######## design 1 ########
### Cells by drive strength, design 1

Scale bar: 10 um.
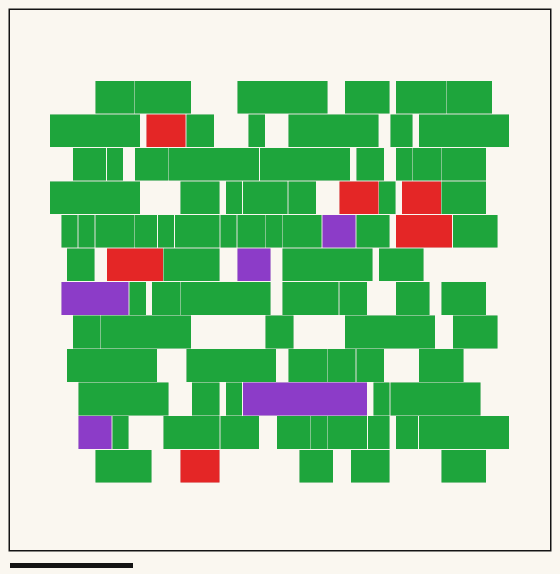

--- src/rtl/jtcop_bus_pkg.sv ---
// Shared CPU bus definitions for the jtcop DTACK and clock-enable logic.
// FSM encoding, default divider ratio and a width helper.
package jtcop_bus_pkg;

  typedef enum logic [1:0] {
    ST_IDLE = 2'd0,
    ST_WAIT = 2'd1,
    ST_ACK  = 2'd2
  } dtack_st_t;

  localparam int CEN_NUM_DEF = 5;
  localparam int CEN_DEN_DEF = 24;
  localparam int MAXREC_DEF  = 15;

  function automatic int bits_for(input int n);
    return (n < 1) ? 1 : $clog2(n + 1);
  endfunction

endpackage

--- src/rtl/jtcop_dtack_if.sv ---
// 68000 bus strobes, memory status and the enables/DTACK returned to the CPU.
// The CPU side drives strobes and memory status; the DTACK block answers.
interface jtcop_dtack_if;
  logic       ASn;
  logic [1:0] DSn;
  logic       bus_cs;
  logic       bus_busy;
  logic       cpu_cen;
  logic       cpu_cenb;
  logic       DTACKn;

  modport master (
    output ASn, DSn, bus_cs, bus_busy,
    input  cpu_cen, cpu_cenb, DTACKn
  );

  modport slave (
    input  ASn, DSn, bus_cs, bus_busy,
    output cpu_cen, cpu_cenb, DTACKn
  );
endinterface

--- src/rtl/jtcop_frac_cen.sv ---
// Fractional CPU clock-enable generator with missed-pulse recovery.
// Suppressed cpu_cen pulses are counted and re-injected in idle clocks.
module jtcop_frac_cen
  import jtcop_bus_pkg::*;
#(
  parameter int CEN_NUM = CEN_NUM_DEF,
  parameter int CEN_DEN = CEN_DEN_DEF,
  parameter int MAXREC  = MAXREC_DEF
) (
  input  logic clk,
  input  logic rst,
  input  logic halt,
  output logic cpu_cen,
  output logic cpu_cenb
);

  localparam int AW = bits_for(CEN_NUM + CEN_DEN - 1);
  localparam int MW = bits_for(MAXREC);
  localparam logic [AW-1:0] NUM  = AW'(CEN_NUM);
  localparam logic [AW-1:0] DEN  = AW'(CEN_DEN);
  localparam logic [MW-1:0] MAXM = MW'(MAXREC);

  logic [AW-1:0] acc;
  logic [AW-1:0] acc_n;
  logic [MW-1:0] miss;
  logic          prev;
  logic          ph_b;
  logic          ap;
  logic          rec;
  logic          fire;

  always_comb begin
    acc_n = acc + NUM;
    ap    = acc_n >= DEN;
    rec   = ~halt & (miss != '0) & ~ap & ~prev;
    fire  = ap | rec;
  end

  // ph_b toggles on suppressed pulses too, so cen/cenb order never breaks
  always_ff @(posedge clk) begin
    if (rst) begin
      acc      <= '0;
      miss     <= '0;
      prev     <= 1'b0;
      ph_b     <= 1'b0;
      cpu_cen  <= 1'b0;
      cpu_cenb <= 1'b0;
    end else begin
      acc      <= ap ? acc_n - DEN : acc_n;
      prev     <= ap;
      ph_b     <= ph_b ^ fire;
      cpu_cen  <= ~ph_b & (rec | (ap & ~halt));
      cpu_cenb <= ph_b & fire;
      if (ap & ~ph_b & halt) begin
        if (miss != MAXM) miss <= miss + 1'b1;
      end else if (rec) begin
        miss <= miss - 1'b1;
      end
    end
  end

endmodule

--- src/rtl/jtcop_dtack.sv ---
// 68000 DTACK generator: halts cpu_cen while SDRAM data is pending.
// Acknowledge drops in the same clk the address strobe is released.
module jtcop_dtack
  import jtcop_bus_pkg::*;
#(
  parameter int CEN_NUM = CEN_NUM_DEF,
  parameter int CEN_DEN = CEN_DEN_DEF,
  parameter int MAXREC  = MAXREC_DEF,
  parameter bit WAIT1   = 1'b0
) (
  input  logic          clk,
  input  logic          rst,
  jtcop_dtack_if.slave  bus
);

  dtack_st_t st;
  logic      wcnt;
  logic      halt;
  logic      ds_act;
  logic      fast_ok;

  assign bus.DTACKn = ~(st == ST_ACK) | bus.ASn;
  assign halt    = ~bus.ASn & bus.bus_cs & bus.bus_busy & bus.DTACKn;
  assign ds_act  = bus.DSn != 2'b11;
  assign fast_ok = (WAIT1 == 1'b0) | wcnt;

  jtcop_frac_cen #(
    .CEN_NUM (CEN_NUM),
    .CEN_DEN (CEN_DEN),
    .MAXREC  (MAXREC)
  ) u_cen (
    .clk      (clk),
    .rst      (rst),
    .halt     (halt),
    .cpu_cen  (bus.cpu_cen),
    .cpu_cenb (bus.cpu_cenb)
  );

  always_ff @(posedge clk) begin
    if (rst) begin
      st   <= ST_IDLE;
      wcnt <= 1'b0;
    end else begin
      unique case (st)
        ST_IDLE:
          if (bus.cpu_cenb & ~bus.ASn & ds_act) begin
            st   <= ST_WAIT;
            wcnt <= 1'b0;
          end
        ST_WAIT:
          if (bus.ASn) begin
            st <= ST_IDLE;
          end else if (bus.cpu_cenb) begin
            if (bus.bus_cs ? ~bus.bus_busy : fast_ok) st <= ST_ACK;
            else if (~bus.bus_cs) wcnt <= 1'b1;
          end
        ST_ACK:
          if (bus.ASn) st <= ST_IDLE;
        default:
          st <= ST_IDLE;
      endcase
    end
  end

endmodule

--- src/flat_wrapper.sv ---
// flat-port wrapper written by rule: the top's interface ports become plain ports
module jtcop_dtack_flat import jtcop_bus_pkg::*;
#(
  parameter int CEN_NUM = CEN_NUM_DEF,
  parameter int CEN_DEN = CEN_DEN_DEF,
  parameter int MAXREC  = MAXREC_DEF,
  parameter bit WAIT1   = 1'b0
)
  (clk, rst, bus_ASn, bus_DSn, bus_bus_cs, bus_bus_busy, bus_cpu_cen, bus_cpu_cenb, bus_DTACKn);
  jtcop_dtack_if bus_i ();
  input  logic clk;
  input  logic rst;
  input wire logic [$bits(bus_i.ASn)-1:0] bus_ASn;
  input wire logic [$bits(bus_i.DSn)-1:0] bus_DSn;
  input wire logic [$bits(bus_i.bus_cs)-1:0] bus_bus_cs;
  input wire logic [$bits(bus_i.bus_busy)-1:0] bus_bus_busy;
  output wire logic [$bits(bus_i.cpu_cen)-1:0] bus_cpu_cen;
  output wire logic [$bits(bus_i.cpu_cenb)-1:0] bus_cpu_cenb;
  output wire logic [$bits(bus_i.DTACKn)-1:0] bus_DTACKn;
  assign bus_i.ASn = bus_ASn;
  assign bus_i.DSn = bus_DSn;
  assign bus_i.bus_cs = bus_bus_cs;
  assign bus_i.bus_busy = bus_bus_busy;
  assign bus_cpu_cen = bus_i.cpu_cen;
  assign bus_cpu_cenb = bus_i.cpu_cenb;
  assign bus_DTACKn = bus_i.DTACKn;
  jtcop_dtack #(.CEN_NUM(CEN_NUM), .CEN_DEN(CEN_DEN), .MAXREC(MAXREC), .WAIT1(WAIT1)) u_core (.clk(clk), .rst(rst), .bus(bus_i));
endmodule
--- config.mk ---
export PLATFORM = sky130hd
export DESIGN_NAME = jtcop_dtack_flat
export DESIGN_NICKNAME = d
export VERILOG_FILES = /design/src/rtl/jtcop_bus_pkg.sv /design/src/rtl/jtcop_dtack_if.sv /design/src/rtl/jtcop_frac_cen.sv /design/src/rtl/jtcop_dtack.sv /design/src/flat_wrapper.sv
export SDC_FILE = /design/constraint.sdc
export NUM_CORES = 1
export LEC_CHECK = 0
export CORE_MARGIN = 3
export CORE_UTILIZATION = 56
export CTS_CLUSTER_SIZE = 24
export DETAILED_ROUTE_END_ITERATION = 6
export PLACE_DENSITY = 0.86
export SLEW_MARGIN = 20
export SYNTH_ARGS = -nofsm -noshare
export SYNTH_HDL_FRONTEND = slang
export SYNTH_HIERARCHICAL = 1
export SYNTH_SLANG_ARGS = --single-unit
--- constraint.sdc ---
create_clock -name clk -period 4 [get_ports clk]
set_input_delay 0.6 -clock clk [delete_from_list [all_inputs] [get_ports clk]]
set_output_delay 0.6 -clock clk [all_outputs]
set_load 0.03 [all_outputs]
######## design 2 ########
$ cat config.mk
export PLATFORM = sky130hd
export DESIGN_NAME = seq_divider
export DESIGN_NICKNAME = d
export VERILOG_FILES = /design/src/rtl/seq_divider.sv
export SDC_FILE = /design/constraint.sdc
export NUM_CORES = 1
export LEC_CHECK = 0
export ABC_AREA = 1
export CAP_MARGIN = 0
export CELL_PAD_IN_SITES_DETAIL_PLACEMENT = 1
export CELL_PAD_IN_SITES_GLOBAL_PLACEMENT = 2
export CORE_MARGIN = 10
export CORE_UTILIZATION = 34
export DETAILED_ROUTE_END_ITERATION = 16
export HOLD_SLACK_MARGIN = 0.1
export PLACE_DENSITY_LB_ADDON = 0.1
export SYNTH_ARGS = -nofsm -noshare
export SYNTH_HDL_FRONTEND = slang
export SYNTH_SLANG_ARGS = --single-unit
$ cat constraint.sdc
create_clock -name clk -period 3.5 [get_ports clk]
set_input_delay 0.7 -clock clk [delete_from_list [all_inputs] [get_ports clk]]
set_output_delay 0.7 -clock clk [all_outputs]
set_load 0.01 [all_outputs]
$ cat src/rtl/seq_divider.sv
// Multi-cycle restoring shift-subtract divider, one quotient bit per cycle.
// Handles signed (truncating) and unsigned division, with single-cycle fast
// paths for divide-by-zero and signed most-negative / -1 overflow.
module seq_divider #(
    parameter int WIDTH = 32,
    parameter int CNT_W = 6
) (
    input  logic             clk,
    input  logic             rst_n,
    input  logic             start,
    input  logic             signed_mode,
    input  logic [WIDTH-1:0] dividend,
    input  logic [WIDTH-1:0] divisor,
    output logic             busy,
    output logic             done,
    output logic [WIDTH-1:0] quotient,
    output logic [WIDTH-1:0] remainder,
    output logic             div_by_zero,
    output logic             overflow
);

    typedef enum logic [1:0] {IDLE, CALC, FIX, DONE} state_t;

    typedef struct packed {
        logic             sm;
        logic [WIDTH-1:0] a;
        logic [WIDTH-1:0] b;
    } req_t;

    localparam logic [WIDTH-1:0] MIN_NEG = {1'b1, {(WIDTH-1){1'b0}}};
    localparam logic [CNT_W-1:0] LAST    = CNT_W'(WIDTH - 1);

    state_t           state_q, state_d;
    logic [CNT_W-1:0] cnt;
    logic [WIDTH:0]   rem;     // partial remainder
    logic [WIDTH-1:0] dq;      // dividend shifting out / quotient shifting in
    logic [WIDTH-1:0] dvs;     // divisor magnitude
    logic             sign_q, sign_r;

    req_t             req;
    logic             a_neg, b_neg, dz_c, ovf_c;
    logic [WIDTH-1:0] a_mag, b_mag;
    logic [WIDTH+1:0] shifted, trial;

    assign req   = '{sm: signed_mode, a: dividend, b: divisor};
    assign a_neg = req.sm & req.a[WIDTH-1];
    assign b_neg = req.sm & req.b[WIDTH-1];
    assign a_mag = a_neg ? -req.a : req.a;
    assign b_mag = b_neg ? -req.b : req.b;
    assign dz_c  = (req.b == '0);
    assign ovf_c = req.sm && (req.a == MIN_NEG) && (req.b == '1);

    // One restoring step: shift in next dividend bit, trial-subtract divisor
    assign shifted = {rem, dq[WIDTH-1]};
    assign trial   = shifted - {2'b00, dvs};

    assign busy = (state_q == CALC) || (state_q == FIX);
    assign done = (state_q == DONE);

    // State register
    always_ff @(posedge clk or negedge rst_n) begin
        if (!rst_n) state_q <= IDLE;
        else        state_q <= state_d;
    end

    // Next-state logic; start is only looked at in IDLE
    always_comb begin
        state_d = state_q;
        case (state_q)
            IDLE: if (start) state_d = (dz_c || ovf_c) ? DONE : CALC;
            CALC: if (cnt == LAST) state_d = FIX;
            FIX:  state_d = DONE;
            DONE: state_d = IDLE;
            default: state_d = IDLE;
        endcase
    end

    // Datapath: operand capture, iteration, sign fix and result load
    always_ff @(posedge clk or negedge rst_n) begin
        if (!rst_n) begin
            cnt         <= '0;
            rem         <= '0;
            dq          <= '0;
            dvs         <= '0;
            sign_q      <= 1'b0;
            sign_r      <= 1'b0;
            quotient    <= '0;
            remainder   <= '0;
            div_by_zero <= 1'b0;
            overflow    <= 1'b0;
        end else begin
            case (state_q)
                IDLE: if (start) begin
                    if (dz_c) begin
                        quotient    <= '1;
                        remainder   <= req.a;
                        div_by_zero <= 1'b1;
                        overflow    <= 1'b0;
                    end else if (ovf_c) begin
                        quotient    <= req.a;
                        remainder   <= '0;
                        div_by_zero <= 1'b0;
                        overflow    <= 1'b1;
                    end else begin
                        rem    <= '0;
                        dq     <= a_mag;
                        dvs    <= b_mag;
                        cnt    <= '0;
                        sign_q <= a_neg ^ b_neg;
                        sign_r <= a_neg;
                    end
                end
                CALC: begin
                    if (!trial[WIDTH+1]) begin
                        rem <= trial[WIDTH:0];
                        dq  <= {dq[WIDTH-2:0], 1'b1};
                    end else begin
                        rem <= shifted[WIDTH:0];
                        dq  <= {dq[WIDTH-2:0], 1'b0};
                    end
                    cnt <= cnt + 1'b1;
                end
                FIX: begin
                    quotient    <= sign_q ? -dq : dq;
                    remainder   <= sign_r ? -rem[WIDTH-1:0] : rem[WIDTH-1:0];
                    div_by_zero <= 1'b0;
                    overflow    <= 1'b0;
                end
                default: ;
            endcase
        end
    end

endmodule

######## design 3 ########
`src/rtl/instr_fetch.sv`:
```
// Instruction fetch stage: loader-written program memory, PC valid/ready intake and a
// two-entry (main + skid) output buffer toward decode. Optional macro: IFETCH_BYPASS_EN.
module instr_fetch #(
  parameter int DATA_W = 8,
  parameter int ADDR_W = 4
) (
  input  logic              clk,
  input  logic              reset_n,
  input  logic              prog_we,
  input  logic [ADDR_W-1:0] prog_addr,
  input  logic [DATA_W-1:0] prog_data,
  input  logic              prog_done,
  input  logic [ADDR_W-1:0] pc,
  input  logic              pc_valid,
  output logic              pc_ready,
  output logic [DATA_W-1:0] instr,
  output logic [ADDR_W-1:0] instr_pc,
  output logic              instr_valid,
  input  logic              instr_ready,
  output logic              loaded
);

  localparam int DEPTH = 2 ** ADDR_W;

  typedef enum logic {
    LOAD = 1'b0,
    RUN  = 1'b1
  } state_t;

  state_t            state_q, state_d;
  logic [DATA_W-1:0] mem_q [DEPTH];
  logic [DATA_W-1:0] instr_q, instr_d;
  logic [ADDR_W-1:0] instr_pc_q, instr_pc_d;
  logic              instr_valid_q, instr_valid_d;
  logic [DATA_W-1:0] skid_q, skid_d;
  logic [ADDR_W-1:0] skid_pc_q, skid_pc_d;
  logic              skid_valid_q, skid_valid_d;
  logic              pc_ready_q, pc_ready_d;
  logic [DATA_W-1:0] rd_word_s;
  logic              accept_s, consume_s, main_free_s;

  // Program memory: no reset so a loaded program survives reset_n.
  always_ff @(posedge clk) begin
    if (prog_we) begin
      mem_q[prog_addr] <= prog_data;
    end
  end

  // Read port, with optional same-edge write forwarding.
  always_comb begin
    rd_word_s = mem_q[pc];
`ifdef IFETCH_BYPASS_EN
    if (prog_we && (prog_addr == pc)) begin
      rd_word_s = prog_data;
    end else begin
      rd_word_s = mem_q[pc];
    end
`endif
  end

  assign accept_s    = pc_valid && pc_ready_q;
  assign consume_s   = instr_valid_q && instr_ready;
  assign main_free_s = !instr_valid_q || consume_s;

  // Next-state: FSM, main/skid buffer movement and registered pc_ready.
  always_comb begin
    state_d       = state_q;
    instr_d       = instr_q;
    instr_pc_d    = instr_pc_q;
    instr_valid_d = instr_valid_q;
    skid_d        = skid_q;
    skid_pc_d     = skid_pc_q;
    skid_valid_d  = skid_valid_q;

    case (state_q)
      LOAD:    state_d = prog_done ? RUN : LOAD;
      RUN:     state_d = RUN;
      default: state_d = LOAD;
    endcase

    if (consume_s) begin
      if (skid_valid_q) begin
        instr_d       = skid_q;
        instr_pc_d    = skid_pc_q;
        instr_valid_d = 1'b1;
        skid_valid_d  = 1'b0;
      end else begin
        instr_valid_d = 1'b0;
      end
    end else begin
      instr_valid_d = instr_valid_q;
    end

    // accept implies skid empty (pc_ready), so skid never shifts on an accept cycle
    if (accept_s) begin
      if (main_free_s) begin
        instr_d       = rd_word_s;
        instr_pc_d    = pc;
        instr_valid_d = 1'b1;
      end else begin
        skid_d        = rd_word_s;
        skid_pc_d     = pc;
        skid_valid_d  = 1'b1;
      end
    end else begin
      skid_valid_d = skid_valid_d;
    end

    pc_ready_d = (state_d == RUN) && !skid_valid_d;
  end

  // State and buffer registers.
  always_ff @(posedge clk or negedge reset_n) begin
    if (!reset_n) begin
      state_q       <= LOAD;
      instr_q       <= {DATA_W{1'b0}};
      instr_pc_q    <= {ADDR_W{1'b0}};
      instr_valid_q <= 1'b0;
      skid_q        <= {DATA_W{1'b0}};
      skid_pc_q     <= {ADDR_W{1'b0}};
      skid_valid_q  <= 1'b0;
      pc_ready_q    <= 1'b0;
    end else begin
      state_q       <= state_d;
      instr_q       <= instr_d;
      instr_pc_q    <= instr_pc_d;
      instr_valid_q <= instr_valid_d;
      skid_q        <= skid_d;
      skid_pc_q     <= skid_pc_d;
      skid_valid_q  <= skid_valid_d;
      pc_ready_q    <= pc_ready_d;
    end
  end

  assign pc_ready    = pc_ready_q;
  assign instr       = instr_q;
  assign instr_pc    = instr_pc_q;
  assign instr_valid = instr_valid_q;
  assign loaded      = (state_q == RUN);

endmodule

```
`config.mk`:
```
export PLATFORM = sky130hd
export DESIGN_NAME = instr_fetch
export DESIGN_NICKNAME = d
export VERILOG_FILES = /design/src/rtl/instr_fetch.sv
export SDC_FILE = /design/constraint.sdc
export NUM_CORES = 1
export LEC_CHECK = 0
export CAP_MARGIN = 20
export CORE_MARGIN = 3
export CORE_UTILIZATION = 63
export DETAILED_ROUTE_END_ITERATION = 12
export DONT_BUFFER_PORTS = 1
export PLACE_DENSITY = 0.79
export SETUP_SLACK_MARGIN = 0.5
export SYNTH_ARGS = -nofsm -noshare
export SYNTH_HDL_FRONTEND = slang
export SYNTH_SLANG_ARGS = --single-unit
```
`constraint.sdc`:
```
create_clock -name clk -period 1.9 [get_ports clk]
set_input_delay 0.19 -clock clk [delete_from_list [all_inputs] [get_ports clk]]
set_output_delay 0.19 -clock clk [all_outputs]
set_load 0.01 [all_outputs]
```

==> screenshots <==
Placed cells, one colour a class.
picture 1
Scale bar: 10 um.
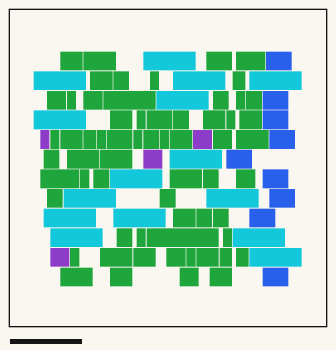
picture 2
Scale bar: 50 um.
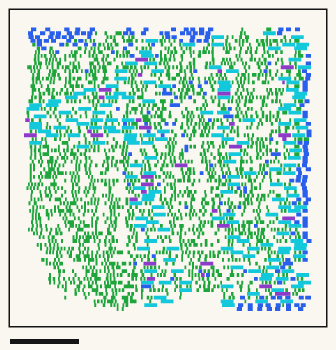
picture 3
Scale bar: 20 um.
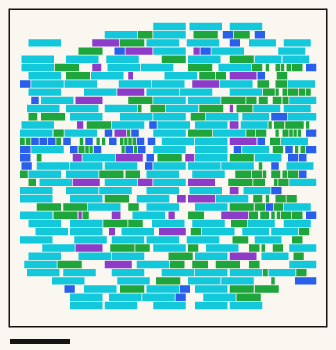
picture 2: design 2
picture 1: design 1
picture 3: design 3

### Selected gate families, design 1

Scale bar: 10 um.
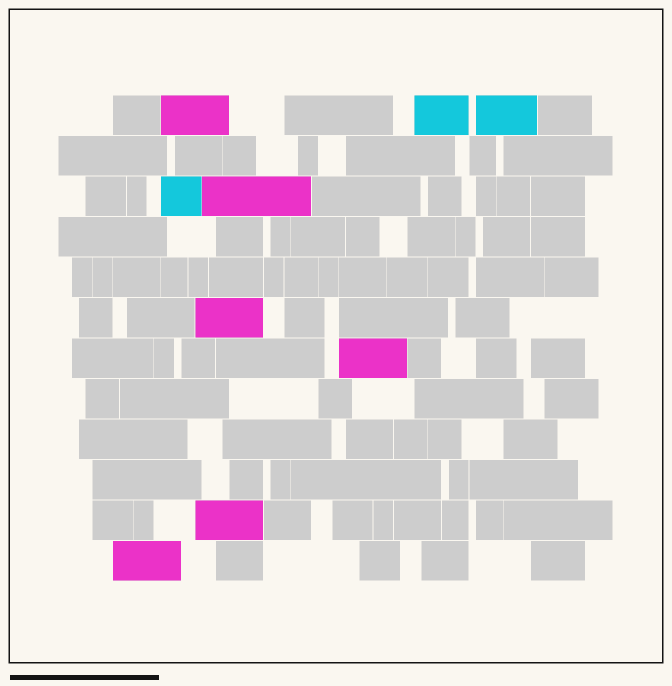
Magenta is adder and majority cells, cells 6, most used ha_1. Cyan is AND-OR and OR-AND gates, cells 3.

About 'Cells by drive strength' of design 1:
Red is drive 2, cells 6, share 6.6%. Purple is drive 3 to 4, cells 5, share 5.5%. Green is drive 1 or less, cells 80, share 88%.

==> results.ini, design 1 <==
[outcome]
status=complete, no violations

[power]
top_power_group=registers
p_int_uw=334
comb_power_uw=210
power_clock_uw=84.4
combPwrFrac_pct=40.6
ir_drop_mv=0.361

[final_timing]
fmax_mhz=339
tightest_slew_ps=608
hold-worst-slack_ps=468

[placed_design]
hpwlAfterDp_um=1000

[drt]
vias=595
firstDrtPassIters=4

[critical_path]
max_stage_delay_ps=490
cp_num_cells=11
worstSetupStartpointType=input pin

[final_layout]
fin_nets=105
antenna_cells=0

[clocking]
cts.sinks=15
clkSlewWorstSetupHoldPaths_ps=80
insertion_delay_ps=280
root_buffer=clkbuf_4

[global_route]
use_met1_pct=17.2
met2_usage_pct=28.5
grt_start_max_net_pins=18

[floorplanning]
chip_area_sq_um=1920
die_w_um=43.8

[synth]
syn_avg_cell_area_sq_um=10.1
top_cell_area_share_pct=37.6
edf_count=0

design 1: placed cells by master (no fill, tap or decap), drive strengths merged, types with 2 or more instances in the layout:
master          n
a211oi          2
a21oi           4
and2            2
clkbuf          4
clkdlybuf4s50   9
dfxtp          15
ha              5
mux2i           2
nand2           3
nand2b          2
nor2           11
nor2b           8
nor3            2
nor3b           2
or2b            2
xnor2           3
xor2            2
design 1: metrics by stage:
step	power, mW	util [%]	worst slack (ps)
after floorplan	0.387	-	1480
final	0.517	76.4	1050
after CTS	0.523	76.4	1070
after detailed placement	0.437	74.3	782
after global placement	0.426	74.3	835
after global routing	0.560	76.4	883
design 1: area by class of cell:
type	count	area, sq um	share of cell area (%)
Sequential cell	15	300	32.3
Multi-Input combinational cell	63	495	53.3
Clock buffer	4	26.3	2.83
Timing Repair Buffer	9	90.1	9.69
Tap cell	14	17.5	1.88
design 1: worst paths after layout:
kind	startpoint	endpoint	slack [ps]
setup / recovery	bus_bus_cs	u_core/u_cen/miss[3]	1050
hold reg to reg	u_core/u_cen/ph_b	u_core/u_cen/cpu_cen	470
setup reg to reg	u_core/u_cen/acc[0]	u_core/u_cen/miss[3]	1390
hold / removal	u_core/u_cen/ph_b	u_core/u_cen/cpu_cen	470
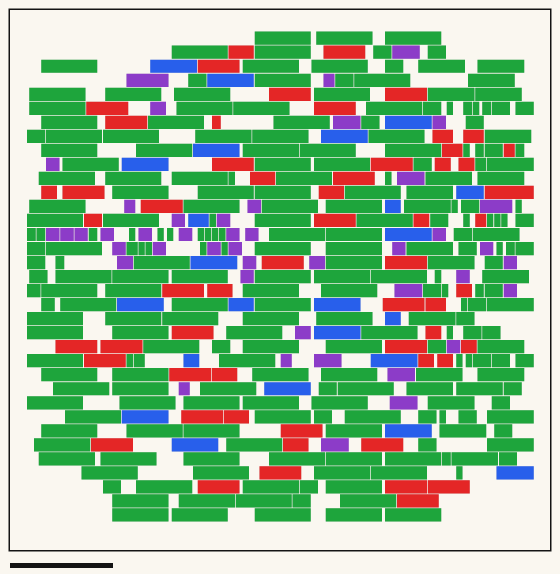
*Cells by drive strength, design 3*
Scale bar: 20 um.
Green is drive 1 or less, cells 250, share 67%. Blue is drive 6 and up, cells 23, share 6.1%. Purple is drive 3 to 4, cells 44, share 12%. Red is drive 2, cells 57, share 15%.

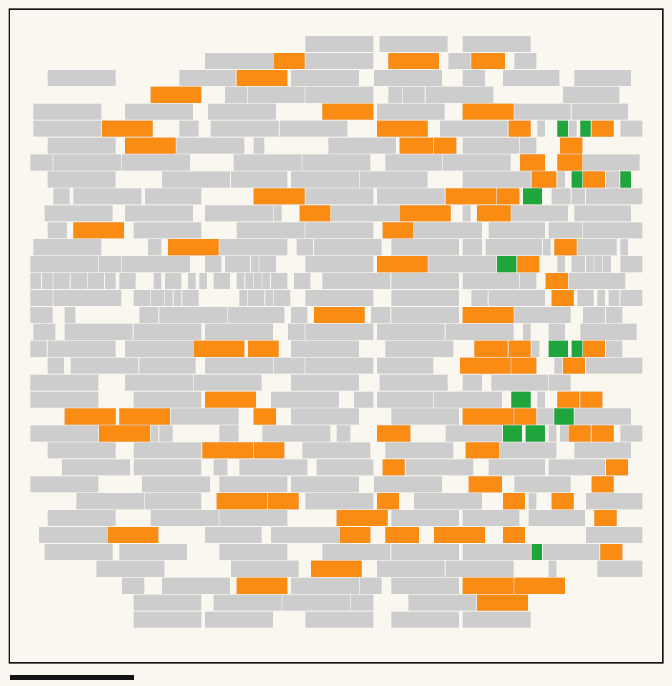
*Selected gate families, design 3*
Scale bar: 20 um.
Green is inverting AOI/OAI gates, cells 13, most used o21ai_2. Orange is multiplexers, cells 80, most used mux4_2, where widely spread.

==> results.ini, design 3 <==
[outcome]
status=finished, violations left
violations=hold timing

[drt]
firstDrtPassIters=4
ant_nets=0

[final_layout]
final.fill_count=523
design_area_sq_um=7250

[critical_path]
end_kind=flip-flop
crit_chain=mux4_2 -> mux2i_2 -> mux2_4 -> mux2i_1

[clocking]
clkSlewWorstSetupHoldPaths_ps=60
clockBufferDepth=2

[final_timing]
hold_violations=18
hold-worst-slack_ps=-177

[floorplanning]
coreArea_sq_um=9370
fp_util_pct=65.6

[synth]
edf_count=128
ff_type=edfxtp_1
xor_area_share_pct=0
syn_nets=333
ys_seq_share_pct=74.0
syn_inst=311
ys_top_logic_family=multiplexers

-- design 3: critical path: cells and delay by family (launching register included) --
kind	cells	cell delay, ps
flops	1	370
mux	4	1000
-- design 3: final cells by class --
| cell class | instances | area share, % |
|---|---|---|
| repair buffers | 46 | 5.66 |
| clock buffers | 18 | 5.76 |
| flip-flops and latches | 156 | 62.7 |
| well taps | 129 | 2.23 |
| multi-input cells | 139 | 22.1 |
| clock inverters | 14 | 1.47 |
| inverters | 1 | 0.0518 |
-- design 3: logic make-up after synthesis --
family / after synthesis
flip-flops: 156
AND-OR/OR-AND: 13
buffers and inverters: 16
multiplexers: 80
AND/OR/NAND/NOR: 46
-- design 3: registers in the layout (all words and copies together), names as in the netlist --
| register | count |
|---|---|
| pc_ready | 1 |
| instr_valid | 1 |
| instr | 8 |
| skid_valid_q | 1 |
| mem_q | 128 |
| instr_pc | 4 |
| skid_pc_q | 4 |
| skid_q | 8 |
| loaded | 1 |
-- design 3: where the power goes --
part / switching (mW) / internal, mW
logic: 0.421 / 0.488
registers: 0.276 / 4.04
clock network: 1.35 / 1.63
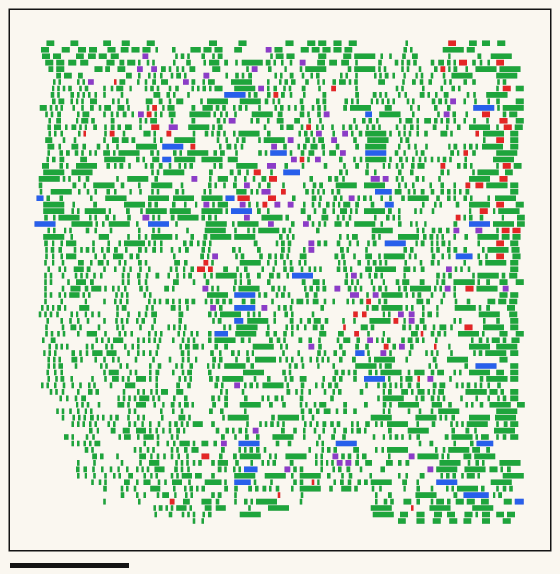
*Cells by drive strength, design 2*
Scale bar: 50 um.
Red is drive 2, cells 61, share 2.4%. Green is drive 1 or less, cells 2337, share 93%. Blue is drive 6 and up, cells 34, share 1.4%. Purple is drive 3 to 4, cells 71, share 2.8%.

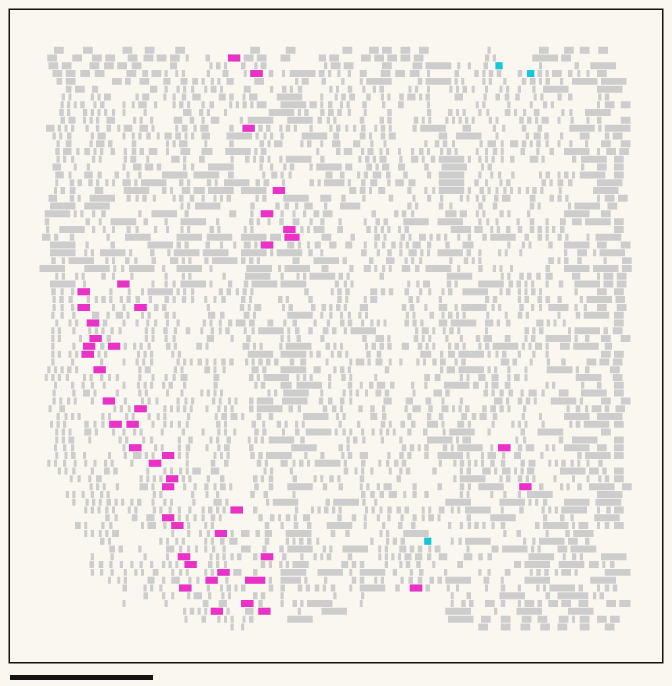
*Selected gate families, design 2*
Scale bar: 50 um.
Cyan is AND-OR and OR-AND gates, cells 3, most used a21o_1. Magenta is adder and majority cells, cells 44, most used ha_1.

==> results.ini, design 2 <==
[critical_path]
critical-path-slowest-cell=nand2_2
critPathKind=reg -> reg
reg2reg_from=rem[23]
cpLargestDelayFamily=simple AND/OR/NAND/NOR gates
cp_max_fo=33

[clocking]
h-tree-depth=4
tritoncts=yes

[final_timing]
finClkSkew_ps=13.5

[global_route]
grt_start_max_net_pins=69
grt_antenna_before_repair=0

[floorplanning]
coreArea_sq_um=42200

[final_layout]
flops=173
top_area_cell_class=logic gates
fin_nets=2602

[run]
warnings=31

[synth]
syn_area_sq_um=14600

[outcome]
status=complete, no violations

[drt]
drc_errors=0

-- design 2: cells by family after synthesis --
logic type,Yosys count,synth area share [%]
simple gates,1447,42.9
buf+inv,381,10.6
compound gates,239,8.71
flops,173,29.6
xor+xnor,73,4.37
fa+ha+maj,44,3.81
-- design 2: where the power goes --
part           switching (mW)  leakage [nW]  internal (mW)
logic                    4.27          6.39           2.14
registers               0.508          2.28           2.56
clock network           0.964         0.293           1.02
-- design 2: final timing paths --
kind | slack (ps) | cells after the start | endpoint
setup / recovery | 500 | 13 | rem[29]
hold / removal | 210 | 1 | remainder[22]
min in group clk | 490 | 2 | dvs[11]
max in group asynchronous | 2330 | 2 | dvs[29]
hold reg to reg | 490 | 2 | dvs[11]
setup reg to reg | 500 | 13 | rem[29]
-- design 2: registers in the layout, summed over array words and instances (netlist names) --
register / count
sign_r: 1
cnt: 6
quotient: 32
dq: 32
overflow: 1
div_by_zero: 1
remainder: 32
rem: 33
sign_q: 1
dvs: 32
state_q: 2
-- design 2: metrics by stage --
stage                     instance area (sq um)  hold WS (ps)
after floorplan                           14600           404
after detailed placement                  16800           476
after CTS                                 17400           214
after global placement                    16800           469
final                                     17400           209
after global routing                      17400           249

######## design 4 ########
### Selected gate families, design 4

Scale bar: 50 um.
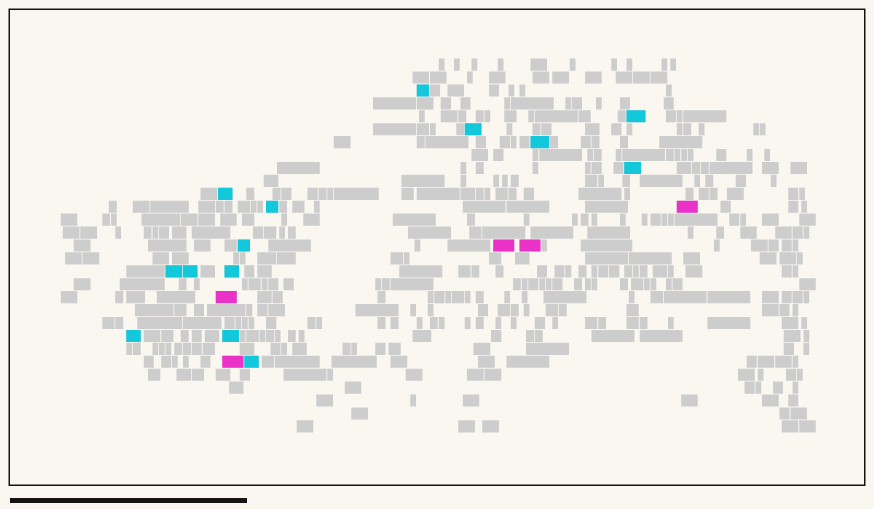

===== src/rtl/port_rd_scheduler_if.sv =====
// Purpose : bundles the scheduler's queue-manager, packet-memory and output-stream signals.
// Latency : wires only; no storage.
// Backpressure: none. The queue manager stalls the scheduler by withholding pkt_ack, and the output side cannot stall.
// Modports: slave = the scheduler (port_rd_scheduler); master = the environment (queue manager, memory, sink).
interface port_rd_scheduler_if;
  logic        sched_mode;      // 0 = strict priority, 1 = round-robin
  logic [7:0]  queue_nonempty;  // bit i: queue i holds a packet
  logic        pkt_req;         // descriptor request
  logic [2:0]  pkt_qid;         // queue being requested
  logic        pkt_ack;         // descriptor valid this cycle
  logic [10:0] pkt_len;         // length in 16-bit words, 0..1024
  logic [15:0] pkt_addr;        // first word address
  logic        mem_rd_en;       // packet memory read strobe
  logic [15:0] mem_rd_addr;     // read address
  logic [15:0] mem_rd_data;     // read data, one cycle after mem_rd_en
  logic        out_ready;       // pulse one cycle before the first beat
  logic        out_data_vld;    // data beat valid
  logic [15:0] out_data;        // data beat
  logic        end_of_packet;   // marks the last beat
  logic        busy;            // scheduler not idle

  modport slave (
    input  sched_mode, queue_nonempty, pkt_ack, pkt_len, pkt_addr, mem_rd_data,
    output pkt_req, pkt_qid, mem_rd_en, mem_rd_addr,
           out_ready, out_data_vld, out_data, end_of_packet, busy
  );

  modport master (
    output sched_mode, queue_nonempty, pkt_ack, pkt_len, pkt_addr, mem_rd_data,
    input  pkt_req, pkt_qid, mem_rd_en, mem_rd_addr,
           out_ready, out_data_vld, out_data, end_of_packet, busy
  );
endinterface


===== src/rtl/port_rd_scheduler.sv =====
// Purpose : selects one of 8 queues (strict priority or round-robin), fetches its descriptor and streams the packet out of memory.
// Latency : grant to pkt_req takes 1 cycle. From pkt_ack, out_ready follows 1 cycle later and the first beat 2 cycles later. There is 1 beat per cycle, and busy drops 2 cycles after the last read.
// Backpressure: the block waits in REQ indefinitely for pkt_ack. The output stream has no backpressure.
// Ports: clk, rst_n (async, active-low); bus = port_rd_scheduler_if.slave (queue manager, memory, output stream).
module port_rd_scheduler (
  input  logic                  clk,
  input  logic                  rst_n,
  port_rd_scheduler_if.slave    bus
);

  localparam logic [2:0] S_IDLE  = 3'd0;
  localparam logic [2:0] S_REQ   = 3'd1;
  localparam logic [2:0] S_START = 3'd2;
  localparam logic [2:0] S_XFER  = 3'd3;
  localparam logic [2:0] S_GAP   = 3'd4;

  logic [2:0]  state_q,  state_d;
  logic [2:0]  qid_q,    qid_d;
  logic [2:0]  rr_ptr_q, rr_ptr_d;
  logic [15:0] addr_q,   addr_d;    // address of the read issued this cycle
  logic [10:0] cnt_q,    cnt_d;     // reads still to issue, counting the current one
  logic        vld_q,    vld_d;
  logic        eop_q,    eop_d;

  logic [2:0]  sp_sel;
  logic [2:0]  rr_sel;
  logic [2:0]  rr_idx;
  logic        rd_en;

  // Strict priority: the highest set bit wins, so the last hit in an ascending scan is kept.
  // Round-robin: scan from rr_ptr+8 down to rr_ptr+1 so that the nearest queue after rr_ptr is the last hit kept.
  always_comb begin
    sp_sel = 3'd0;
    for (int i = 0; i < 8; i++) begin
      if (bus.queue_nonempty[i]) sp_sel = 3'(i);
    end
    rr_sel = 3'd0;
    rr_idx = 3'd0;
    for (int k = 8; k >= 1; k--) begin
      rr_idx = rr_ptr_q + 3'(k);
      if (bus.queue_nonempty[rr_idx]) rr_sel = rr_idx;
    end
  end

  assign rd_en = (state_q == S_START) || (state_q == S_XFER);

  always_comb begin
    state_d  = state_q;
    qid_d    = qid_q;
    rr_ptr_d = rr_ptr_q;
    addr_d   = addr_q;
    cnt_d    = cnt_q;
    vld_d    = rd_en;
    eop_d    = rd_en && (cnt_q == 11'd1);
    case (state_q)
      S_IDLE: begin
        if (bus.queue_nonempty != 8'd0) begin
          qid_d   = bus.sched_mode ? rr_sel : sp_sel;
          state_d = S_REQ;
        end
      end
      S_REQ: begin
        if (bus.pkt_ack) begin
          rr_ptr_d = qid_q;
          if (bus.pkt_len == 11'd0) begin
            state_d = S_IDLE;
          end else begin
            addr_d  = bus.pkt_addr;
            cnt_d   = bus.pkt_len;
            state_d = S_START;
          end
        end
      end
      S_START, S_XFER: begin
        addr_d  = addr_q + 16'd1;
        cnt_d   = cnt_q - 11'd1;
        state_d = (cnt_q == 11'd1) ? S_GAP : S_XFER;
      end
      S_GAP: begin
        // Drains the beat of the final read.
        state_d = S_IDLE;
      end
      default: begin
        state_d = S_IDLE;
      end
    endcase
  end

  always_ff @(posedge clk or negedge rst_n) begin
    if (!rst_n) begin
      state_q  <= S_IDLE;
      qid_q    <= 3'd0;
      rr_ptr_q <= 3'd7;
      addr_q   <= 16'd0;
      cnt_q    <= 11'd0;
      vld_q    <= 1'b0;
      eop_q    <= 1'b0;
    end else begin
      state_q  <= state_d;
      qid_q    <= qid_d;
      rr_ptr_q <= rr_ptr_d;
      addr_q   <= addr_d;
      cnt_q    <= cnt_d;
      vld_q    <= vld_d;
      eop_q    <= eop_d;
    end
  end

  assign bus.pkt_req       = (state_q == S_REQ);
  assign bus.pkt_qid       = qid_q;
  assign bus.mem_rd_en     = rd_en;
  assign bus.mem_rd_addr   = rd_en ? addr_q : 16'd0;
  assign bus.out_ready     = (state_q == S_START);
  assign bus.out_data_vld  = vld_q;
  // Gating with the valid flag keeps out_data at 0 whenever the memory bus carries no data for us, including during reset.
  assign bus.out_data      = vld_q ? bus.mem_rd_data : 16'd0;
  assign bus.end_of_packet = eop_q;
  assign bus.busy          = (state_q != S_IDLE);

endmodule

===== src/flat_wrapper.sv =====
// flat-port wrapper written by rule: the top's interface ports become plain ports
module port_rd_scheduler_flat 
  (clk, rst_n, bus_sched_mode, bus_queue_nonempty, bus_pkt_ack, bus_pkt_len, bus_pkt_addr, bus_mem_rd_data, bus_pkt_req, bus_pkt_qid, bus_mem_rd_en, bus_mem_rd_addr, bus_out_ready, bus_out_data_vld, bus_out_data, bus_end_of_packet, bus_busy);
  port_rd_scheduler_if bus_i ();
  input  logic clk;
  input  logic rst_n;
  input wire logic [$bits(bus_i.sched_mode)-1:0] bus_sched_mode;
  input wire logic [$bits(bus_i.queue_nonempty)-1:0] bus_queue_nonempty;
  input wire logic [$bits(bus_i.pkt_ack)-1:0] bus_pkt_ack;
  input wire logic [$bits(bus_i.pkt_len)-1:0] bus_pkt_len;
  input wire logic [$bits(bus_i.pkt_addr)-1:0] bus_pkt_addr;
  input wire logic [$bits(bus_i.mem_rd_data)-1:0] bus_mem_rd_data;
  output wire logic [$bits(bus_i.pkt_req)-1:0] bus_pkt_req;
  output wire logic [$bits(bus_i.pkt_qid)-1:0] bus_pkt_qid;
  output wire logic [$bits(bus_i.mem_rd_en)-1:0] bus_mem_rd_en;
  output wire logic [$bits(bus_i.mem_rd_addr)-1:0] bus_mem_rd_addr;
  output wire logic [$bits(bus_i.out_ready)-1:0] bus_out_ready;
  output wire logic [$bits(bus_i.out_data_vld)-1:0] bus_out_data_vld;
  output wire logic [$bits(bus_i.out_data)-1:0] bus_out_data;
  output wire logic [$bits(bus_i.end_of_packet)-1:0] bus_end_of_packet;
  output wire logic [$bits(bus_i.busy)-1:0] bus_busy;
  assign bus_i.sched_mode = bus_sched_mode;
  assign bus_i.queue_nonempty = bus_queue_nonempty;
  assign bus_i.pkt_ack = bus_pkt_ack;
  assign bus_i.pkt_len = bus_pkt_len;
  assign bus_i.pkt_addr = bus_pkt_addr;
  assign bus_i.mem_rd_data = bus_mem_rd_data;
  assign bus_pkt_req = bus_i.pkt_req;
  assign bus_pkt_qid = bus_i.pkt_qid;
  assign bus_mem_rd_en = bus_i.mem_rd_en;
  assign bus_mem_rd_addr = bus_i.mem_rd_addr;
  assign bus_out_ready = bus_i.out_ready;
  assign bus_out_data_vld = bus_i.out_data_vld;
  assign bus_out_data = bus_i.out_data;
  assign bus_end_of_packet = bus_i.end_of_packet;
  assign bus_busy = bus_i.busy;
  port_rd_scheduler u_core (.clk(clk), .rst_n(rst_n), .bus(bus_i));
endmodule

===== config.mk =====
export PLATFORM = sky130hd
export DESIGN_NAME = port_rd_scheduler_flat
export DESIGN_NICKNAME = d
export VERILOG_FILES = /design/src/rtl/port_rd_scheduler_if.sv /design/src/rtl/port_rd_scheduler.sv /design/src/flat_wrapper.sv
export SDC_FILE = /design/constraint.sdc
export NUM_CORES = 1
export LEC_CHECK = 0
export CORE_ASPECT_RATIO = 0.5
export CORE_MARGIN = 10
export CORE_UTILIZATION = 25
export CTS_CLUSTER_DIAMETER = 60
export DETAILED_ROUTE_END_ITERATION = 10
export GPL_ROUTABILITY_DRIVEN = 0
export PLACE_DENSITY = 0.56
export RECOVER_POWER = 100
export REMOVE_ABC_BUFFERS = 1
export SLEW_MARGIN = 0
export SYNTH_ARGS = -nofsm -noshare
export SYNTH_HDL_FRONTEND = slang
export SYNTH_SLANG_ARGS = --single-unit

===== constraint.sdc =====
create_clock -name clk -period 3.9 [get_ports clk]
set_input_delay 0.585 -clock clk [delete_from_list [all_inputs] [get_ports clk]]
set_output_delay 0.585 -clock clk [all_outputs]
set_load 0.1 [all_outputs]

######## design 5 ########
File: src/rtl/instr_fetch_unit_if.sv
// ---------------------------------------------------------------------------
// instr_fetch_unit_if
//   Bundles the two buses of the instruction fetch stage:
//     - byte-wide instruction memory read port (imem_rd / imem_addr / imem_rdata)
//     - IF/ID output handshake (out_valid / out_ready / instruction_out / pc_out)
//   master : the fetch unit (drives the read strobe/address and the output word)
//   slave  : memory + IF/ID consumer (returns read data, drives out_ready)
// ---------------------------------------------------------------------------
interface instr_fetch_unit_if #(
  parameter int PC_W = 8
) ();

  logic            imem_rd;
  logic [PC_W-1:0] imem_addr;
  logic [7:0]      imem_rdata;

  logic            out_valid;
  logic            out_ready;
  logic [31:0]     instruction_out;
  logic [PC_W-1:0] pc_out;

  modport master (
    output imem_rd,
    output imem_addr,
    input  imem_rdata,
    output out_valid,
    input  out_ready,
    output instruction_out,
    output pc_out
  );

  modport slave (
    input  imem_rd,
    input  imem_addr,
    output imem_rdata,
    input  out_valid,
    output out_ready,
    input  instruction_out,
    input  pc_out
  );

endinterface : instr_fetch_unit_if

File: src/rtl/instr_fetch_unit.sv
// ---------------------------------------------------------------------------
// instr_fetch_unit
//   Instruction fetch stage feeding the IF/ID register. Holds the PC, reads a
//   32-bit instruction as four little-endian bytes from a byte-wide memory
//   with a fixed one-cycle read latency, and presents {instruction, pc} on a
//   valid/ready handshake. Later stages may redirect the PC at any time.
//
// Ports
//   clk            : clock, all state updates on the rising edge
//   rst_n          : synchronous reset, active-low
//   bus (master)   : imem read port and IF/ID output handshake
//   redirect_valid : taken branch/jump, load redirect_pc
//   redirect_pc    : redirect target, low two bits forced to zero
//   fetch_count    : number of completed output handshakes (wraps)
//
// Timing: RD0 RD1 RD2 RD3 CAP3 HOLD -> out_valid rises 5 cycles after RD0,
// one instruction per 6 cycles when out_ready is held high.
// ---------------------------------------------------------------------------
module instr_fetch_unit #(
  parameter int              PC_W     = 8,
  parameter logic [PC_W-1:0] RESET_PC = '0,
  parameter int              CNT_W    = 16
) (
  input  logic                clk,
  input  logic                rst_n,
  instr_fetch_unit_if.master  bus,
  input  logic                redirect_valid,
  input  logic [PC_W-1:0]     redirect_pc,
  output logic [CNT_W-1:0]    fetch_count
);

  typedef enum logic [2:0] {
    RD0,
    RD1,
    RD2,
    RD3,
    CAP3,
    HOLD
  } state_e;

  state_e            state_q, state_d;
  logic [PC_W-1:0]   pc_q;
  logic [23:0]       asm_q;          // bytes 0..2 of the word being assembled
  logic              out_valid_q;
  logic [31:0]       instr_q;
  logic [PC_W-1:0]   pc_out_q;
  logic [CNT_W-1:0]  fetch_count_q;

  logic              rd_en;
  logic [PC_W-1:0]   addr_off;
  logic              load_out;
  logic              accept;

  // Next-state and per-state controls. Byte k-1 arrives while in RDk because
  // of the one-cycle memory latency; byte 3 arrives in CAP3.
  always_comb begin
    // NOTE: every output of this block is given a default first so no path
    // leaves a signal unassigned, which would otherwise infer a latch.
    state_d  = state_q;
    rd_en    = 1'b0;
    addr_off = '0;
    load_out = 1'b0;
    accept   = 1'b0;

    case (state_q)
      RD0: begin
        rd_en   = 1'b1;
        state_d = RD1;
      end
      RD1: begin
        rd_en    = 1'b1;
        addr_off = PC_W'(1);
        state_d  = RD2;
      end
      RD2: begin
        rd_en    = 1'b1;
        addr_off = PC_W'(2);
        state_d  = RD3;
      end
      RD3: begin
        rd_en    = 1'b1;
        addr_off = PC_W'(3);
        state_d  = CAP3;
      end
      CAP3: begin
        load_out = 1'b1;
        state_d  = HOLD;
      end
      HOLD: begin
        if (out_valid_q && bus.out_ready) begin
          accept  = 1'b1;
          state_d = RD0;
        end
      end
      default: state_d = RD0;
    endcase

    // A redirect restarts the fetch from any state. A handshake that coincides
    // with it in HOLD still completes (accept stays set).
    if (redirect_valid) begin
      state_d = RD0;
    end
  end

  // NOTE: all registers use non-blocking assignments so every flop samples
  // the pre-edge values regardless of statement order.
  always_ff @(posedge clk) begin
    if (!rst_n) begin
      state_q       <= RD0;
      pc_q          <= RESET_PC;
      asm_q         <= '0;
      out_valid_q   <= 1'b0;
      instr_q       <= '0;
      pc_out_q      <= '0;
      fetch_count_q <= '0;
    end else begin
      state_q <= state_d;

      if (accept) begin
        fetch_count_q <= fetch_count_q + CNT_W'(1);
      end

      if (redirect_valid) begin
        // Partially assembled bytes are abandoned; the byte returned next
        // cycle lands in RD0, which never captures.
        pc_q        <= {redirect_pc[PC_W-1:2], 2'b00};
        out_valid_q <= 1'b0;
      end else begin
        case (state_q)
          RD1:     asm_q[7:0]   <= bus.imem_rdata;
          RD2:     asm_q[15:8]  <= bus.imem_rdata;
          RD3:     asm_q[23:16] <= bus.imem_rdata;
          default: ;
        endcase

        if (load_out) begin
          instr_q     <= {bus.imem_rdata, asm_q};
          pc_out_q    <= pc_q;
          out_valid_q <= 1'b1;
        end

        if (accept) begin
          out_valid_q <= 1'b0;
          pc_q        <= pc_q + PC_W'(4);
        end
      end
    end
  end

  // Read strobe is suppressed while reset is asserted; address shows pc when idle.
  assign bus.imem_rd         = rd_en & rst_n;
  assign bus.imem_addr       = pc_q + addr_off;
  assign bus.out_valid       = out_valid_q;
  assign bus.instruction_out = instr_q;
  assign bus.pc_out          = pc_out_q;
  assign fetch_count         = fetch_count_q;

endmodule : instr_fetch_unit

File: src/flat_wrapper.sv
// flat-port wrapper written by rule: the top's interface ports become plain ports
module instr_fetch_unit_flat 
#(
  parameter int              PC_W     = 8,
  parameter logic [PC_W-1:0] RESET_PC = '0,
  parameter int              CNT_W    = 16
)
  (clk, rst_n, redirect_valid, redirect_pc, fetch_count, bus_imem_rd, bus_imem_addr, bus_imem_rdata, bus_out_valid, bus_out_ready, bus_instruction_out, bus_pc_out);
  instr_fetch_unit_if #(.PC_W(PC_W)) bus_i ();
  input  logic clk;
  input  logic rst_n;
  input  logic redirect_valid;
  input  logic [PC_W-1:0] redirect_pc;
  output logic [CNT_W-1:0] fetch_count;
  output wire logic [$bits(bus_i.imem_rd)-1:0] bus_imem_rd;
  output wire logic [$bits(bus_i.imem_addr)-1:0] bus_imem_addr;
  input wire logic [$bits(bus_i.imem_rdata)-1:0] bus_imem_rdata;
  output wire logic [$bits(bus_i.out_valid)-1:0] bus_out_valid;
  input wire logic [$bits(bus_i.out_ready)-1:0] bus_out_ready;
  output wire logic [$bits(bus_i.instruction_out)-1:0] bus_instruction_out;
  output wire logic [$bits(bus_i.pc_out)-1:0] bus_pc_out;
  assign bus_imem_rd = bus_i.imem_rd;
  assign bus_imem_addr = bus_i.imem_addr;
  assign bus_i.imem_rdata = bus_imem_rdata;
  assign bus_out_valid = bus_i.out_valid;
  assign bus_i.out_ready = bus_out_ready;
  assign bus_instruction_out = bus_i.instruction_out;
  assign bus_pc_out = bus_i.pc_out;
  instr_fetch_unit #(.PC_W(PC_W), .RESET_PC(RESET_PC), .CNT_W(CNT_W)) u_core (.clk(clk), .rst_n(rst_n), .bus(bus_i), .redirect_valid(redirect_valid), .redirect_pc(redirect_pc), .fetch_count(fetch_count));
endmodule
File: config.mk
export PLATFORM = sky130hd
export DESIGN_NAME = instr_fetch_unit_flat
export DESIGN_NICKNAME = d
export VERILOG_FILES = /design/src/rtl/instr_fetch_unit_if.sv /design/src/rtl/instr_fetch_unit.sv /design/src/flat_wrapper.sv
export SDC_FILE = /design/constraint.sdc
export NUM_CORES = 1
export LEC_CHECK = 0
export CELL_PAD_IN_SITES_DETAIL_PLACEMENT = 1
export CELL_PAD_IN_SITES_GLOBAL_PLACEMENT = 2
export CORE_UTILIZATION = 30
export DETAILED_ROUTE_END_ITERATION = 7
export PLACE_DENSITY_LB_ADDON = 0.08
export SKIP_CTS_REPAIR_TIMING = 1
export SYNTH_ARGS = -nofsm -noshare
export SYNTH_HDL_FRONTEND = slang
export SYNTH_SLANG_ARGS = --single-unit
File: constraint.sdc
create_clock -name clk -period 3.9 [get_ports clk]
set_input_delay 0.39 -clock clk [delete_from_list [all_inputs] [get_ports clk]]
set_output_delay 0.39 -clock clk [all_outputs]
set_load 0.005 [all_outputs]
######## design 6 ########
[config.mk]
export PLATFORM = sky130hd
export DESIGN_NAME = adder_arbiter
export DESIGN_NICKNAME = d
export VERILOG_FILES = /design/src/rtl/adder_arbiter.sv
export SDC_FILE = /design/constraint.sdc
export NUM_CORES = 1
export LEC_CHECK = 0
export ABC_CLOCK_PERIOD_IN_PS = 1900
export CAP_MARGIN = 15
export CORE_UTILIZATION = 25
export DETAILED_ROUTE_END_ITERATION = 10
export GPL_ROUTABILITY_DRIVEN = 1
export GPL_TIMING_DRIVEN = 0
export MAX_ROUTING_LAYER = met4
export PLACE_DENSITY = 0.57
export SLEW_MARGIN = 20
export SYNTH_ARGS = -nofsm -noshare
export SYNTH_HDL_FRONTEND = slang
export SYNTH_SLANG_ARGS = --single-unit
[constraint.sdc]
create_clock -name clk -period 1.9 [get_ports clk]
set_input_delay 0.38 -clock clk [delete_from_list [all_inputs] [get_ports clk]]
set_output_delay 0.38 -clock clk [all_outputs]
set_load 0.01 [all_outputs]
[src/rtl/adder_arbiter.sv]
// Two-requester arbiter sharing one signed_adder; one operation in flight, registered operands/results.
// Optional build macro ADDER_ARB_FIXED_PRIO_EN selects fixed priority (requester 0 wins ties) instead of round-robin.

module signed_adder #(
    parameter int SIZE = 8
) (
    input  logic [SIZE-1:0] a,
    input  logic [SIZE-1:0] b,
    output logic [SIZE:0]   result,
    output logic            overflow
);
    // Sign-extended sum; overflow flags a sum that does not fit back into SIZE signed bits.
    always_comb begin
        result   = {a[SIZE-1], a} + {b[SIZE-1], b};
        overflow = result[SIZE] ^ result[SIZE-1];
    end
endmodule

module adder_arbiter #(
    parameter int SIZE = 8
) (
    input  logic            clk,
    input  logic            rst,
    input  logic            req0_valid,
    output logic            req0_ready,
    input  logic [SIZE-1:0] req0_a,
    input  logic [SIZE-1:0] req0_b,
    input  logic            req1_valid,
    output logic            req1_ready,
    input  logic [SIZE-1:0] req1_a,
    input  logic [SIZE-1:0] req1_b,
    output logic            rsp0_valid,
    input  logic            rsp0_ready,
    output logic            rsp1_valid,
    input  logic            rsp1_ready,
    output logic [SIZE:0]   rsp_result,
    output logic            rsp_overflow,
    output logic            busy
);
    typedef enum logic [1:0] {IDLE, CALC, RESP} state_t;

    state_t          state, state_next;
    logic            owner;
    logic            grant;
    logic            accept;
    logic            rsp_accept;
    logic [SIZE-1:0] op_a, op_b;
    logic [SIZE:0]   sum;
    logic            sum_ovf;
`ifndef ADDER_ARB_FIXED_PRIO_EN
    logic            last_grant;
`endif

    signed_adder #(.SIZE(SIZE)) u_adder (
        .a        (op_a),
        .b        (op_b),
        .result   (sum),
        .overflow (sum_ovf)
    );

    // grant selects requester 1 when set; only meaningful while IDLE.
    always_comb begin
        grant = 1'b0;
        if (req0_valid && req1_valid) begin
`ifdef ADDER_ARB_FIXED_PRIO_EN
            grant = 1'b0;
`else
            grant = ~last_grant;
`endif
        end else if (req1_valid) begin
            grant = 1'b1;
        end
    end

    always_comb begin
        req0_ready = (state == IDLE) && req0_valid && !grant;
        req1_ready = (state == IDLE) && req1_valid && grant;
        accept     = req0_ready || req1_ready;
        rsp_accept = (rsp0_valid && rsp0_ready) || (rsp1_valid && rsp1_ready);
        busy       = (state != IDLE);
    end

    always_comb begin
        state_next = state;
        unique case (state)
            IDLE:    if (accept) state_next = CALC;
            CALC:    state_next = RESP;
            RESP:    if (rsp_accept) state_next = IDLE;
            default: state_next = IDLE;
        endcase
    end

    always_ff @(posedge clk) begin
        if (rst) begin
            state        <= IDLE;
            owner        <= 1'b0;
            op_a         <= '0;
            op_b         <= '0;
            rsp0_valid   <= 1'b0;
            rsp1_valid   <= 1'b0;
            rsp_result   <= '0;
            rsp_overflow <= 1'b0;
`ifndef ADDER_ARB_FIXED_PRIO_EN
            last_grant   <= 1'b1;
`endif
        end else begin
            state <= state_next;
            if (accept) begin
                op_a  <= grant ? req1_a : req0_a;
                op_b  <= grant ? req1_b : req0_b;
                owner <= grant;
`ifndef ADDER_ARB_FIXED_PRIO_EN
                last_grant <= grant;
`endif
            end
            if (state == CALC) begin
                rsp_result   <= sum;
                rsp_overflow <= sum_ovf;
                rsp0_valid   <= !owner;
                rsp1_valid   <= owner;
            end
            if (state == RESP && rsp_accept) begin
                rsp0_valid <= 1'b0;
                rsp1_valid <= 1'b0;
            end
        end
    end
endmodule

### Selected gate families, design 5

Scale bar: 20 um.
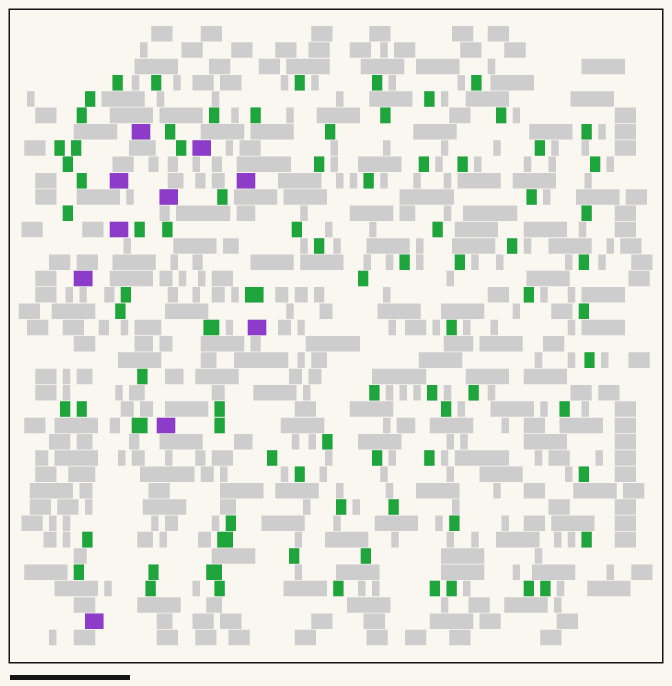
Green is inverting AOI/OAI gates, cells 84, most used a21oi_1, where widely spread. Purple is XOR/XNOR gates, cells 10, most used xnor2_1.

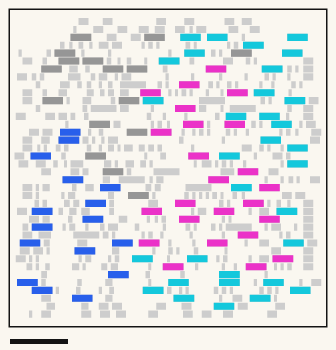
*Sequential cells coloured by netlist name, design 5*
Scale bar: 20 um. Other sequential cells in the stronger grey, the rest of the logic in the fainter grey.
Cyan is `u_core.bus.instruction_out`, placed flops 32. Magenta is `u_core.asm_q`, placed flops 24. Blue is `u_core.fetch_count`, placed flops 16.

==> results.ini, design 5 <==
[outcome]
status=complete, no violations

[global_route]
grt_first_pass_wirelength_um=14800
top_usage_layer=met2
grt_antenna_before_repair=0

[run]
warnings=28

[final_layout]
largest_reg_flops=32
antenna_cells=0
layout.cells.most_common=nand2_1

[final_timing]
rsz0062_at_grt=no

[drt]
wl_met2_um=4420
firstDrtPassIters=4

[critical_path]
max_stage_delay_ps=850
r2r-end=u_core.fetch_count[15]

[placed_design]
port_buffers=81
place_ws_ps=1530

[synth]
synthMuxAreaShare_pct=3.81
simple_gate_area_share_pct=23.9

[min_path]
worstHoldPathType=reg -> reg

[floorplanning]
io_pins=86
coreArea_sq_um=11000

-- design 5: area by class of cell --
class / instances / area [sq um]
Inverter: 4 / 15.0
Tap cell: 140 / 175
Multi-Input combinational cell: 299 / 1510
Clock inverter: 6 / 50.0
Sequential cell: 88 / 1760
Timing Repair Buffer: 84 / 833
Fill cell: 1303 / 6400
Clock buffer: 10 / 239
-- design 5: worst min-delay path, delay by kind of cell (launching register included) --
| family | cells | cell delay [ps] |
|---|---|---|
| simple gates | 1 | 50 |
| flops | 1 | 310 |
| compound gates | 1 | 50 |
-- design 5: synthesized netlist by cell type (2+ instances only) --
library cell,count
xnor2_1,8
mux2i_1,13
clkbuf_1,18
ha_1,2
and3_1,3
buf_2,7
buf_4,5
a21oi_1,68
nor3_1,8
nor2b_1,2
or3_1,3
nand2b_1,6
nand4_1,3
nand2_1,125
nor4_1,2
inv_1,4
o21ai_0,11
or3_2,2
nand3_1,7
nor2_1,18
o31ai_1,3
dfxtp_1,88
xor2_1,2
or4_1,3
-- design 5: report_power, final --
group	internal, mW	switching (mW)
Sequential	0.908	0.0108
Clock	0.457	0.378
Combinational	0.0366	0.0457
Total	1.40	0.435
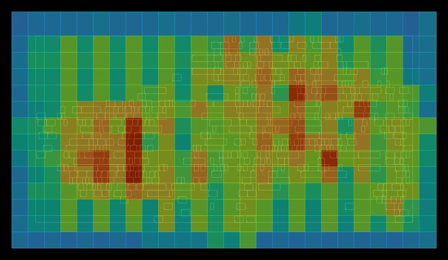
*Congestion heat map, design 4*
met1 GRT Util: 15.1%
Finished Core Util: 33.6%
met2 GRT Util: 18.2%
Total GRT Usage: 11.1%

## Picture notes: 'Selected gate families' of design 4
Magenta is adder and majority cells, cells 5, most used ha_1. Cyan is AND-OR and OR-AND gates, cells 14, most used o21a_1.

==> results.ini, design 4 <==
[outcome]
status=finished, violations left
violations=capacitance limit, slew limit

[clocking]
postCtsSetupBuffers=0
root_buffer=clkbuf_16
insertion_delay_ps=280
ctsResizeCount=0
tritoncts=yes

[placed_design]
place_ws_ps=699
place_area_sq_um=4210
placed_cells=638
port_buffers=95

[drt]
post_drt_wl_per_cell_um=16.0
routed_wl_um=10400
viasPerCell=5.09
firstDrtPassIters=5

[final_timing]
slew_violations=39
hold_violations=0
finClkSkew_ps=8.31

[global_route]
grt_antenna_before_repair=0

[min_path]
hold_end=u_core.cnt_q[3]

[run]
warnings=27
max-cap-violations=1

[power]
swShare_pct=28.5
p_leak_nw=1.60

[synth]
ys_top_cells_by_count=nor2_1, and2_1, dfrtp_1, nand2_1, a21oi_1
ys_chip_area_sq_um=3190
ff_type=dfrtp_1

[final_layout]
largest_reg_flops=16
instances_no_fill=646

[floorplanning]
io_pins=96

==> design 4: layout make-up <==
type	instances	area, sq um
fillers	1339	8360
multi-input cells	315	2070
clock inverters	3	45.0
well taps	170	213
flip-flops and latches	38	955
repair buffers	101	766
clock buffers	5	125
inverters	14	52.6
==> design 4: critical path: stages (launching register included) <==
cell and delay (ps):
dfrtp_1 440, nand2b_1 180, inv_1 690, and2_1 310, clkbuf_1 890
==> design 4: metal layers <==
layer	vias to the layer above	track usage [%]	routed length, um	share of wire, %
li1	1608	-	-	-
met1	1537	15.1	5000	48
met2	136	18.2	4740	46
met3	4	2.15	561	5.4
met4	0	2.15	66	0.64
met5	-	0	0	0
==> design 4: power groups by stage <==
stage / clock, mW / sequential (mW) / combinational [mW]
finish: 0.466 / 0.399 / 0.227
CTS: 0.479 / 0.399 / 0.239
detailed placement: 0 / 0.406 / 0.238
global placement: 0 / 0.406 / 0.239
global route: 0.499 / 0.399 / 0.241
floorplan: 0 / 0.426 / 0.112
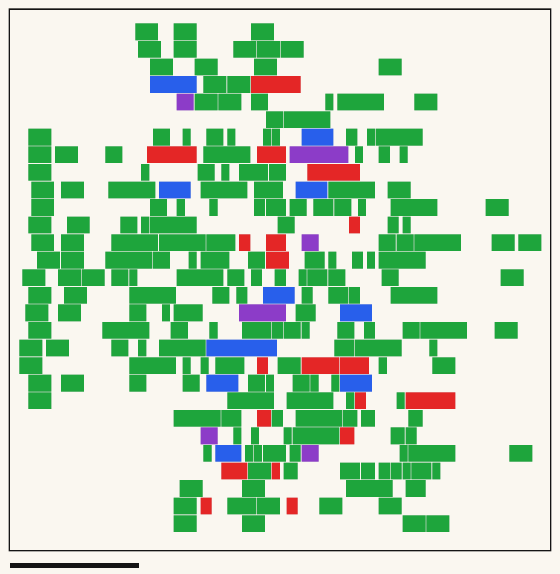
*Cells by drive strength, design 6*
Scale bar: 20 um.
Red is drive 2, cells 19, share 7.8%. Blue is drive 6 and up, cells 10, share 4.1%. Purple is drive 3 to 4, cells 6, share 2.5%. Green is drive 1 or less, cells 209, share 86%.

==> results.ini, design 6 <==
[synth]
ys_seq_share_pct=38.5
synth.cellmix.compoundShare_pct=22.2
syn_area_sq_um=1670

[clocking]
cts.sinks=32
postCtsHoldBufs=0

[final_layout]
final_util_pct=38.7

[critical_path]
cp-endpoint=req0_ready
cp_max_fo=4

[drt]
highest_layer=met4

[global_route]
use_met1_pct=15.6

[final_timing]
finalCritPeriodShare_pct=96.1
slew_violations=0

[placed_design]
hpwlAfterDp_um=3010

[floorplanning]
io_pins=53

[outcome]
status=complete, no violations

[design 6: layout make-up]
| class | instances | area, sq um |
|---|---|---|
| plain buffers | 11 | 70.1 |
| multi-input cells | 136 | 996 |
| clock buffers | 7 | 96.3 |
| fillers | 665 | 3910 |
| repair buffers | 55 | 533 |
| well taps | 77 | 96.3 |
| clock inverters | 1 | 30.0 |
| flip-flops and latches | 32 | 644 |
| inverters | 2 | 7.51 |
[design 6: worst max-delay path, stage by stage]
cell	delay [ps]
clkdlybuf4s50_1	520
a21boi_2	70
buf_6	130
buf_12	120
nor2_1	90
buf_2	130
[design 6: power breakdown]
| group | internal (mW) | switching, mW | total [mW] |
|---|---|---|---|
| Clock | 0.463 | 0.251 | 0.714 |
| Sequential | 0.757 | 0.0598 | 0.817 |
| Combinational | 0.329 | 0.298 | 0.627 |
[design 6: flip-flops by register name (all words and copies together) (netlist names)]
register	count
rsp_result	9
op_a	8
op_b	8
state	2
last_grant	1
owner	1
rsp0_valid	1
rsp1_valid	1
rsp_overflow	1

######## design 7 ########
**src/rtl/fetch_unpacker_pkg.sv**
```systemverilog
// Shared lane layout and lane-search helper for the fetch unpacker.
// Lane packing inside a FIFO entry is {valid, pc, inst}, lane 0 in the low bits.
package fetch_unpacker_pkg;

  localparam int unsigned PC_W      = 32;
  localparam int unsigned INST_W    = 32;
  localparam int unsigned L         = 1 + PC_W + INST_W;
  localparam int unsigned VALID_BIT = L - 1;
  localparam int unsigned PC_LSB    = INST_W;
  localparam int unsigned INST_LSB  = 0;
  localparam int unsigned MAX_LANES = 4;

  typedef struct packed {
    logic              valid;
    logic [PC_W-1:0]   pc;
    logic [INST_W-1:0] inst;
  } lane_t;

  // Returns {found, index} of the lowest set mask bit at or above 'from'.
  // A 'from' of 4 (one past the last lane) yields found=0.
  function automatic logic [2:0] lowest_valid(input logic [MAX_LANES-1:0] mask,
                                              input logic [2:0] from);
    logic [2:0] res;
    res = '0;
    for (int i = MAX_LANES - 1; i >= 0; i--) begin
      if (mask[i] && (3'(i) >= from)) res = {1'b1, 2'(i)};
    end
    return res;
  endfunction

endpackage

```
**src/rtl/fetch_unpacker_lane_select.sv**
```systemverilog
// Combinational priority encoder: first valid lane at or above a start index.
module fetch_unpacker_lane_select
  import fetch_unpacker_pkg::*;
#(
  parameter int unsigned LANES = 2,
  localparam int unsigned IW   = (LANES > 1) ? $clog2(LANES) : 1
) (
  input  logic [LANES-1:0] i_mask,
  input  logic [IW:0]      i_from,
  output logic             o_found_c,
  output logic [IW-1:0]    o_idx_c
);

  logic [2:0] w_res;

  assign w_res     = lowest_valid(MAX_LANES'(i_mask), 3'(i_from));
  assign o_found_c = w_res[2];
  assign o_idx_c   = IW'(w_res[1:0]);

endmodule

```
**src/rtl/fetch_unpacker.sv**
```systemverilog
// Pops multi-lane fetch packets from the fetch FIFO and issues one valid lane
// per cycle to decode over valid/ready. Optional counters: FETCH_UNPACKER_PERF_EN.
module fetch_unpacker
  import fetch_unpacker_pkg::*;
#(
  parameter int unsigned  LANES      = 2,
  parameter int unsigned  PC_WIDTH   = PC_W,
  parameter int unsigned  INST_WIDTH = INST_W,
  localparam int unsigned PKT_WIDTH  = LANES * (1 + PC_WIDTH + INST_WIDTH)
) (
  input  logic                  clk,
  input  logic                  rst,
  input  logic                  flush,
  input  logic                  fifo_empty,
  input  logic [PKT_WIDTH-1:0]  fifo_data,
  output logic                  fifo_pop,
  output logic                  out_valid,
  input  logic                  out_ready,
  output logic [PC_WIDTH-1:0]   out_pc,
  output logic [INST_WIDTH-1:0] out_inst
`ifdef FETCH_UNPACKER_PERF_EN
  ,
  output logic [31:0]           perf_stall_cnt,
  output logic [31:0]           perf_starve_cnt
`endif
);

  localparam int unsigned LW    = 1 + PC_WIDTH + INST_WIDTH;
  localparam int unsigned VB    = PC_WIDTH + INST_WIDTH;
  localparam int unsigned PCL   = INST_WIDTH;
  localparam int unsigned IW    = (LANES > 1) ? $clog2(LANES) : 1;

  logic                 r_held;
  logic [PKT_WIDTH-1:0] r_pkt;
  logic [IW-1:0]        r_idx;

  logic [LANES-1:0]     w_pkt_mask;
  logic [LANES-1:0]     w_load_mask;
  logic [LW-1:0]        w_lane [LANES];
  logic [LW-1:0]        w_cur;
  logic                 w_load_found;
  logic [IW-1:0]        w_load_idx;
  logic                 w_adv_found;
  logic [IW-1:0]        w_adv_idx;
  logic [IW:0]          w_adv_from;
  logic                 w_fire;
  logic                 w_last;
  logic                 w_show;

  for (genvar g = 0; g < LANES; g++) begin : g_lane
    assign w_lane[g]      = r_pkt[g*LW +: LW];
    assign w_pkt_mask[g]  = r_pkt[g*LW + VB];
    assign w_load_mask[g] = fifo_data[g*LW + VB];
  end

  fetch_unpacker_lane_select #(.LANES(LANES)) u_load_sel (
    .i_mask    (w_load_mask),
    .i_from    ('0),
    .o_found_c (w_load_found),
    .o_idx_c   (w_load_idx)
  );

  assign w_adv_from = (IW+1)'(r_idx) + (IW+1)'(1);

  fetch_unpacker_lane_select #(.LANES(LANES)) u_adv_sel (
    .i_mask    (w_pkt_mask),
    .i_from    (w_adv_from),
    .o_found_c (w_adv_found),
    .o_idx_c   (w_adv_idx)
  );

  // Presentation is suppressed while reset is asserted, even before the edge.
  assign w_show    = r_held & rst;
  assign w_cur     = w_lane[r_idx];
  assign out_valid = w_show;
  assign out_pc    = w_show ? w_cur[PCL +: PC_WIDTH] : '0;
  assign out_inst  = w_show ? w_cur[0 +: INST_WIDTH] : '0;

  assign w_fire   = out_valid & out_ready;
  assign w_last   = w_fire & ~w_adv_found;
  assign fifo_pop = rst & ~flush & ~fifo_empty & (~r_held | w_last);

  // Packet register: reset > flush > pop-load > lane advance.
  always_ff @(posedge clk) begin
    if (!rst) begin
      r_held <= 1'b0;
      r_idx  <= '0;
      r_pkt  <= '0;
    end else if (flush) begin
      r_held <= 1'b0;
      r_idx  <= '0;
    end else if (fifo_pop) begin
      r_pkt  <= fifo_data;
      r_held <= w_load_found;
      r_idx  <= w_load_found ? w_load_idx : '0;
    end else if (w_fire) begin
      if (w_last) r_held <= 1'b0;
      else        r_idx  <= w_adv_idx;
    end
  end

`ifdef FETCH_UNPACKER_PERF_EN
  // Free-running wrap-around counters; only reset clears them.
  always_ff @(posedge clk) begin
    if (!rst) begin
      perf_stall_cnt  <= '0;
      perf_starve_cnt <= '0;
    end else begin
      if (out_valid & ~out_ready)         perf_stall_cnt  <= perf_stall_cnt + 32'd1;
      if (~r_held & fifo_empty & ~flush)  perf_starve_cnt <= perf_starve_cnt + 32'd1;
    end
  end
`endif

endmodule

```
**config.mk**
```make
export PLATFORM = sky130hd
export DESIGN_NAME = fetch_unpacker
export DESIGN_NICKNAME = d
export VERILOG_FILES = /design/src/rtl/fetch_unpacker_pkg.sv /design/src/rtl/fetch_unpacker_lane_select.sv /design/src/rtl/fetch_unpacker.sv
export SDC_FILE = /design/constraint.sdc
export NUM_CORES = 1
export LEC_CHECK = 0
export CORE_UTILIZATION = 42
export DETAILED_ROUTE_END_ITERATION = 7
export PLACE_DENSITY = 0.77
export SLEW_MARGIN = 10
export SYNTH_ARGS = -nofsm -noshare
export SYNTH_HDL_FRONTEND = slang
export SYNTH_SLANG_ARGS = --single-unit
```
**constraint.sdc**
```tcl
create_clock -name clk -period 1.5 [get_ports clk]
set_input_delay 0.225 -clock clk [delete_from_list [all_inputs] [get_ports clk]]
set_output_delay 0.225 -clock clk [all_outputs]
set_load 0.02 [all_outputs]
```
######## design 8 ########
$ cat src/rtl/eaglesong_sponge_ctrl.sv
// Sponge-mode initiator for the iterative Eaglesong permutation engine: absorbs a byte stream,
// pads, sequences one permutation per 256-bit block and presents the digest. Optional counters: EAGLESONG_SPONGE_PERF_CNT_EN.
module eaglesong_sponge_ctrl #(
  parameter logic [7:0] DELIM = 8'h06
`ifdef EAGLESONG_SPONGE_PERF_CNT_EN
  , parameter int PERF_CNT_W = 16
`endif
) (
  input  logic              clk,
  input  logic              rst_n,
  // valid/ready on both streams: a transfer happens on a rising edge where valid and ready are
  // both high; the producer holds its data stable until then.
  input  logic [31:0]       msg_word,
  input  logic              msg_valid,
  input  logic              msg_last,
  input  logic [2:0]        msg_nbytes,
  output logic              msg_ready,
  output logic [15:0][31:0] perm_state,
  output logic              perm_start,
  input  logic [15:0][31:0] perm_result,
  input  logic              perm_done,
  output logic [255:0]      digest,
  output logic              digest_valid,
  input  logic              digest_ready,
  output logic [2:0]        o_dbg_state
`ifdef EAGLESONG_SPONGE_PERF_CNT_EN
  , output logic [PERF_CNT_W-1:0] perm_count
  , output logic [PERF_CNT_W-1:0] busy_cycles
`endif
);

  localparam logic [2:0] S_IDLE   = 3'd0;
  localparam logic [2:0] S_ABSORB = 3'd1;
  localparam logic [2:0] S_PAD    = 3'd2;
  localparam logic [2:0] S_PSTART = 3'd3;
  localparam logic [2:0] S_PWAIT  = 3'd4;
  localparam logic [2:0] S_OUT    = 3'd5;

  logic [2:0]        r_state;
  logic [2:0]        r_widx;
  logic              r_final;
  logic              r_delim_pending;
  logic [15:0][31:0] r_st;
  logic [255:0]      r_digest;

  logic [2:0]        w_nb;
  logic [31:0]       w_last_word;
  logic [31:0]       w_absorb_word;
  logic              w_hs;
  logic [255:0]      w_digest;
  logic [3:0]        w_widx;

  assign w_nb          = (msg_nbytes > 3'd4) ? 3'd4 : msg_nbytes;
  assign w_absorb_word = msg_last ? w_last_word : msg_word;
  assign w_hs          = msg_valid && (r_state == S_ABSORB);
  assign w_widx        = {1'b0, r_widx};

  // Last word: keep bytes below nbytes, place the delimiter right after them, zero the rest.
  always_comb begin
    w_last_word = '0;
    for (int k = 0; k < 4; k++) begin
      if (3'(k) < w_nb) w_last_word[31-8*k -: 8] = msg_word[31-8*k -: 8];
      else if (3'(k) == w_nb) w_last_word[31-8*k -: 8] = DELIM;
    end
  end

  // Digest bytes are read little-endian out of each of the eight rate words.
  always_comb begin
    w_digest = '0;
    for (int j = 0; j < 8; j++) begin
      for (int k = 0; k < 4; k++) begin
        w_digest[255-8*(4*j+k) -: 8] = perm_result[j][8*k+7 -: 8];
      end
    end
  end

  always_ff @(posedge clk or negedge rst_n) begin
    if (!rst_n) begin
      r_state         <= S_IDLE;
      r_widx          <= 3'd0;
      r_final         <= 1'b0;
      r_delim_pending <= 1'b0;
      r_st            <= '0;
      r_digest        <= '0;
    end else begin
      case (r_state)
        S_IDLE: begin
          r_st            <= '0;
          r_widx          <= 3'd0;
          r_final         <= 1'b0;
          r_delim_pending <= 1'b0;
          r_state         <= S_ABSORB;
        end
        S_ABSORB: begin
          if (w_hs) begin
            r_st[w_widx] <= r_st[w_widx] ^ w_absorb_word;
            if (!msg_last) begin
              if (r_widx != 3'd7) begin
                r_widx <= r_widx + 3'd1;
              end else begin
                r_final <= 1'b0;
                r_state <= S_PSTART;
              end
            end else if (w_nb != 3'd4) begin
              r_final <= 1'b1;
              r_state <= S_PSTART;
            end else begin
              // Full last word: the delimiter goes into the next word, possibly of the next block.
              r_delim_pending <= 1'b1;
              if (r_widx != 3'd7) begin
                r_widx  <= r_widx + 3'd1;
                r_state <= S_PAD;
              end else begin
                r_final <= 1'b0;
                r_widx  <= 3'd0;
                r_state <= S_PSTART;
              end
            end
          end
        end
        S_PAD: begin
          r_st[w_widx]    <= r_st[w_widx] ^ {DELIM, 24'h0};
          r_delim_pending <= 1'b0;
          r_final         <= 1'b1;
          r_state         <= S_PSTART;
        end
        S_PSTART: r_state <= S_PWAIT;
        S_PWAIT: begin
          if (perm_done) begin
            r_st   <= perm_result;
            r_widx <= 3'd0;
            if (r_delim_pending) begin
              r_state <= S_PAD;
            end else if (r_final) begin
              r_digest <= w_digest;
              r_state  <= S_OUT;
            end else begin
              r_state <= S_ABSORB;
            end
          end
        end
        S_OUT: if (digest_ready) r_state <= S_IDLE;
        default: r_state <= S_IDLE;
      endcase
    end
  end

  assign msg_ready    = (r_state == S_ABSORB);
  assign perm_start   = (r_state == S_PSTART);
  assign digest_valid = (r_state == S_OUT);
  assign perm_state   = r_st;
  assign digest       = r_digest;
  assign o_dbg_state  = r_state;

`ifdef EAGLESONG_SPONGE_PERF_CNT_EN
  logic [PERF_CNT_W-1:0] r_perm_count;
  logic [PERF_CNT_W-1:0] r_busy_cycles;

  always_ff @(posedge clk or negedge rst_n) begin
    if (!rst_n) begin
      r_perm_count  <= '0;
      r_busy_cycles <= '0;
    end else if (r_state == S_IDLE) begin
      r_perm_count  <= '0;
      r_busy_cycles <= '0;
    end else begin
      if ((r_state == S_PSTART) && (r_perm_count != '1)) r_perm_count <= r_perm_count + 1'b1;
      if ((r_state != S_OUT) && (r_busy_cycles != '1)) r_busy_cycles <= r_busy_cycles + 1'b1;
    end
  end

  assign perm_count  = r_perm_count;
  assign busy_cycles = r_busy_cycles;
`endif

endmodule

$ cat config.mk
export PLATFORM = sky130hd
export DESIGN_NAME = eaglesong_sponge_ctrl
export DESIGN_NICKNAME = d
export VERILOG_FILES = /design/src/rtl/eaglesong_sponge_ctrl.sv
export SDC_FILE = /design/constraint.sdc
export NUM_CORES = 1
export LEC_CHECK = 0
export CORE_AREA = 5 5 509 511
export DETAILED_ROUTE_END_ITERATION = 8
export DIE_AREA = 0 0 514 516
export PLACE_DENSITY_LB_ADDON = 0.08
export RECOVER_POWER = 100
export REMOVE_ABC_BUFFERS = 1
export SLEW_MARGIN = 20
export SYNTH_ARGS = -nofsm -noshare
export SYNTH_HDL_FRONTEND = slang
export SYNTH_SLANG_ARGS = --single-unit
$ cat constraint.sdc
create_clock -name clk -period 2.7 [get_ports clk]
set_clock_uncertainty 0.15 [all_clocks]
set_input_delay 0.54 -clock clk [delete_from_list [all_inputs] [get_ports clk]]
set_output_delay 0.54 -clock clk [all_outputs]
set_load 0.03 [all_outputs]
######## design 9 ########
<file path="src/rtl/interval_result_streamer.sv">
// Snapshots the interval min/max engine's results on a rising done and streams
// them out one interval per valid/ready beat, flagging results that arrive while busy.
module interval_result_streamer #(
  parameter int NUM_INTERVALS = 10,
  parameter int DATA_W        = 32,
  parameter int IDX_W         = 16
) (
  input  logic                            clk,
  input  logic                            reset,
  input  logic                            res_done,
  input  logic [NUM_INTERVALS*DATA_W-1:0] res_max,
  input  logic [NUM_INTERVALS*DATA_W-1:0] res_min,
  input  logic [IDX_W-1:0]                num_valid,
  output logic                            out_valid,
  input  logic                            out_ready,
  output logic [IDX_W-1:0]                out_index,
  output logic [DATA_W-1:0]               out_min,
  output logic [DATA_W-1:0]               out_max,
  output logic                            out_last,
  output logic                            busy,
  output logic                            frame_done,
  output logic                            overrun
);

  typedef enum logic [1:0] {
    S_IDLE   = 2'd0,
    S_STREAM = 2'd1,
    S_FIN    = 2'd2
  } state_t;

  localparam int              SEL_W     = (NUM_INTERVALS > 1) ? $clog2(NUM_INTERVALS) : 1;
  localparam logic [IDX_W-1:0] MAX_COUNT = IDX_W'(NUM_INTERVALS);

  state_t               state_q, state_d;
  logic                 done_q;
  logic [IDX_W-1:0]     idx_q, idx_d;
  logic [IDX_W-1:0]     count_q, count_d;
  logic                 overrun_q, overrun_d;
  logic [DATA_W-1:0]    snap_min_q [NUM_INTERVALS];
  logic [DATA_W-1:0]    snap_max_q [NUM_INTERVALS];

  logic                 rise;
  logic                 capture;
  logic                 beat_last;
  logic [IDX_W-1:0]     clamped_count;
  logic [SEL_W-1:0]     sel;

  assign rise          = res_done & ~done_q;
  assign clamped_count = (num_valid > MAX_COUNT) ? MAX_COUNT : num_valid;
  assign beat_last     = (idx_q == count_q - IDX_W'(1));
  // idx_q never reaches NUM_INTERVALS while streaming, so the low bits select the slot.
  assign sel           = idx_q[SEL_W-1:0];

  always_comb begin
    // NOTE: every next-state signal gets its default first so no latch can be inferred.
    state_d   = state_q;
    idx_d     = idx_q;
    count_d   = count_q;
    overrun_d = overrun_q;
    capture   = 1'b0;

    unique case (state_q)
      S_IDLE: begin
        if (rise) begin
          capture = 1'b1;
          count_d = clamped_count;
          idx_d   = '0;
          state_d = (clamped_count == '0) ? S_FIN : S_STREAM;
        end
      end
      S_STREAM: begin
        if (rise) overrun_d = 1'b1;
        if (out_ready) begin
          if (beat_last) state_d = S_FIN;
          else           idx_d   = idx_q + IDX_W'(1);
        end
      end
      S_FIN: begin
        if (rise) overrun_d = 1'b1;
        state_d = S_IDLE;
      end
      default: state_d = S_IDLE;
    endcase
  end

  always_ff @(posedge clk) begin
    // NOTE: non-blocking assignments so every register samples pre-edge values together.
    if (reset) begin
      state_q   <= S_IDLE;
      done_q    <= 1'b1;  // a done already high at reset release must not look like a rise
      idx_q     <= '0;
      count_q   <= '0;
      overrun_q <= 1'b0;
    end else begin
      state_q   <= state_d;
      done_q    <= res_done;
      idx_q     <= idx_d;
      count_q   <= count_d;
      overrun_q <= overrun_d;
    end
  end

  always_ff @(posedge clk) begin
    // NOTE: the snapshot is plain flip-flops, not a RAM, so it can be cleared on reset.
    if (reset) begin
      for (int i = 0; i < NUM_INTERVALS; i++) begin
        snap_min_q[i] <= '0;
        snap_max_q[i] <= '0;
      end
    end else if (capture) begin
      for (int i = 0; i < NUM_INTERVALS; i++) begin
        snap_min_q[i] <= res_min[DATA_W*i +: DATA_W];
        snap_max_q[i] <= res_max[DATA_W*i +: DATA_W];
      end
    end
  end

  assign out_valid  = (state_q == S_STREAM);
  assign out_last   = out_valid & beat_last;
  assign out_index  = out_valid ? idx_q : '0;
  assign out_min    = out_valid ? snap_min_q[sel] : '0;
  assign out_max    = out_valid ? snap_max_q[sel] : '0;
  assign busy       = (state_q != S_IDLE);
  assign frame_done = (state_q == S_FIN);
  assign overrun    = overrun_q;

endmodule

</file>
<file path="config.mk">
export PLATFORM = sky130hd
export DESIGN_NAME = interval_result_streamer
export DESIGN_NICKNAME = d
export VERILOG_FILES = /design/src/rtl/interval_result_streamer.sv
export SDC_FILE = /design/constraint.sdc
export NUM_CORES = 1
export LEC_CHECK = 0
export CAP_MARGIN = 15
export CORE_AREA = 2 2 293 295
export CTS_BUF_LIST = sky130_fd_sc_hd__clkbuf_16
export CTS_CLUSTER_DIAMETER = 40
export DETAILED_ROUTE_END_ITERATION = 8
export DIE_AREA = 0 0 295 297
export PLACE_DENSITY_LB_ADDON = 0.3
export SYNTH_ARGS = -nofsm -noshare
export SYNTH_HDL_FRONTEND = slang
export SYNTH_SLANG_ARGS = --single-unit
</file>
<file path="constraint.sdc">
create_clock -name clk -period 17.9 [get_ports clk]
set_input_delay 2.685 -clock clk [delete_from_list [all_inputs] [get_ports clk]]
set_output_delay 2.685 -clock clk [all_outputs]
set_load 0.01 [all_outputs]
</file>
######## design 10 ########
**config.mk**
```make
export PLATFORM = sky130hd
export DESIGN_NAME = vec_field_unit
export DESIGN_NICKNAME = d
export VERILOG_FILES = /design/src/rtl/vec_field_pkg.sv /design/src/rtl/vec_field_mask.sv /design/src/rtl/vec_field_unit.sv
export SDC_FILE = /design/constraint.sdc
export NUM_CORES = 1
export LEC_CHECK = 0
export ABC_AREA = 1
export CORE_MARGIN = 2
export CORE_UTILIZATION = 40
export CTS_CLUSTER_SIZE = 20
export DETAILED_ROUTE_END_ITERATION = 8
export PLACE_DENSITY = 0.67
export SETUP_SLACK_MARGIN = 0.2
export SLEW_MARGIN = 25
export SYNTH_ARGS = -nofsm -noshare
export SYNTH_HDL_FRONTEND = slang
export SYNTH_HIERARCHICAL = 1
export SYNTH_SLANG_ARGS = --single-unit
```
**constraint.sdc**
```tcl
create_clock -name clk -period 6.2 [get_ports clk]
set_input_delay 0.62 -clock clk [delete_from_list [all_inputs] [get_ports clk]]
set_output_delay 0.62 -clock clk [all_outputs]
set_load 0.05 [all_outputs]
```
**src/rtl/vec_field_pkg.sv**
```systemverilog
// Shared types and constants for the bit-field unit: operation codes,
// handshake FSM states and the request counter width.
package vec_field_pkg;

  localparam int CNT_W = 16;

  typedef enum logic [1:0] {
    OP_EXTRACT   = 2'd0,
    OP_INSERT    = 2'd1,
    OP_REPLICATE = 2'd2,
    OP_NOP       = 2'd3
  } field_op_t;

  typedef enum logic {
    ST_EMPTY = 1'b0,
    ST_FULL  = 1'b1
  } field_state_t;

endpackage

```
**src/rtl/vec_field_mask.sv**
```systemverilog
// Combinational field mask: ones over bits [off +: len], truncated at the word
// top, with a flag raised when the requested field runs past bit WIDTH-1.
module vec_field_mask #(
  parameter int WIDTH = 8,
  parameter int OFF_W = $clog2(WIDTH),
  parameter int LEN_W = $clog2(WIDTH) + 1
) (
  input  logic [OFF_W-1:0] i_off,
  input  logic [LEN_W-1:0] i_len,
  output logic [WIDTH-1:0] o_mask,
  output logic             o_clip
);

  // One extra bit so off+len never wraps.
  localparam int EW = LEN_W + 1;

  logic [EW-1:0] w_end;

  always_comb begin
    w_end  = EW'(i_off) + EW'(i_len);
    o_mask = '0;
    for (int i = 0; i < WIDTH; i++) begin
      o_mask[i] = (EW'(i) >= EW'(i_off)) && (EW'(i) < w_end);
    end
    // An empty field is never reported as clipped.
    o_clip = (w_end > EW'(WIDTH)) && (i_len != '0);
  end

endmodule

```
**src/rtl/vec_field_unit.sv**
```systemverilog
// Single-stage bit-field unit (extract / insert / replicate / pass-through)
// with a one-entry valid/ready output register and an accepted-request counter.
module vec_field_unit
  import vec_field_pkg::*;
#(
  parameter int WIDTH = 8,
  parameter int OFF_W = $clog2(WIDTH),
  parameter int LEN_W = $clog2(WIDTH) + 1
) (
  input  logic               clk,
  input  logic               rst,
  input  logic               in_valid,
  output logic               in_ready,
  input  field_op_t          in_op,
  input  logic [WIDTH-1:0]   in_a,
  input  logic [WIDTH-1:0]   in_b,
  input  logic [OFF_W-1:0]   in_off,
  input  logic [LEN_W-1:0]   in_len,
  output logic               out_valid,
  input  logic               out_ready,
  output logic [WIDTH-1:0]   out_data,
  output logic               out_err,
  output logic [CNT_W-1:0]   op_count,
  output field_state_t       dbg_state
);

  // Handshake: a transfer happens on any edge where valid && ready are both 1.
  // The input side is ready whenever the output register is empty or is being
  // drained this cycle; out_data/out_err hold while out_valid && !out_ready.

  logic [WIDTH-1:0] w_mask;
  logic             w_clip;
  logic [WIDTH-1:0] w_result;
  logic             w_accept;

  field_state_t     r_state;
  logic             r_out_valid;
  logic [WIDTH-1:0] r_out_data;
  logic             r_out_err;
  logic [CNT_W-1:0] r_op_count;

  vec_field_mask #(
    .WIDTH (WIDTH),
    .OFF_W (OFF_W),
    .LEN_W (LEN_W)
  ) u_mask (
    .i_off  (in_off),
    .i_len  (in_len),
    .o_mask (w_mask),
    .o_clip (w_clip)
  );

  always_comb begin
    w_result = in_a;
    case (in_op)
      OP_EXTRACT:   w_result = (in_a & w_mask) >> in_off;
      OP_INSERT:    w_result = (in_a & ~w_mask) | ((in_b << in_off) & w_mask);
      OP_REPLICATE: w_result = in_b[0] ? (in_a | w_mask) : (in_a & ~w_mask);
      default:      w_result = in_a;
    endcase
  end

  assign in_ready = !r_out_valid || out_ready;
  assign w_accept = in_valid && in_ready;

  always_ff @(posedge clk) begin
    if (rst) begin
      r_state     <= ST_EMPTY;
      r_out_valid <= 1'b0;
      r_out_data  <= '0;
      r_out_err   <= 1'b0;
      r_op_count  <= '0;
    end else begin
      case (r_state)
        ST_EMPTY: begin
          if (w_accept) begin
            r_state     <= ST_FULL;
            r_out_valid <= 1'b1;
            r_out_data  <= w_result;
            r_out_err   <= w_clip;
            r_op_count  <= r_op_count + 1'b1;
          end
        end
        ST_FULL: begin
          if (w_accept) begin
            r_state     <= ST_FULL;
            r_out_valid <= 1'b1;
            r_out_data  <= w_result;
            r_out_err   <= w_clip;
            r_op_count  <= r_op_count + 1'b1;
          end else if (out_ready) begin
            r_state     <= ST_EMPTY;
            r_out_valid <= 1'b0;
          end
        end
        default: begin
          r_state     <= ST_EMPTY;
          r_out_valid <= 1'b0;
        end
      endcase
    end
  end

  assign out_valid = r_out_valid;
  assign out_data  = r_out_data;
  assign out_err   = r_out_err;
  assign op_count  = r_op_count;
  assign dbg_state = r_state;

endmodule

```

==> screenshots <==
Placed cells, one colour a class.
(a)
Scale bar: 100 um.
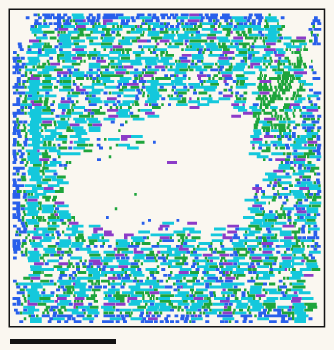
(b)
Scale bar: 20 um.
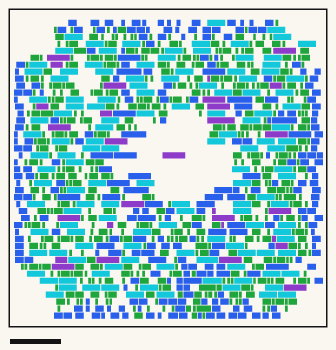
(c)
Scale bar: 200 um.
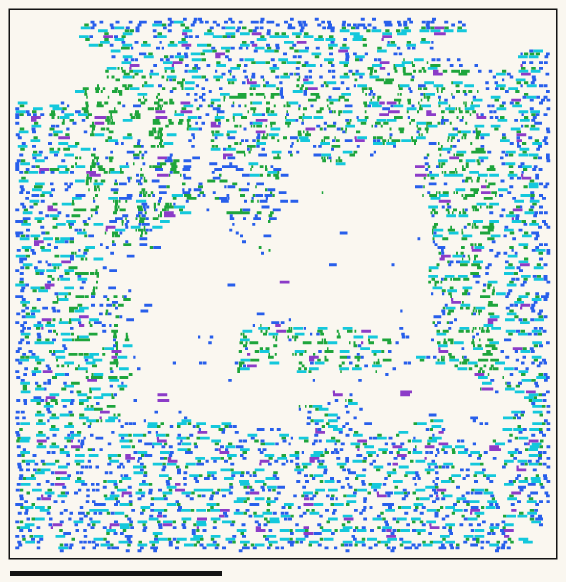
(d)
Scale bar: 20 um.
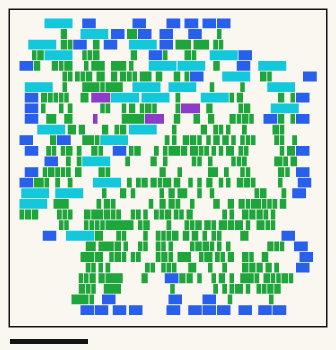
(b) is design 7.
(c) is design 8.
(d) is design 10.
(a) is design 9.
The one with the highest utilization is (b).
The one with the lowest utilization is (c).

### Congestion heat map, design 10

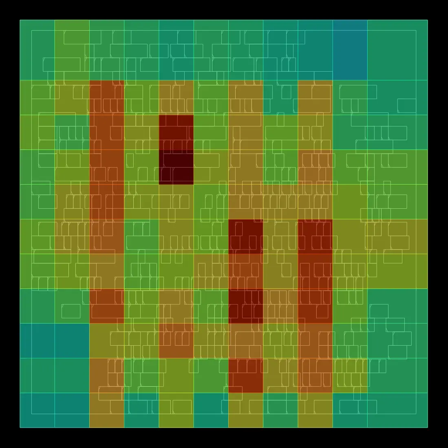
GRT met3 Usage: 3.78%
GRT busiest layer: met2
met2 GRT Util: 36.9%

==> results.ini, design 10 <==
[outcome]
status=complete, no violations

[power]
combPwrFrac_pct=39.6
p_int_uw=293

[floorplanning]
die_y_um=81.0
io_pins=57

[critical_path]
cp_common_cell=nand2_1

[clocking]
h-tree-depth=1

[final_timing]
fmax_mhz=275
hold_violations=0

[final_layout]
instances_no_fill=536
drive_gt1_share_pct=6.07

[synth]
edf_count=0
ys_sh_adder_pct=2.96
yosysMostFrequentCell=nand2_1
ys_seq_share_pct=22.8
syn_nets=447
simple_gate_area_share_pct=44.7

[placed_design]
place_ws_ps=2310

[drt]
viasPerCell=5.14
vias=2757

[global_route]
grt_usage_pct=21.4

==> design 10: sequential cells by signal, indices dropped and copies added, names as in the netlist <==
name and count:
out_data 8, out_valid 1, op_count 16, dbg_state 1, out_err 1
==> design 10: worst max-delay path: cells and delay by family <==
kind / cells / cell delay, ps
AOI/OAI and AO/OA: 2 / 410
and+or+nand+nor: 11 / 1090
buffers and inverters: 2 / 860
adders and majority gates: 2 / 830
==> design 10: per-layer routing <==
metal  track usage [%]  vias up
li1                  -     1424
met1              27.8     1252
met2              36.9       70
met3              3.78       11
met4              4.92        0
met5                 0        -
==> design 10: how the worst min path moves through the flow <==
stage	start	slack, ps	endpoint
after floorplan	op_count[8]	680	op_count[8]
after global placement	out_data[0]	450	out_data[0]
after detailed placement	out_data[7]	450	out_data[7]
after CTS	out_data[7]	470	out_data[7]
after global routing	out_data[2]	490	out_data[2]
final	out_data[7]	470	out_data[7]
==> design 10: power groups by stage <==
stage          clock network [mW]  logic [mW]  registers (mW)
3_3_place_gp                    0       0.183           0.189
6_report                   0.0987       0.186           0.186
4_1_cts                     0.103       0.185           0.186
3_5_place_dp                    0       0.184           0.190
2_1_floorplan                   0      0.0993           0.214
5_1_grt                     0.111       0.205           0.187
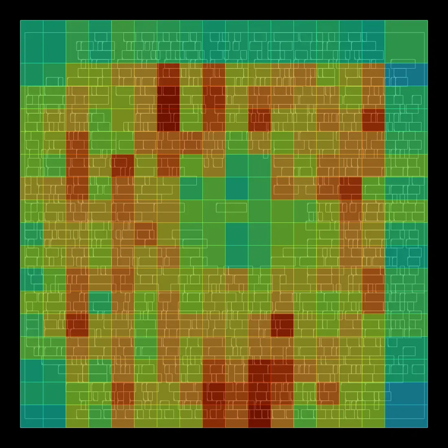
*Congestion heat map, design 7*
wire length per cell: 15.1 um
met2 GRT Util: 35.1%
GRT met3 Usage: 5.90%

==> results.ini, design 7 <==
[outcome]
status=finished, violations left
violations=setup timing

[critical_path]
crit_chain=buf_8 -> nor2b_4 -> o21ai_4 -> nor3b_4 -> buf_6 -> buf_12 -> clkbuf_16 -> mux2i_1
r2r-end=r_pkt[110]
critical-path-slowest-cell=dfxtp_4
reg2reg_from=r_idx
r2r_slack_ps=-310

[power]
power_clock_mw=3.97
combPwrFrac_pct=14.3
p_leak_nw=3.78

[global_route]
grt_remaining_overflow=0
use_met1_pct=26.0

[final_timing]
finalSetupViolations=194
worst_slack_ps=-306
relSlewSlack_pct=41.0
timing.setup.tns_ps=-42890

[placed_design]
hpwlAfterDp_um=10300

[synth]
top_cell_area_share_pct=42.4
syn_nets=854

[run]
warnings=30

design 7: state kept, by name, indices dropped and copies added, names as in the netlist:
| register | count |
|---|---|
| r_pkt | 129 |
| r_idx | 1 |
| r_held | 1 |
design 7: synth_stat cells, drive strengths merged:
| library cell | number |
|---|---|
| a211o | 1 |
| a21oi | 1 |
| a31oi | 1 |
| buf | 27 |
| clkbuf | 30 |
| dfxtp | 131 |
| inv | 3 |
| mux2i | 193 |
| nand2 | 261 |
| nand2b | 1 |
| nor2 | 65 |
| nor2b | 1 |
| nor3b | 1 |
| o21ai | 2 |
| o41ai | 1 |
design 7: logic make-up after synthesis:
logic type	synth area share, %
flip-flops	42.4
AND/OR/NAND/NOR	20.3
AND-OR/OR-AND	0.688
buffers and inverters	5.40
multiplexers	31.2
design 7: area by class of cell:
class | count | area, sq um | area share (%)
clock inverters | 4 | 47.5 | 0.502
clock buffers | 25 | 515 | 5.44
repair buffers | 261 | 2770 | 29.3
inverters | 3 | 11.3 | 0.119
flip-flops and latches | 131 | 2630 | 27.7
well taps | 180 | 225 | 2.38
multi-input cells | 528 | 3270 | 34.5
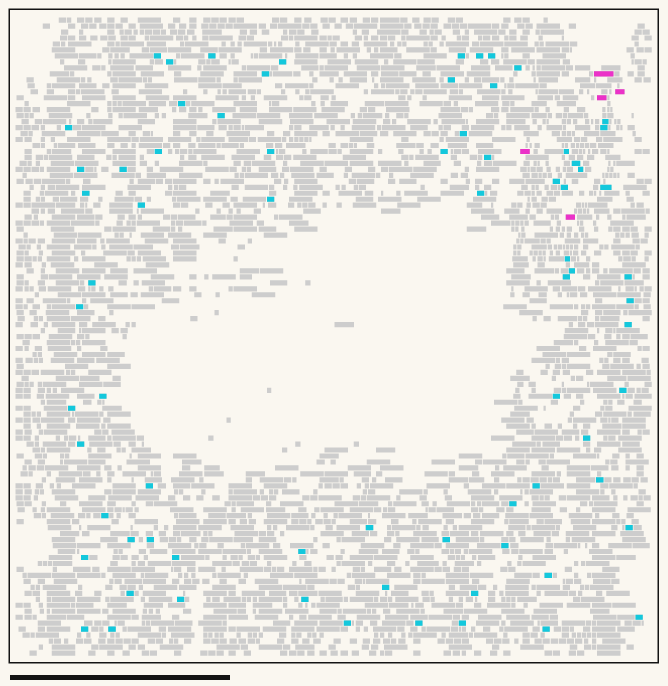
*Selected gate families, design 9*
Scale bar: 100 um.
Magenta is adder and majority cells, cells 5, most used ha_1, where upper right. Cyan is AND-OR and OR-AND gates, cells 74, most used o211a_1, where widely spread.

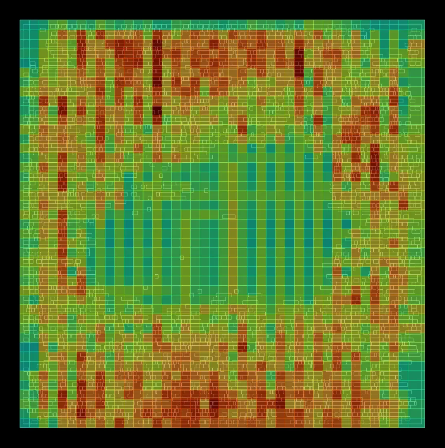
*Congestion heat map, design 9*
met2 GRT Util: 35.6%
GRT met3 Usage: 5.24%
Total GRT Usage: 20.4%

==> results.ini, design 9 <==
[final_layout]
area_delta_synth_final_pct=38.8
clockBufferCount=104

[critical_path]
cp-endpoint=out_max[2]

[floorplanning]
die_y_um=297
die_w_um=295
coreArea_sq_um=84500

[synth]
yosys.area.top_type=edfxtp_1
yosys_warnings=0
xor_area_share_pct=0.632
ff_type=edfxtp_1
syn_avg_cell_area_sq_um=15.0

[power]
p_clk_share_pct=47.9
ir_drop_mv=0.0687

[drt]
drt-met1-wl_um=34600
drc_errors=0

[global_route]
use_met1_pct=24.1

[outcome]
status=complete, no violations

[min_path]
worstHoldStart=overrun
hold_depth=2

[placed_design]
place_area_sq_um=39800

## design 9: worst max-delay path, cell delays in order (launching register included)
cell and delay [ps]:
dfxtp_4 930, buf_4 770, buf_4 790, mux4_2 650, mux2_2 280, o211a_1 200, clkdlybuf4s50_1 520
## design 9: power groups by stage
stage | Clock, mW | Sequential (mW) | Combinational (mW)
after CTS | 2.06 | 1.87 | 0.331
after global placement | 0 | 1.90 | 0.323
after floorplan | 0 | 1.94 | 0.134
after global routing | 2.13 | 1.88 | 0.352
after detailed placement | 0 | 1.90 | 0.329
final | 2.02 | 1.87 | 0.327
## design 9: sequential cells by signal, indices dropped and copies added (netlist names), named ones only
register	flops
state_q	2
count_q	16
idx_q	16
done_q	1
snap_min_q	320
snap_max_q	320
overrun	1
## design 9: synthesized netlist by cell type, types with 4 or more instances
library cell	instances
inv_1	10
buf_1	21
nand3_1	15
or2_2	4
dfxtp_1	40
or4_1	6
mux2_2	64
buf_2	6
nand2b_1	4
o211a_1	65
nand2_1	80
mux2i_1	67
and2_1	669
nor4_1	9
xor2_1	6
or3_1	9
edfxtp_1	640
nor3_1	8
nor2_1	18
xnor2_1	14
nand4_1	6
ha_1	5
a21oi_1	20
clkbuf_1	120
mux4_2	128
o21ai_0	8
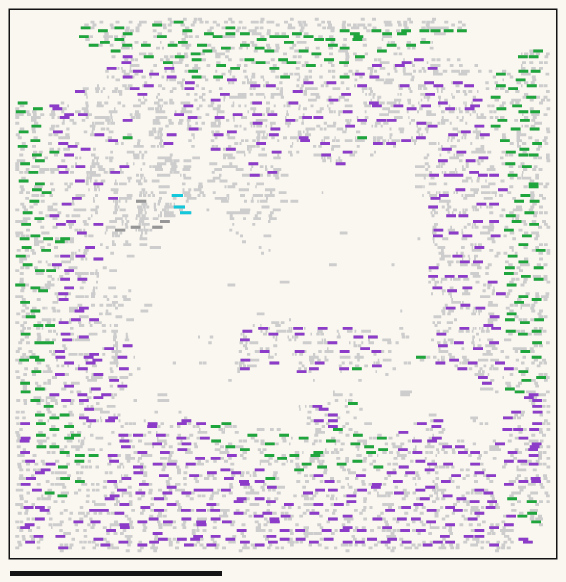
*Sequential cells coloured by netlist name, design 8*
Scale bar: 200 um. Other sequential cells in the stronger grey, the rest of the logic in the fainter grey.
Cyan is `r_widx`, placed flops 3. Purple is `perm_state`, placed flops 512, where widely spread. Green is `digest`, placed flops 256, where widely spread.

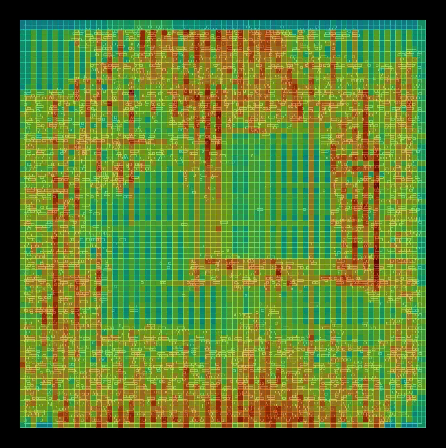
*Congestion heat map, design 8*
Total GRT Usage: 18.8%
met1 GRT Util: 23.7%
Finished Core Util: 23.0%

==> results.ini, design 8 <==
[synth]
yosys-top-cells-area=dfrtp_1, mux2_2, a22o_1
top_cell_area_share_pct=55.8
ys_seq_share_pct=55.8
ff_type=dfrtp_1

[power]
powerDensity_nw_per_um2=1150
p_leak_nw=26.1
ir_drop_mv=0.550
p_clk_share_pct=23.5

[drt]
highest_layer=met5
wl_met2_um=123000
ant_nets=0

[final_timing]
relSlewSlack_pct=-7.95
slew_violations=171
worst_slack_ps=109
hold-worst-slack_ps=158

[critical_path]
critPathBufInv=1
max_stage_delay_ps=750
worstSetupStartpointType=flip-flop

[final_layout]
buf_share_pct=28.2
antenna_cells=32
regArea_sq_um=19400
inv_count=12

[global_route]
met2_usage_pct=31.1

[clocking]
cts.sinks=776
h-tree-depth=3

[min_path]
worstHoldPathType=in -> async

[outcome]
violations=capacitance limit, slew limit
status=finished, violations left

[run]
max-cap-violations=4

design 8: state kept, by name, summed over array words and instances (netlist names):
name	flops
perm_state	512
r_final	1
r_widx	3
r_delim_pending	1
o_dbg_state	3
digest	256
design 8: power groups by stage:
stage	registers, mW	clock network, mW	logic, mW
6_report	18.0	15.7	33.1
5_1_grt	18.5	16.7	34.8
4_1_cts	18.2	16.4	34.6
3_5_place_dp	18.4	0	35.1
3_3_place_gp	18.4	0	35.2
2_1_floorplan	22.6	0	7.83
design 8: path summary, 6_finish.rpt:
path	depth (start not counted)	slack (ps)	to
worst max-delay path	1	110	perm_state[175]
worst min-delay path	2	160	perm_state[95]
worst max register to register	10	130	perm_state[34]
worst min register to register	1	340	perm_state[305]
max in group asynchronous	4	160	perm_state[195]
min in group clk	2	220	perm_state[276]
design 8: logic make-up (layout without fill, tap and decap cells):
group           Yosys count  in the layout  synth area share [%]
xor+xnor                 26             26                 0.676
buf+inv                 272           1904                  4.16
simple gates            343            343                  4.86
flops                   776            776                  55.8
compound gates          978            978                  20.7
other cells               0             32                     0
fa+ha+maj                 2              2                0.0719
mux                     364            364                  13.7

######## design 11 ########
**src/rtl/sync_filter_if.sv**
```systemverilog
// Pin-side bundle for sync_filter: raw asynchronous inputs in, and the
// filtered level with its edge pulses out.
interface sync_filter_if #(
    parameter int p_width = 4
);
    logic [p_width-1:0] d;
    logic [p_width-1:0] d_o;
    logic [p_width-1:0] d_o_pe;
    logic [p_width-1:0] d_o_ne;
    logic               d_o_chg;

    modport master (output d, input d_o, d_o_pe, d_o_ne, d_o_chg);
    modport slave  (input d, output d_o, d_o_pe, d_o_ne, d_o_chg);
endinterface

```
**src/rtl/sync_filter.sv**
```systemverilog
// Per-channel synchroniser followed by a stability (deglitch) filter, with
// registered rising/falling pulses aligned to the filtered level.
module sync_filter #(
    parameter int                 p_width       = 4,
    parameter int                 p_sync_stages = 2,
    parameter int                 p_filt_len    = 4,
    parameter logic [p_width-1:0] p_rst_val     = '0
) (
    input  logic          clk,
    input  logic          rst_n,
    sync_filter_if.slave  bus
);
    localparam int               CNT_W   = (p_filt_len > 1) ? $clog2(p_filt_len) : 1;
    localparam logic [CNT_W-1:0] CNT_MAX = CNT_W'(p_filt_len - 1);

    logic [p_sync_stages-1:0] sync_q [p_width];
    logic [p_sync_stages-1:0] sync_d [p_width];
    logic [CNT_W-1:0]         cnt_q  [p_width];
    logic [CNT_W-1:0]         cnt_d  [p_width];
    logic [p_width-1:0]       filt_q, filt_d;
    logic [p_width-1:0]       pe_q, pe_d;
    logic [p_width-1:0]       ne_q, ne_d;
    logic                     chg_q, chg_d;
    logic                     x;

    always_comb begin
        chg_d = 1'b0;
        x     = 1'b0;
        for (int i = 0; i < p_width; i++) begin
            sync_d[i] = {sync_q[i][p_sync_stages-2:0], bus.d[i]};
            filt_d[i] = filt_q[i];
            cnt_d[i]  = '0;
            pe_d[i]   = 1'b0;
            ne_d[i]   = 1'b0;
            x         = sync_q[i][p_sync_stages-1];
            // Any agreement between x and the level discards a partial count.
            if (x != filt_q[i]) begin
                if (cnt_q[i] == CNT_MAX) begin
                    filt_d[i] = x;
                    pe_d[i]   = x;
                    ne_d[i]   = ~x;
                end else begin
                    cnt_d[i] = cnt_q[i] + 1'b1;
                end
            end
        end
        chg_d = |(pe_d | ne_d);
    end

    always_ff @(posedge clk) begin
        if (!rst_n) begin
            for (int i = 0; i < p_width; i++) begin
                sync_q[i] <= {p_sync_stages{p_rst_val[i]}};
                cnt_q[i]  <= '0;
            end
            filt_q <= p_rst_val;
            pe_q   <= '0;
            ne_q   <= '0;
            chg_q  <= 1'b0;
        end else begin
            for (int i = 0; i < p_width; i++) begin
                sync_q[i] <= sync_d[i];
                cnt_q[i]  <= cnt_d[i];
            end
            filt_q <= filt_d;
            pe_q   <= pe_d;
            ne_q   <= ne_d;
            chg_q  <= chg_d;
        end
    end

    assign bus.d_o     = filt_q;
    assign bus.d_o_pe  = pe_q;
    assign bus.d_o_ne  = ne_q;
    assign bus.d_o_chg = chg_q;
endmodule

```
**src/flat_wrapper.sv**
```systemverilog
// flat-port wrapper written by rule: the top's interface ports become plain ports
module sync_filter_flat 
#(
    parameter int                 p_width       = 4,
    parameter int                 p_sync_stages = 2,
    parameter int                 p_filt_len    = 4,
    parameter logic [p_width-1:0] p_rst_val     = '0
)
  (clk, rst_n, bus_d, bus_d_o, bus_d_o_pe, bus_d_o_ne, bus_d_o_chg);
  sync_filter_if #(.p_width(p_width)) bus_i ();
  input  logic clk;
  input  logic rst_n;
  input wire logic [$bits(bus_i.d)-1:0] bus_d;
  output wire logic [$bits(bus_i.d_o)-1:0] bus_d_o;
  output wire logic [$bits(bus_i.d_o_pe)-1:0] bus_d_o_pe;
  output wire logic [$bits(bus_i.d_o_ne)-1:0] bus_d_o_ne;
  output wire logic [$bits(bus_i.d_o_chg)-1:0] bus_d_o_chg;
  assign bus_i.d = bus_d;
  assign bus_d_o = bus_i.d_o;
  assign bus_d_o_pe = bus_i.d_o_pe;
  assign bus_d_o_ne = bus_i.d_o_ne;
  assign bus_d_o_chg = bus_i.d_o_chg;
  sync_filter #(.p_width(p_width), .p_sync_stages(p_sync_stages), .p_filt_len(p_filt_len), .p_rst_val(p_rst_val)) u_core (.clk(clk), .rst_n(rst_n), .bus(bus_i));
endmodule
```
**config.mk**
```make
export PLATFORM = sky130hd
export DESIGN_NAME = sync_filter_flat
export DESIGN_NICKNAME = d
export VERILOG_FILES = /design/src/rtl/sync_filter_if.sv /design/src/rtl/sync_filter.sv /design/src/flat_wrapper.sv
export SDC_FILE = /design/constraint.sdc
export NUM_CORES = 1
export LEC_CHECK = 0
export CORE_MARGIN = 3
export CORE_UTILIZATION = 49
export CTS_CLUSTER_DIAMETER = 40
export DETAILED_ROUTE_END_ITERATION = 8
export GPL_TIMING_DRIVEN = 0
export PLACE_DENSITY = 0.82
export SYNTH_ARGS = -nofsm -noshare
export SYNTH_HDL_FRONTEND = slang
export SYNTH_SLANG_ARGS = --single-unit
```
**constraint.sdc**
```tcl
create_clock -name clk -period 1.6 [get_ports clk]
set_input_delay 0.48 -clock clk [delete_from_list [all_inputs] [get_ports clk]]
set_output_delay 0.48 -clock clk [all_outputs]
set_load 0.005 [all_outputs]
```
######## design 12 ########
**src/rtl/mem_port_arbiter.sv**
```systemverilog
// N-port arbiter serialising CPU-style read/write requesters onto one memory port.
// Round-robin or fixed-priority selection; the winning request is latched for the whole transaction.
module mem_port_arbiter #(
    parameter int unsigned NUM_PORTS      = 2,
    parameter int unsigned ADDR_WIDTH     = 32,
    parameter int unsigned DATA_WIDTH     = 32,
    parameter int unsigned FIXED_PRIORITY = 0
) (
    input  logic                                  clk,
    input  logic                                  rst,
    input  logic [NUM_PORTS-1:0]                  port_read,
    input  logic [NUM_PORTS-1:0]                  port_write,
    input  logic [NUM_PORTS*(DATA_WIDTH/8)-1:0]   port_byte_enable,
    input  logic [NUM_PORTS*ADDR_WIDTH-1:0]       port_address,
    input  logic [NUM_PORTS*DATA_WIDTH-1:0]       port_wdata,
    output logic [NUM_PORTS-1:0]                  port_resp,
    output logic [DATA_WIDTH-1:0]                 port_rdata,
    output logic                                  mem_read,
    output logic                                  mem_write,
    output logic [(DATA_WIDTH/8)-1:0]             mem_byte_enable,
    output logic [ADDR_WIDTH-1:0]                 mem_address,
    output logic [DATA_WIDTH-1:0]                 mem_wdata,
    input  logic                                  mem_resp,
    input  logic [DATA_WIDTH-1:0]                 mem_rdata,
    output logic                                  busy,
    output logic [$clog2(NUM_PORTS)-1:0]          grant_id
);

    localparam int unsigned IW = $clog2(NUM_PORTS);
    localparam int unsigned BE = DATA_WIDTH / 8;

    typedef enum logic [1:0] {
        S_IDLE = 2'd0,
        S_BUSY = 2'd1,
        S_DONE = 2'd2
    } state_e;

    state_e                 state_q, state_d;
    logic [IW-1:0]          grant_q, grant_d;
    logic [IW-1:0]          last_grant_q, last_grant_d;
    logic                   mem_read_q, mem_read_d;
    logic                   mem_write_q, mem_write_d;
    logic [BE-1:0]          be_q, be_d;
    logic [ADDR_WIDTH-1:0]  addr_q, addr_d;
    logic [DATA_WIDTH-1:0]  wdata_q, wdata_d;
    logic [DATA_WIDTH-1:0]  rdata_q, rdata_d;
    logic [NUM_PORTS-1:0]   port_resp_q, port_resp_d;
    logic                   busy_q, busy_d;

    logic [NUM_PORTS-1:0]   req;
    logic [NUM_PORTS-1:0]   req_sh;
    logic [NUM_PORTS-1:0]   wr_sh;
    int unsigned            idx;
    logic                   any_req;
    logic [IW-1:0]          winner;
    logic                   win_write;
    logic [BE-1:0]          win_be;
    logic [ADDR_WIDTH-1:0]  win_addr;
    logic [DATA_WIDTH-1:0]  win_wdata;

    assign req = port_read | port_write;

    // Winner search: rotating start after the last grant, or from index 0 in fixed-priority mode.
    always_comb begin
        any_req = 1'b0;
        winner  = '0;
        idx     = 0;
        req_sh  = '0;
        for (int unsigned off = 0; off < NUM_PORTS; off++) begin
            if (FIXED_PRIORITY != 0) begin
                idx = off;
            end else begin
                idx = (32'(last_grant_q) + off + 1) % NUM_PORTS;
            end
            req_sh = req >> idx;
            if (!any_req && req_sh[0]) begin
                any_req = 1'b1;
                winner  = IW'(idx);
            end
        end
    end

    // Payload of the selected port; write wins when both read and write are raised.
    always_comb begin
        wr_sh     = port_write >> winner;
        win_write = wr_sh[0];
        win_be    = BE'(port_byte_enable >> (32'(winner) * BE));
        win_addr  = ADDR_WIDTH'(port_address >> (32'(winner) * ADDR_WIDTH));
        win_wdata = DATA_WIDTH'(port_wdata >> (32'(winner) * DATA_WIDTH));
    end

    always_comb begin
        state_d      = state_q;
        grant_d      = grant_q;
        last_grant_d = last_grant_q;
        mem_read_d   = mem_read_q;
        mem_write_d  = mem_write_q;
        be_d         = be_q;
        addr_d       = addr_q;
        wdata_d      = wdata_q;
        rdata_d      = rdata_q;
        port_resp_d  = '0;
        busy_d       = busy_q;

        case (state_q)
            S_IDLE: begin
                if (any_req) begin
                    grant_d      = winner;
                    last_grant_d = winner;
                    mem_write_d  = win_write;
                    mem_read_d   = !win_write;
                    be_d         = win_be;
                    addr_d       = win_addr;
                    wdata_d      = win_wdata;
                    busy_d       = 1'b1;
                    state_d      = S_BUSY;
                end
            end
            S_BUSY: begin
                if (mem_resp) begin
                    if (!mem_write_q) begin
                        rdata_d = mem_rdata;
                    end
                    mem_read_d  = 1'b0;
                    mem_write_d = 1'b0;
                    port_resp_d = NUM_PORTS'(1) << grant_q;
                    state_d     = S_DONE;
                end
            end
            S_DONE: begin
                busy_d  = 1'b0;
                state_d = S_IDLE;
            end
            default: begin
                mem_read_d  = 1'b0;
                mem_write_d = 1'b0;
                busy_d      = 1'b0;
                state_d     = S_IDLE;
            end
        endcase
    end

    always_ff @(posedge clk or negedge rst) begin
        if (!rst) begin
            state_q      <= S_IDLE;
            grant_q      <= '0;
            last_grant_q <= IW'(NUM_PORTS - 1);
            mem_read_q   <= 1'b0;
            mem_write_q  <= 1'b0;
            be_q         <= '0;
            addr_q       <= '0;
            wdata_q      <= '0;
            rdata_q      <= '0;
            port_resp_q  <= '0;
            busy_q       <= 1'b0;
        end else begin
            state_q      <= state_d;
            grant_q      <= grant_d;
            last_grant_q <= last_grant_d;
            mem_read_q   <= mem_read_d;
            mem_write_q  <= mem_write_d;
            be_q         <= be_d;
            addr_q       <= addr_d;
            wdata_q      <= wdata_d;
            rdata_q      <= rdata_d;
            port_resp_q  <= port_resp_d;
            busy_q       <= busy_d;
        end
    end

    assign port_resp       = port_resp_q;
    assign port_rdata      = rdata_q;
    assign mem_read        = mem_read_q;
    assign mem_write       = mem_write_q;
    assign mem_byte_enable = be_q;
    assign mem_address     = addr_q;
    assign mem_wdata       = wdata_q;
    assign busy            = busy_q;
    assign grant_id        = grant_q;

endmodule

```
**config.mk**
```make
export PLATFORM = sky130hd
export DESIGN_NAME = mem_port_arbiter
export DESIGN_NICKNAME = d
export VERILOG_FILES = /design/src/rtl/mem_port_arbiter.sv
export SDC_FILE = /design/constraint.sdc
export NUM_CORES = 1
export LEC_CHECK = 0
export CAP_MARGIN = 20
export CORE_MARGIN = 2
export CORE_UTILIZATION = 40
export CTS_BUF_LIST = sky130_fd_sc_hd__clkbuf_2
export CTS_CLUSTER_DIAMETER = 120
export CTS_CLUSTER_SIZE = 24
export DETAILED_ROUTE_END_ITERATION = 10
export HOLD_SLACK_MARGIN = 0.08
export PLACE_DENSITY = 0.83
export SLEW_MARGIN = 0
export SYNTH_ARGS = -nofsm -noshare
export SYNTH_HDL_FRONTEND = slang
export SYNTH_SLANG_ARGS = --single-unit
```
**constraint.sdc**
```tcl
create_clock -name clk -period 2.3 [get_ports clk]
set_input_delay 0.23 -clock clk [delete_from_list [all_inputs] [get_ports clk]]
set_output_delay 0.23 -clock clk [all_outputs]
set_load 0.02 [all_outputs]
```
######## design 13 ########
===== src/rtl/mem_stage_if.sv =====
`default_nettype none
// ============================================================================
//  Module      : mem_stage_if
//  Description : Read handshake bundle between the memory stage and the data
//                memory. The stage (master) raises rd_req with a stable
//                rd_addr. Memory (slave) answers with rd_ack and rd_data in
//                the cycle the data is valid.
//  Signals     : rd_req  - read request        (master -> slave)
//                rd_addr - 16-bit read address (master -> slave)
//                rd_ack  - read data valid     (slave  -> master)
//                rd_data - 16-bit read data    (slave  -> master)
//  Revision    : 1.0 - initial release
// ============================================================================
interface mem_stage_if;
  logic        rd_req;
  logic [15:0] rd_addr;
  logic        rd_ack;
  logic [15:0] rd_data;

  modport master (
    output rd_req,
    output rd_addr,
    input  rd_ack,
    input  rd_data
  );

  modport slave (
    input  rd_req,
    input  rd_addr,
    output rd_ack,
    output rd_data
  );
endinterface : mem_stage_if
`default_nettype wire


===== src/rtl/mem_stage.sv =====
`default_nettype none
// ============================================================================
//  Module      : mem_stage
//  Description : Memory stage of the 5-stage pipeline. Non-load instructions
//                pass through with one cycle of latency. Loads use a
//                variable-latency read handshake. The front of the pipeline
//                is stalled while a load is outstanding. A load that is not
//                acknowledged within TIMEOUT wait cycles is retired with
//                ERR_DATA and raises the sticky bus_err flag.
//  Ports       : clk, rst              - clock, synchronous active-high reset
//                ex_*                  - execute-stage registered outputs
//                halt_in_wb            - writeback halted, kill this stage
//                mem_bus               - read handshake (master side)
//                stall_out             - hold pc/decode/execute this cycle
//                mem_*_out, mem_tgt    - writeback slot and forwarding value
//                bus_err               - sticky load-timeout flag
//                load_cnt, stall_cnt   - saturating event counters
//  Revision    : 1.0 - initial release
// ============================================================================
module mem_stage #(
  parameter int          TIMEOUT  = 255,
  parameter logic [15:0] ERR_DATA = 16'hDEAD
) (
  input  wire logic        clk,
  input  wire logic        rst,
  input  wire logic [15:0] ex_result,
  input  wire logic [2:0]  ex_opcode,
  input  wire logic [2:0]  ex_tgt,
  input  wire logic        ex_bubble,
  input  wire logic        ex_halt,
  input  wire logic        halt_in_wb,
  mem_stage_if.master      mem_bus,
  output logic             stall_out,
  output logic [15:0]      mem_result_out,
  output logic [2:0]       mem_tgt,
  output logic [2:0]       mem_opcode_out,
  output logic             mem_bubble_out,
  output logic             mem_halt_out,
  output logic             bus_err,
  output logic [15:0]      load_cnt,
  output logic [15:0]      stall_cnt
);

  localparam logic [2:0]  OP_LOAD  = 3'b101;
  localparam logic [15:0] CNT_MAX  = 16'hFFFF;
  // Wait counter counts 0 .. TIMEOUT-1
  localparam int          WCW      = (TIMEOUT < 2) ? 1 : $clog2(TIMEOUT);
  localparam logic [WCW-1:0] WAIT_LAST = WCW'(TIMEOUT - 1);

  localparam logic [0:0] S_IDLE = 1'b0;
  localparam logic [0:0] S_WAIT = 1'b1;

  logic [0:0]     state_q,    state_d;
  logic [15:0]    addr_q,     addr_d;
  logic [2:0]     hold_tgt_q, hold_tgt_d;
  logic [2:0]     hold_opc_q, hold_opc_d;
  logic [WCW-1:0] wait_cnt_q, wait_cnt_d;
  logic [15:0]    result_q,   result_d;
  logic [2:0]     tgt_q,      tgt_d;
  logic [2:0]     opc_q,      opc_d;
  logic           bubble_q,   bubble_d;
  logic           halt_q,     halt_d;
  logic           bus_err_q,  bus_err_d;
  logic [15:0]    load_cnt_q;
  logic [15:0]    stall_cnt_q;

  logic           w_rd_req;
  logic [15:0]    w_rd_addr;
  logic           w_stall;
  logic           w_load_done;

  always_comb begin
    state_d     = state_q;
    addr_d      = addr_q;
    hold_tgt_d  = hold_tgt_q;
    hold_opc_d  = hold_opc_q;
    wait_cnt_d  = wait_cnt_q;
    result_d    = result_q;
    tgt_d       = tgt_q;
    opc_d       = opc_q;
    bubble_d    = bubble_q;
    halt_d      = halt_q;
    bus_err_d   = bus_err_q;
    w_rd_req    = 1'b0;
    w_rd_addr   = ex_result;
    w_stall     = 1'b0;
    w_load_done = 1'b0;

    if (halt_in_wb) begin
      // Kill: drop any outstanding request; a late ack lands in IDLE with
      // rd_req low and is therefore ignored.
      state_d  = S_IDLE;
      tgt_d    = 3'd0;
      bubble_d = 1'b1;
      halt_d   = 1'b0;
    end else begin
      case (state_q)
        S_IDLE: begin
          if (!ex_bubble && ex_opcode == OP_LOAD) begin
            w_rd_req  = 1'b1;
            w_rd_addr = ex_result;
            if (mem_bus.rd_ack) begin
              result_d    = mem_bus.rd_data;
              tgt_d       = ex_tgt;
              opc_d       = ex_opcode;
              bubble_d    = 1'b0;
              halt_d      = 1'b0;
              w_load_done = 1'b1;
            end else begin
              w_stall    = 1'b1;
              state_d    = S_WAIT;
              addr_d     = ex_result;
              hold_tgt_d = ex_tgt;
              hold_opc_d = ex_opcode;
              wait_cnt_d = '0;
              tgt_d      = 3'd0;
              bubble_d   = 1'b1;
              halt_d     = 1'b0;
            end
          end else begin
            result_d = ex_result;
            // A bubble never carries a target, so execute cannot forward it
            tgt_d    = ex_bubble ? 3'd0 : ex_tgt;
            opc_d    = ex_opcode;
            bubble_d = ex_bubble;
            halt_d   = ex_halt && !ex_bubble;
          end
        end

        S_WAIT: begin
          w_rd_req  = 1'b1;
          w_rd_addr = addr_q;
          if (mem_bus.rd_ack) begin
            result_d    = mem_bus.rd_data;
            tgt_d       = hold_tgt_q;
            opc_d       = hold_opc_q;
            bubble_d    = 1'b0;
            halt_d      = 1'b0;
            w_load_done = 1'b1;
            state_d     = S_IDLE;
          end else if (wait_cnt_q == WAIT_LAST) begin
            // Abort retires the load, so upstream is released this cycle
            // just as on an ack; otherwise the held load would be reissued.
            result_d  = ERR_DATA;
            tgt_d     = hold_tgt_q;
            opc_d     = hold_opc_q;
            bubble_d  = 1'b0;
            halt_d    = 1'b0;
            bus_err_d = 1'b1;
            state_d   = S_IDLE;
          end else begin
            w_stall    = 1'b1;
            wait_cnt_d = wait_cnt_q + 1'b1;
            tgt_d      = 3'd0;
            bubble_d   = 1'b1;
            halt_d     = 1'b0;
          end
        end

        default: begin
          state_d = S_IDLE;
        end
      endcase
    end
  end

  always_ff @(posedge clk) begin
    if (rst) begin
      state_q     <= S_IDLE;
      addr_q      <= 16'd0;
      hold_tgt_q  <= 3'd0;
      hold_opc_q  <= 3'd0;
      wait_cnt_q  <= '0;
      result_q    <= 16'd0;
      tgt_q       <= 3'd0;
      opc_q       <= 3'd0;
      bubble_q    <= 1'b1;
      halt_q      <= 1'b0;
      bus_err_q   <= 1'b0;
      load_cnt_q  <= 16'd0;
      stall_cnt_q <= 16'd0;
    end else begin
      state_q    <= state_d;
      addr_q     <= addr_d;
      hold_tgt_q <= hold_tgt_d;
      hold_opc_q <= hold_opc_d;
      wait_cnt_q <= wait_cnt_d;
      result_q   <= result_d;
      tgt_q      <= tgt_d;
      opc_q      <= opc_d;
      bubble_q   <= bubble_d;
      halt_q     <= halt_d;
      bus_err_q  <= bus_err_d;
      if (w_load_done && load_cnt_q != CNT_MAX) begin
        load_cnt_q <= load_cnt_q + 16'd1;
      end
      if (w_stall && stall_cnt_q != CNT_MAX) begin
        stall_cnt_q <= stall_cnt_q + 16'd1;
      end
    end
  end

  // Handshake and stall are forced low while reset is asserted
  assign mem_bus.rd_req  = w_rd_req && !rst;
  assign mem_bus.rd_addr = w_rd_addr;
  assign stall_out       = w_stall && !rst;

  assign mem_result_out  = result_q;
  assign mem_tgt         = tgt_q;
  assign mem_opcode_out  = opc_q;
  assign mem_bubble_out  = bubble_q;
  assign mem_halt_out    = halt_q;
  assign bus_err         = bus_err_q;
  assign load_cnt        = load_cnt_q;
  assign stall_cnt       = stall_cnt_q;

endmodule : mem_stage
`default_nettype wire


===== src/flat_wrapper.sv =====
// flat-port wrapper written by rule: the top's interface ports become plain ports
module mem_stage_flat 
#(
  parameter int          TIMEOUT  = 255,
  parameter logic [15:0] ERR_DATA = 16'hDEAD
)
  (clk, rst, ex_result, ex_opcode, ex_tgt, ex_bubble, ex_halt, halt_in_wb, stall_out, mem_result_out, mem_tgt, mem_opcode_out, mem_bubble_out, mem_halt_out, bus_err, load_cnt, stall_cnt, mem_bus_rd_req, mem_bus_rd_addr, mem_bus_rd_ack, mem_bus_rd_data);
  mem_stage_if mem_bus_i ();
  input  wire logic clk;
  input  wire logic rst;
  input  wire logic [15:0] ex_result;
  input  wire logic [2:0] ex_opcode;
  input  wire logic [2:0] ex_tgt;
  input  wire logic ex_bubble;
  input  wire logic ex_halt;
  input  wire logic halt_in_wb;
  output logic stall_out;
  output logic [15:0] mem_result_out;
  output logic [2:0] mem_tgt;
  output logic [2:0] mem_opcode_out;
  output logic mem_bubble_out;
  output logic mem_halt_out;
  output logic bus_err;
  output logic [15:0] load_cnt;
  output logic [15:0] stall_cnt;
  output wire logic [$bits(mem_bus_i.rd_req)-1:0] mem_bus_rd_req;
  output wire logic [$bits(mem_bus_i.rd_addr)-1:0] mem_bus_rd_addr;
  input wire logic [$bits(mem_bus_i.rd_ack)-1:0] mem_bus_rd_ack;
  input wire logic [$bits(mem_bus_i.rd_data)-1:0] mem_bus_rd_data;
  assign mem_bus_rd_req = mem_bus_i.rd_req;
  assign mem_bus_rd_addr = mem_bus_i.rd_addr;
  assign mem_bus_i.rd_ack = mem_bus_rd_ack;
  assign mem_bus_i.rd_data = mem_bus_rd_data;
  mem_stage #(.TIMEOUT(TIMEOUT), .ERR_DATA(ERR_DATA)) u_core (.clk(clk), .rst(rst), .ex_result(ex_result), .ex_opcode(ex_opcode), .ex_tgt(ex_tgt), .ex_bubble(ex_bubble), .ex_halt(ex_halt), .halt_in_wb(halt_in_wb), .mem_bus(mem_bus_i), .stall_out(stall_out), .mem_result_out(mem_result_out), .mem_tgt(mem_tgt), .mem_opcode_out(mem_opcode_out), .mem_bubble_out(mem_bubble_out), .mem_halt_out(mem_halt_out), .bus_err(bus_err), .load_cnt(load_cnt), .stall_cnt(stall_cnt));
endmodule

===== config.mk =====
export PLATFORM = sky130hd
export DESIGN_NAME = mem_stage_flat
export DESIGN_NICKNAME = d
export VERILOG_FILES = /design/src/rtl/mem_stage_if.sv /design/src/rtl/mem_stage.sv /design/src/flat_wrapper.sv
export SDC_FILE = /design/constraint.sdc
export NUM_CORES = 1
export LEC_CHECK = 0
export ABC_AREA = 1
export CORE_ASPECT_RATIO = 0.75
export CORE_MARGIN = 2
export CORE_UTILIZATION = 45
export CTS_BUF_LIST = sky130_fd_sc_hd__clkbuf_8
export CTS_CLUSTER_SIZE = 28
export DETAILED_ROUTE_END_ITERATION = 16
export MAX_ROUTING_LAYER = met4
export PLACE_DENSITY = 0.87
export SYNTH_ARGS = -nofsm -noshare
export SYNTH_HDL_FRONTEND = slang
export SYNTH_SLANG_ARGS = --single-unit

===== constraint.sdc =====
create_clock -name clk -period 1.7 [get_ports clk]
set_clock_uncertainty 0.05 [all_clocks]
set_input_delay 0.34 -clock clk [delete_from_list [all_inputs] [get_ports clk]]
set_output_delay 0.34 -clock clk [all_outputs]
set_load 0.01 [all_outputs]

######## design 14 ########
$ cat config.mk
export PLATFORM = sky130hd
export DESIGN_NAME = seg_scan_decoder_flat
export DESIGN_NICKNAME = d
export VERILOG_FILES = /design/src/rtl/seg_scan_decoder_if.sv /design/src/rtl/seg_scan_decoder.sv /design/src/flat_wrapper.sv
export SDC_FILE = /design/constraint.sdc
export NUM_CORES = 1
export LEC_CHECK = 0
export CAP_MARGIN = 20
export CORE_UTILIZATION = 60
export DETAILED_ROUTE_END_ITERATION = 6
export HOLD_SLACK_MARGIN = 0.1
export PLACE_DENSITY = 0.83
export SETUP_SLACK_MARGIN = 0.1
export SYNTH_ARGS = -nofsm -noshare
export SYNTH_HDL_FRONTEND = slang
export SYNTH_SLANG_ARGS = --single-unit
$ cat constraint.sdc
create_clock -name clk -period 8.7 [get_ports clk]
set_clock_uncertainty 0.1 [all_clocks]
set_input_delay 1.74 -clock clk [delete_from_list [all_inputs] [get_ports clk]]
set_output_delay 1.74 -clock clk [all_outputs]
set_load 0.01 [all_outputs]
$ cat src/rtl/seg_scan_decoder_if.sv
// Display-bus and decoded-frame signals of the seven-segment scan decoder.
// The master side drives the display bus; the slave side is the decoder.
interface seg_scan_decoder_if;
  logic [6:0]  seg;
  logic [7:0]  dig_sel;
  logic [31:0] frame;
  logic [7:0]  ctrl_rec;
  logic        frame_valid;
  logic        match;
  logic        err;
  logic        timeout;

  // frame_valid is a one-cycle strobe with no back-pressure: frame, ctrl_rec and
  // match are valid only while it is high; err and timeout are one-cycle strobes.
  modport master (
    output seg, dig_sel,
    input  frame, ctrl_rec, frame_valid, match, err, timeout
  );

  modport slave (
    input  seg, dig_sel,
    output frame, ctrl_rec, frame_valid, match, err, timeout
  );
endinterface

$ cat src/rtl/seg_scan_decoder.sv
// Samples a multiplexed seven-segment bus, debounces each digit slot, decodes it,
// and reassembles the 8-digit frame checked against the "AAUB2225" message.
module seg_scan_decoder #(
  parameter int STABLE_CYCLES  = 4,
  parameter int TIMEOUT_CYCLES = 4096
) (
  input  logic              clk,
  input  logic              rst,
  seg_scan_decoder_if.slave bus,
  output logic [1:0]        dbg_state
);

  localparam int CW = $clog2(STABLE_CYCLES + 1);
  localparam int TW = $clog2(TIMEOUT_CYCLES + 1);
  localparam logic [CW-1:0] STABLE_MAX = CW'(STABLE_CYCLES);
  localparam logic [TW-1:0] TMO_MAX    = TW'(TIMEOUT_CYCLES);
  // Expected code per digit, digit 0 in the low nibble.
  localparam logic [31:0]   EXP_CODES  = 32'h5444_1233;

  typedef enum logic [1:0] {
    S_IDLE    = 2'd0,
    S_COLLECT = 2'd1,
    S_EMIT    = 2'd2
  } state_t;

  function automatic logic [3:0] decode(input logic [6:0] s);
    logic [3:0] c;
    case (s)
      7'b1111111: c = 4'h0;
      7'b0000000: c = 4'h1;
      7'b1000001: c = 4'h2;
      7'b0001000: c = 4'h3;
      7'b0100100: c = 4'h4;
      7'b0010010: c = 4'h5;
      default:    c = 4'hF;
    endcase
    return c;
  endfunction

  logic [6:0]    seg_q, seg_d, seg_p_q, seg_p_d;
  logic [7:0]    sel_q, sel_d, sel_p_q, sel_p_d;
  logic [CW-1:0] cnt_q, cnt_d;
  logic [31:0]   slots_q, slots_d;
  logic [7:0]    mask_q, mask_d;
  logic [TW-1:0] tmo_q, tmo_d;
  state_t        state_q, state_d;
  logic [31:0]   frame_q, frame_d;
  logic [7:0]    ctrl_q, ctrl_d;
  logic          match_q, match_d;
  logic          err_q, err_d;
  logic          timeout_q, timeout_d;

  logic          sel_legal;
  logic          sel_multi;
  logic          same;
  logic          capture;
  logic [3:0]    code;
  logic [7:0]    mask_cap;
  logic [7:0]    ctrl_calc;
  logic          match_calc;
  logic [TW-1:0] tmo_inc;

  // Input stage and debounce counter.
  always_comb begin
    seg_d     = bus.seg;
    sel_d     = bus.dig_sel;
    seg_p_d   = seg_q;
    sel_p_d   = sel_q;
    sel_legal = (sel_q != 8'd0) && ((sel_q & (sel_q - 8'd1)) == 8'd0);
    sel_multi = (sel_q != 8'd0) && !sel_legal;
    same      = (seg_q == seg_p_q) && (sel_q == sel_p_q);
    err_d     = sel_multi;
    cnt_d     = '0;
    if (!sel_legal) begin
      cnt_d = '0;
    end else if (same) begin
      cnt_d = (cnt_q == STABLE_MAX) ? STABLE_MAX : cnt_q + CW'(1);
    end else begin
      cnt_d = CW'(1);
    end
    // A saturated counter means this run was already captured.
    capture  = sel_legal && (cnt_d == STABLE_MAX) && (cnt_q != STABLE_MAX);
    code     = decode(seg_q);
    mask_cap = capture ? sel_q : 8'd0;
  end

  always_comb begin
    slots_d = slots_q;
    for (int i = 0; i < 8; i++) begin
      if (mask_cap[i]) slots_d[4*i +: 4] = code;
    end
  end

  // Unknown code F never equals an expected code, so it clears match here.
  always_comb begin
    ctrl_calc  = 8'd0;
    match_calc = 1'b1;
    for (int i = 0; i < 8; i++) begin
      ctrl_calc[7-i] = (slots_d[4*i +: 4] != 4'h0);
      if ((slots_d[4*i +: 4] != 4'h0) && (slots_d[4*i +: 4] != EXP_CODES[4*i +: 4]))
        match_calc = 1'b0;
    end
  end

  always_comb begin
    state_d   = state_q;
    mask_d    = mask_q;
    tmo_d     = '0;
    frame_d   = frame_q;
    ctrl_d    = ctrl_q;
    match_d   = match_q;
    timeout_d = 1'b0;
    tmo_inc   = tmo_q + TW'(1);
    case (state_q)
      S_IDLE: begin
        mask_d = mask_cap;
        if (capture) state_d = S_COLLECT;
      end
      S_COLLECT: begin
        mask_d = mask_q | mask_cap;
        if (mask_d == 8'hFF) begin
          state_d = S_EMIT;
          frame_d = slots_d;
          ctrl_d  = ctrl_calc;
          match_d = match_calc;
        end else if (capture) begin
          tmo_d = '0;
        end else if (tmo_inc == TMO_MAX) begin
          timeout_d = 1'b1;
          mask_d    = 8'd0;
          state_d   = S_IDLE;
        end else begin
          tmo_d = tmo_inc;
        end
      end
      S_EMIT: begin
        // A capture landing on the emit cycle seeds the next frame.
        mask_d  = mask_cap;
        state_d = capture ? S_COLLECT : S_IDLE;
      end
      default: begin
        mask_d  = 8'd0;
        state_d = S_IDLE;
      end
    endcase
  end

  always_ff @(posedge clk or posedge rst) begin
    if (rst) begin
      seg_q     <= '0;
      sel_q     <= '0;
      seg_p_q   <= '0;
      sel_p_q   <= '0;
      cnt_q     <= '0;
      slots_q   <= '0;
      mask_q    <= '0;
      tmo_q     <= '0;
      state_q   <= S_IDLE;
      frame_q   <= '0;
      ctrl_q    <= '0;
      match_q   <= 1'b0;
      err_q     <= 1'b0;
      timeout_q <= 1'b0;
    end else begin
      seg_q     <= seg_d;
      sel_q     <= sel_d;
      seg_p_q   <= seg_p_d;
      sel_p_q   <= sel_p_d;
      cnt_q     <= cnt_d;
      slots_q   <= slots_d;
      mask_q    <= mask_d;
      tmo_q     <= tmo_d;
      state_q   <= state_d;
      frame_q   <= frame_d;
      ctrl_q    <= ctrl_d;
      match_q   <= match_d;
      err_q     <= err_d;
      timeout_q <= timeout_d;
    end
  end

  assign bus.frame       = frame_q;
  assign bus.ctrl_rec    = ctrl_q;
  assign bus.frame_valid = (state_q == S_EMIT);
  assign bus.match       = match_q;
  assign bus.err         = err_q;
  assign bus.timeout     = timeout_q;
  assign dbg_state       = state_q;

endmodule
$ cat src/flat_wrapper.sv
// flat-port wrapper written by rule: the top's interface ports become plain ports
module seg_scan_decoder_flat 
#(
  parameter int STABLE_CYCLES  = 4,
  parameter int TIMEOUT_CYCLES = 4096
)
  (clk, rst, dbg_state, bus_seg, bus_dig_sel, bus_frame, bus_ctrl_rec, bus_frame_valid, bus_match, bus_err, bus_timeout);
  seg_scan_decoder_if bus_i ();
  input  logic clk;
  input  logic rst;
  output logic [1:0] dbg_state;
  input wire logic [$bits(bus_i.seg)-1:0] bus_seg;
  input wire logic [$bits(bus_i.dig_sel)-1:0] bus_dig_sel;
  output wire logic [$bits(bus_i.frame)-1:0] bus_frame;
  output wire logic [$bits(bus_i.ctrl_rec)-1:0] bus_ctrl_rec;
  output wire logic [$bits(bus_i.frame_valid)-1:0] bus_frame_valid;
  output wire logic [$bits(bus_i.match)-1:0] bus_match;
  output wire logic [$bits(bus_i.err)-1:0] bus_err;
  output wire logic [$bits(bus_i.timeout)-1:0] bus_timeout;
  assign bus_i.seg = bus_seg;
  assign bus_i.dig_sel = bus_dig_sel;
  assign bus_frame = bus_i.frame;
  assign bus_ctrl_rec = bus_i.ctrl_rec;
  assign bus_frame_valid = bus_i.frame_valid;
  assign bus_match = bus_i.match;
  assign bus_err = bus_i.err;
  assign bus_timeout = bus_i.timeout;
  seg_scan_decoder #(.STABLE_CYCLES(STABLE_CYCLES), .TIMEOUT_CYCLES(TIMEOUT_CYCLES)) u_core (.clk(clk), .rst(rst), .bus(bus_i), .dbg_state(dbg_state));
endmodule
### Cells by drive strength, design 14

Scale bar: 20 um.
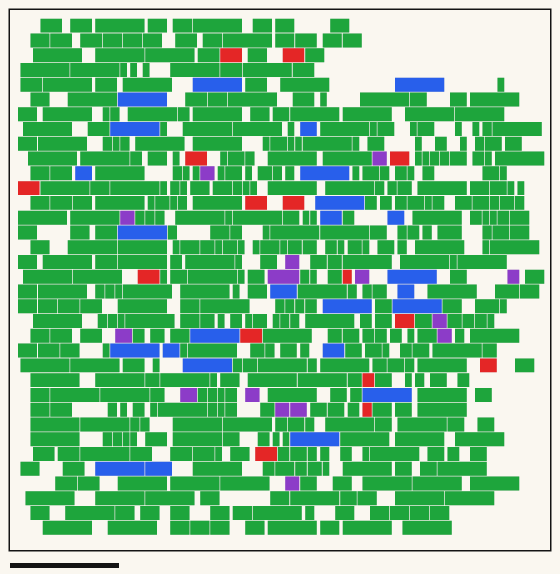
Blue is drive 6 and up, cells 25, share 4.4%. Red is drive 2, cells 15, share 2.6%. Green is drive 1 or less, cells 512, share 90%. Purple is drive 3 to 4, cells 15, share 2.6%.

==> results.ini, design 14 <==
[critical_path]
cp_num_cells=9
cpLargestDelayFamily=simple AND/OR/NAND/NOR gates
end_kind=flip-flop
cp_max_fo=42

[floorplanning]
chip_area_sq_um=9890
coreArea_sq_um=9240
io_pins=63
die_w_um=99.4

[synth]
edf_count=0
yosys_warnings=0
synth_flops=131
ys_top_cells_by_count=dfrtp_1, nand2_1, mux2_1, o21ai_0, nor2_1
syn_area_sq_um=5700
ys_chip_area_sq_um=5700

[placed_design]
hpwlAfterDp_um=8210
placed_cells=663
place_area_sq_um=6410

[power]
power_clock_uw=651
ir_drop_mv=0.114

[final_layout]
clk_share_pct=7.87

[drt]
post_drt_wl_per_cell_um=18.0
firstDrtPassIters=5
routed_wl_um=12500

[outcome]
status=complete, no violations

[final_timing]
hold_violations=0

[run]
warnings=27

[clocking]
cts_made_buffers=17
root_buffer=clkbuf_8

[global_route]
met3_usage_pct=5.69

[design 14: final timing paths]
path | start | endpoint | slack [ps]
max | u_core.sel_p_d[0] | u_core.bus.ctrl_rec[5] | 4290
min in group asynchronous | rst | u_core.bus.timeout | 1560
min reg2reg | u_core.bus.frame[5] | u_core.bus.frame[5] | 390
min | u_core.bus.frame[5] | u_core.bus.frame[5] | 390
max in group asynchronous | rst | u_core.slots_q[9] | 5550
max reg2reg | u_core.sel_p_d[0] | u_core.bus.ctrl_rec[5] | 4290
[design 14: state kept, by name, summed over array words and instances (netlist names)]
register and count:
u_core.bus.ctrl_rec 8, u_core.bus.err 1, u_core.bus.frame 32, u_core.bus.match 1, u_core.bus.timeout 1, u_core.cnt_q 3, u_core.dbg_state 2, u_core.mask_q 8
u_core.seg_p_d 7, u_core.seg_p_q 7, u_core.sel_p_d 8, u_core.sel_p_q 8, u_core.slots_q 32, u_core.tmo_q 13
[design 14: through the flow]
step                hold WS [ps]  utilization, %  total power, mW
CTS                          394            75.3             1.32
detailed placement           378            69.4            0.673
finish                       388            75.4             1.31
floorplan                    249               -            0.657
global route                 411            75.4             1.35
global placement             372            69.3            0.671
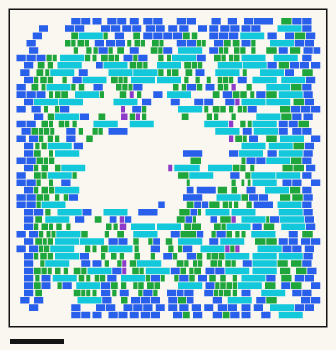
*Placed cells, one colour a class, design 12*
Scale bar: 20 um.
Green is all other logic, cells 331, share of their area 27%. Cyan is flip-flops, cells 109, share of their area 34%. Blue is other buffers and delay cells, cells 302, share of their area 38%. Purple is clock drivers and dummy loads, cells 16, share of their area 1.1%.

==> results.ini, design 12 <==
[outcome]
status=complete, no violations

[floorplanning]
coreArea_sq_um=12600
die_w_um=117

[synth]
ys_top_cells_by_count=dfrtp_1, o21ai_0, nand3b_1, a21oi_1, a31oi_1
yosysCellCount=495
async_flop_share_pct=100
edf_count=0
syn_inst=495
yosysMostFrequentCell=dfrtp_1
yosys_warnings=0

[critical_path]
crit_chain=clkdlybuf4s50_1
end_kind=output pin
cp_max_fo=4

[clocking]
root_buffer=clkbuf_2

[power]
ir_drop_mv=0.545
switchingPower_mw=4.37
p_leak_nw=3.14
swShare_pct=42.2

[placed_design]
gp_congestion=0.787
port_buffers=280

[run]
warnings=26

[final_layout]
regArea_sq_um=2730

[final_timing]
rsz0062_at_grt=no

[global_route]
grt_first_pass_wirelength_um=25300

design 12: power groups by stage:
stage / Sequential (mW) / Combinational, mW / Clock (mW)
finish: 3.48 / 6.13 / 0.751
detailed placement: 3.52 / 6.16 / 0
global placement: 3.48 / 6.01 / 0
floorplan: 4.57 / 2.07 / 0
CTS: 3.49 / 6.16 / 0.779
global route: 3.59 / 6.57 / 0.855
design 12: kinds of logic after synthesis:
logic type	Yosys count	synth area share (%)
flops	109	53.4
compound gates	211	22.5
simple gates	81	11.3
buf+inv	58	4.87
mux	36	7.91
design 12: area by class of cell:
cell class | count | share of cell area (%)
clock buffers | 12 | 0.727
clock inverters | 4 | 0.303
inverters | 3 | 0.136
multi-input cells | 328 | 26.2
flip-flops and latches | 109 | 33.0
well taps | 172 | 2.61
repair buffers | 302 | 37.0
design 12: repair_timing:
| action | 4_1_cts | 5_1_grt |
|---|---|---|
| buffers inserted | 0 | 0 |
| hold buffers | 2 | 0 |
| endpoints found under the setup margin | 0 | 0 |
| endpoints found under the hold margin | 108 | 0 |
design 12: layer usage:
metal	vias to the layer above	global-route usage, %	wire [um]
met5	-	0	0
met4	0	10.4	447
met3	41	5.56	1500
met2	262	41.7	8440
met1	2492	27.6	6360
li1	2352	-	-
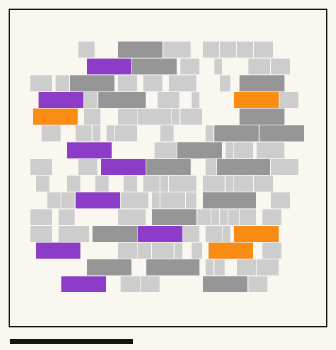
*Sequential cells coloured by netlist name, design 11*
Scale bar: 20 um. Other sequential cells in the stronger grey, the rest of the logic in the fainter grey.
Purple is `u_core.sync_q`, placed flops 8. Orange is `u_core.bus.d_o_pe`, placed flops 4.
Another 17 sequential cells are not coloured.

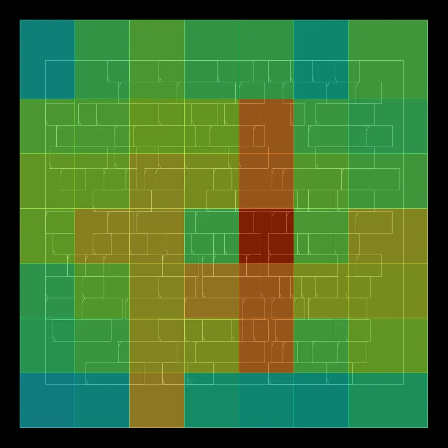
*Congestion heat map, design 11*
GRT busiest layer: met2
Total GRT Usage: 17.8%
wire length per cell: 13.4 um
met1 GRT Util: 17.5%
Finished Core Util: 69.9%

==> results.ini, design 11 <==
[outcome]
status=complete, no violations

[synth]
ys_chip_area_sq_um=1010

[critical_path]
end_kind=flip-flop
reg2reg_from=u_core.cnt_q[0][6]
required_ps=1790
critical-path-slowest-cell=clkdlybuf4s50_1
cpLargestDelayFamily=buffers and inverters
critPathKind=in -> reg

[clocking]
root_buffer=clkbuf_4
cts_made_buffers=5

[floorplanning]
fp_util_pct=54.8
die_y_um=51.3
chip_area_sq_um=2640

[final_timing]
finClkSkew_ps=4.31

[final_layout]
top_regs=u_core.cnt_q x8, u_core.sync_q x8
design_area_sq_um=1280

[drt]
firstDrtPassIters=2
wl_met2_um=936
met3_wirelength_um=124
highest_layer=met4
routed_wl_um=1860

[global_route]
grt_remaining_overflow=0
met2_usage_pct=28.3
grt_start_max_net_pins=11

[placed_design]
place_area_sq_um=1220

[design 11: timing repair]
action,in CTS,in global routing
setup buffers,2,0
endpoints found under the setup margin,13,0
gates resized,20,0
[design 11: kinds of logic after synthesis]
family | count (synthesis) | synth area share, %
compound gates | 4 | 2.73
xor+xnor | 4 | 3.48
fa+ha+maj | 7 | 8.70
buf+inv | 3 | 1.12
flops | 29 | 57.6
mux | 4 | 3.98
simple gates | 36 | 22.4
[design 11: how the worst min path moves through the flow]
stage / start / endpoint
global placement: u_core.sync_q[0][0] / u_core.sync_q[0][1]
global route: u_core.sync_q[0][4] / u_core.sync_q[0][5]
CTS: u_core.sync_q[0][4] / u_core.sync_q[0][5]
floorplan: u_core.sync_q[0][0] / u_core.sync_q[0][1]
finish: u_core.sync_q[0][4] / u_core.sync_q[0][5]
detailed placement: u_core.sync_q[0][4] / u_core.sync_q[0][5]
[design 11: power breakdown]
group	leakage, nW	total, mW	switching (mW)	internal [mW]
Clock	0.0314	0.427	0.221	0.207
Sequential	0.239	0.737	0.00867	0.728
Combinational	0.333	0.0395	0.0173	0.0222
Total	0.603	1.20	0.247	0.957
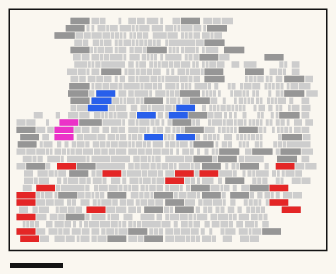
*Sequential cells coloured by netlist name, design 13*
Scale bar: 20 um. Other sequential cells in the stronger grey, the rest of the logic in the fainter grey.
Blue is `u_core.wait_cnt_q`, placed flops 8, where centre. Magenta is `u_core.hold_tgt_q`, placed flops 3. Red is `u_core.mem_result_out`, placed flops 16.
Another 61 sequential cells are not coloured.

==> results.ini, design 13 <==
[critical_path]
reg2reg_depth=15
end_kind=output pin

[final_timing]
tightest_slew_ps=396
finalSetupViolations=57
slew_violations=0
hold-worst-slack_ps=394
worst_slack_ps=-267

[power]
p_int_mw=3.14
seqPwrFrac_pct=50.2

[final_layout]
buf_share_pct=27.7
flops=88
sh_seq_area_pct=25.4
final.fill_count=595

[clocking]
postCtsHoldBufs=0
root_buffer=clkbuf_8

[floorplanning]
die_y_um=89.8
die_w_um=118

[outcome]
status=finished, violations left
violations=setup timing

[drt]
vias=5615

-- design 13: cell families after synthesis --
| group | share of synthesized area [%] |
|---|---|
| adder cells (fa/ha/maj) | 1.13 |
| flip-flops | 39.9 |
| XOR/XNOR | 3.97 |
| buffers and inverters | 8.19 |
| AND-OR/OR-AND | 18.0 |
| AND/OR/NAND/NOR | 28.8 |
-- design 13: sequential cells by signal (all words and copies together), names as in the netlist --
register               count
u_core.mem_halt_out        1
u_core.hold_tgt_q          3
u_core.addr_q             16
u_core.stall_cnt          16
u_core.state_q             1
u_core.hold_opc_q          3
u_core.mem_bubble_out      1
u_core.mem_result_out     16
u_core.mem_opcode_out      3
u_core.mem_tgt             3
u_core.load_cnt           16
u_core.wait_cnt_q          8
u_core.bus_err             1
-- design 13: routing by layer --
metal / track usage, % / part of all wire (%) / up-vias
met3: 5.96 / 8.9 / 128
li1: - / - / 2485
met4: 13.0 / 6.5 / 0
met2: 46.1 / 46 / 395
met5: - / 0 / -
met1: 34.3 / 38 / 2607
-- design 13: worst max-delay path, cell delays in order (launching register included) --
cell	delay (ps)
dfxtp_4	380
inv_6	40
nor2_4	200
buf_12	190
nand2_2	70
o21ai_1	140
buf_2	200

######## design 15 ########
### Sequential cells coloured by netlist name, design 15

Scale bar: 50 um. Other sequential cells in the stronger grey, the rest of the logic in the fainter grey.
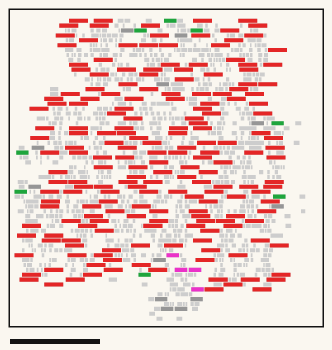

<file path="src/rtl/led_stretch.sv">
// Per-channel event stretcher driving PWM-dimmed, active-low LED pins.
// Active rises on the event edge; pins follow active one cycle later.
module led_stretch #(
  parameter int DELAY = 24,
  parameter int WIDTH = 8
) (
  input  logic             clock,
  input  logic             reset,
  input  logic [WIDTH-1:0] events,
  input  logic [3:0]       brightness,
  input  logic             lamp_test,
  output logic [WIDTH-1:0] active,
  output logic [WIDTH-1:0] led_pins
);

  localparam logic [DELAY-1:0] HOLD_MAX = '1;
  localparam logic [3:0]       PWM_LAST = 4'd14;

  logic [DELAY-1:0] r_cnt [WIDTH];
  logic [WIDTH-1:0] r_active;
  logic [WIDTH-1:0] r_pins;
  logic [3:0]       r_pwm;
  logic [3:0]       r_bright;

  logic             w_wrap;
  logic             w_pwm_on;
  logic [3:0]       w_pwm_next;

  // Duty only changes at the period boundary so no PWM period is cut short.
  assign w_wrap     = (r_pwm == PWM_LAST);
  assign w_pwm_next = w_wrap ? 4'd0 : r_pwm + 4'd1;
  assign w_pwm_on   = (r_pwm < r_bright);

  always_ff @(posedge clock) begin
    if (reset) begin
      r_pwm    <= 4'd0;
      r_bright <= 4'hF;
    end else begin
      r_pwm <= w_pwm_next;
      if (w_wrap) begin
        r_bright <= brightness;
      end
    end
  end

  // Counter reaches 0 one edge before active drops, giving 2^DELAY cycles.
  always_ff @(posedge clock) begin
    if (reset) begin
      r_active <= '0;
      for (int i = 0; i < WIDTH; i++) begin
        r_cnt[i] <= '0;
      end
    end else begin
      for (int i = 0; i < WIDTH; i++) begin
        if (events[i]) begin
          r_cnt[i]    <= HOLD_MAX;
          r_active[i] <= 1'b1;
        end else if (r_active[i]) begin
          if (r_cnt[i] != '0) begin
            r_cnt[i] <= r_cnt[i] - DELAY'(1);
          end else begin
            r_active[i] <= 1'b0;
          end
        end
      end
    end
  end

  always_ff @(posedge clock) begin
    if (reset) begin
      r_pins <= '1;
    end else begin
      for (int i = 0; i < WIDTH; i++) begin
        r_pins[i] <= ~((r_active[i] & w_pwm_on) | lamp_test);
      end
    end
  end

  assign active   = r_active;
  assign led_pins = r_pins;

endmodule

</file>
<file path="config.mk">
export PLATFORM = sky130hd
export DESIGN_NAME = led_stretch
export DESIGN_NICKNAME = d
export VERILOG_FILES = /design/src/rtl/led_stretch.sv
export SDC_FILE = /design/constraint.sdc
export NUM_CORES = 1
export LEC_CHECK = 0
export CAP_MARGIN = 25
export CORE_AREA = 2 2 172 174
export CTS_BUF_LIST = sky130_fd_sc_hd__clkbuf_8
export DETAILED_ROUTE_END_ITERATION = 12
export DIE_AREA = 0 0 174 176
export PLACE_DENSITY = 0.63
export RECOVER_POWER = 25
export SYNTH_ARGS = -nofsm -noshare
export SYNTH_HDL_FRONTEND = slang
export SYNTH_SLANG_ARGS = --single-unit
</file>
<file path="constraint.sdc">
create_clock -name clock -period 2.75 [get_ports clock]
set_clock_uncertainty 0.05 [all_clocks]
set_input_delay 0.4125 -clock clock [delete_from_list [all_inputs] [get_ports clock]]
set_output_delay 0.4125 -clock clock [all_outputs]
set_load 0.01 [all_outputs]
</file>
######## design 16 ########
===== src/rtl/logreg_pkg.sv =====
// Shared types and helpers for the logistic-regression engines.
// sat_shift is also meant for the multi-class variants, so it works on a wide fixed container.
package logreg_pkg;

    typedef enum logic [1:0] {
        S_IDLE,
        S_RUN,
        S_FIN,
        S_DONE
    } state_t;

    localparam int SAT_W = 128;

    function automatic int acc_w(input int n_feat, input int data_w);
        return 2 * data_w + $clog2(n_feat) + 1;
    endfunction

    // Arithmetic shift right by frac_w (floor), then clamp to a signed data_w range.
    function automatic logic signed [SAT_W-1:0] sat_shift(
        input logic signed [SAT_W-1:0] acc,
        input int                       frac_w,
        input int                       data_w
    );
        logic signed [SAT_W-1:0] sh;
        logic signed [SAT_W-1:0] hi;
        logic signed [SAT_W-1:0] lo;
        sh = acc >>> frac_w;
        hi = (128'sd1 <<< (data_w - 1)) - 128'sd1;
        lo = -(128'sd1 <<< (data_w - 1));
        if (sh > hi)      return hi;
        else if (sh < lo) return lo;
        else              return sh;
    endfunction

endpackage


===== src/rtl/logreg_if.sv =====
// Host-side bus of the logistic-regression engine: weight writes, start/done, feature stream.
interface logreg_if #(
    parameter int DATA_W = 16,
    parameter int ADDR_W = 8
);
    logic                     wr_en;
    logic [ADDR_W-1:0]        wr_addr;
    logic signed [DATA_W-1:0] wr_data;
    logic                     start;
    logic                     feat_valid;
    logic signed [DATA_W-1:0] feat_data;
    logic                     feat_ready;
    logic                     busy;
    logic                     done;
    logic                     ypred;
    logic signed [DATA_W-1:0] z_out;

    modport master (
        output wr_en, wr_addr, wr_data, start, feat_valid, feat_data,
        input  feat_ready, busy, done, ypred, z_out
    );

    modport slave (
        input  wr_en, wr_addr, wr_data, start, feat_valid, feat_data,
        output feat_ready, busy, done, ypred, z_out
    );
endinterface


===== src/rtl/logreg_mac.sv =====
// Signed multiply-accumulate register: full-precision products plus a Q-aligned bias add.
module logreg_mac #(
    parameter int DATA_W = 16,
    parameter int FRAC_W = 8,
    parameter int ACC_W  = 35
) (
    input  logic                     clk,
    input  logic                     rst,
    input  logic                     clr,
    input  logic                     add_en,
    input  logic                     bias_en,
    input  logic signed [DATA_W-1:0] w,
    input  logic signed [DATA_W-1:0] x,
    input  logic signed [DATA_W-1:0] bias,
    output logic signed [ACC_W-1:0]  acc
);
    logic signed [2*DATA_W-1:0] prod;
    logic signed [ACC_W-1:0]    prod_ext;
    logic signed [ACC_W-1:0]    bias_ext;

    assign prod     = w * x;
    assign prod_ext = ACC_W'(prod);
    // Bias is in Q(FRAC_W); products are in Q(2*FRAC_W), so align before adding.
    assign bias_ext = ACC_W'(bias) <<< FRAC_W;

    always_ff @(posedge clk) begin
        if (rst)          acc <= '0;
        else if (clr)     acc <= '0;
        else if (add_en)  acc <= acc + prod_ext;
        else if (bias_en) acc <= acc + bias_ext;
    end
endmodule


===== src/rtl/logreg_engine.sv =====
// Binary logistic-regression classifier: streamed dot product + bias, sign decides the label.
// sigmoid(z) >= 0.5 iff z >= 0, so no sigmoid is evaluated.
module logreg_engine
    import logreg_pkg::*;
#(
    parameter int N_FEAT = 4,
    parameter int DATA_W = 16,
    parameter int FRAC_W = 8,
    parameter int ADDR_W = 8
) (
    input logic     clk,
    input logic     rst,
    logreg_if.slave bus
);
    localparam int ACC_W = acc_w(N_FEAT, DATA_W);
    localparam int IDX_W = $clog2(N_FEAT);

    state_t                          state;
    logic [N_FEAT-1:0][DATA_W-1:0]   w_q;
    logic signed [DATA_W-1:0]        bias_q;
    logic [IDX_W-1:0]                idx;
    logic signed [ACC_W-1:0]         acc;
    logic signed [DATA_W-1:0]        z_sat;
    logic                            accept;
    logic                            ready_q, busy_q, done_q, ypred_q;
    logic signed [DATA_W-1:0]        z_q;

    assign accept = (state == S_RUN) && bus.feat_valid && ready_q;
    assign z_sat  = DATA_W'(sat_shift(SAT_W'(acc), FRAC_W, DATA_W));

    logreg_mac #(
        .DATA_W (DATA_W),
        .FRAC_W (FRAC_W),
        .ACC_W  (ACC_W)
    ) u_mac (
        .clk     (clk),
        .rst     (rst),
        .clr     ((state == S_IDLE) && bus.start),
        .add_en  (accept),
        .bias_en (state == S_FIN),
        .w       ($signed(w_q[idx])),
        .x       (bus.feat_data),
        .bias    (bias_q),
        .acc     (acc)
    );

    always_ff @(posedge clk) begin
        if (rst) begin
            state   <= S_IDLE;
            w_q     <= '0;
            bias_q  <= '0;
            idx     <= '0;
            ready_q <= 1'b0;
            busy_q  <= 1'b0;
            done_q  <= 1'b0;
            ypred_q <= 1'b0;
            z_q     <= '0;
        end else begin
            done_q <= 1'b0;
            case (state)
                S_IDLE: begin
                    // Write lands on the same edge as start, so the run sees the new value.
                    if (bus.wr_en) begin
                        for (int i = 0; i < N_FEAT; i++)
                            if (bus.wr_addr == ADDR_W'(i)) w_q[i] <= bus.wr_data;
                        if (bus.wr_addr == ADDR_W'(N_FEAT)) bias_q <= bus.wr_data;
                    end
                    if (bus.start) begin
                        state   <= S_RUN;
                        idx     <= '0;
                        ypred_q <= 1'b0;
                        z_q     <= '0;
                        ready_q <= 1'b1;
                        busy_q  <= 1'b1;
                    end
                end
                S_RUN: begin
                    if (accept) begin
                        idx <= idx + 1'b1;
                        if (idx == IDX_W'(N_FEAT - 1)) begin
                            state   <= S_FIN;
                            ready_q <= 1'b0;
                        end
                    end
                end
                S_FIN: state <= S_DONE;
                S_DONE: begin
                    // Label comes from the full-precision sign, not the clamped score.
                    ypred_q <= ~acc[ACC_W-1];
                    z_q     <= z_sat;
                    done_q  <= 1'b1;
                    busy_q  <= 1'b0;
                    state   <= S_IDLE;
                end
                default: state <= S_IDLE;
            endcase
        end
    end

    assign bus.feat_ready = ready_q;
    assign bus.busy       = busy_q;
    assign bus.done       = done_q;
    assign bus.ypred      = ypred_q;
    assign bus.z_out      = z_q;
endmodule


===== src/flat_wrapper.sv =====
// flat-port wrapper written by rule: the top's interface ports become plain ports
module logreg_engine_flat import logreg_pkg::*;
#(
    parameter int N_FEAT = 4,
    parameter int DATA_W = 16,
    parameter int FRAC_W = 8,
    parameter int ADDR_W = 8
)
  (clk, rst, bus_wr_en, bus_wr_addr, bus_wr_data, bus_start, bus_feat_valid, bus_feat_data, bus_feat_ready, bus_busy, bus_done, bus_ypred, bus_z_out);
  logreg_if #(.DATA_W(DATA_W), .ADDR_W(ADDR_W)) bus_i ();
  input logic clk;
  input logic rst;
  input wire logic [$bits(bus_i.wr_en)-1:0] bus_wr_en;
  input wire logic [$bits(bus_i.wr_addr)-1:0] bus_wr_addr;
  input wire logic [$bits(bus_i.wr_data)-1:0] bus_wr_data;
  input wire logic [$bits(bus_i.start)-1:0] bus_start;
  input wire logic [$bits(bus_i.feat_valid)-1:0] bus_feat_valid;
  input wire logic [$bits(bus_i.feat_data)-1:0] bus_feat_data;
  output wire logic [$bits(bus_i.feat_ready)-1:0] bus_feat_ready;
  output wire logic [$bits(bus_i.busy)-1:0] bus_busy;
  output wire logic [$bits(bus_i.done)-1:0] bus_done;
  output wire logic [$bits(bus_i.ypred)-1:0] bus_ypred;
  output wire logic [$bits(bus_i.z_out)-1:0] bus_z_out;
  assign bus_i.wr_en = bus_wr_en;
  assign bus_i.wr_addr = bus_wr_addr;
  assign bus_i.wr_data = bus_wr_data;
  assign bus_i.start = bus_start;
  assign bus_i.feat_valid = bus_feat_valid;
  assign bus_i.feat_data = bus_feat_data;
  assign bus_feat_ready = bus_i.feat_ready;
  assign bus_busy = bus_i.busy;
  assign bus_done = bus_i.done;
  assign bus_ypred = bus_i.ypred;
  assign bus_z_out = bus_i.z_out;
  logreg_engine #(.N_FEAT(N_FEAT), .DATA_W(DATA_W), .FRAC_W(FRAC_W), .ADDR_W(ADDR_W)) u_core (.clk(clk), .rst(rst), .bus(bus_i));
endmodule

===== config.mk =====
export PLATFORM = sky130hd
export DESIGN_NAME = logreg_engine_flat
export DESIGN_NICKNAME = d
export VERILOG_FILES = /design/src/rtl/logreg_pkg.sv /design/src/rtl/logreg_if.sv /design/src/rtl/logreg_mac.sv /design/src/rtl/logreg_engine.sv /design/src/flat_wrapper.sv
export SDC_FILE = /design/constraint.sdc
export NUM_CORES = 1
export LEC_CHECK = 0
export CORE_UTILIZATION = 52
export DETAILED_ROUTE_END_ITERATION = 8
export PLACE_DENSITY = 0.72
export SLEW_MARGIN = 40
export SYNTH_ARGS = -nofsm -noshare
export SYNTH_HDL_FRONTEND = slang
export SYNTH_SLANG_ARGS = --single-unit

===== constraint.sdc =====
create_clock -name clk -period 6.6 [get_ports clk]
set_input_delay 0.66 -clock clk [delete_from_list [all_inputs] [get_ports clk]]
set_output_delay 0.66 -clock clk [all_outputs]
set_load 0.01 [all_outputs]

######## design 17 ########
### src/rtl/dom_sbox4.sv
// dom_sbox4: two-share DOM-protected 4-bit small-scale AES S-box.
// The input is mapped to the tower field GF((2^2)^2). Elements are written
// h*y + l, with y^2 = y + nu and nu = w, where w is the GF(2^2) generator
// (w^2 = w + 1).
// Under this choice, y is itself a root of x^4 + x + 1. The isomorphism
// therefore sends x^i to y^i.
// Inversion: (h*y + l)^-1 = (h*y + (h^l)) * d^-1, where d = nu*h^2 ^ h*l ^ l^2.
// Pipeline: stage 1 (h*l products), stage 2 (h*d^-1 and (h^l)*d^-1), output.
module dom_sbox4 (
    input  logic       clk,
    input  logic       rst,
    input  logic [3:0] A,
    input  logic [3:0] B,
    input  logic [1:0] Z0,
    input  logic [1:0] Z1,
    input  logic [1:0] Z2,
    input  logic [1:0] Az0,
    input  logic [1:0] Az1,
    input  logic [1:0] Az2,
    input  logic [1:0] Bz0,
    input  logic [1:0] Bz1,
    input  logic [1:0] Bz2,
    output logic [3:0] A_out,
    output logic [3:0] B_out
);

    // GF(2^2) product. Elements are encoded {b1,b0} = b1*w + b0.
    function automatic logic [1:0] gf4_mul(input logic [1:0] a, input logic [1:0] b);
        gf4_mul = {(a[1] & b[1]) ^ (a[1] & b[0]) ^ (a[0] & b[1]),
                   (a[1] & b[1]) ^ (a[0] & b[0])};
    endfunction

    // GF(2^2) square. It is linear, and it equals the inverse for nonzero elements.
    function automatic logic [1:0] gf4_sq(input logic [1:0] a);
        gf4_sq = {a[1], a[1] ^ a[0]};
    endfunction

    // Multiply by nu = w.
    function automatic logic [1:0] gf4_mul_nu(input logic [1:0] a);
        gf4_mul_nu = {a[1] ^ a[0], a[1]};
    endfunction

    // Polynomial basis to tower {h,l}. The images of the basis are
    // 1 -> 0001, x -> 0100, x^2 -> 0110, x^3 -> 1110.
    function automatic logic [3:0] to_tower(input logic [3:0] x);
        to_tower = {x[3], x[1] ^ x[2] ^ x[3], x[2] ^ x[3], x[0]};
    endfunction

    // Tower back to polynomial basis, followed by the linear part of the affine map.
    // The affine constant is not added here.
    function automatic logic [3:0] from_tower_lin(input logic [3:0] t);
        logic [3:0] x;
        x = {t[3], t[1] ^ t[3], t[2] ^ t[1], t[0]};
        from_tower_lin = {x[0] ^ x[1] ^ x[3],
                          x[0] ^ x[2] ^ x[3],
                          x[1] ^ x[2] ^ x[3],
                          x[0] ^ x[1] ^ x[2]};
    endfunction

    // Stage 1 registers. Suffix _a is domain A and _b is domain B.
    // The m0 terms hold inner (i) and cross (x) products.
    logic [1:0] h1_a_q, h1_a_d, h1_b_q, h1_b_d;
    logic [1:0] l1_a_q, l1_a_d, l1_b_q, l1_b_d;
    logic [1:0] s1_a_q, s1_a_d, s1_b_q, s1_b_d;
    logic [1:0] m0_ia_q, m0_ia_d, m0_xa_q, m0_xa_d;
    logic [1:0] m0_ib_q, m0_ib_d, m0_xb_q, m0_xb_d;
    logic       vld1_q, vld1_d;

    // Stage 2 registers.
    logic [1:0] m1_ia_q, m1_ia_d, m1_xa_q, m1_xa_d;
    logic [1:0] m1_ib_q, m1_ib_d, m1_xb_q, m1_xb_d;
    logic [1:0] m2_ia_q, m2_ia_d, m2_xa_q, m2_xa_d;
    logic [1:0] m2_ib_q, m2_ib_d, m2_xb_q, m2_xb_d;
    logic       vld2_q, vld2_d;

    // Output registers.
    logic [3:0] a_out_q, a_out_d, b_out_q, b_out_d;

    // Stage-2 intermediates: the d shares and the d^-1 shares.
    logic [1:0] d_a, d_b, di_a, di_b;

    // Output-stage intermediates: the recombined tower shares.
    logic [3:0] y_a, y_b;

    // Stage 1: map each share to the tower field, then form the multiplier-0 terms.
    always_comb begin
        logic [3:0] t_a;
        logic [3:0] t_b;
        logic [1:0] r0;
        t_a     = to_tower(A);
        t_b     = to_tower(B);
        r0      = Az0 ^ Bz0;
        h1_a_d  = t_a[3:2];
        l1_a_d  = t_a[1:0];
        h1_b_d  = t_b[3:2];
        l1_b_d  = t_b[1:0];
        s1_a_d  = t_a[3:2] ^ t_a[1:0];
        s1_b_d  = t_b[3:2] ^ t_b[1:0];
        m0_ia_d = gf4_mul(t_a[3:2], t_a[1:0]) ^ r0;
        m0_xa_d = gf4_mul(t_a[3:2], t_b[1:0]) ^ Z0;
        m0_xb_d = gf4_mul(t_b[3:2], t_a[1:0]) ^ Z0;
        m0_ib_d = gf4_mul(t_b[3:2], t_b[1:0]) ^ r0;
        vld1_d  = 1'b1;
    end

    // Stage 2: finish d per domain and square it to get d^-1.
    // Then form the multiplier-1 and multiplier-2 terms.
    always_comb begin
        logic [1:0] r1;
        logic [1:0] r2;
        r1      = Az1 ^ Bz1;
        r2      = Az2 ^ Bz2;
        d_a     = gf4_mul_nu(gf4_sq(h1_a_q)) ^ gf4_sq(l1_a_q) ^ m0_ia_q ^ m0_xa_q;
        d_b     = gf4_mul_nu(gf4_sq(h1_b_q)) ^ gf4_sq(l1_b_q) ^ m0_ib_q ^ m0_xb_q;
        di_a    = gf4_sq(d_a);
        di_b    = gf4_sq(d_b);
        m1_ia_d = gf4_mul(h1_a_q, di_a) ^ r1;
        m1_xa_d = gf4_mul(h1_a_q, di_b) ^ Z1;
        m1_xb_d = gf4_mul(h1_b_q, di_a) ^ Z1;
        m1_ib_d = gf4_mul(h1_b_q, di_b) ^ r1;
        m2_ia_d = gf4_mul(s1_a_q, di_a) ^ r2;
        m2_xa_d = gf4_mul(s1_a_q, di_b) ^ Z2;
        m2_xb_d = gf4_mul(s1_b_q, di_a) ^ Z2;
        m2_ib_d = gf4_mul(s1_b_q, di_b) ^ r2;
        vld2_d  = vld1_q;
    end

    // Output stage: recombine each domain, apply the inverse map and the affine
    // map, and add the constant to share A. Outputs are held at zero until
    // real data reaches this stage after reset.
    always_comb begin
        y_a     = {m1_ia_q ^ m1_xa_q, m2_ia_q ^ m2_xa_q};
        y_b     = {m1_ib_q ^ m1_xb_q, m2_ib_q ^ m2_xb_q};
        a_out_d = 4'h0;
        b_out_d = 4'h0;
        if (vld2_q) begin
            a_out_d = from_tower_lin(y_a) ^ 4'h6;
            b_out_d = from_tower_lin(y_b);
        end
    end

    // Pipeline registers. A synchronous reset discards everything in flight.
    always_ff @(posedge clk) begin
        if (rst) begin
            h1_a_q  <= '0; h1_b_q  <= '0; l1_a_q  <= '0; l1_b_q  <= '0;
            s1_a_q  <= '0; s1_b_q  <= '0;
            m0_ia_q <= '0; m0_xa_q <= '0; m0_ib_q <= '0; m0_xb_q <= '0;
            m1_ia_q <= '0; m1_xa_q <= '0; m1_ib_q <= '0; m1_xb_q <= '0;
            m2_ia_q <= '0; m2_xa_q <= '0; m2_ib_q <= '0; m2_xb_q <= '0;
            vld1_q  <= 1'b0;
            vld2_q  <= 1'b0;
            a_out_q <= '0;
            b_out_q <= '0;
        end else begin
            h1_a_q  <= h1_a_d;  h1_b_q  <= h1_b_d;
            l1_a_q  <= l1_a_d;  l1_b_q  <= l1_b_d;
            s1_a_q  <= s1_a_d;  s1_b_q  <= s1_b_d;
            m0_ia_q <= m0_ia_d; m0_xa_q <= m0_xa_d;
            m0_ib_q <= m0_ib_d; m0_xb_q <= m0_xb_d;
            m1_ia_q <= m1_ia_d; m1_xa_q <= m1_xa_d;
            m1_ib_q <= m1_ib_d; m1_xb_q <= m1_xb_d;
            m2_ia_q <= m2_ia_d; m2_xa_q <= m2_xa_d;
            m2_ib_q <= m2_ib_d; m2_xb_q <= m2_xb_d;
            vld1_q  <= vld1_d;
            vld2_q  <= vld2_d;
            a_out_q <= a_out_d;
            b_out_q <= b_out_d;
        end
    end

    assign A_out = a_out_q;
    assign B_out = b_out_q;

endmodule

### config.mk
export PLATFORM = sky130hd
export DESIGN_NAME = dom_sbox4
export DESIGN_NICKNAME = d
export VERILOG_FILES = /design/src/rtl/dom_sbox4.sv
export SDC_FILE = /design/constraint.sdc
export NUM_CORES = 1
export LEC_CHECK = 0
export CORE_MARGIN = 5
export CORE_UTILIZATION = 40
export CTS_CLUSTER_DIAMETER = 150
export DETAILED_ROUTE_END_ITERATION = 16
export PLACE_DENSITY = 0.7
export SYNTH_ARGS = -nofsm -noshare
export SYNTH_HDL_FRONTEND = slang
export SYNTH_SLANG_ARGS = --single-unit
export TNS_END_PERCENT = 1
### constraint.sdc
create_clock -name clk -period 1.9 [get_ports clk]
set_input_delay 0.38 -clock clk [delete_from_list [all_inputs] [get_ports clk]]
set_output_delay 0.38 -clock clk [all_outputs]
set_load 0.03 [all_outputs]
######## design 18 ########
`config.mk`:
```
export PLATFORM = sky130hd
export DESIGN_NAME = flag_status_unit
export DESIGN_NICKNAME = d
export VERILOG_FILES = /design/src/rtl/flag_status_unit.sv
export SDC_FILE = /design/constraint.sdc
export NUM_CORES = 1
export LEC_CHECK = 0
export ABC_AREA = 0
export CAP_MARGIN = 30
export CORE_MARGIN = 2
export CORE_UTILIZATION = 39
export CTS_CLUSTER_SIZE = 20
export DETAILED_ROUTE_END_ITERATION = 16
export PLACE_DENSITY = 0.73
export SETUP_SLACK_MARGIN = 0.4
export SLEW_MARGIN = 40
export SYNTH_ARGS = -nofsm -noshare
export SYNTH_HDL_FRONTEND = slang
export SYNTH_SLANG_ARGS = --single-unit
export TNS_END_PERCENT = 20
```
`constraint.sdc`:
```
create_clock -name clk -period 2.61 [get_ports clk]
set_input_delay 0.3915 -clock clk [delete_from_list [all_inputs] [get_ports clk]]
set_output_delay 0.3915 -clock clk [all_outputs]
set_load 0.02 [all_outputs]
```
`src/rtl/flag_status_unit.sv`:
```
// ============================================================================
// flag_status_unit
//
// Status-flag unit at the execute/writeback boundary. Derives Z, S, C and V
// from the ALU result and operands, parks them in a one-entry pending stage,
// and commits them into the architectural flag register under stall, flush,
// per-flag write mask and direct-load control. Also provides a forwarded flag
// view for dependent branches, a sticky overflow bit and a saturating
// overflow event counter.
//
// Flag vectors are ordered {Z, S, C, V} (bit 3 .. bit 0).
//
// Parameters
//   WIDTH  datapath width in bits (>= 2)
//   OPW    ALU operation code width (>= 4)
//   CNTW   overflow event counter width
//
// Ports
//   clk             clock, rising edge
//   rst_n           asynchronous active-low reset
//   valid_in        ALU result on the inputs is valid this cycle
//   alu_op          ALU operation code
//   alu_result      ALU result
//   op_a            first operand
//   op_b            second operand / shift amount for shift ops
//   carry_in        adder carry-out from the ALU
//   flag_we         per-flag write mask {Z,S,C,V}, sampled with valid_in
//   stall           hold pending stage, block commit
//   flush           discard pending stage (and drop a same-cycle valid_in)
//   flags_load      direct write of architectural flags
//   flags_load_val  value for flags_load
//   sticky_clr      clear sticky_v and ovf_count
//   flags           architectural flags (registered)
//   flags_fwd       pending entry merged over architectural flags (comb)
//   pending         pending stage holds a valid entry
//   sticky_v        set by any committed V=1
//   ovf_count       saturating count of committed V=1
// ============================================================================
module flag_status_unit #(
    parameter int WIDTH = 8,
    parameter int OPW   = 4,
    parameter int CNTW  = 8
) (
    input  logic             clk,
    input  logic             rst_n,
    input  logic             valid_in,
    input  logic [OPW-1:0]   alu_op,
    input  logic [WIDTH-1:0] alu_result,
    input  logic [WIDTH-1:0] op_a,
    input  logic [WIDTH-1:0] op_b,
    input  logic             carry_in,
    input  logic [3:0]       flag_we,
    input  logic             stall,
    input  logic             flush,
    input  logic             flags_load,
    input  logic [3:0]       flags_load_val,
    input  logic             sticky_clr,
    output logic [3:0]       flags,
    output logic [3:0]       flags_fwd,
    output logic             pending,
    output logic             sticky_v,
    output logic [CNTW-1:0]  ovf_count
);

    localparam int MSB = WIDTH - 1;

    typedef enum logic [OPW-1:0] {
        OP_ADD = OPW'(0),
        OP_SUB = OPW'(1),
        OP_AND = OPW'(2),
        OP_OR  = OPW'(3),
        OP_XOR = OPW'(4),
        OP_MOV = OPW'(5),
        OP_ADC = OPW'(6),
        OP_SHL = OPW'(7),
        OP_SHR = OPW'(8),
        OP_ASR = OPW'(9),
        OP_ROR = OPW'(10),
        OP_ROL = OPW'(11),
        OP_ZS  = OPW'(12)
    } alu_op_e;

    // ------------------------------------------------------------------
    // Raw flag derivation
    // ------------------------------------------------------------------
    logic             raw_z;
    logic             raw_s;
    logic             raw_c;
    logic             raw_v;
    logic [3:0]       force_mask;
    logic [3:0]       raw_flags;
    logic [3:0]       eff_mask;

    logic             add_ovf;
    logic             sub_ovf;
    logic             shift_ovf;

    logic             shamt_zero;
    logic             shamt_ok;
    logic [WIDTH-1:0] shr_vec;
    logic [WIDTH-1:0] shl_vec;

    assign raw_z = (alu_result == '0);
    assign raw_s = alu_result[MSB];

    assign add_ovf   = (op_a[MSB] == op_b[MSB]) & (alu_result[MSB] != op_a[MSB]);
    assign sub_ovf   = (op_a[MSB] != op_b[MSB]) & (alu_result[MSB] != op_a[MSB]);
    assign shift_ovf = (op_a[MSB] != alu_result[MSB]);

    // Shift carry is the last bit shifted out. Rather than a variable bit
    // select, the operand is shifted so the wanted bit lands in bit 0:
    // right shifts want a[s-1], left shifts want a[WIDTH-s]. Both shift
    // amounts are only meaningful for 1 <= s <= WIDTH, which shamt_ok gates.
    assign shamt_zero = (op_b == '0);
    assign shamt_ok   = !shamt_zero && ({1'b0, op_b} <= (WIDTH+1)'(WIDTH));
    assign shr_vec    = op_a >> (op_b - WIDTH'(1));
    assign shl_vec    = op_a >> (WIDTH'(WIDTH) - op_b);

    always_comb begin
        raw_c      = 1'b0;
        raw_v      = 1'b0;
        force_mask = 4'b0000;
        case (alu_op)
            OP_ADD, OP_ADC: begin
                raw_c      = carry_in;
                raw_v      = add_ovf;
                force_mask = 4'b1111;
            end
            OP_SUB: begin
                raw_c      = carry_in;
                raw_v      = sub_ovf;
                force_mask = 4'b1111;
            end
            OP_AND, OP_OR, OP_XOR, OP_MOV: begin
                force_mask = 4'b1111;
            end
            OP_SHL, OP_ROL: begin
                raw_c      = shamt_ok & shl_vec[0];
                raw_v      = shift_ovf;
                force_mask = {2'b11, !shamt_zero, 1'b1};
            end
            OP_SHR, OP_ASR, OP_ROR: begin
                raw_c      = shamt_ok & shr_vec[0];
                raw_v      = shift_ovf;
                force_mask = {2'b11, !shamt_zero, 1'b1};
            end
            OP_ZS: begin
                force_mask = 4'b1100;
            end
            default: begin
                force_mask = 4'b0000;
            end
        endcase
    end

    assign raw_flags = {raw_z, raw_s, raw_c, raw_v};
    assign eff_mask  = flag_we & force_mask;

    // ------------------------------------------------------------------
    // Pending stage
    // ------------------------------------------------------------------
    logic       pend_valid;
    logic [3:0] pend_flags;
    logic [3:0] pend_mask;
    logic       commit;
    logic       ovf_event;

    assign commit    = pend_valid & ~stall & ~flush;
    // A direct load consumes the pending entry without any of its side effects.
    assign ovf_event = commit & ~flags_load & pend_mask[0] & pend_flags[0];

    // Flush outranks stall; without stall the stage either refills from
    // valid_in or empties after its commit.
    always_ff @(posedge clk or negedge rst_n) begin
        if (!rst_n) begin
            pend_valid <= 1'b0;
            pend_flags <= '0;
            pend_mask  <= '0;
        end else if (flush) begin
            pend_valid <= 1'b0;
        end else if (!stall) begin
            pend_valid <= valid_in;
            if (valid_in) begin
                pend_flags <= raw_flags;
                pend_mask  <= eff_mask;
            end
        end
    end

    // ------------------------------------------------------------------
    // Architectural flags
    // ------------------------------------------------------------------
    logic [3:0] flags_q;

    always_ff @(posedge clk or negedge rst_n) begin
        if (!rst_n) begin
            flags_q <= '0;
        end else if (flags_load) begin
            flags_q <= flags_load_val;
        end else if (commit) begin
            flags_q <= (flags_q & ~pend_mask) | (pend_flags & pend_mask);
        end
    end

    // ------------------------------------------------------------------
    // Sticky overflow and saturating event counter
    // ------------------------------------------------------------------
    logic            sticky_q;
    logic [CNTW-1:0] cnt_q;

    // A new overflow on the same edge as a clear restarts the count at one.
    always_ff @(posedge clk or negedge rst_n) begin
        if (!rst_n) begin
            sticky_q <= 1'b0;
            cnt_q    <= '0;
        end else if (ovf_event) begin
            sticky_q <= 1'b1;
            if (sticky_clr) begin
                cnt_q <= CNTW'(1);
            end else if (cnt_q != '1) begin
                cnt_q <= cnt_q + CNTW'(1);
            end
        end else if (sticky_clr) begin
            sticky_q <= 1'b0;
            cnt_q    <= '0;
        end
    end

    // ------------------------------------------------------------------
    // Outputs
    // ------------------------------------------------------------------
    logic [3:0] fwd_sel;

    assign fwd_sel   = pend_valid ? pend_mask : 4'b0000;
    assign flags_fwd = (pend_flags & fwd_sel) | (flags_q & ~fwd_sel);
    assign flags     = flags_q;
    assign pending   = pend_valid;
    assign sticky_v  = sticky_q;
    assign ovf_count = cnt_q;

endmodule

```
### Cells by drive strength, design 17

Scale bar: 20 um.
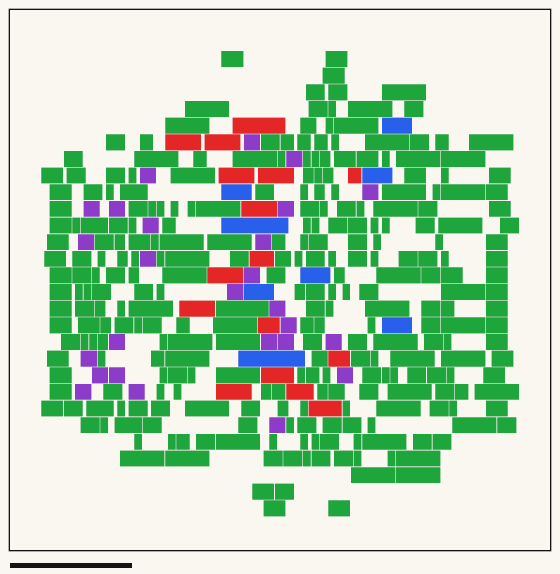
Red is drive 2, cells 16, share 4.8%. Blue is drive 6 and up, cells 8, share 2.4%. Green is drive 1 or less, cells 281, share 85%. Purple is drive 3 to 4, cells 26, share 7.9%.

==> results.ini, design 17 <==
[floorplanning]
coreArea_sq_um=5960

[final_timing]
relSlewSlack_pct=65.7
layout_min_cycle_time_ps=1860
hold_violations=0
fmax_mhz=537

[drt]
ant_nets=0
routed_wl_um=4370
highest_layer=met4

[synth]
synthMuxAreaShare_pct=2.09
syn_area_sq_um=2450
ys_seq_share_pct=37.6
simple_gate_area_share_pct=17.8
async_flop_share_pct=0
synth.cellmix.compoundShare_pct=4.29

[global_route]
met3_usage_pct=2.42
grt_start_max_net_pins=23

[critical_path]
worst-endpoint-arrival_ps=2060
reg2reg_from=m0_ia_q[0]
r2r_slack_ps=40

[placed_design]
gp_congestion=0.798
placed_cells=397

[min_path]
hold_end=vld2_q

[outcome]
status=complete, no violations

[final_layout]
logic_gates=206

[power]
p_clk_share_pct=23.8

[clocking]
clockBufferDepth=2

[run]
max-cap-violations=0

==> design 17: repair_timing <==
item / 4_1_cts / 5_1_grt
cloned: 0 / 1
endpoints found under the setup margin: 3 / 8
resized: 1 / 6
pin swaps: 0 / 1
==> design 17: placed cells by master (no fill, tap or decap), types with 2 or more instances in the layout <==
cell type,instances
dfxtp_1,46
xor2_1,27
nand2_1,23
xnor2_1,47
clkbuf_8,6
clkdlybuf4s50_1,35
ha_1,4
xnor2_2,6
a21oi_1,5
nor2_1,45
o21ai_0,4
nand3_1,5
buf_4,26
nor2b_1,9
inv_1,10
xor2_2,2
mux2i_1,4
nor3_1,2
bufinv_16,2
==> design 17: per-stage QoR <==
step / area [sq um] / power [mW]
6_report: 3230 / 3.66
5_1_grt: 3230 / 3.91
3_3_place_gp: 3030 / 2.73
4_1_cts: 3180 / 3.65
3_5_place_dp: 3030 / 2.77
2_1_floorplan: 2450 / 2.34
==> design 17: logic make-up (layout without fill, tap and decap cells) <==
group | after synthesis | after routing
AND-OR/OR-AND | 17 | 17
multiplexers | 5 | 5
buffers and inverters | 21 | 79
AND/OR/NAND/NOR | 96 | 96
adder cells (fa/ha/maj) | 4 | 4
XOR/XNOR | 83 | 84
flip-flops | 46 | 46
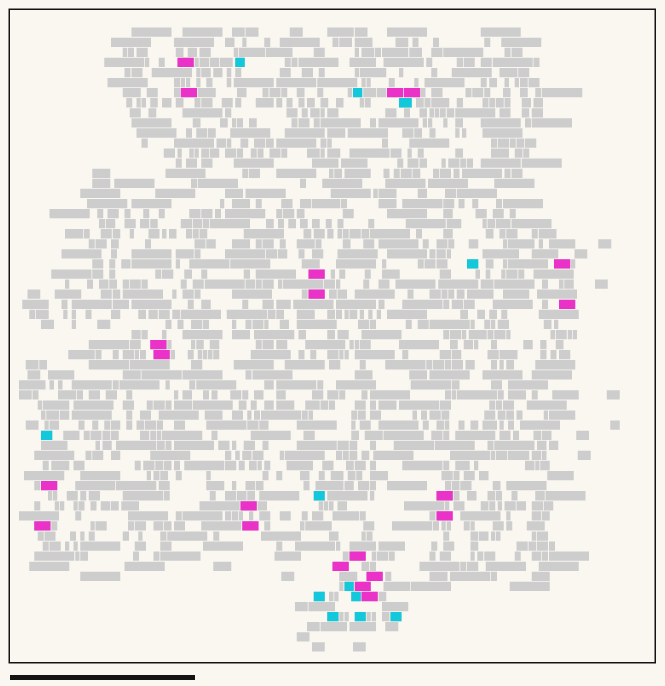
*Selected gate families, design 15*
Scale bar: 50 um.
Magenta is adder and majority cells, cells 21, most used ha_1. Cyan is AND-OR and OR-AND gates, cells 12.

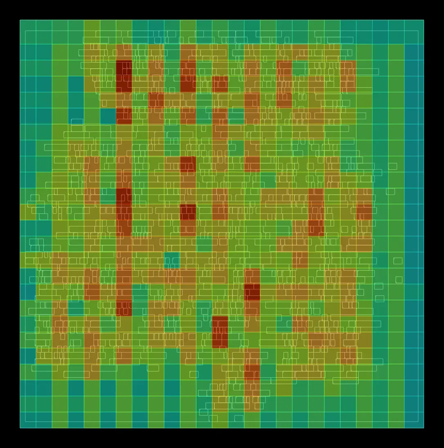
*Congestion heat map, design 15*
Finished Core Util: 46.6%
wire length per cell: 14.6 um
GRT busiest layer: met2

## Picture notes: 'Sequential cells coloured by netlist name' of design 15
Red is `r_cnt`, placed flops 192, where widely spread. Magenta is `r_pwm`, placed flops 4, where bottom centre. Green is `led_pins`, placed flops 8, where widely spread.
Another 12 sequential cells are not coloured.

==> results.ini, design 15 <==
[synth]
ys_sh_adder_pct=2.30
syn_inst=1039
xor_area_share_pct=12.5
synthMuxAreaShare_pct=0
synth.distinct_cells=44
simple_gate_area_share_pct=15.4

[critical_path]
r2r_slack_ps=130
critPathKind=reg -> reg
crit_chain=or4_4 -> or4_4 -> o41ai_4 -> a21o_2 -> buf_12 -> a21oi_1
worstSetupStartpointType=flip-flop

[final_timing]
hold_violations=0
slew_violations=0

[final_layout]
layout.cells.most_common=edfxtp_1
drive_gt1_share_pct=11.7
comb_share_pct=36.2
clk_share_pct=5.56

[clocking]
root_buffer=clkbuf_8
clkSlewWorstSetupHoldPaths_ps=60
insertion_delay_ps=520

[outcome]
status=complete, no violations

[floorplanning]
io_pins=31
die_y_um=176

[power]
swShare_pct=26.2

[placed_design]
place_ws_ps=84.6

design 15: worst reg2reg max path: stages, from the launching register on:
cell      delay, ps
edfxtp_1        410
or4_4           550
or4_4           450
o41ai_4         440
a21o_2          230
buf_12          150
a21oi_1          50
design 15: through the flow:
step	power [mW]	util, %	hold WS, ps	cells	area (sq um)
floorplan	4.89	-	420	1039	11400
global placement	5.23	44.1	401	1471	12600
detailed placement	5.25	44.1	407	1471	12600
CTS	8.16	46.7	250	1542	13300
global route	8.45	46.6	273	1542	13300
finish	8.05	46.6	276	1542	13300
design 15: metal layers:
metal,track usage [%],up-vias
met5,0,-
met2,24.1,84
met1,20.1,3887
met3,2.91,23
li1,-,4058
met4,4.41,0
design 15: what timing repair did:
action | in CTS | in global routing
gates resized | 0 | 1
setup endpoints to repair | 0 | 2
buffers inserted | 0 | 0
design 15: worst paths after layout:
check	from	endpoint	cells after the start
min reg2reg	active[0]	led_pins[0]	1
max reg2reg	r_cnt[0][43]	r_cnt[0][28]	6
min	reset	r_pwm[3]	2
max	r_cnt[0][43]	r_cnt[0][28]	6
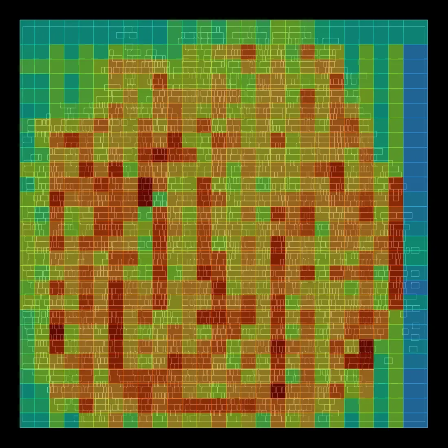
*Congestion heat map, design 16*
GRT busiest layer: met2
met2 GRT Util: 43.6%
Total GRT Usage: 27.2%
met1 GRT Util: 38.7%

==> results.ini, design 16 <==
[final_timing]
finalSetupViolations=13
finClkSkew_ps=13.7
finalCritPeriodShare_pct=103
worst_slack_ps=-191

[synth]
edf_count=0
yosys.area.top_type=fa_1
synthMuxAreaShare_pct=4.71
xor_area_share_pct=2.32
async_flop_share_pct=0

[clocking]
h-tree-depth=4
cts.sinks=139

[min_path]
hold_end=u_core.w_q[27]
worstHoldStart=u_core.w_q[27]

[power]
switchingPower_mw=1.05

[final_layout]
instances_no_fill=2728
regArea_sq_um=2790
clockBufferCount=19
antenna_cells=0
final.fill_count=2791

[critical_path]
crit_chain=buf_12 -> mux4_2 -> buf_4 -> buf_4 -> and2_1 -> fa_1 -> fa_1 -> fa_1 -> fa_1 -> fa_1 -> inv_1 -> fa_1 -> inv_1 -> ha_1 -> buf_4 -> nand3_1 -> nor2_1 -> inv_1 -> a211oi_4 -> o31ai_4 -> o21bai_1 -> a21oi_2 -> buf_4 -> a211o_1

[outcome]
violations=setup timing
status=finished, violations left

[drt]
firstDrtPassIters=5

[design 16: what timing repair did]
action,4_1_cts,5_1_grt
gates cloned,2,1
pin swaps,45,41
setup endpoints to repair,17,22
resized,64,31
hold buffers,0,0
setup buffers,21,7
[design 16: sequential cells by signal (all words and copies together), names as in the netlist]
signal                 cells
u_core.bias_q             16
u_core.bus.busy            1
u_core.bus.done            1
u_core.bus.feat_ready      1
u_core.bus.ypred           1
u_core.bus.z_out          16
u_core.idx                 2
u_core.state               2
u_core.u_mac.acc          35
u_core.w_q                64
[design 16: stage by stage]
| step | setup WS (ps) | setup TNS (ps) | util (%) |
|---|---|---|---|
| global placement | -248 | -2440 | 59.3 |
| global route | -416 | -5230 | 62.8 |
| CTS | -163 | -937 | 62.2 |
| finish | -191 | -1520 | 62.8 |
| floorplan | 2.03 | 0 | - |
| detailed placement | -290 | -3250 | 59.4 |
[design 16: layer usage]
metal | part of all wire, % | wire length (um)
met4 | 1.9 | 902
met1 | 45 | 21200
met2 | 46 | 21700
met5 | 0 | 0
met3 | 6.7 | 3120
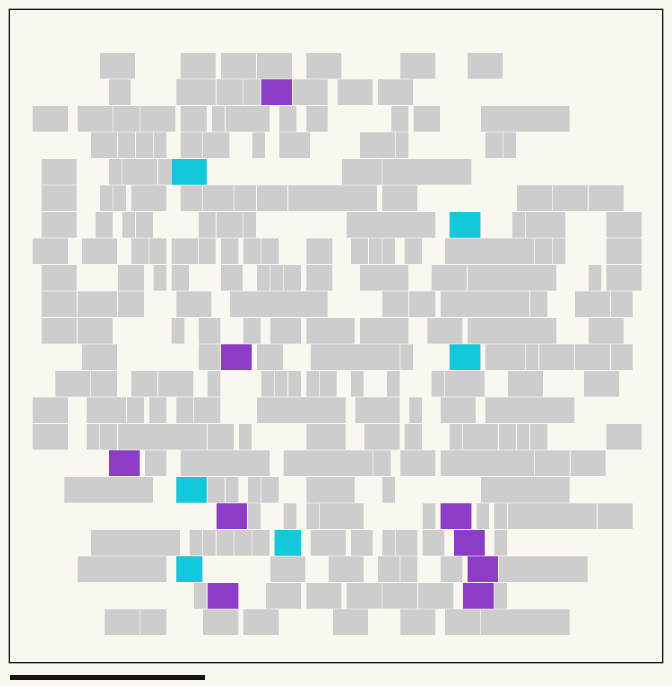
*Selected gate families, design 18*
Scale bar: 20 um.
Purple is XOR/XNOR gates, cells 9, most used xnor2_1. Cyan is AND-OR and OR-AND gates, cells 6, most used a22o_1.

==> results.ini, design 18 <==
[critical_path]
critPathBufInv=1
critPathKind=reg -> out
required_ps=2220
crit_chain=nand2_1 -> mux2_2 -> clkdlybuf4s50_1
reg2reg_from=pending
r2r_slack_ps=960

[global_route]
grt_remaining_overflow=0
grt_start_max_net_pins=23

[power]
swShare_pct=26.3
p_leak_nw=0.950

[synth]
ys_seq_share_pct=35.7
synth.distinct_cells=45

[drt]
firstDrtPassIters=4
drtIter0Drc=73

[final_layout]
instances_no_fill=296
area_delta_synth_final_pct=48.4

[outcome]
status=complete, no violations

[floorplanning]
coreArea_sq_um=3740

[clocking]
cts.sinks=22
clockBufferDepth=2
postCtsSetupBuffers=0

[final_timing]
tightest_slew_ps=340
worst_slack_ps=476

[design 18: power by group through the flow]
stage               Clock [mW]  Combinational, mW  Sequential, mW
finish                   0.238              0.246           0.380
global route             0.261              0.271           0.384
CTS                      0.245              0.248           0.380
detailed placement           0              0.248           0.387
global placement             0              0.244           0.386
floorplan                    0              0.112           0.390
[design 18: cells by family after synthesis]
| kind of cell | after synthesis | share of synthesized area [%] |
|---|---|---|
| xor gates and xnor gates | 9 | 5.11 |
| adders and majority gates | 2 | 1.62 |
| DFF | 22 | 35.7 |
| buffers and inverters | 13 | 3.81 |
| AOI/OAI and AO/OA | 39 | 17.3 |
| and+or+nand+nor | 84 | 26.9 |
| muxes | 14 | 9.64 |
[design 18: metal layers]
metal	GRT usage, %	vias to the layer above	wire length, um
met5	0	-	0
met4	6.38	0	45
met3	2.20	4	234
met2	31.0	51	1780
met1	26.1	713	1760
li1	-	786	-
[design 18: final cells by class]
class / count / area [sq um]
clock buffers: 4 / 55.1
fillers: 355 / 1450
inverters: 5 / 18.8
multi-input cells: 148 / 935
flip-flops and latches: 22 / 552
well taps: 48 / 60.1
repair buffers: 69 / 671

==> layout pictures side by side <==
Placed cells, one colour a class.
shot_01.png
Scale bar: 20 um.
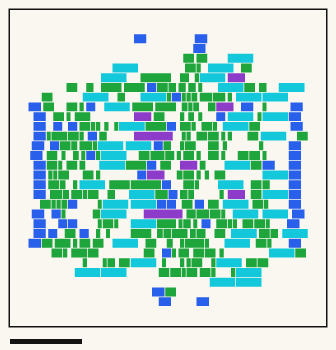
shot_02.png
Scale bar: 20 um.
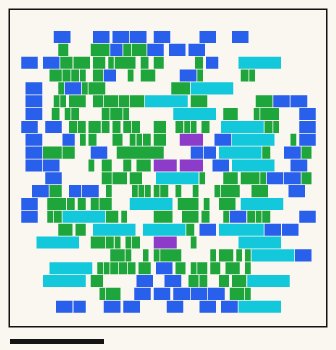
shot_03.png
Scale bar: 50 um.
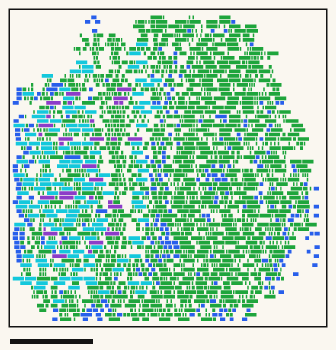
shot_04.png
Scale bar: 50 um.
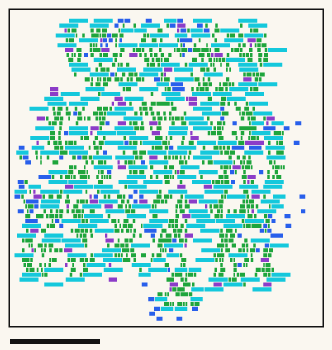
- design 16 = shot_03.png
- design 15 = shot_04.png
- design 18 = shot_02.png
- design 17 = shot_01.png



==> notes/layouts.md <==
Pictures saved along the way, in no particular order.

Cells by drive strength.
panel A
Scale bar: 50 um.
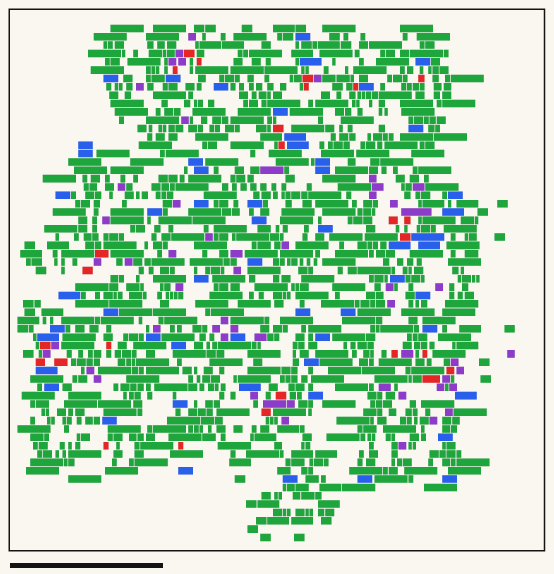
panel B
Scale bar: 50 um.
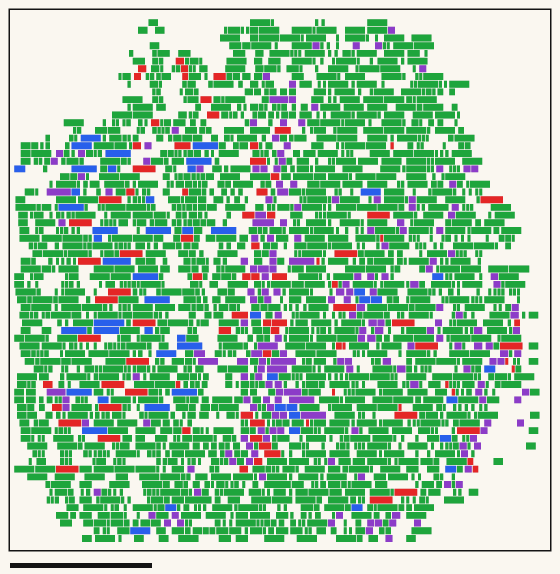
panel C
Scale bar: 100 um.
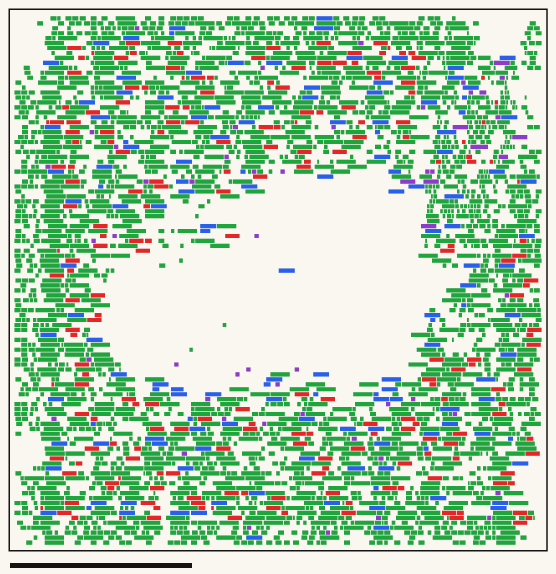
panel D
Scale bar: 20 um.
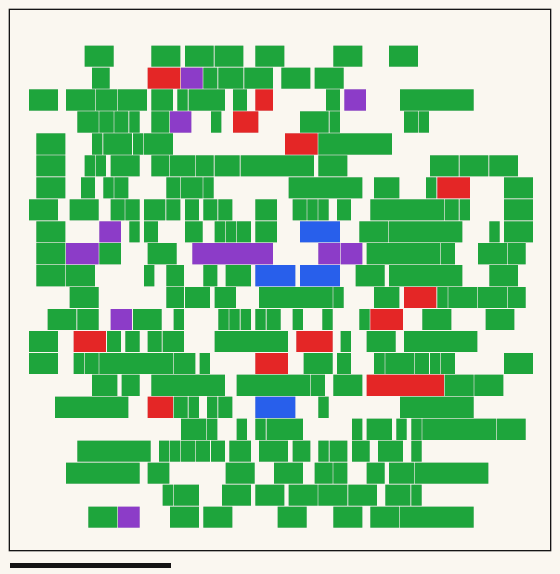
panel E
Scale bar: 20 um.
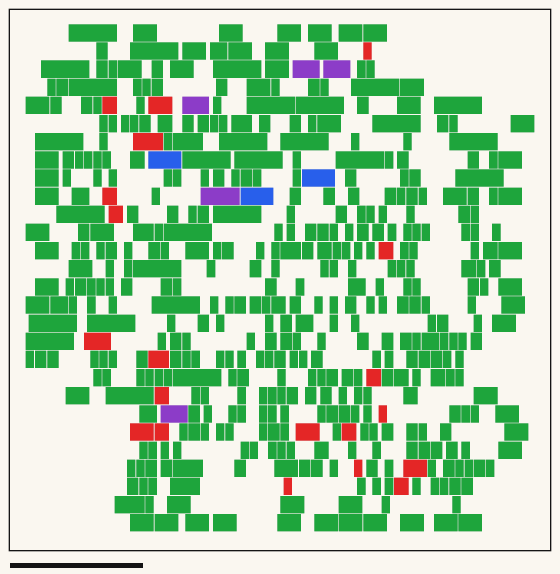
panel F
Scale bar: 20 um.
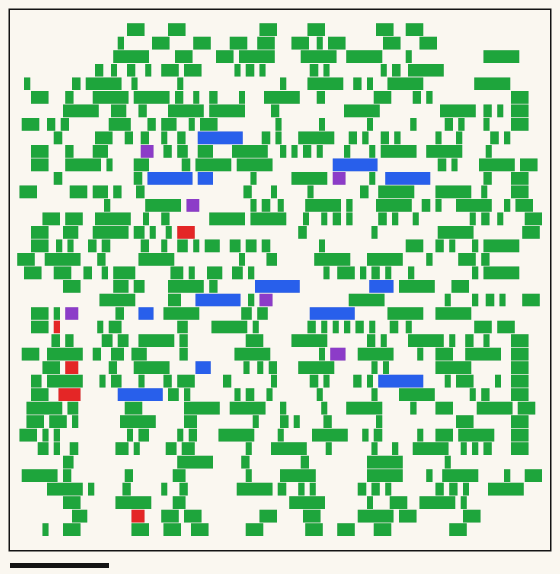
| picture | from |
|---|---|
| panel F | design 5 |
| panel B | design 16 |
| panel D | design 18 |
| panel E | design 10 |
| panel A | design 15 |
| panel C | design 9 |
- most cells: panel C
- largest die: panel C

Key to panel E:
Red is drive 2, cells 20, share 4.3%. Blue is drive 6 and up, cells 3, share 0.65%. Green is drive 1 or less, cells 433, share 94%. Purple is drive 3 to 4, cells 5, share 1.1%.


==> notes/layouts.md <==
Pictures saved along the way, in no particular order.

Congestion heat map.
image #1
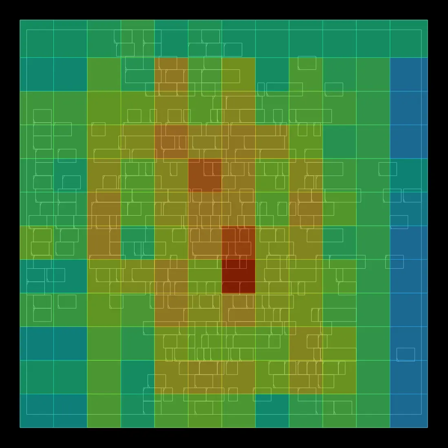
image #2
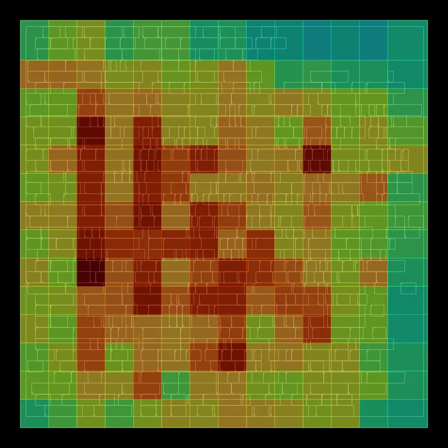
image #3
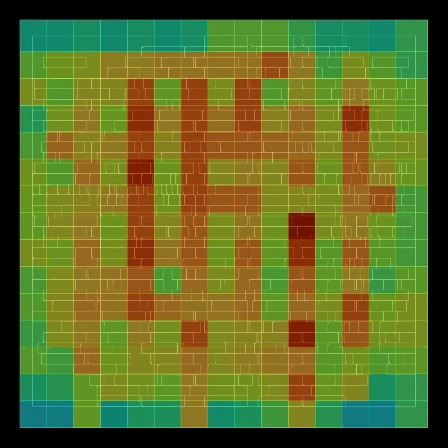
image #4
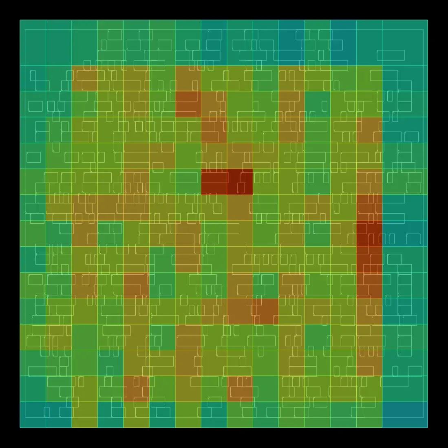
image #5
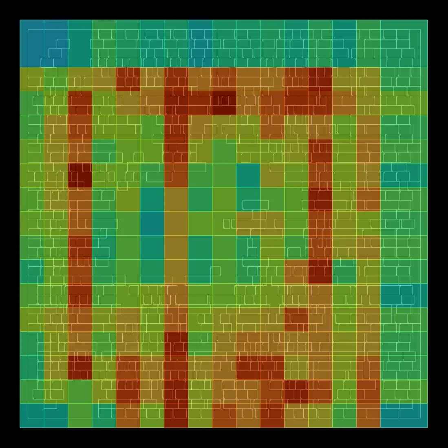
image #6
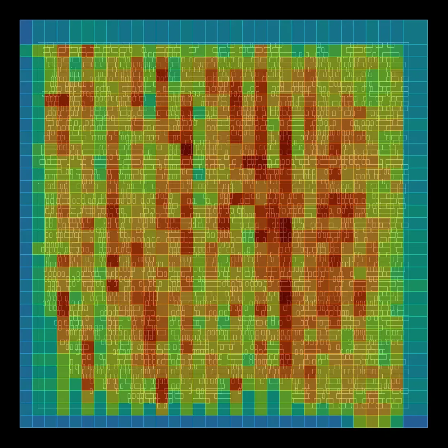
- least wire per cell: image #1
image #4 -> design 5
image #2 -> design 14
image #6 -> design 2
image #1 -> design 6
image #5 -> design 12
image #3 -> design 3

Power and IR drop assume default switching activity.
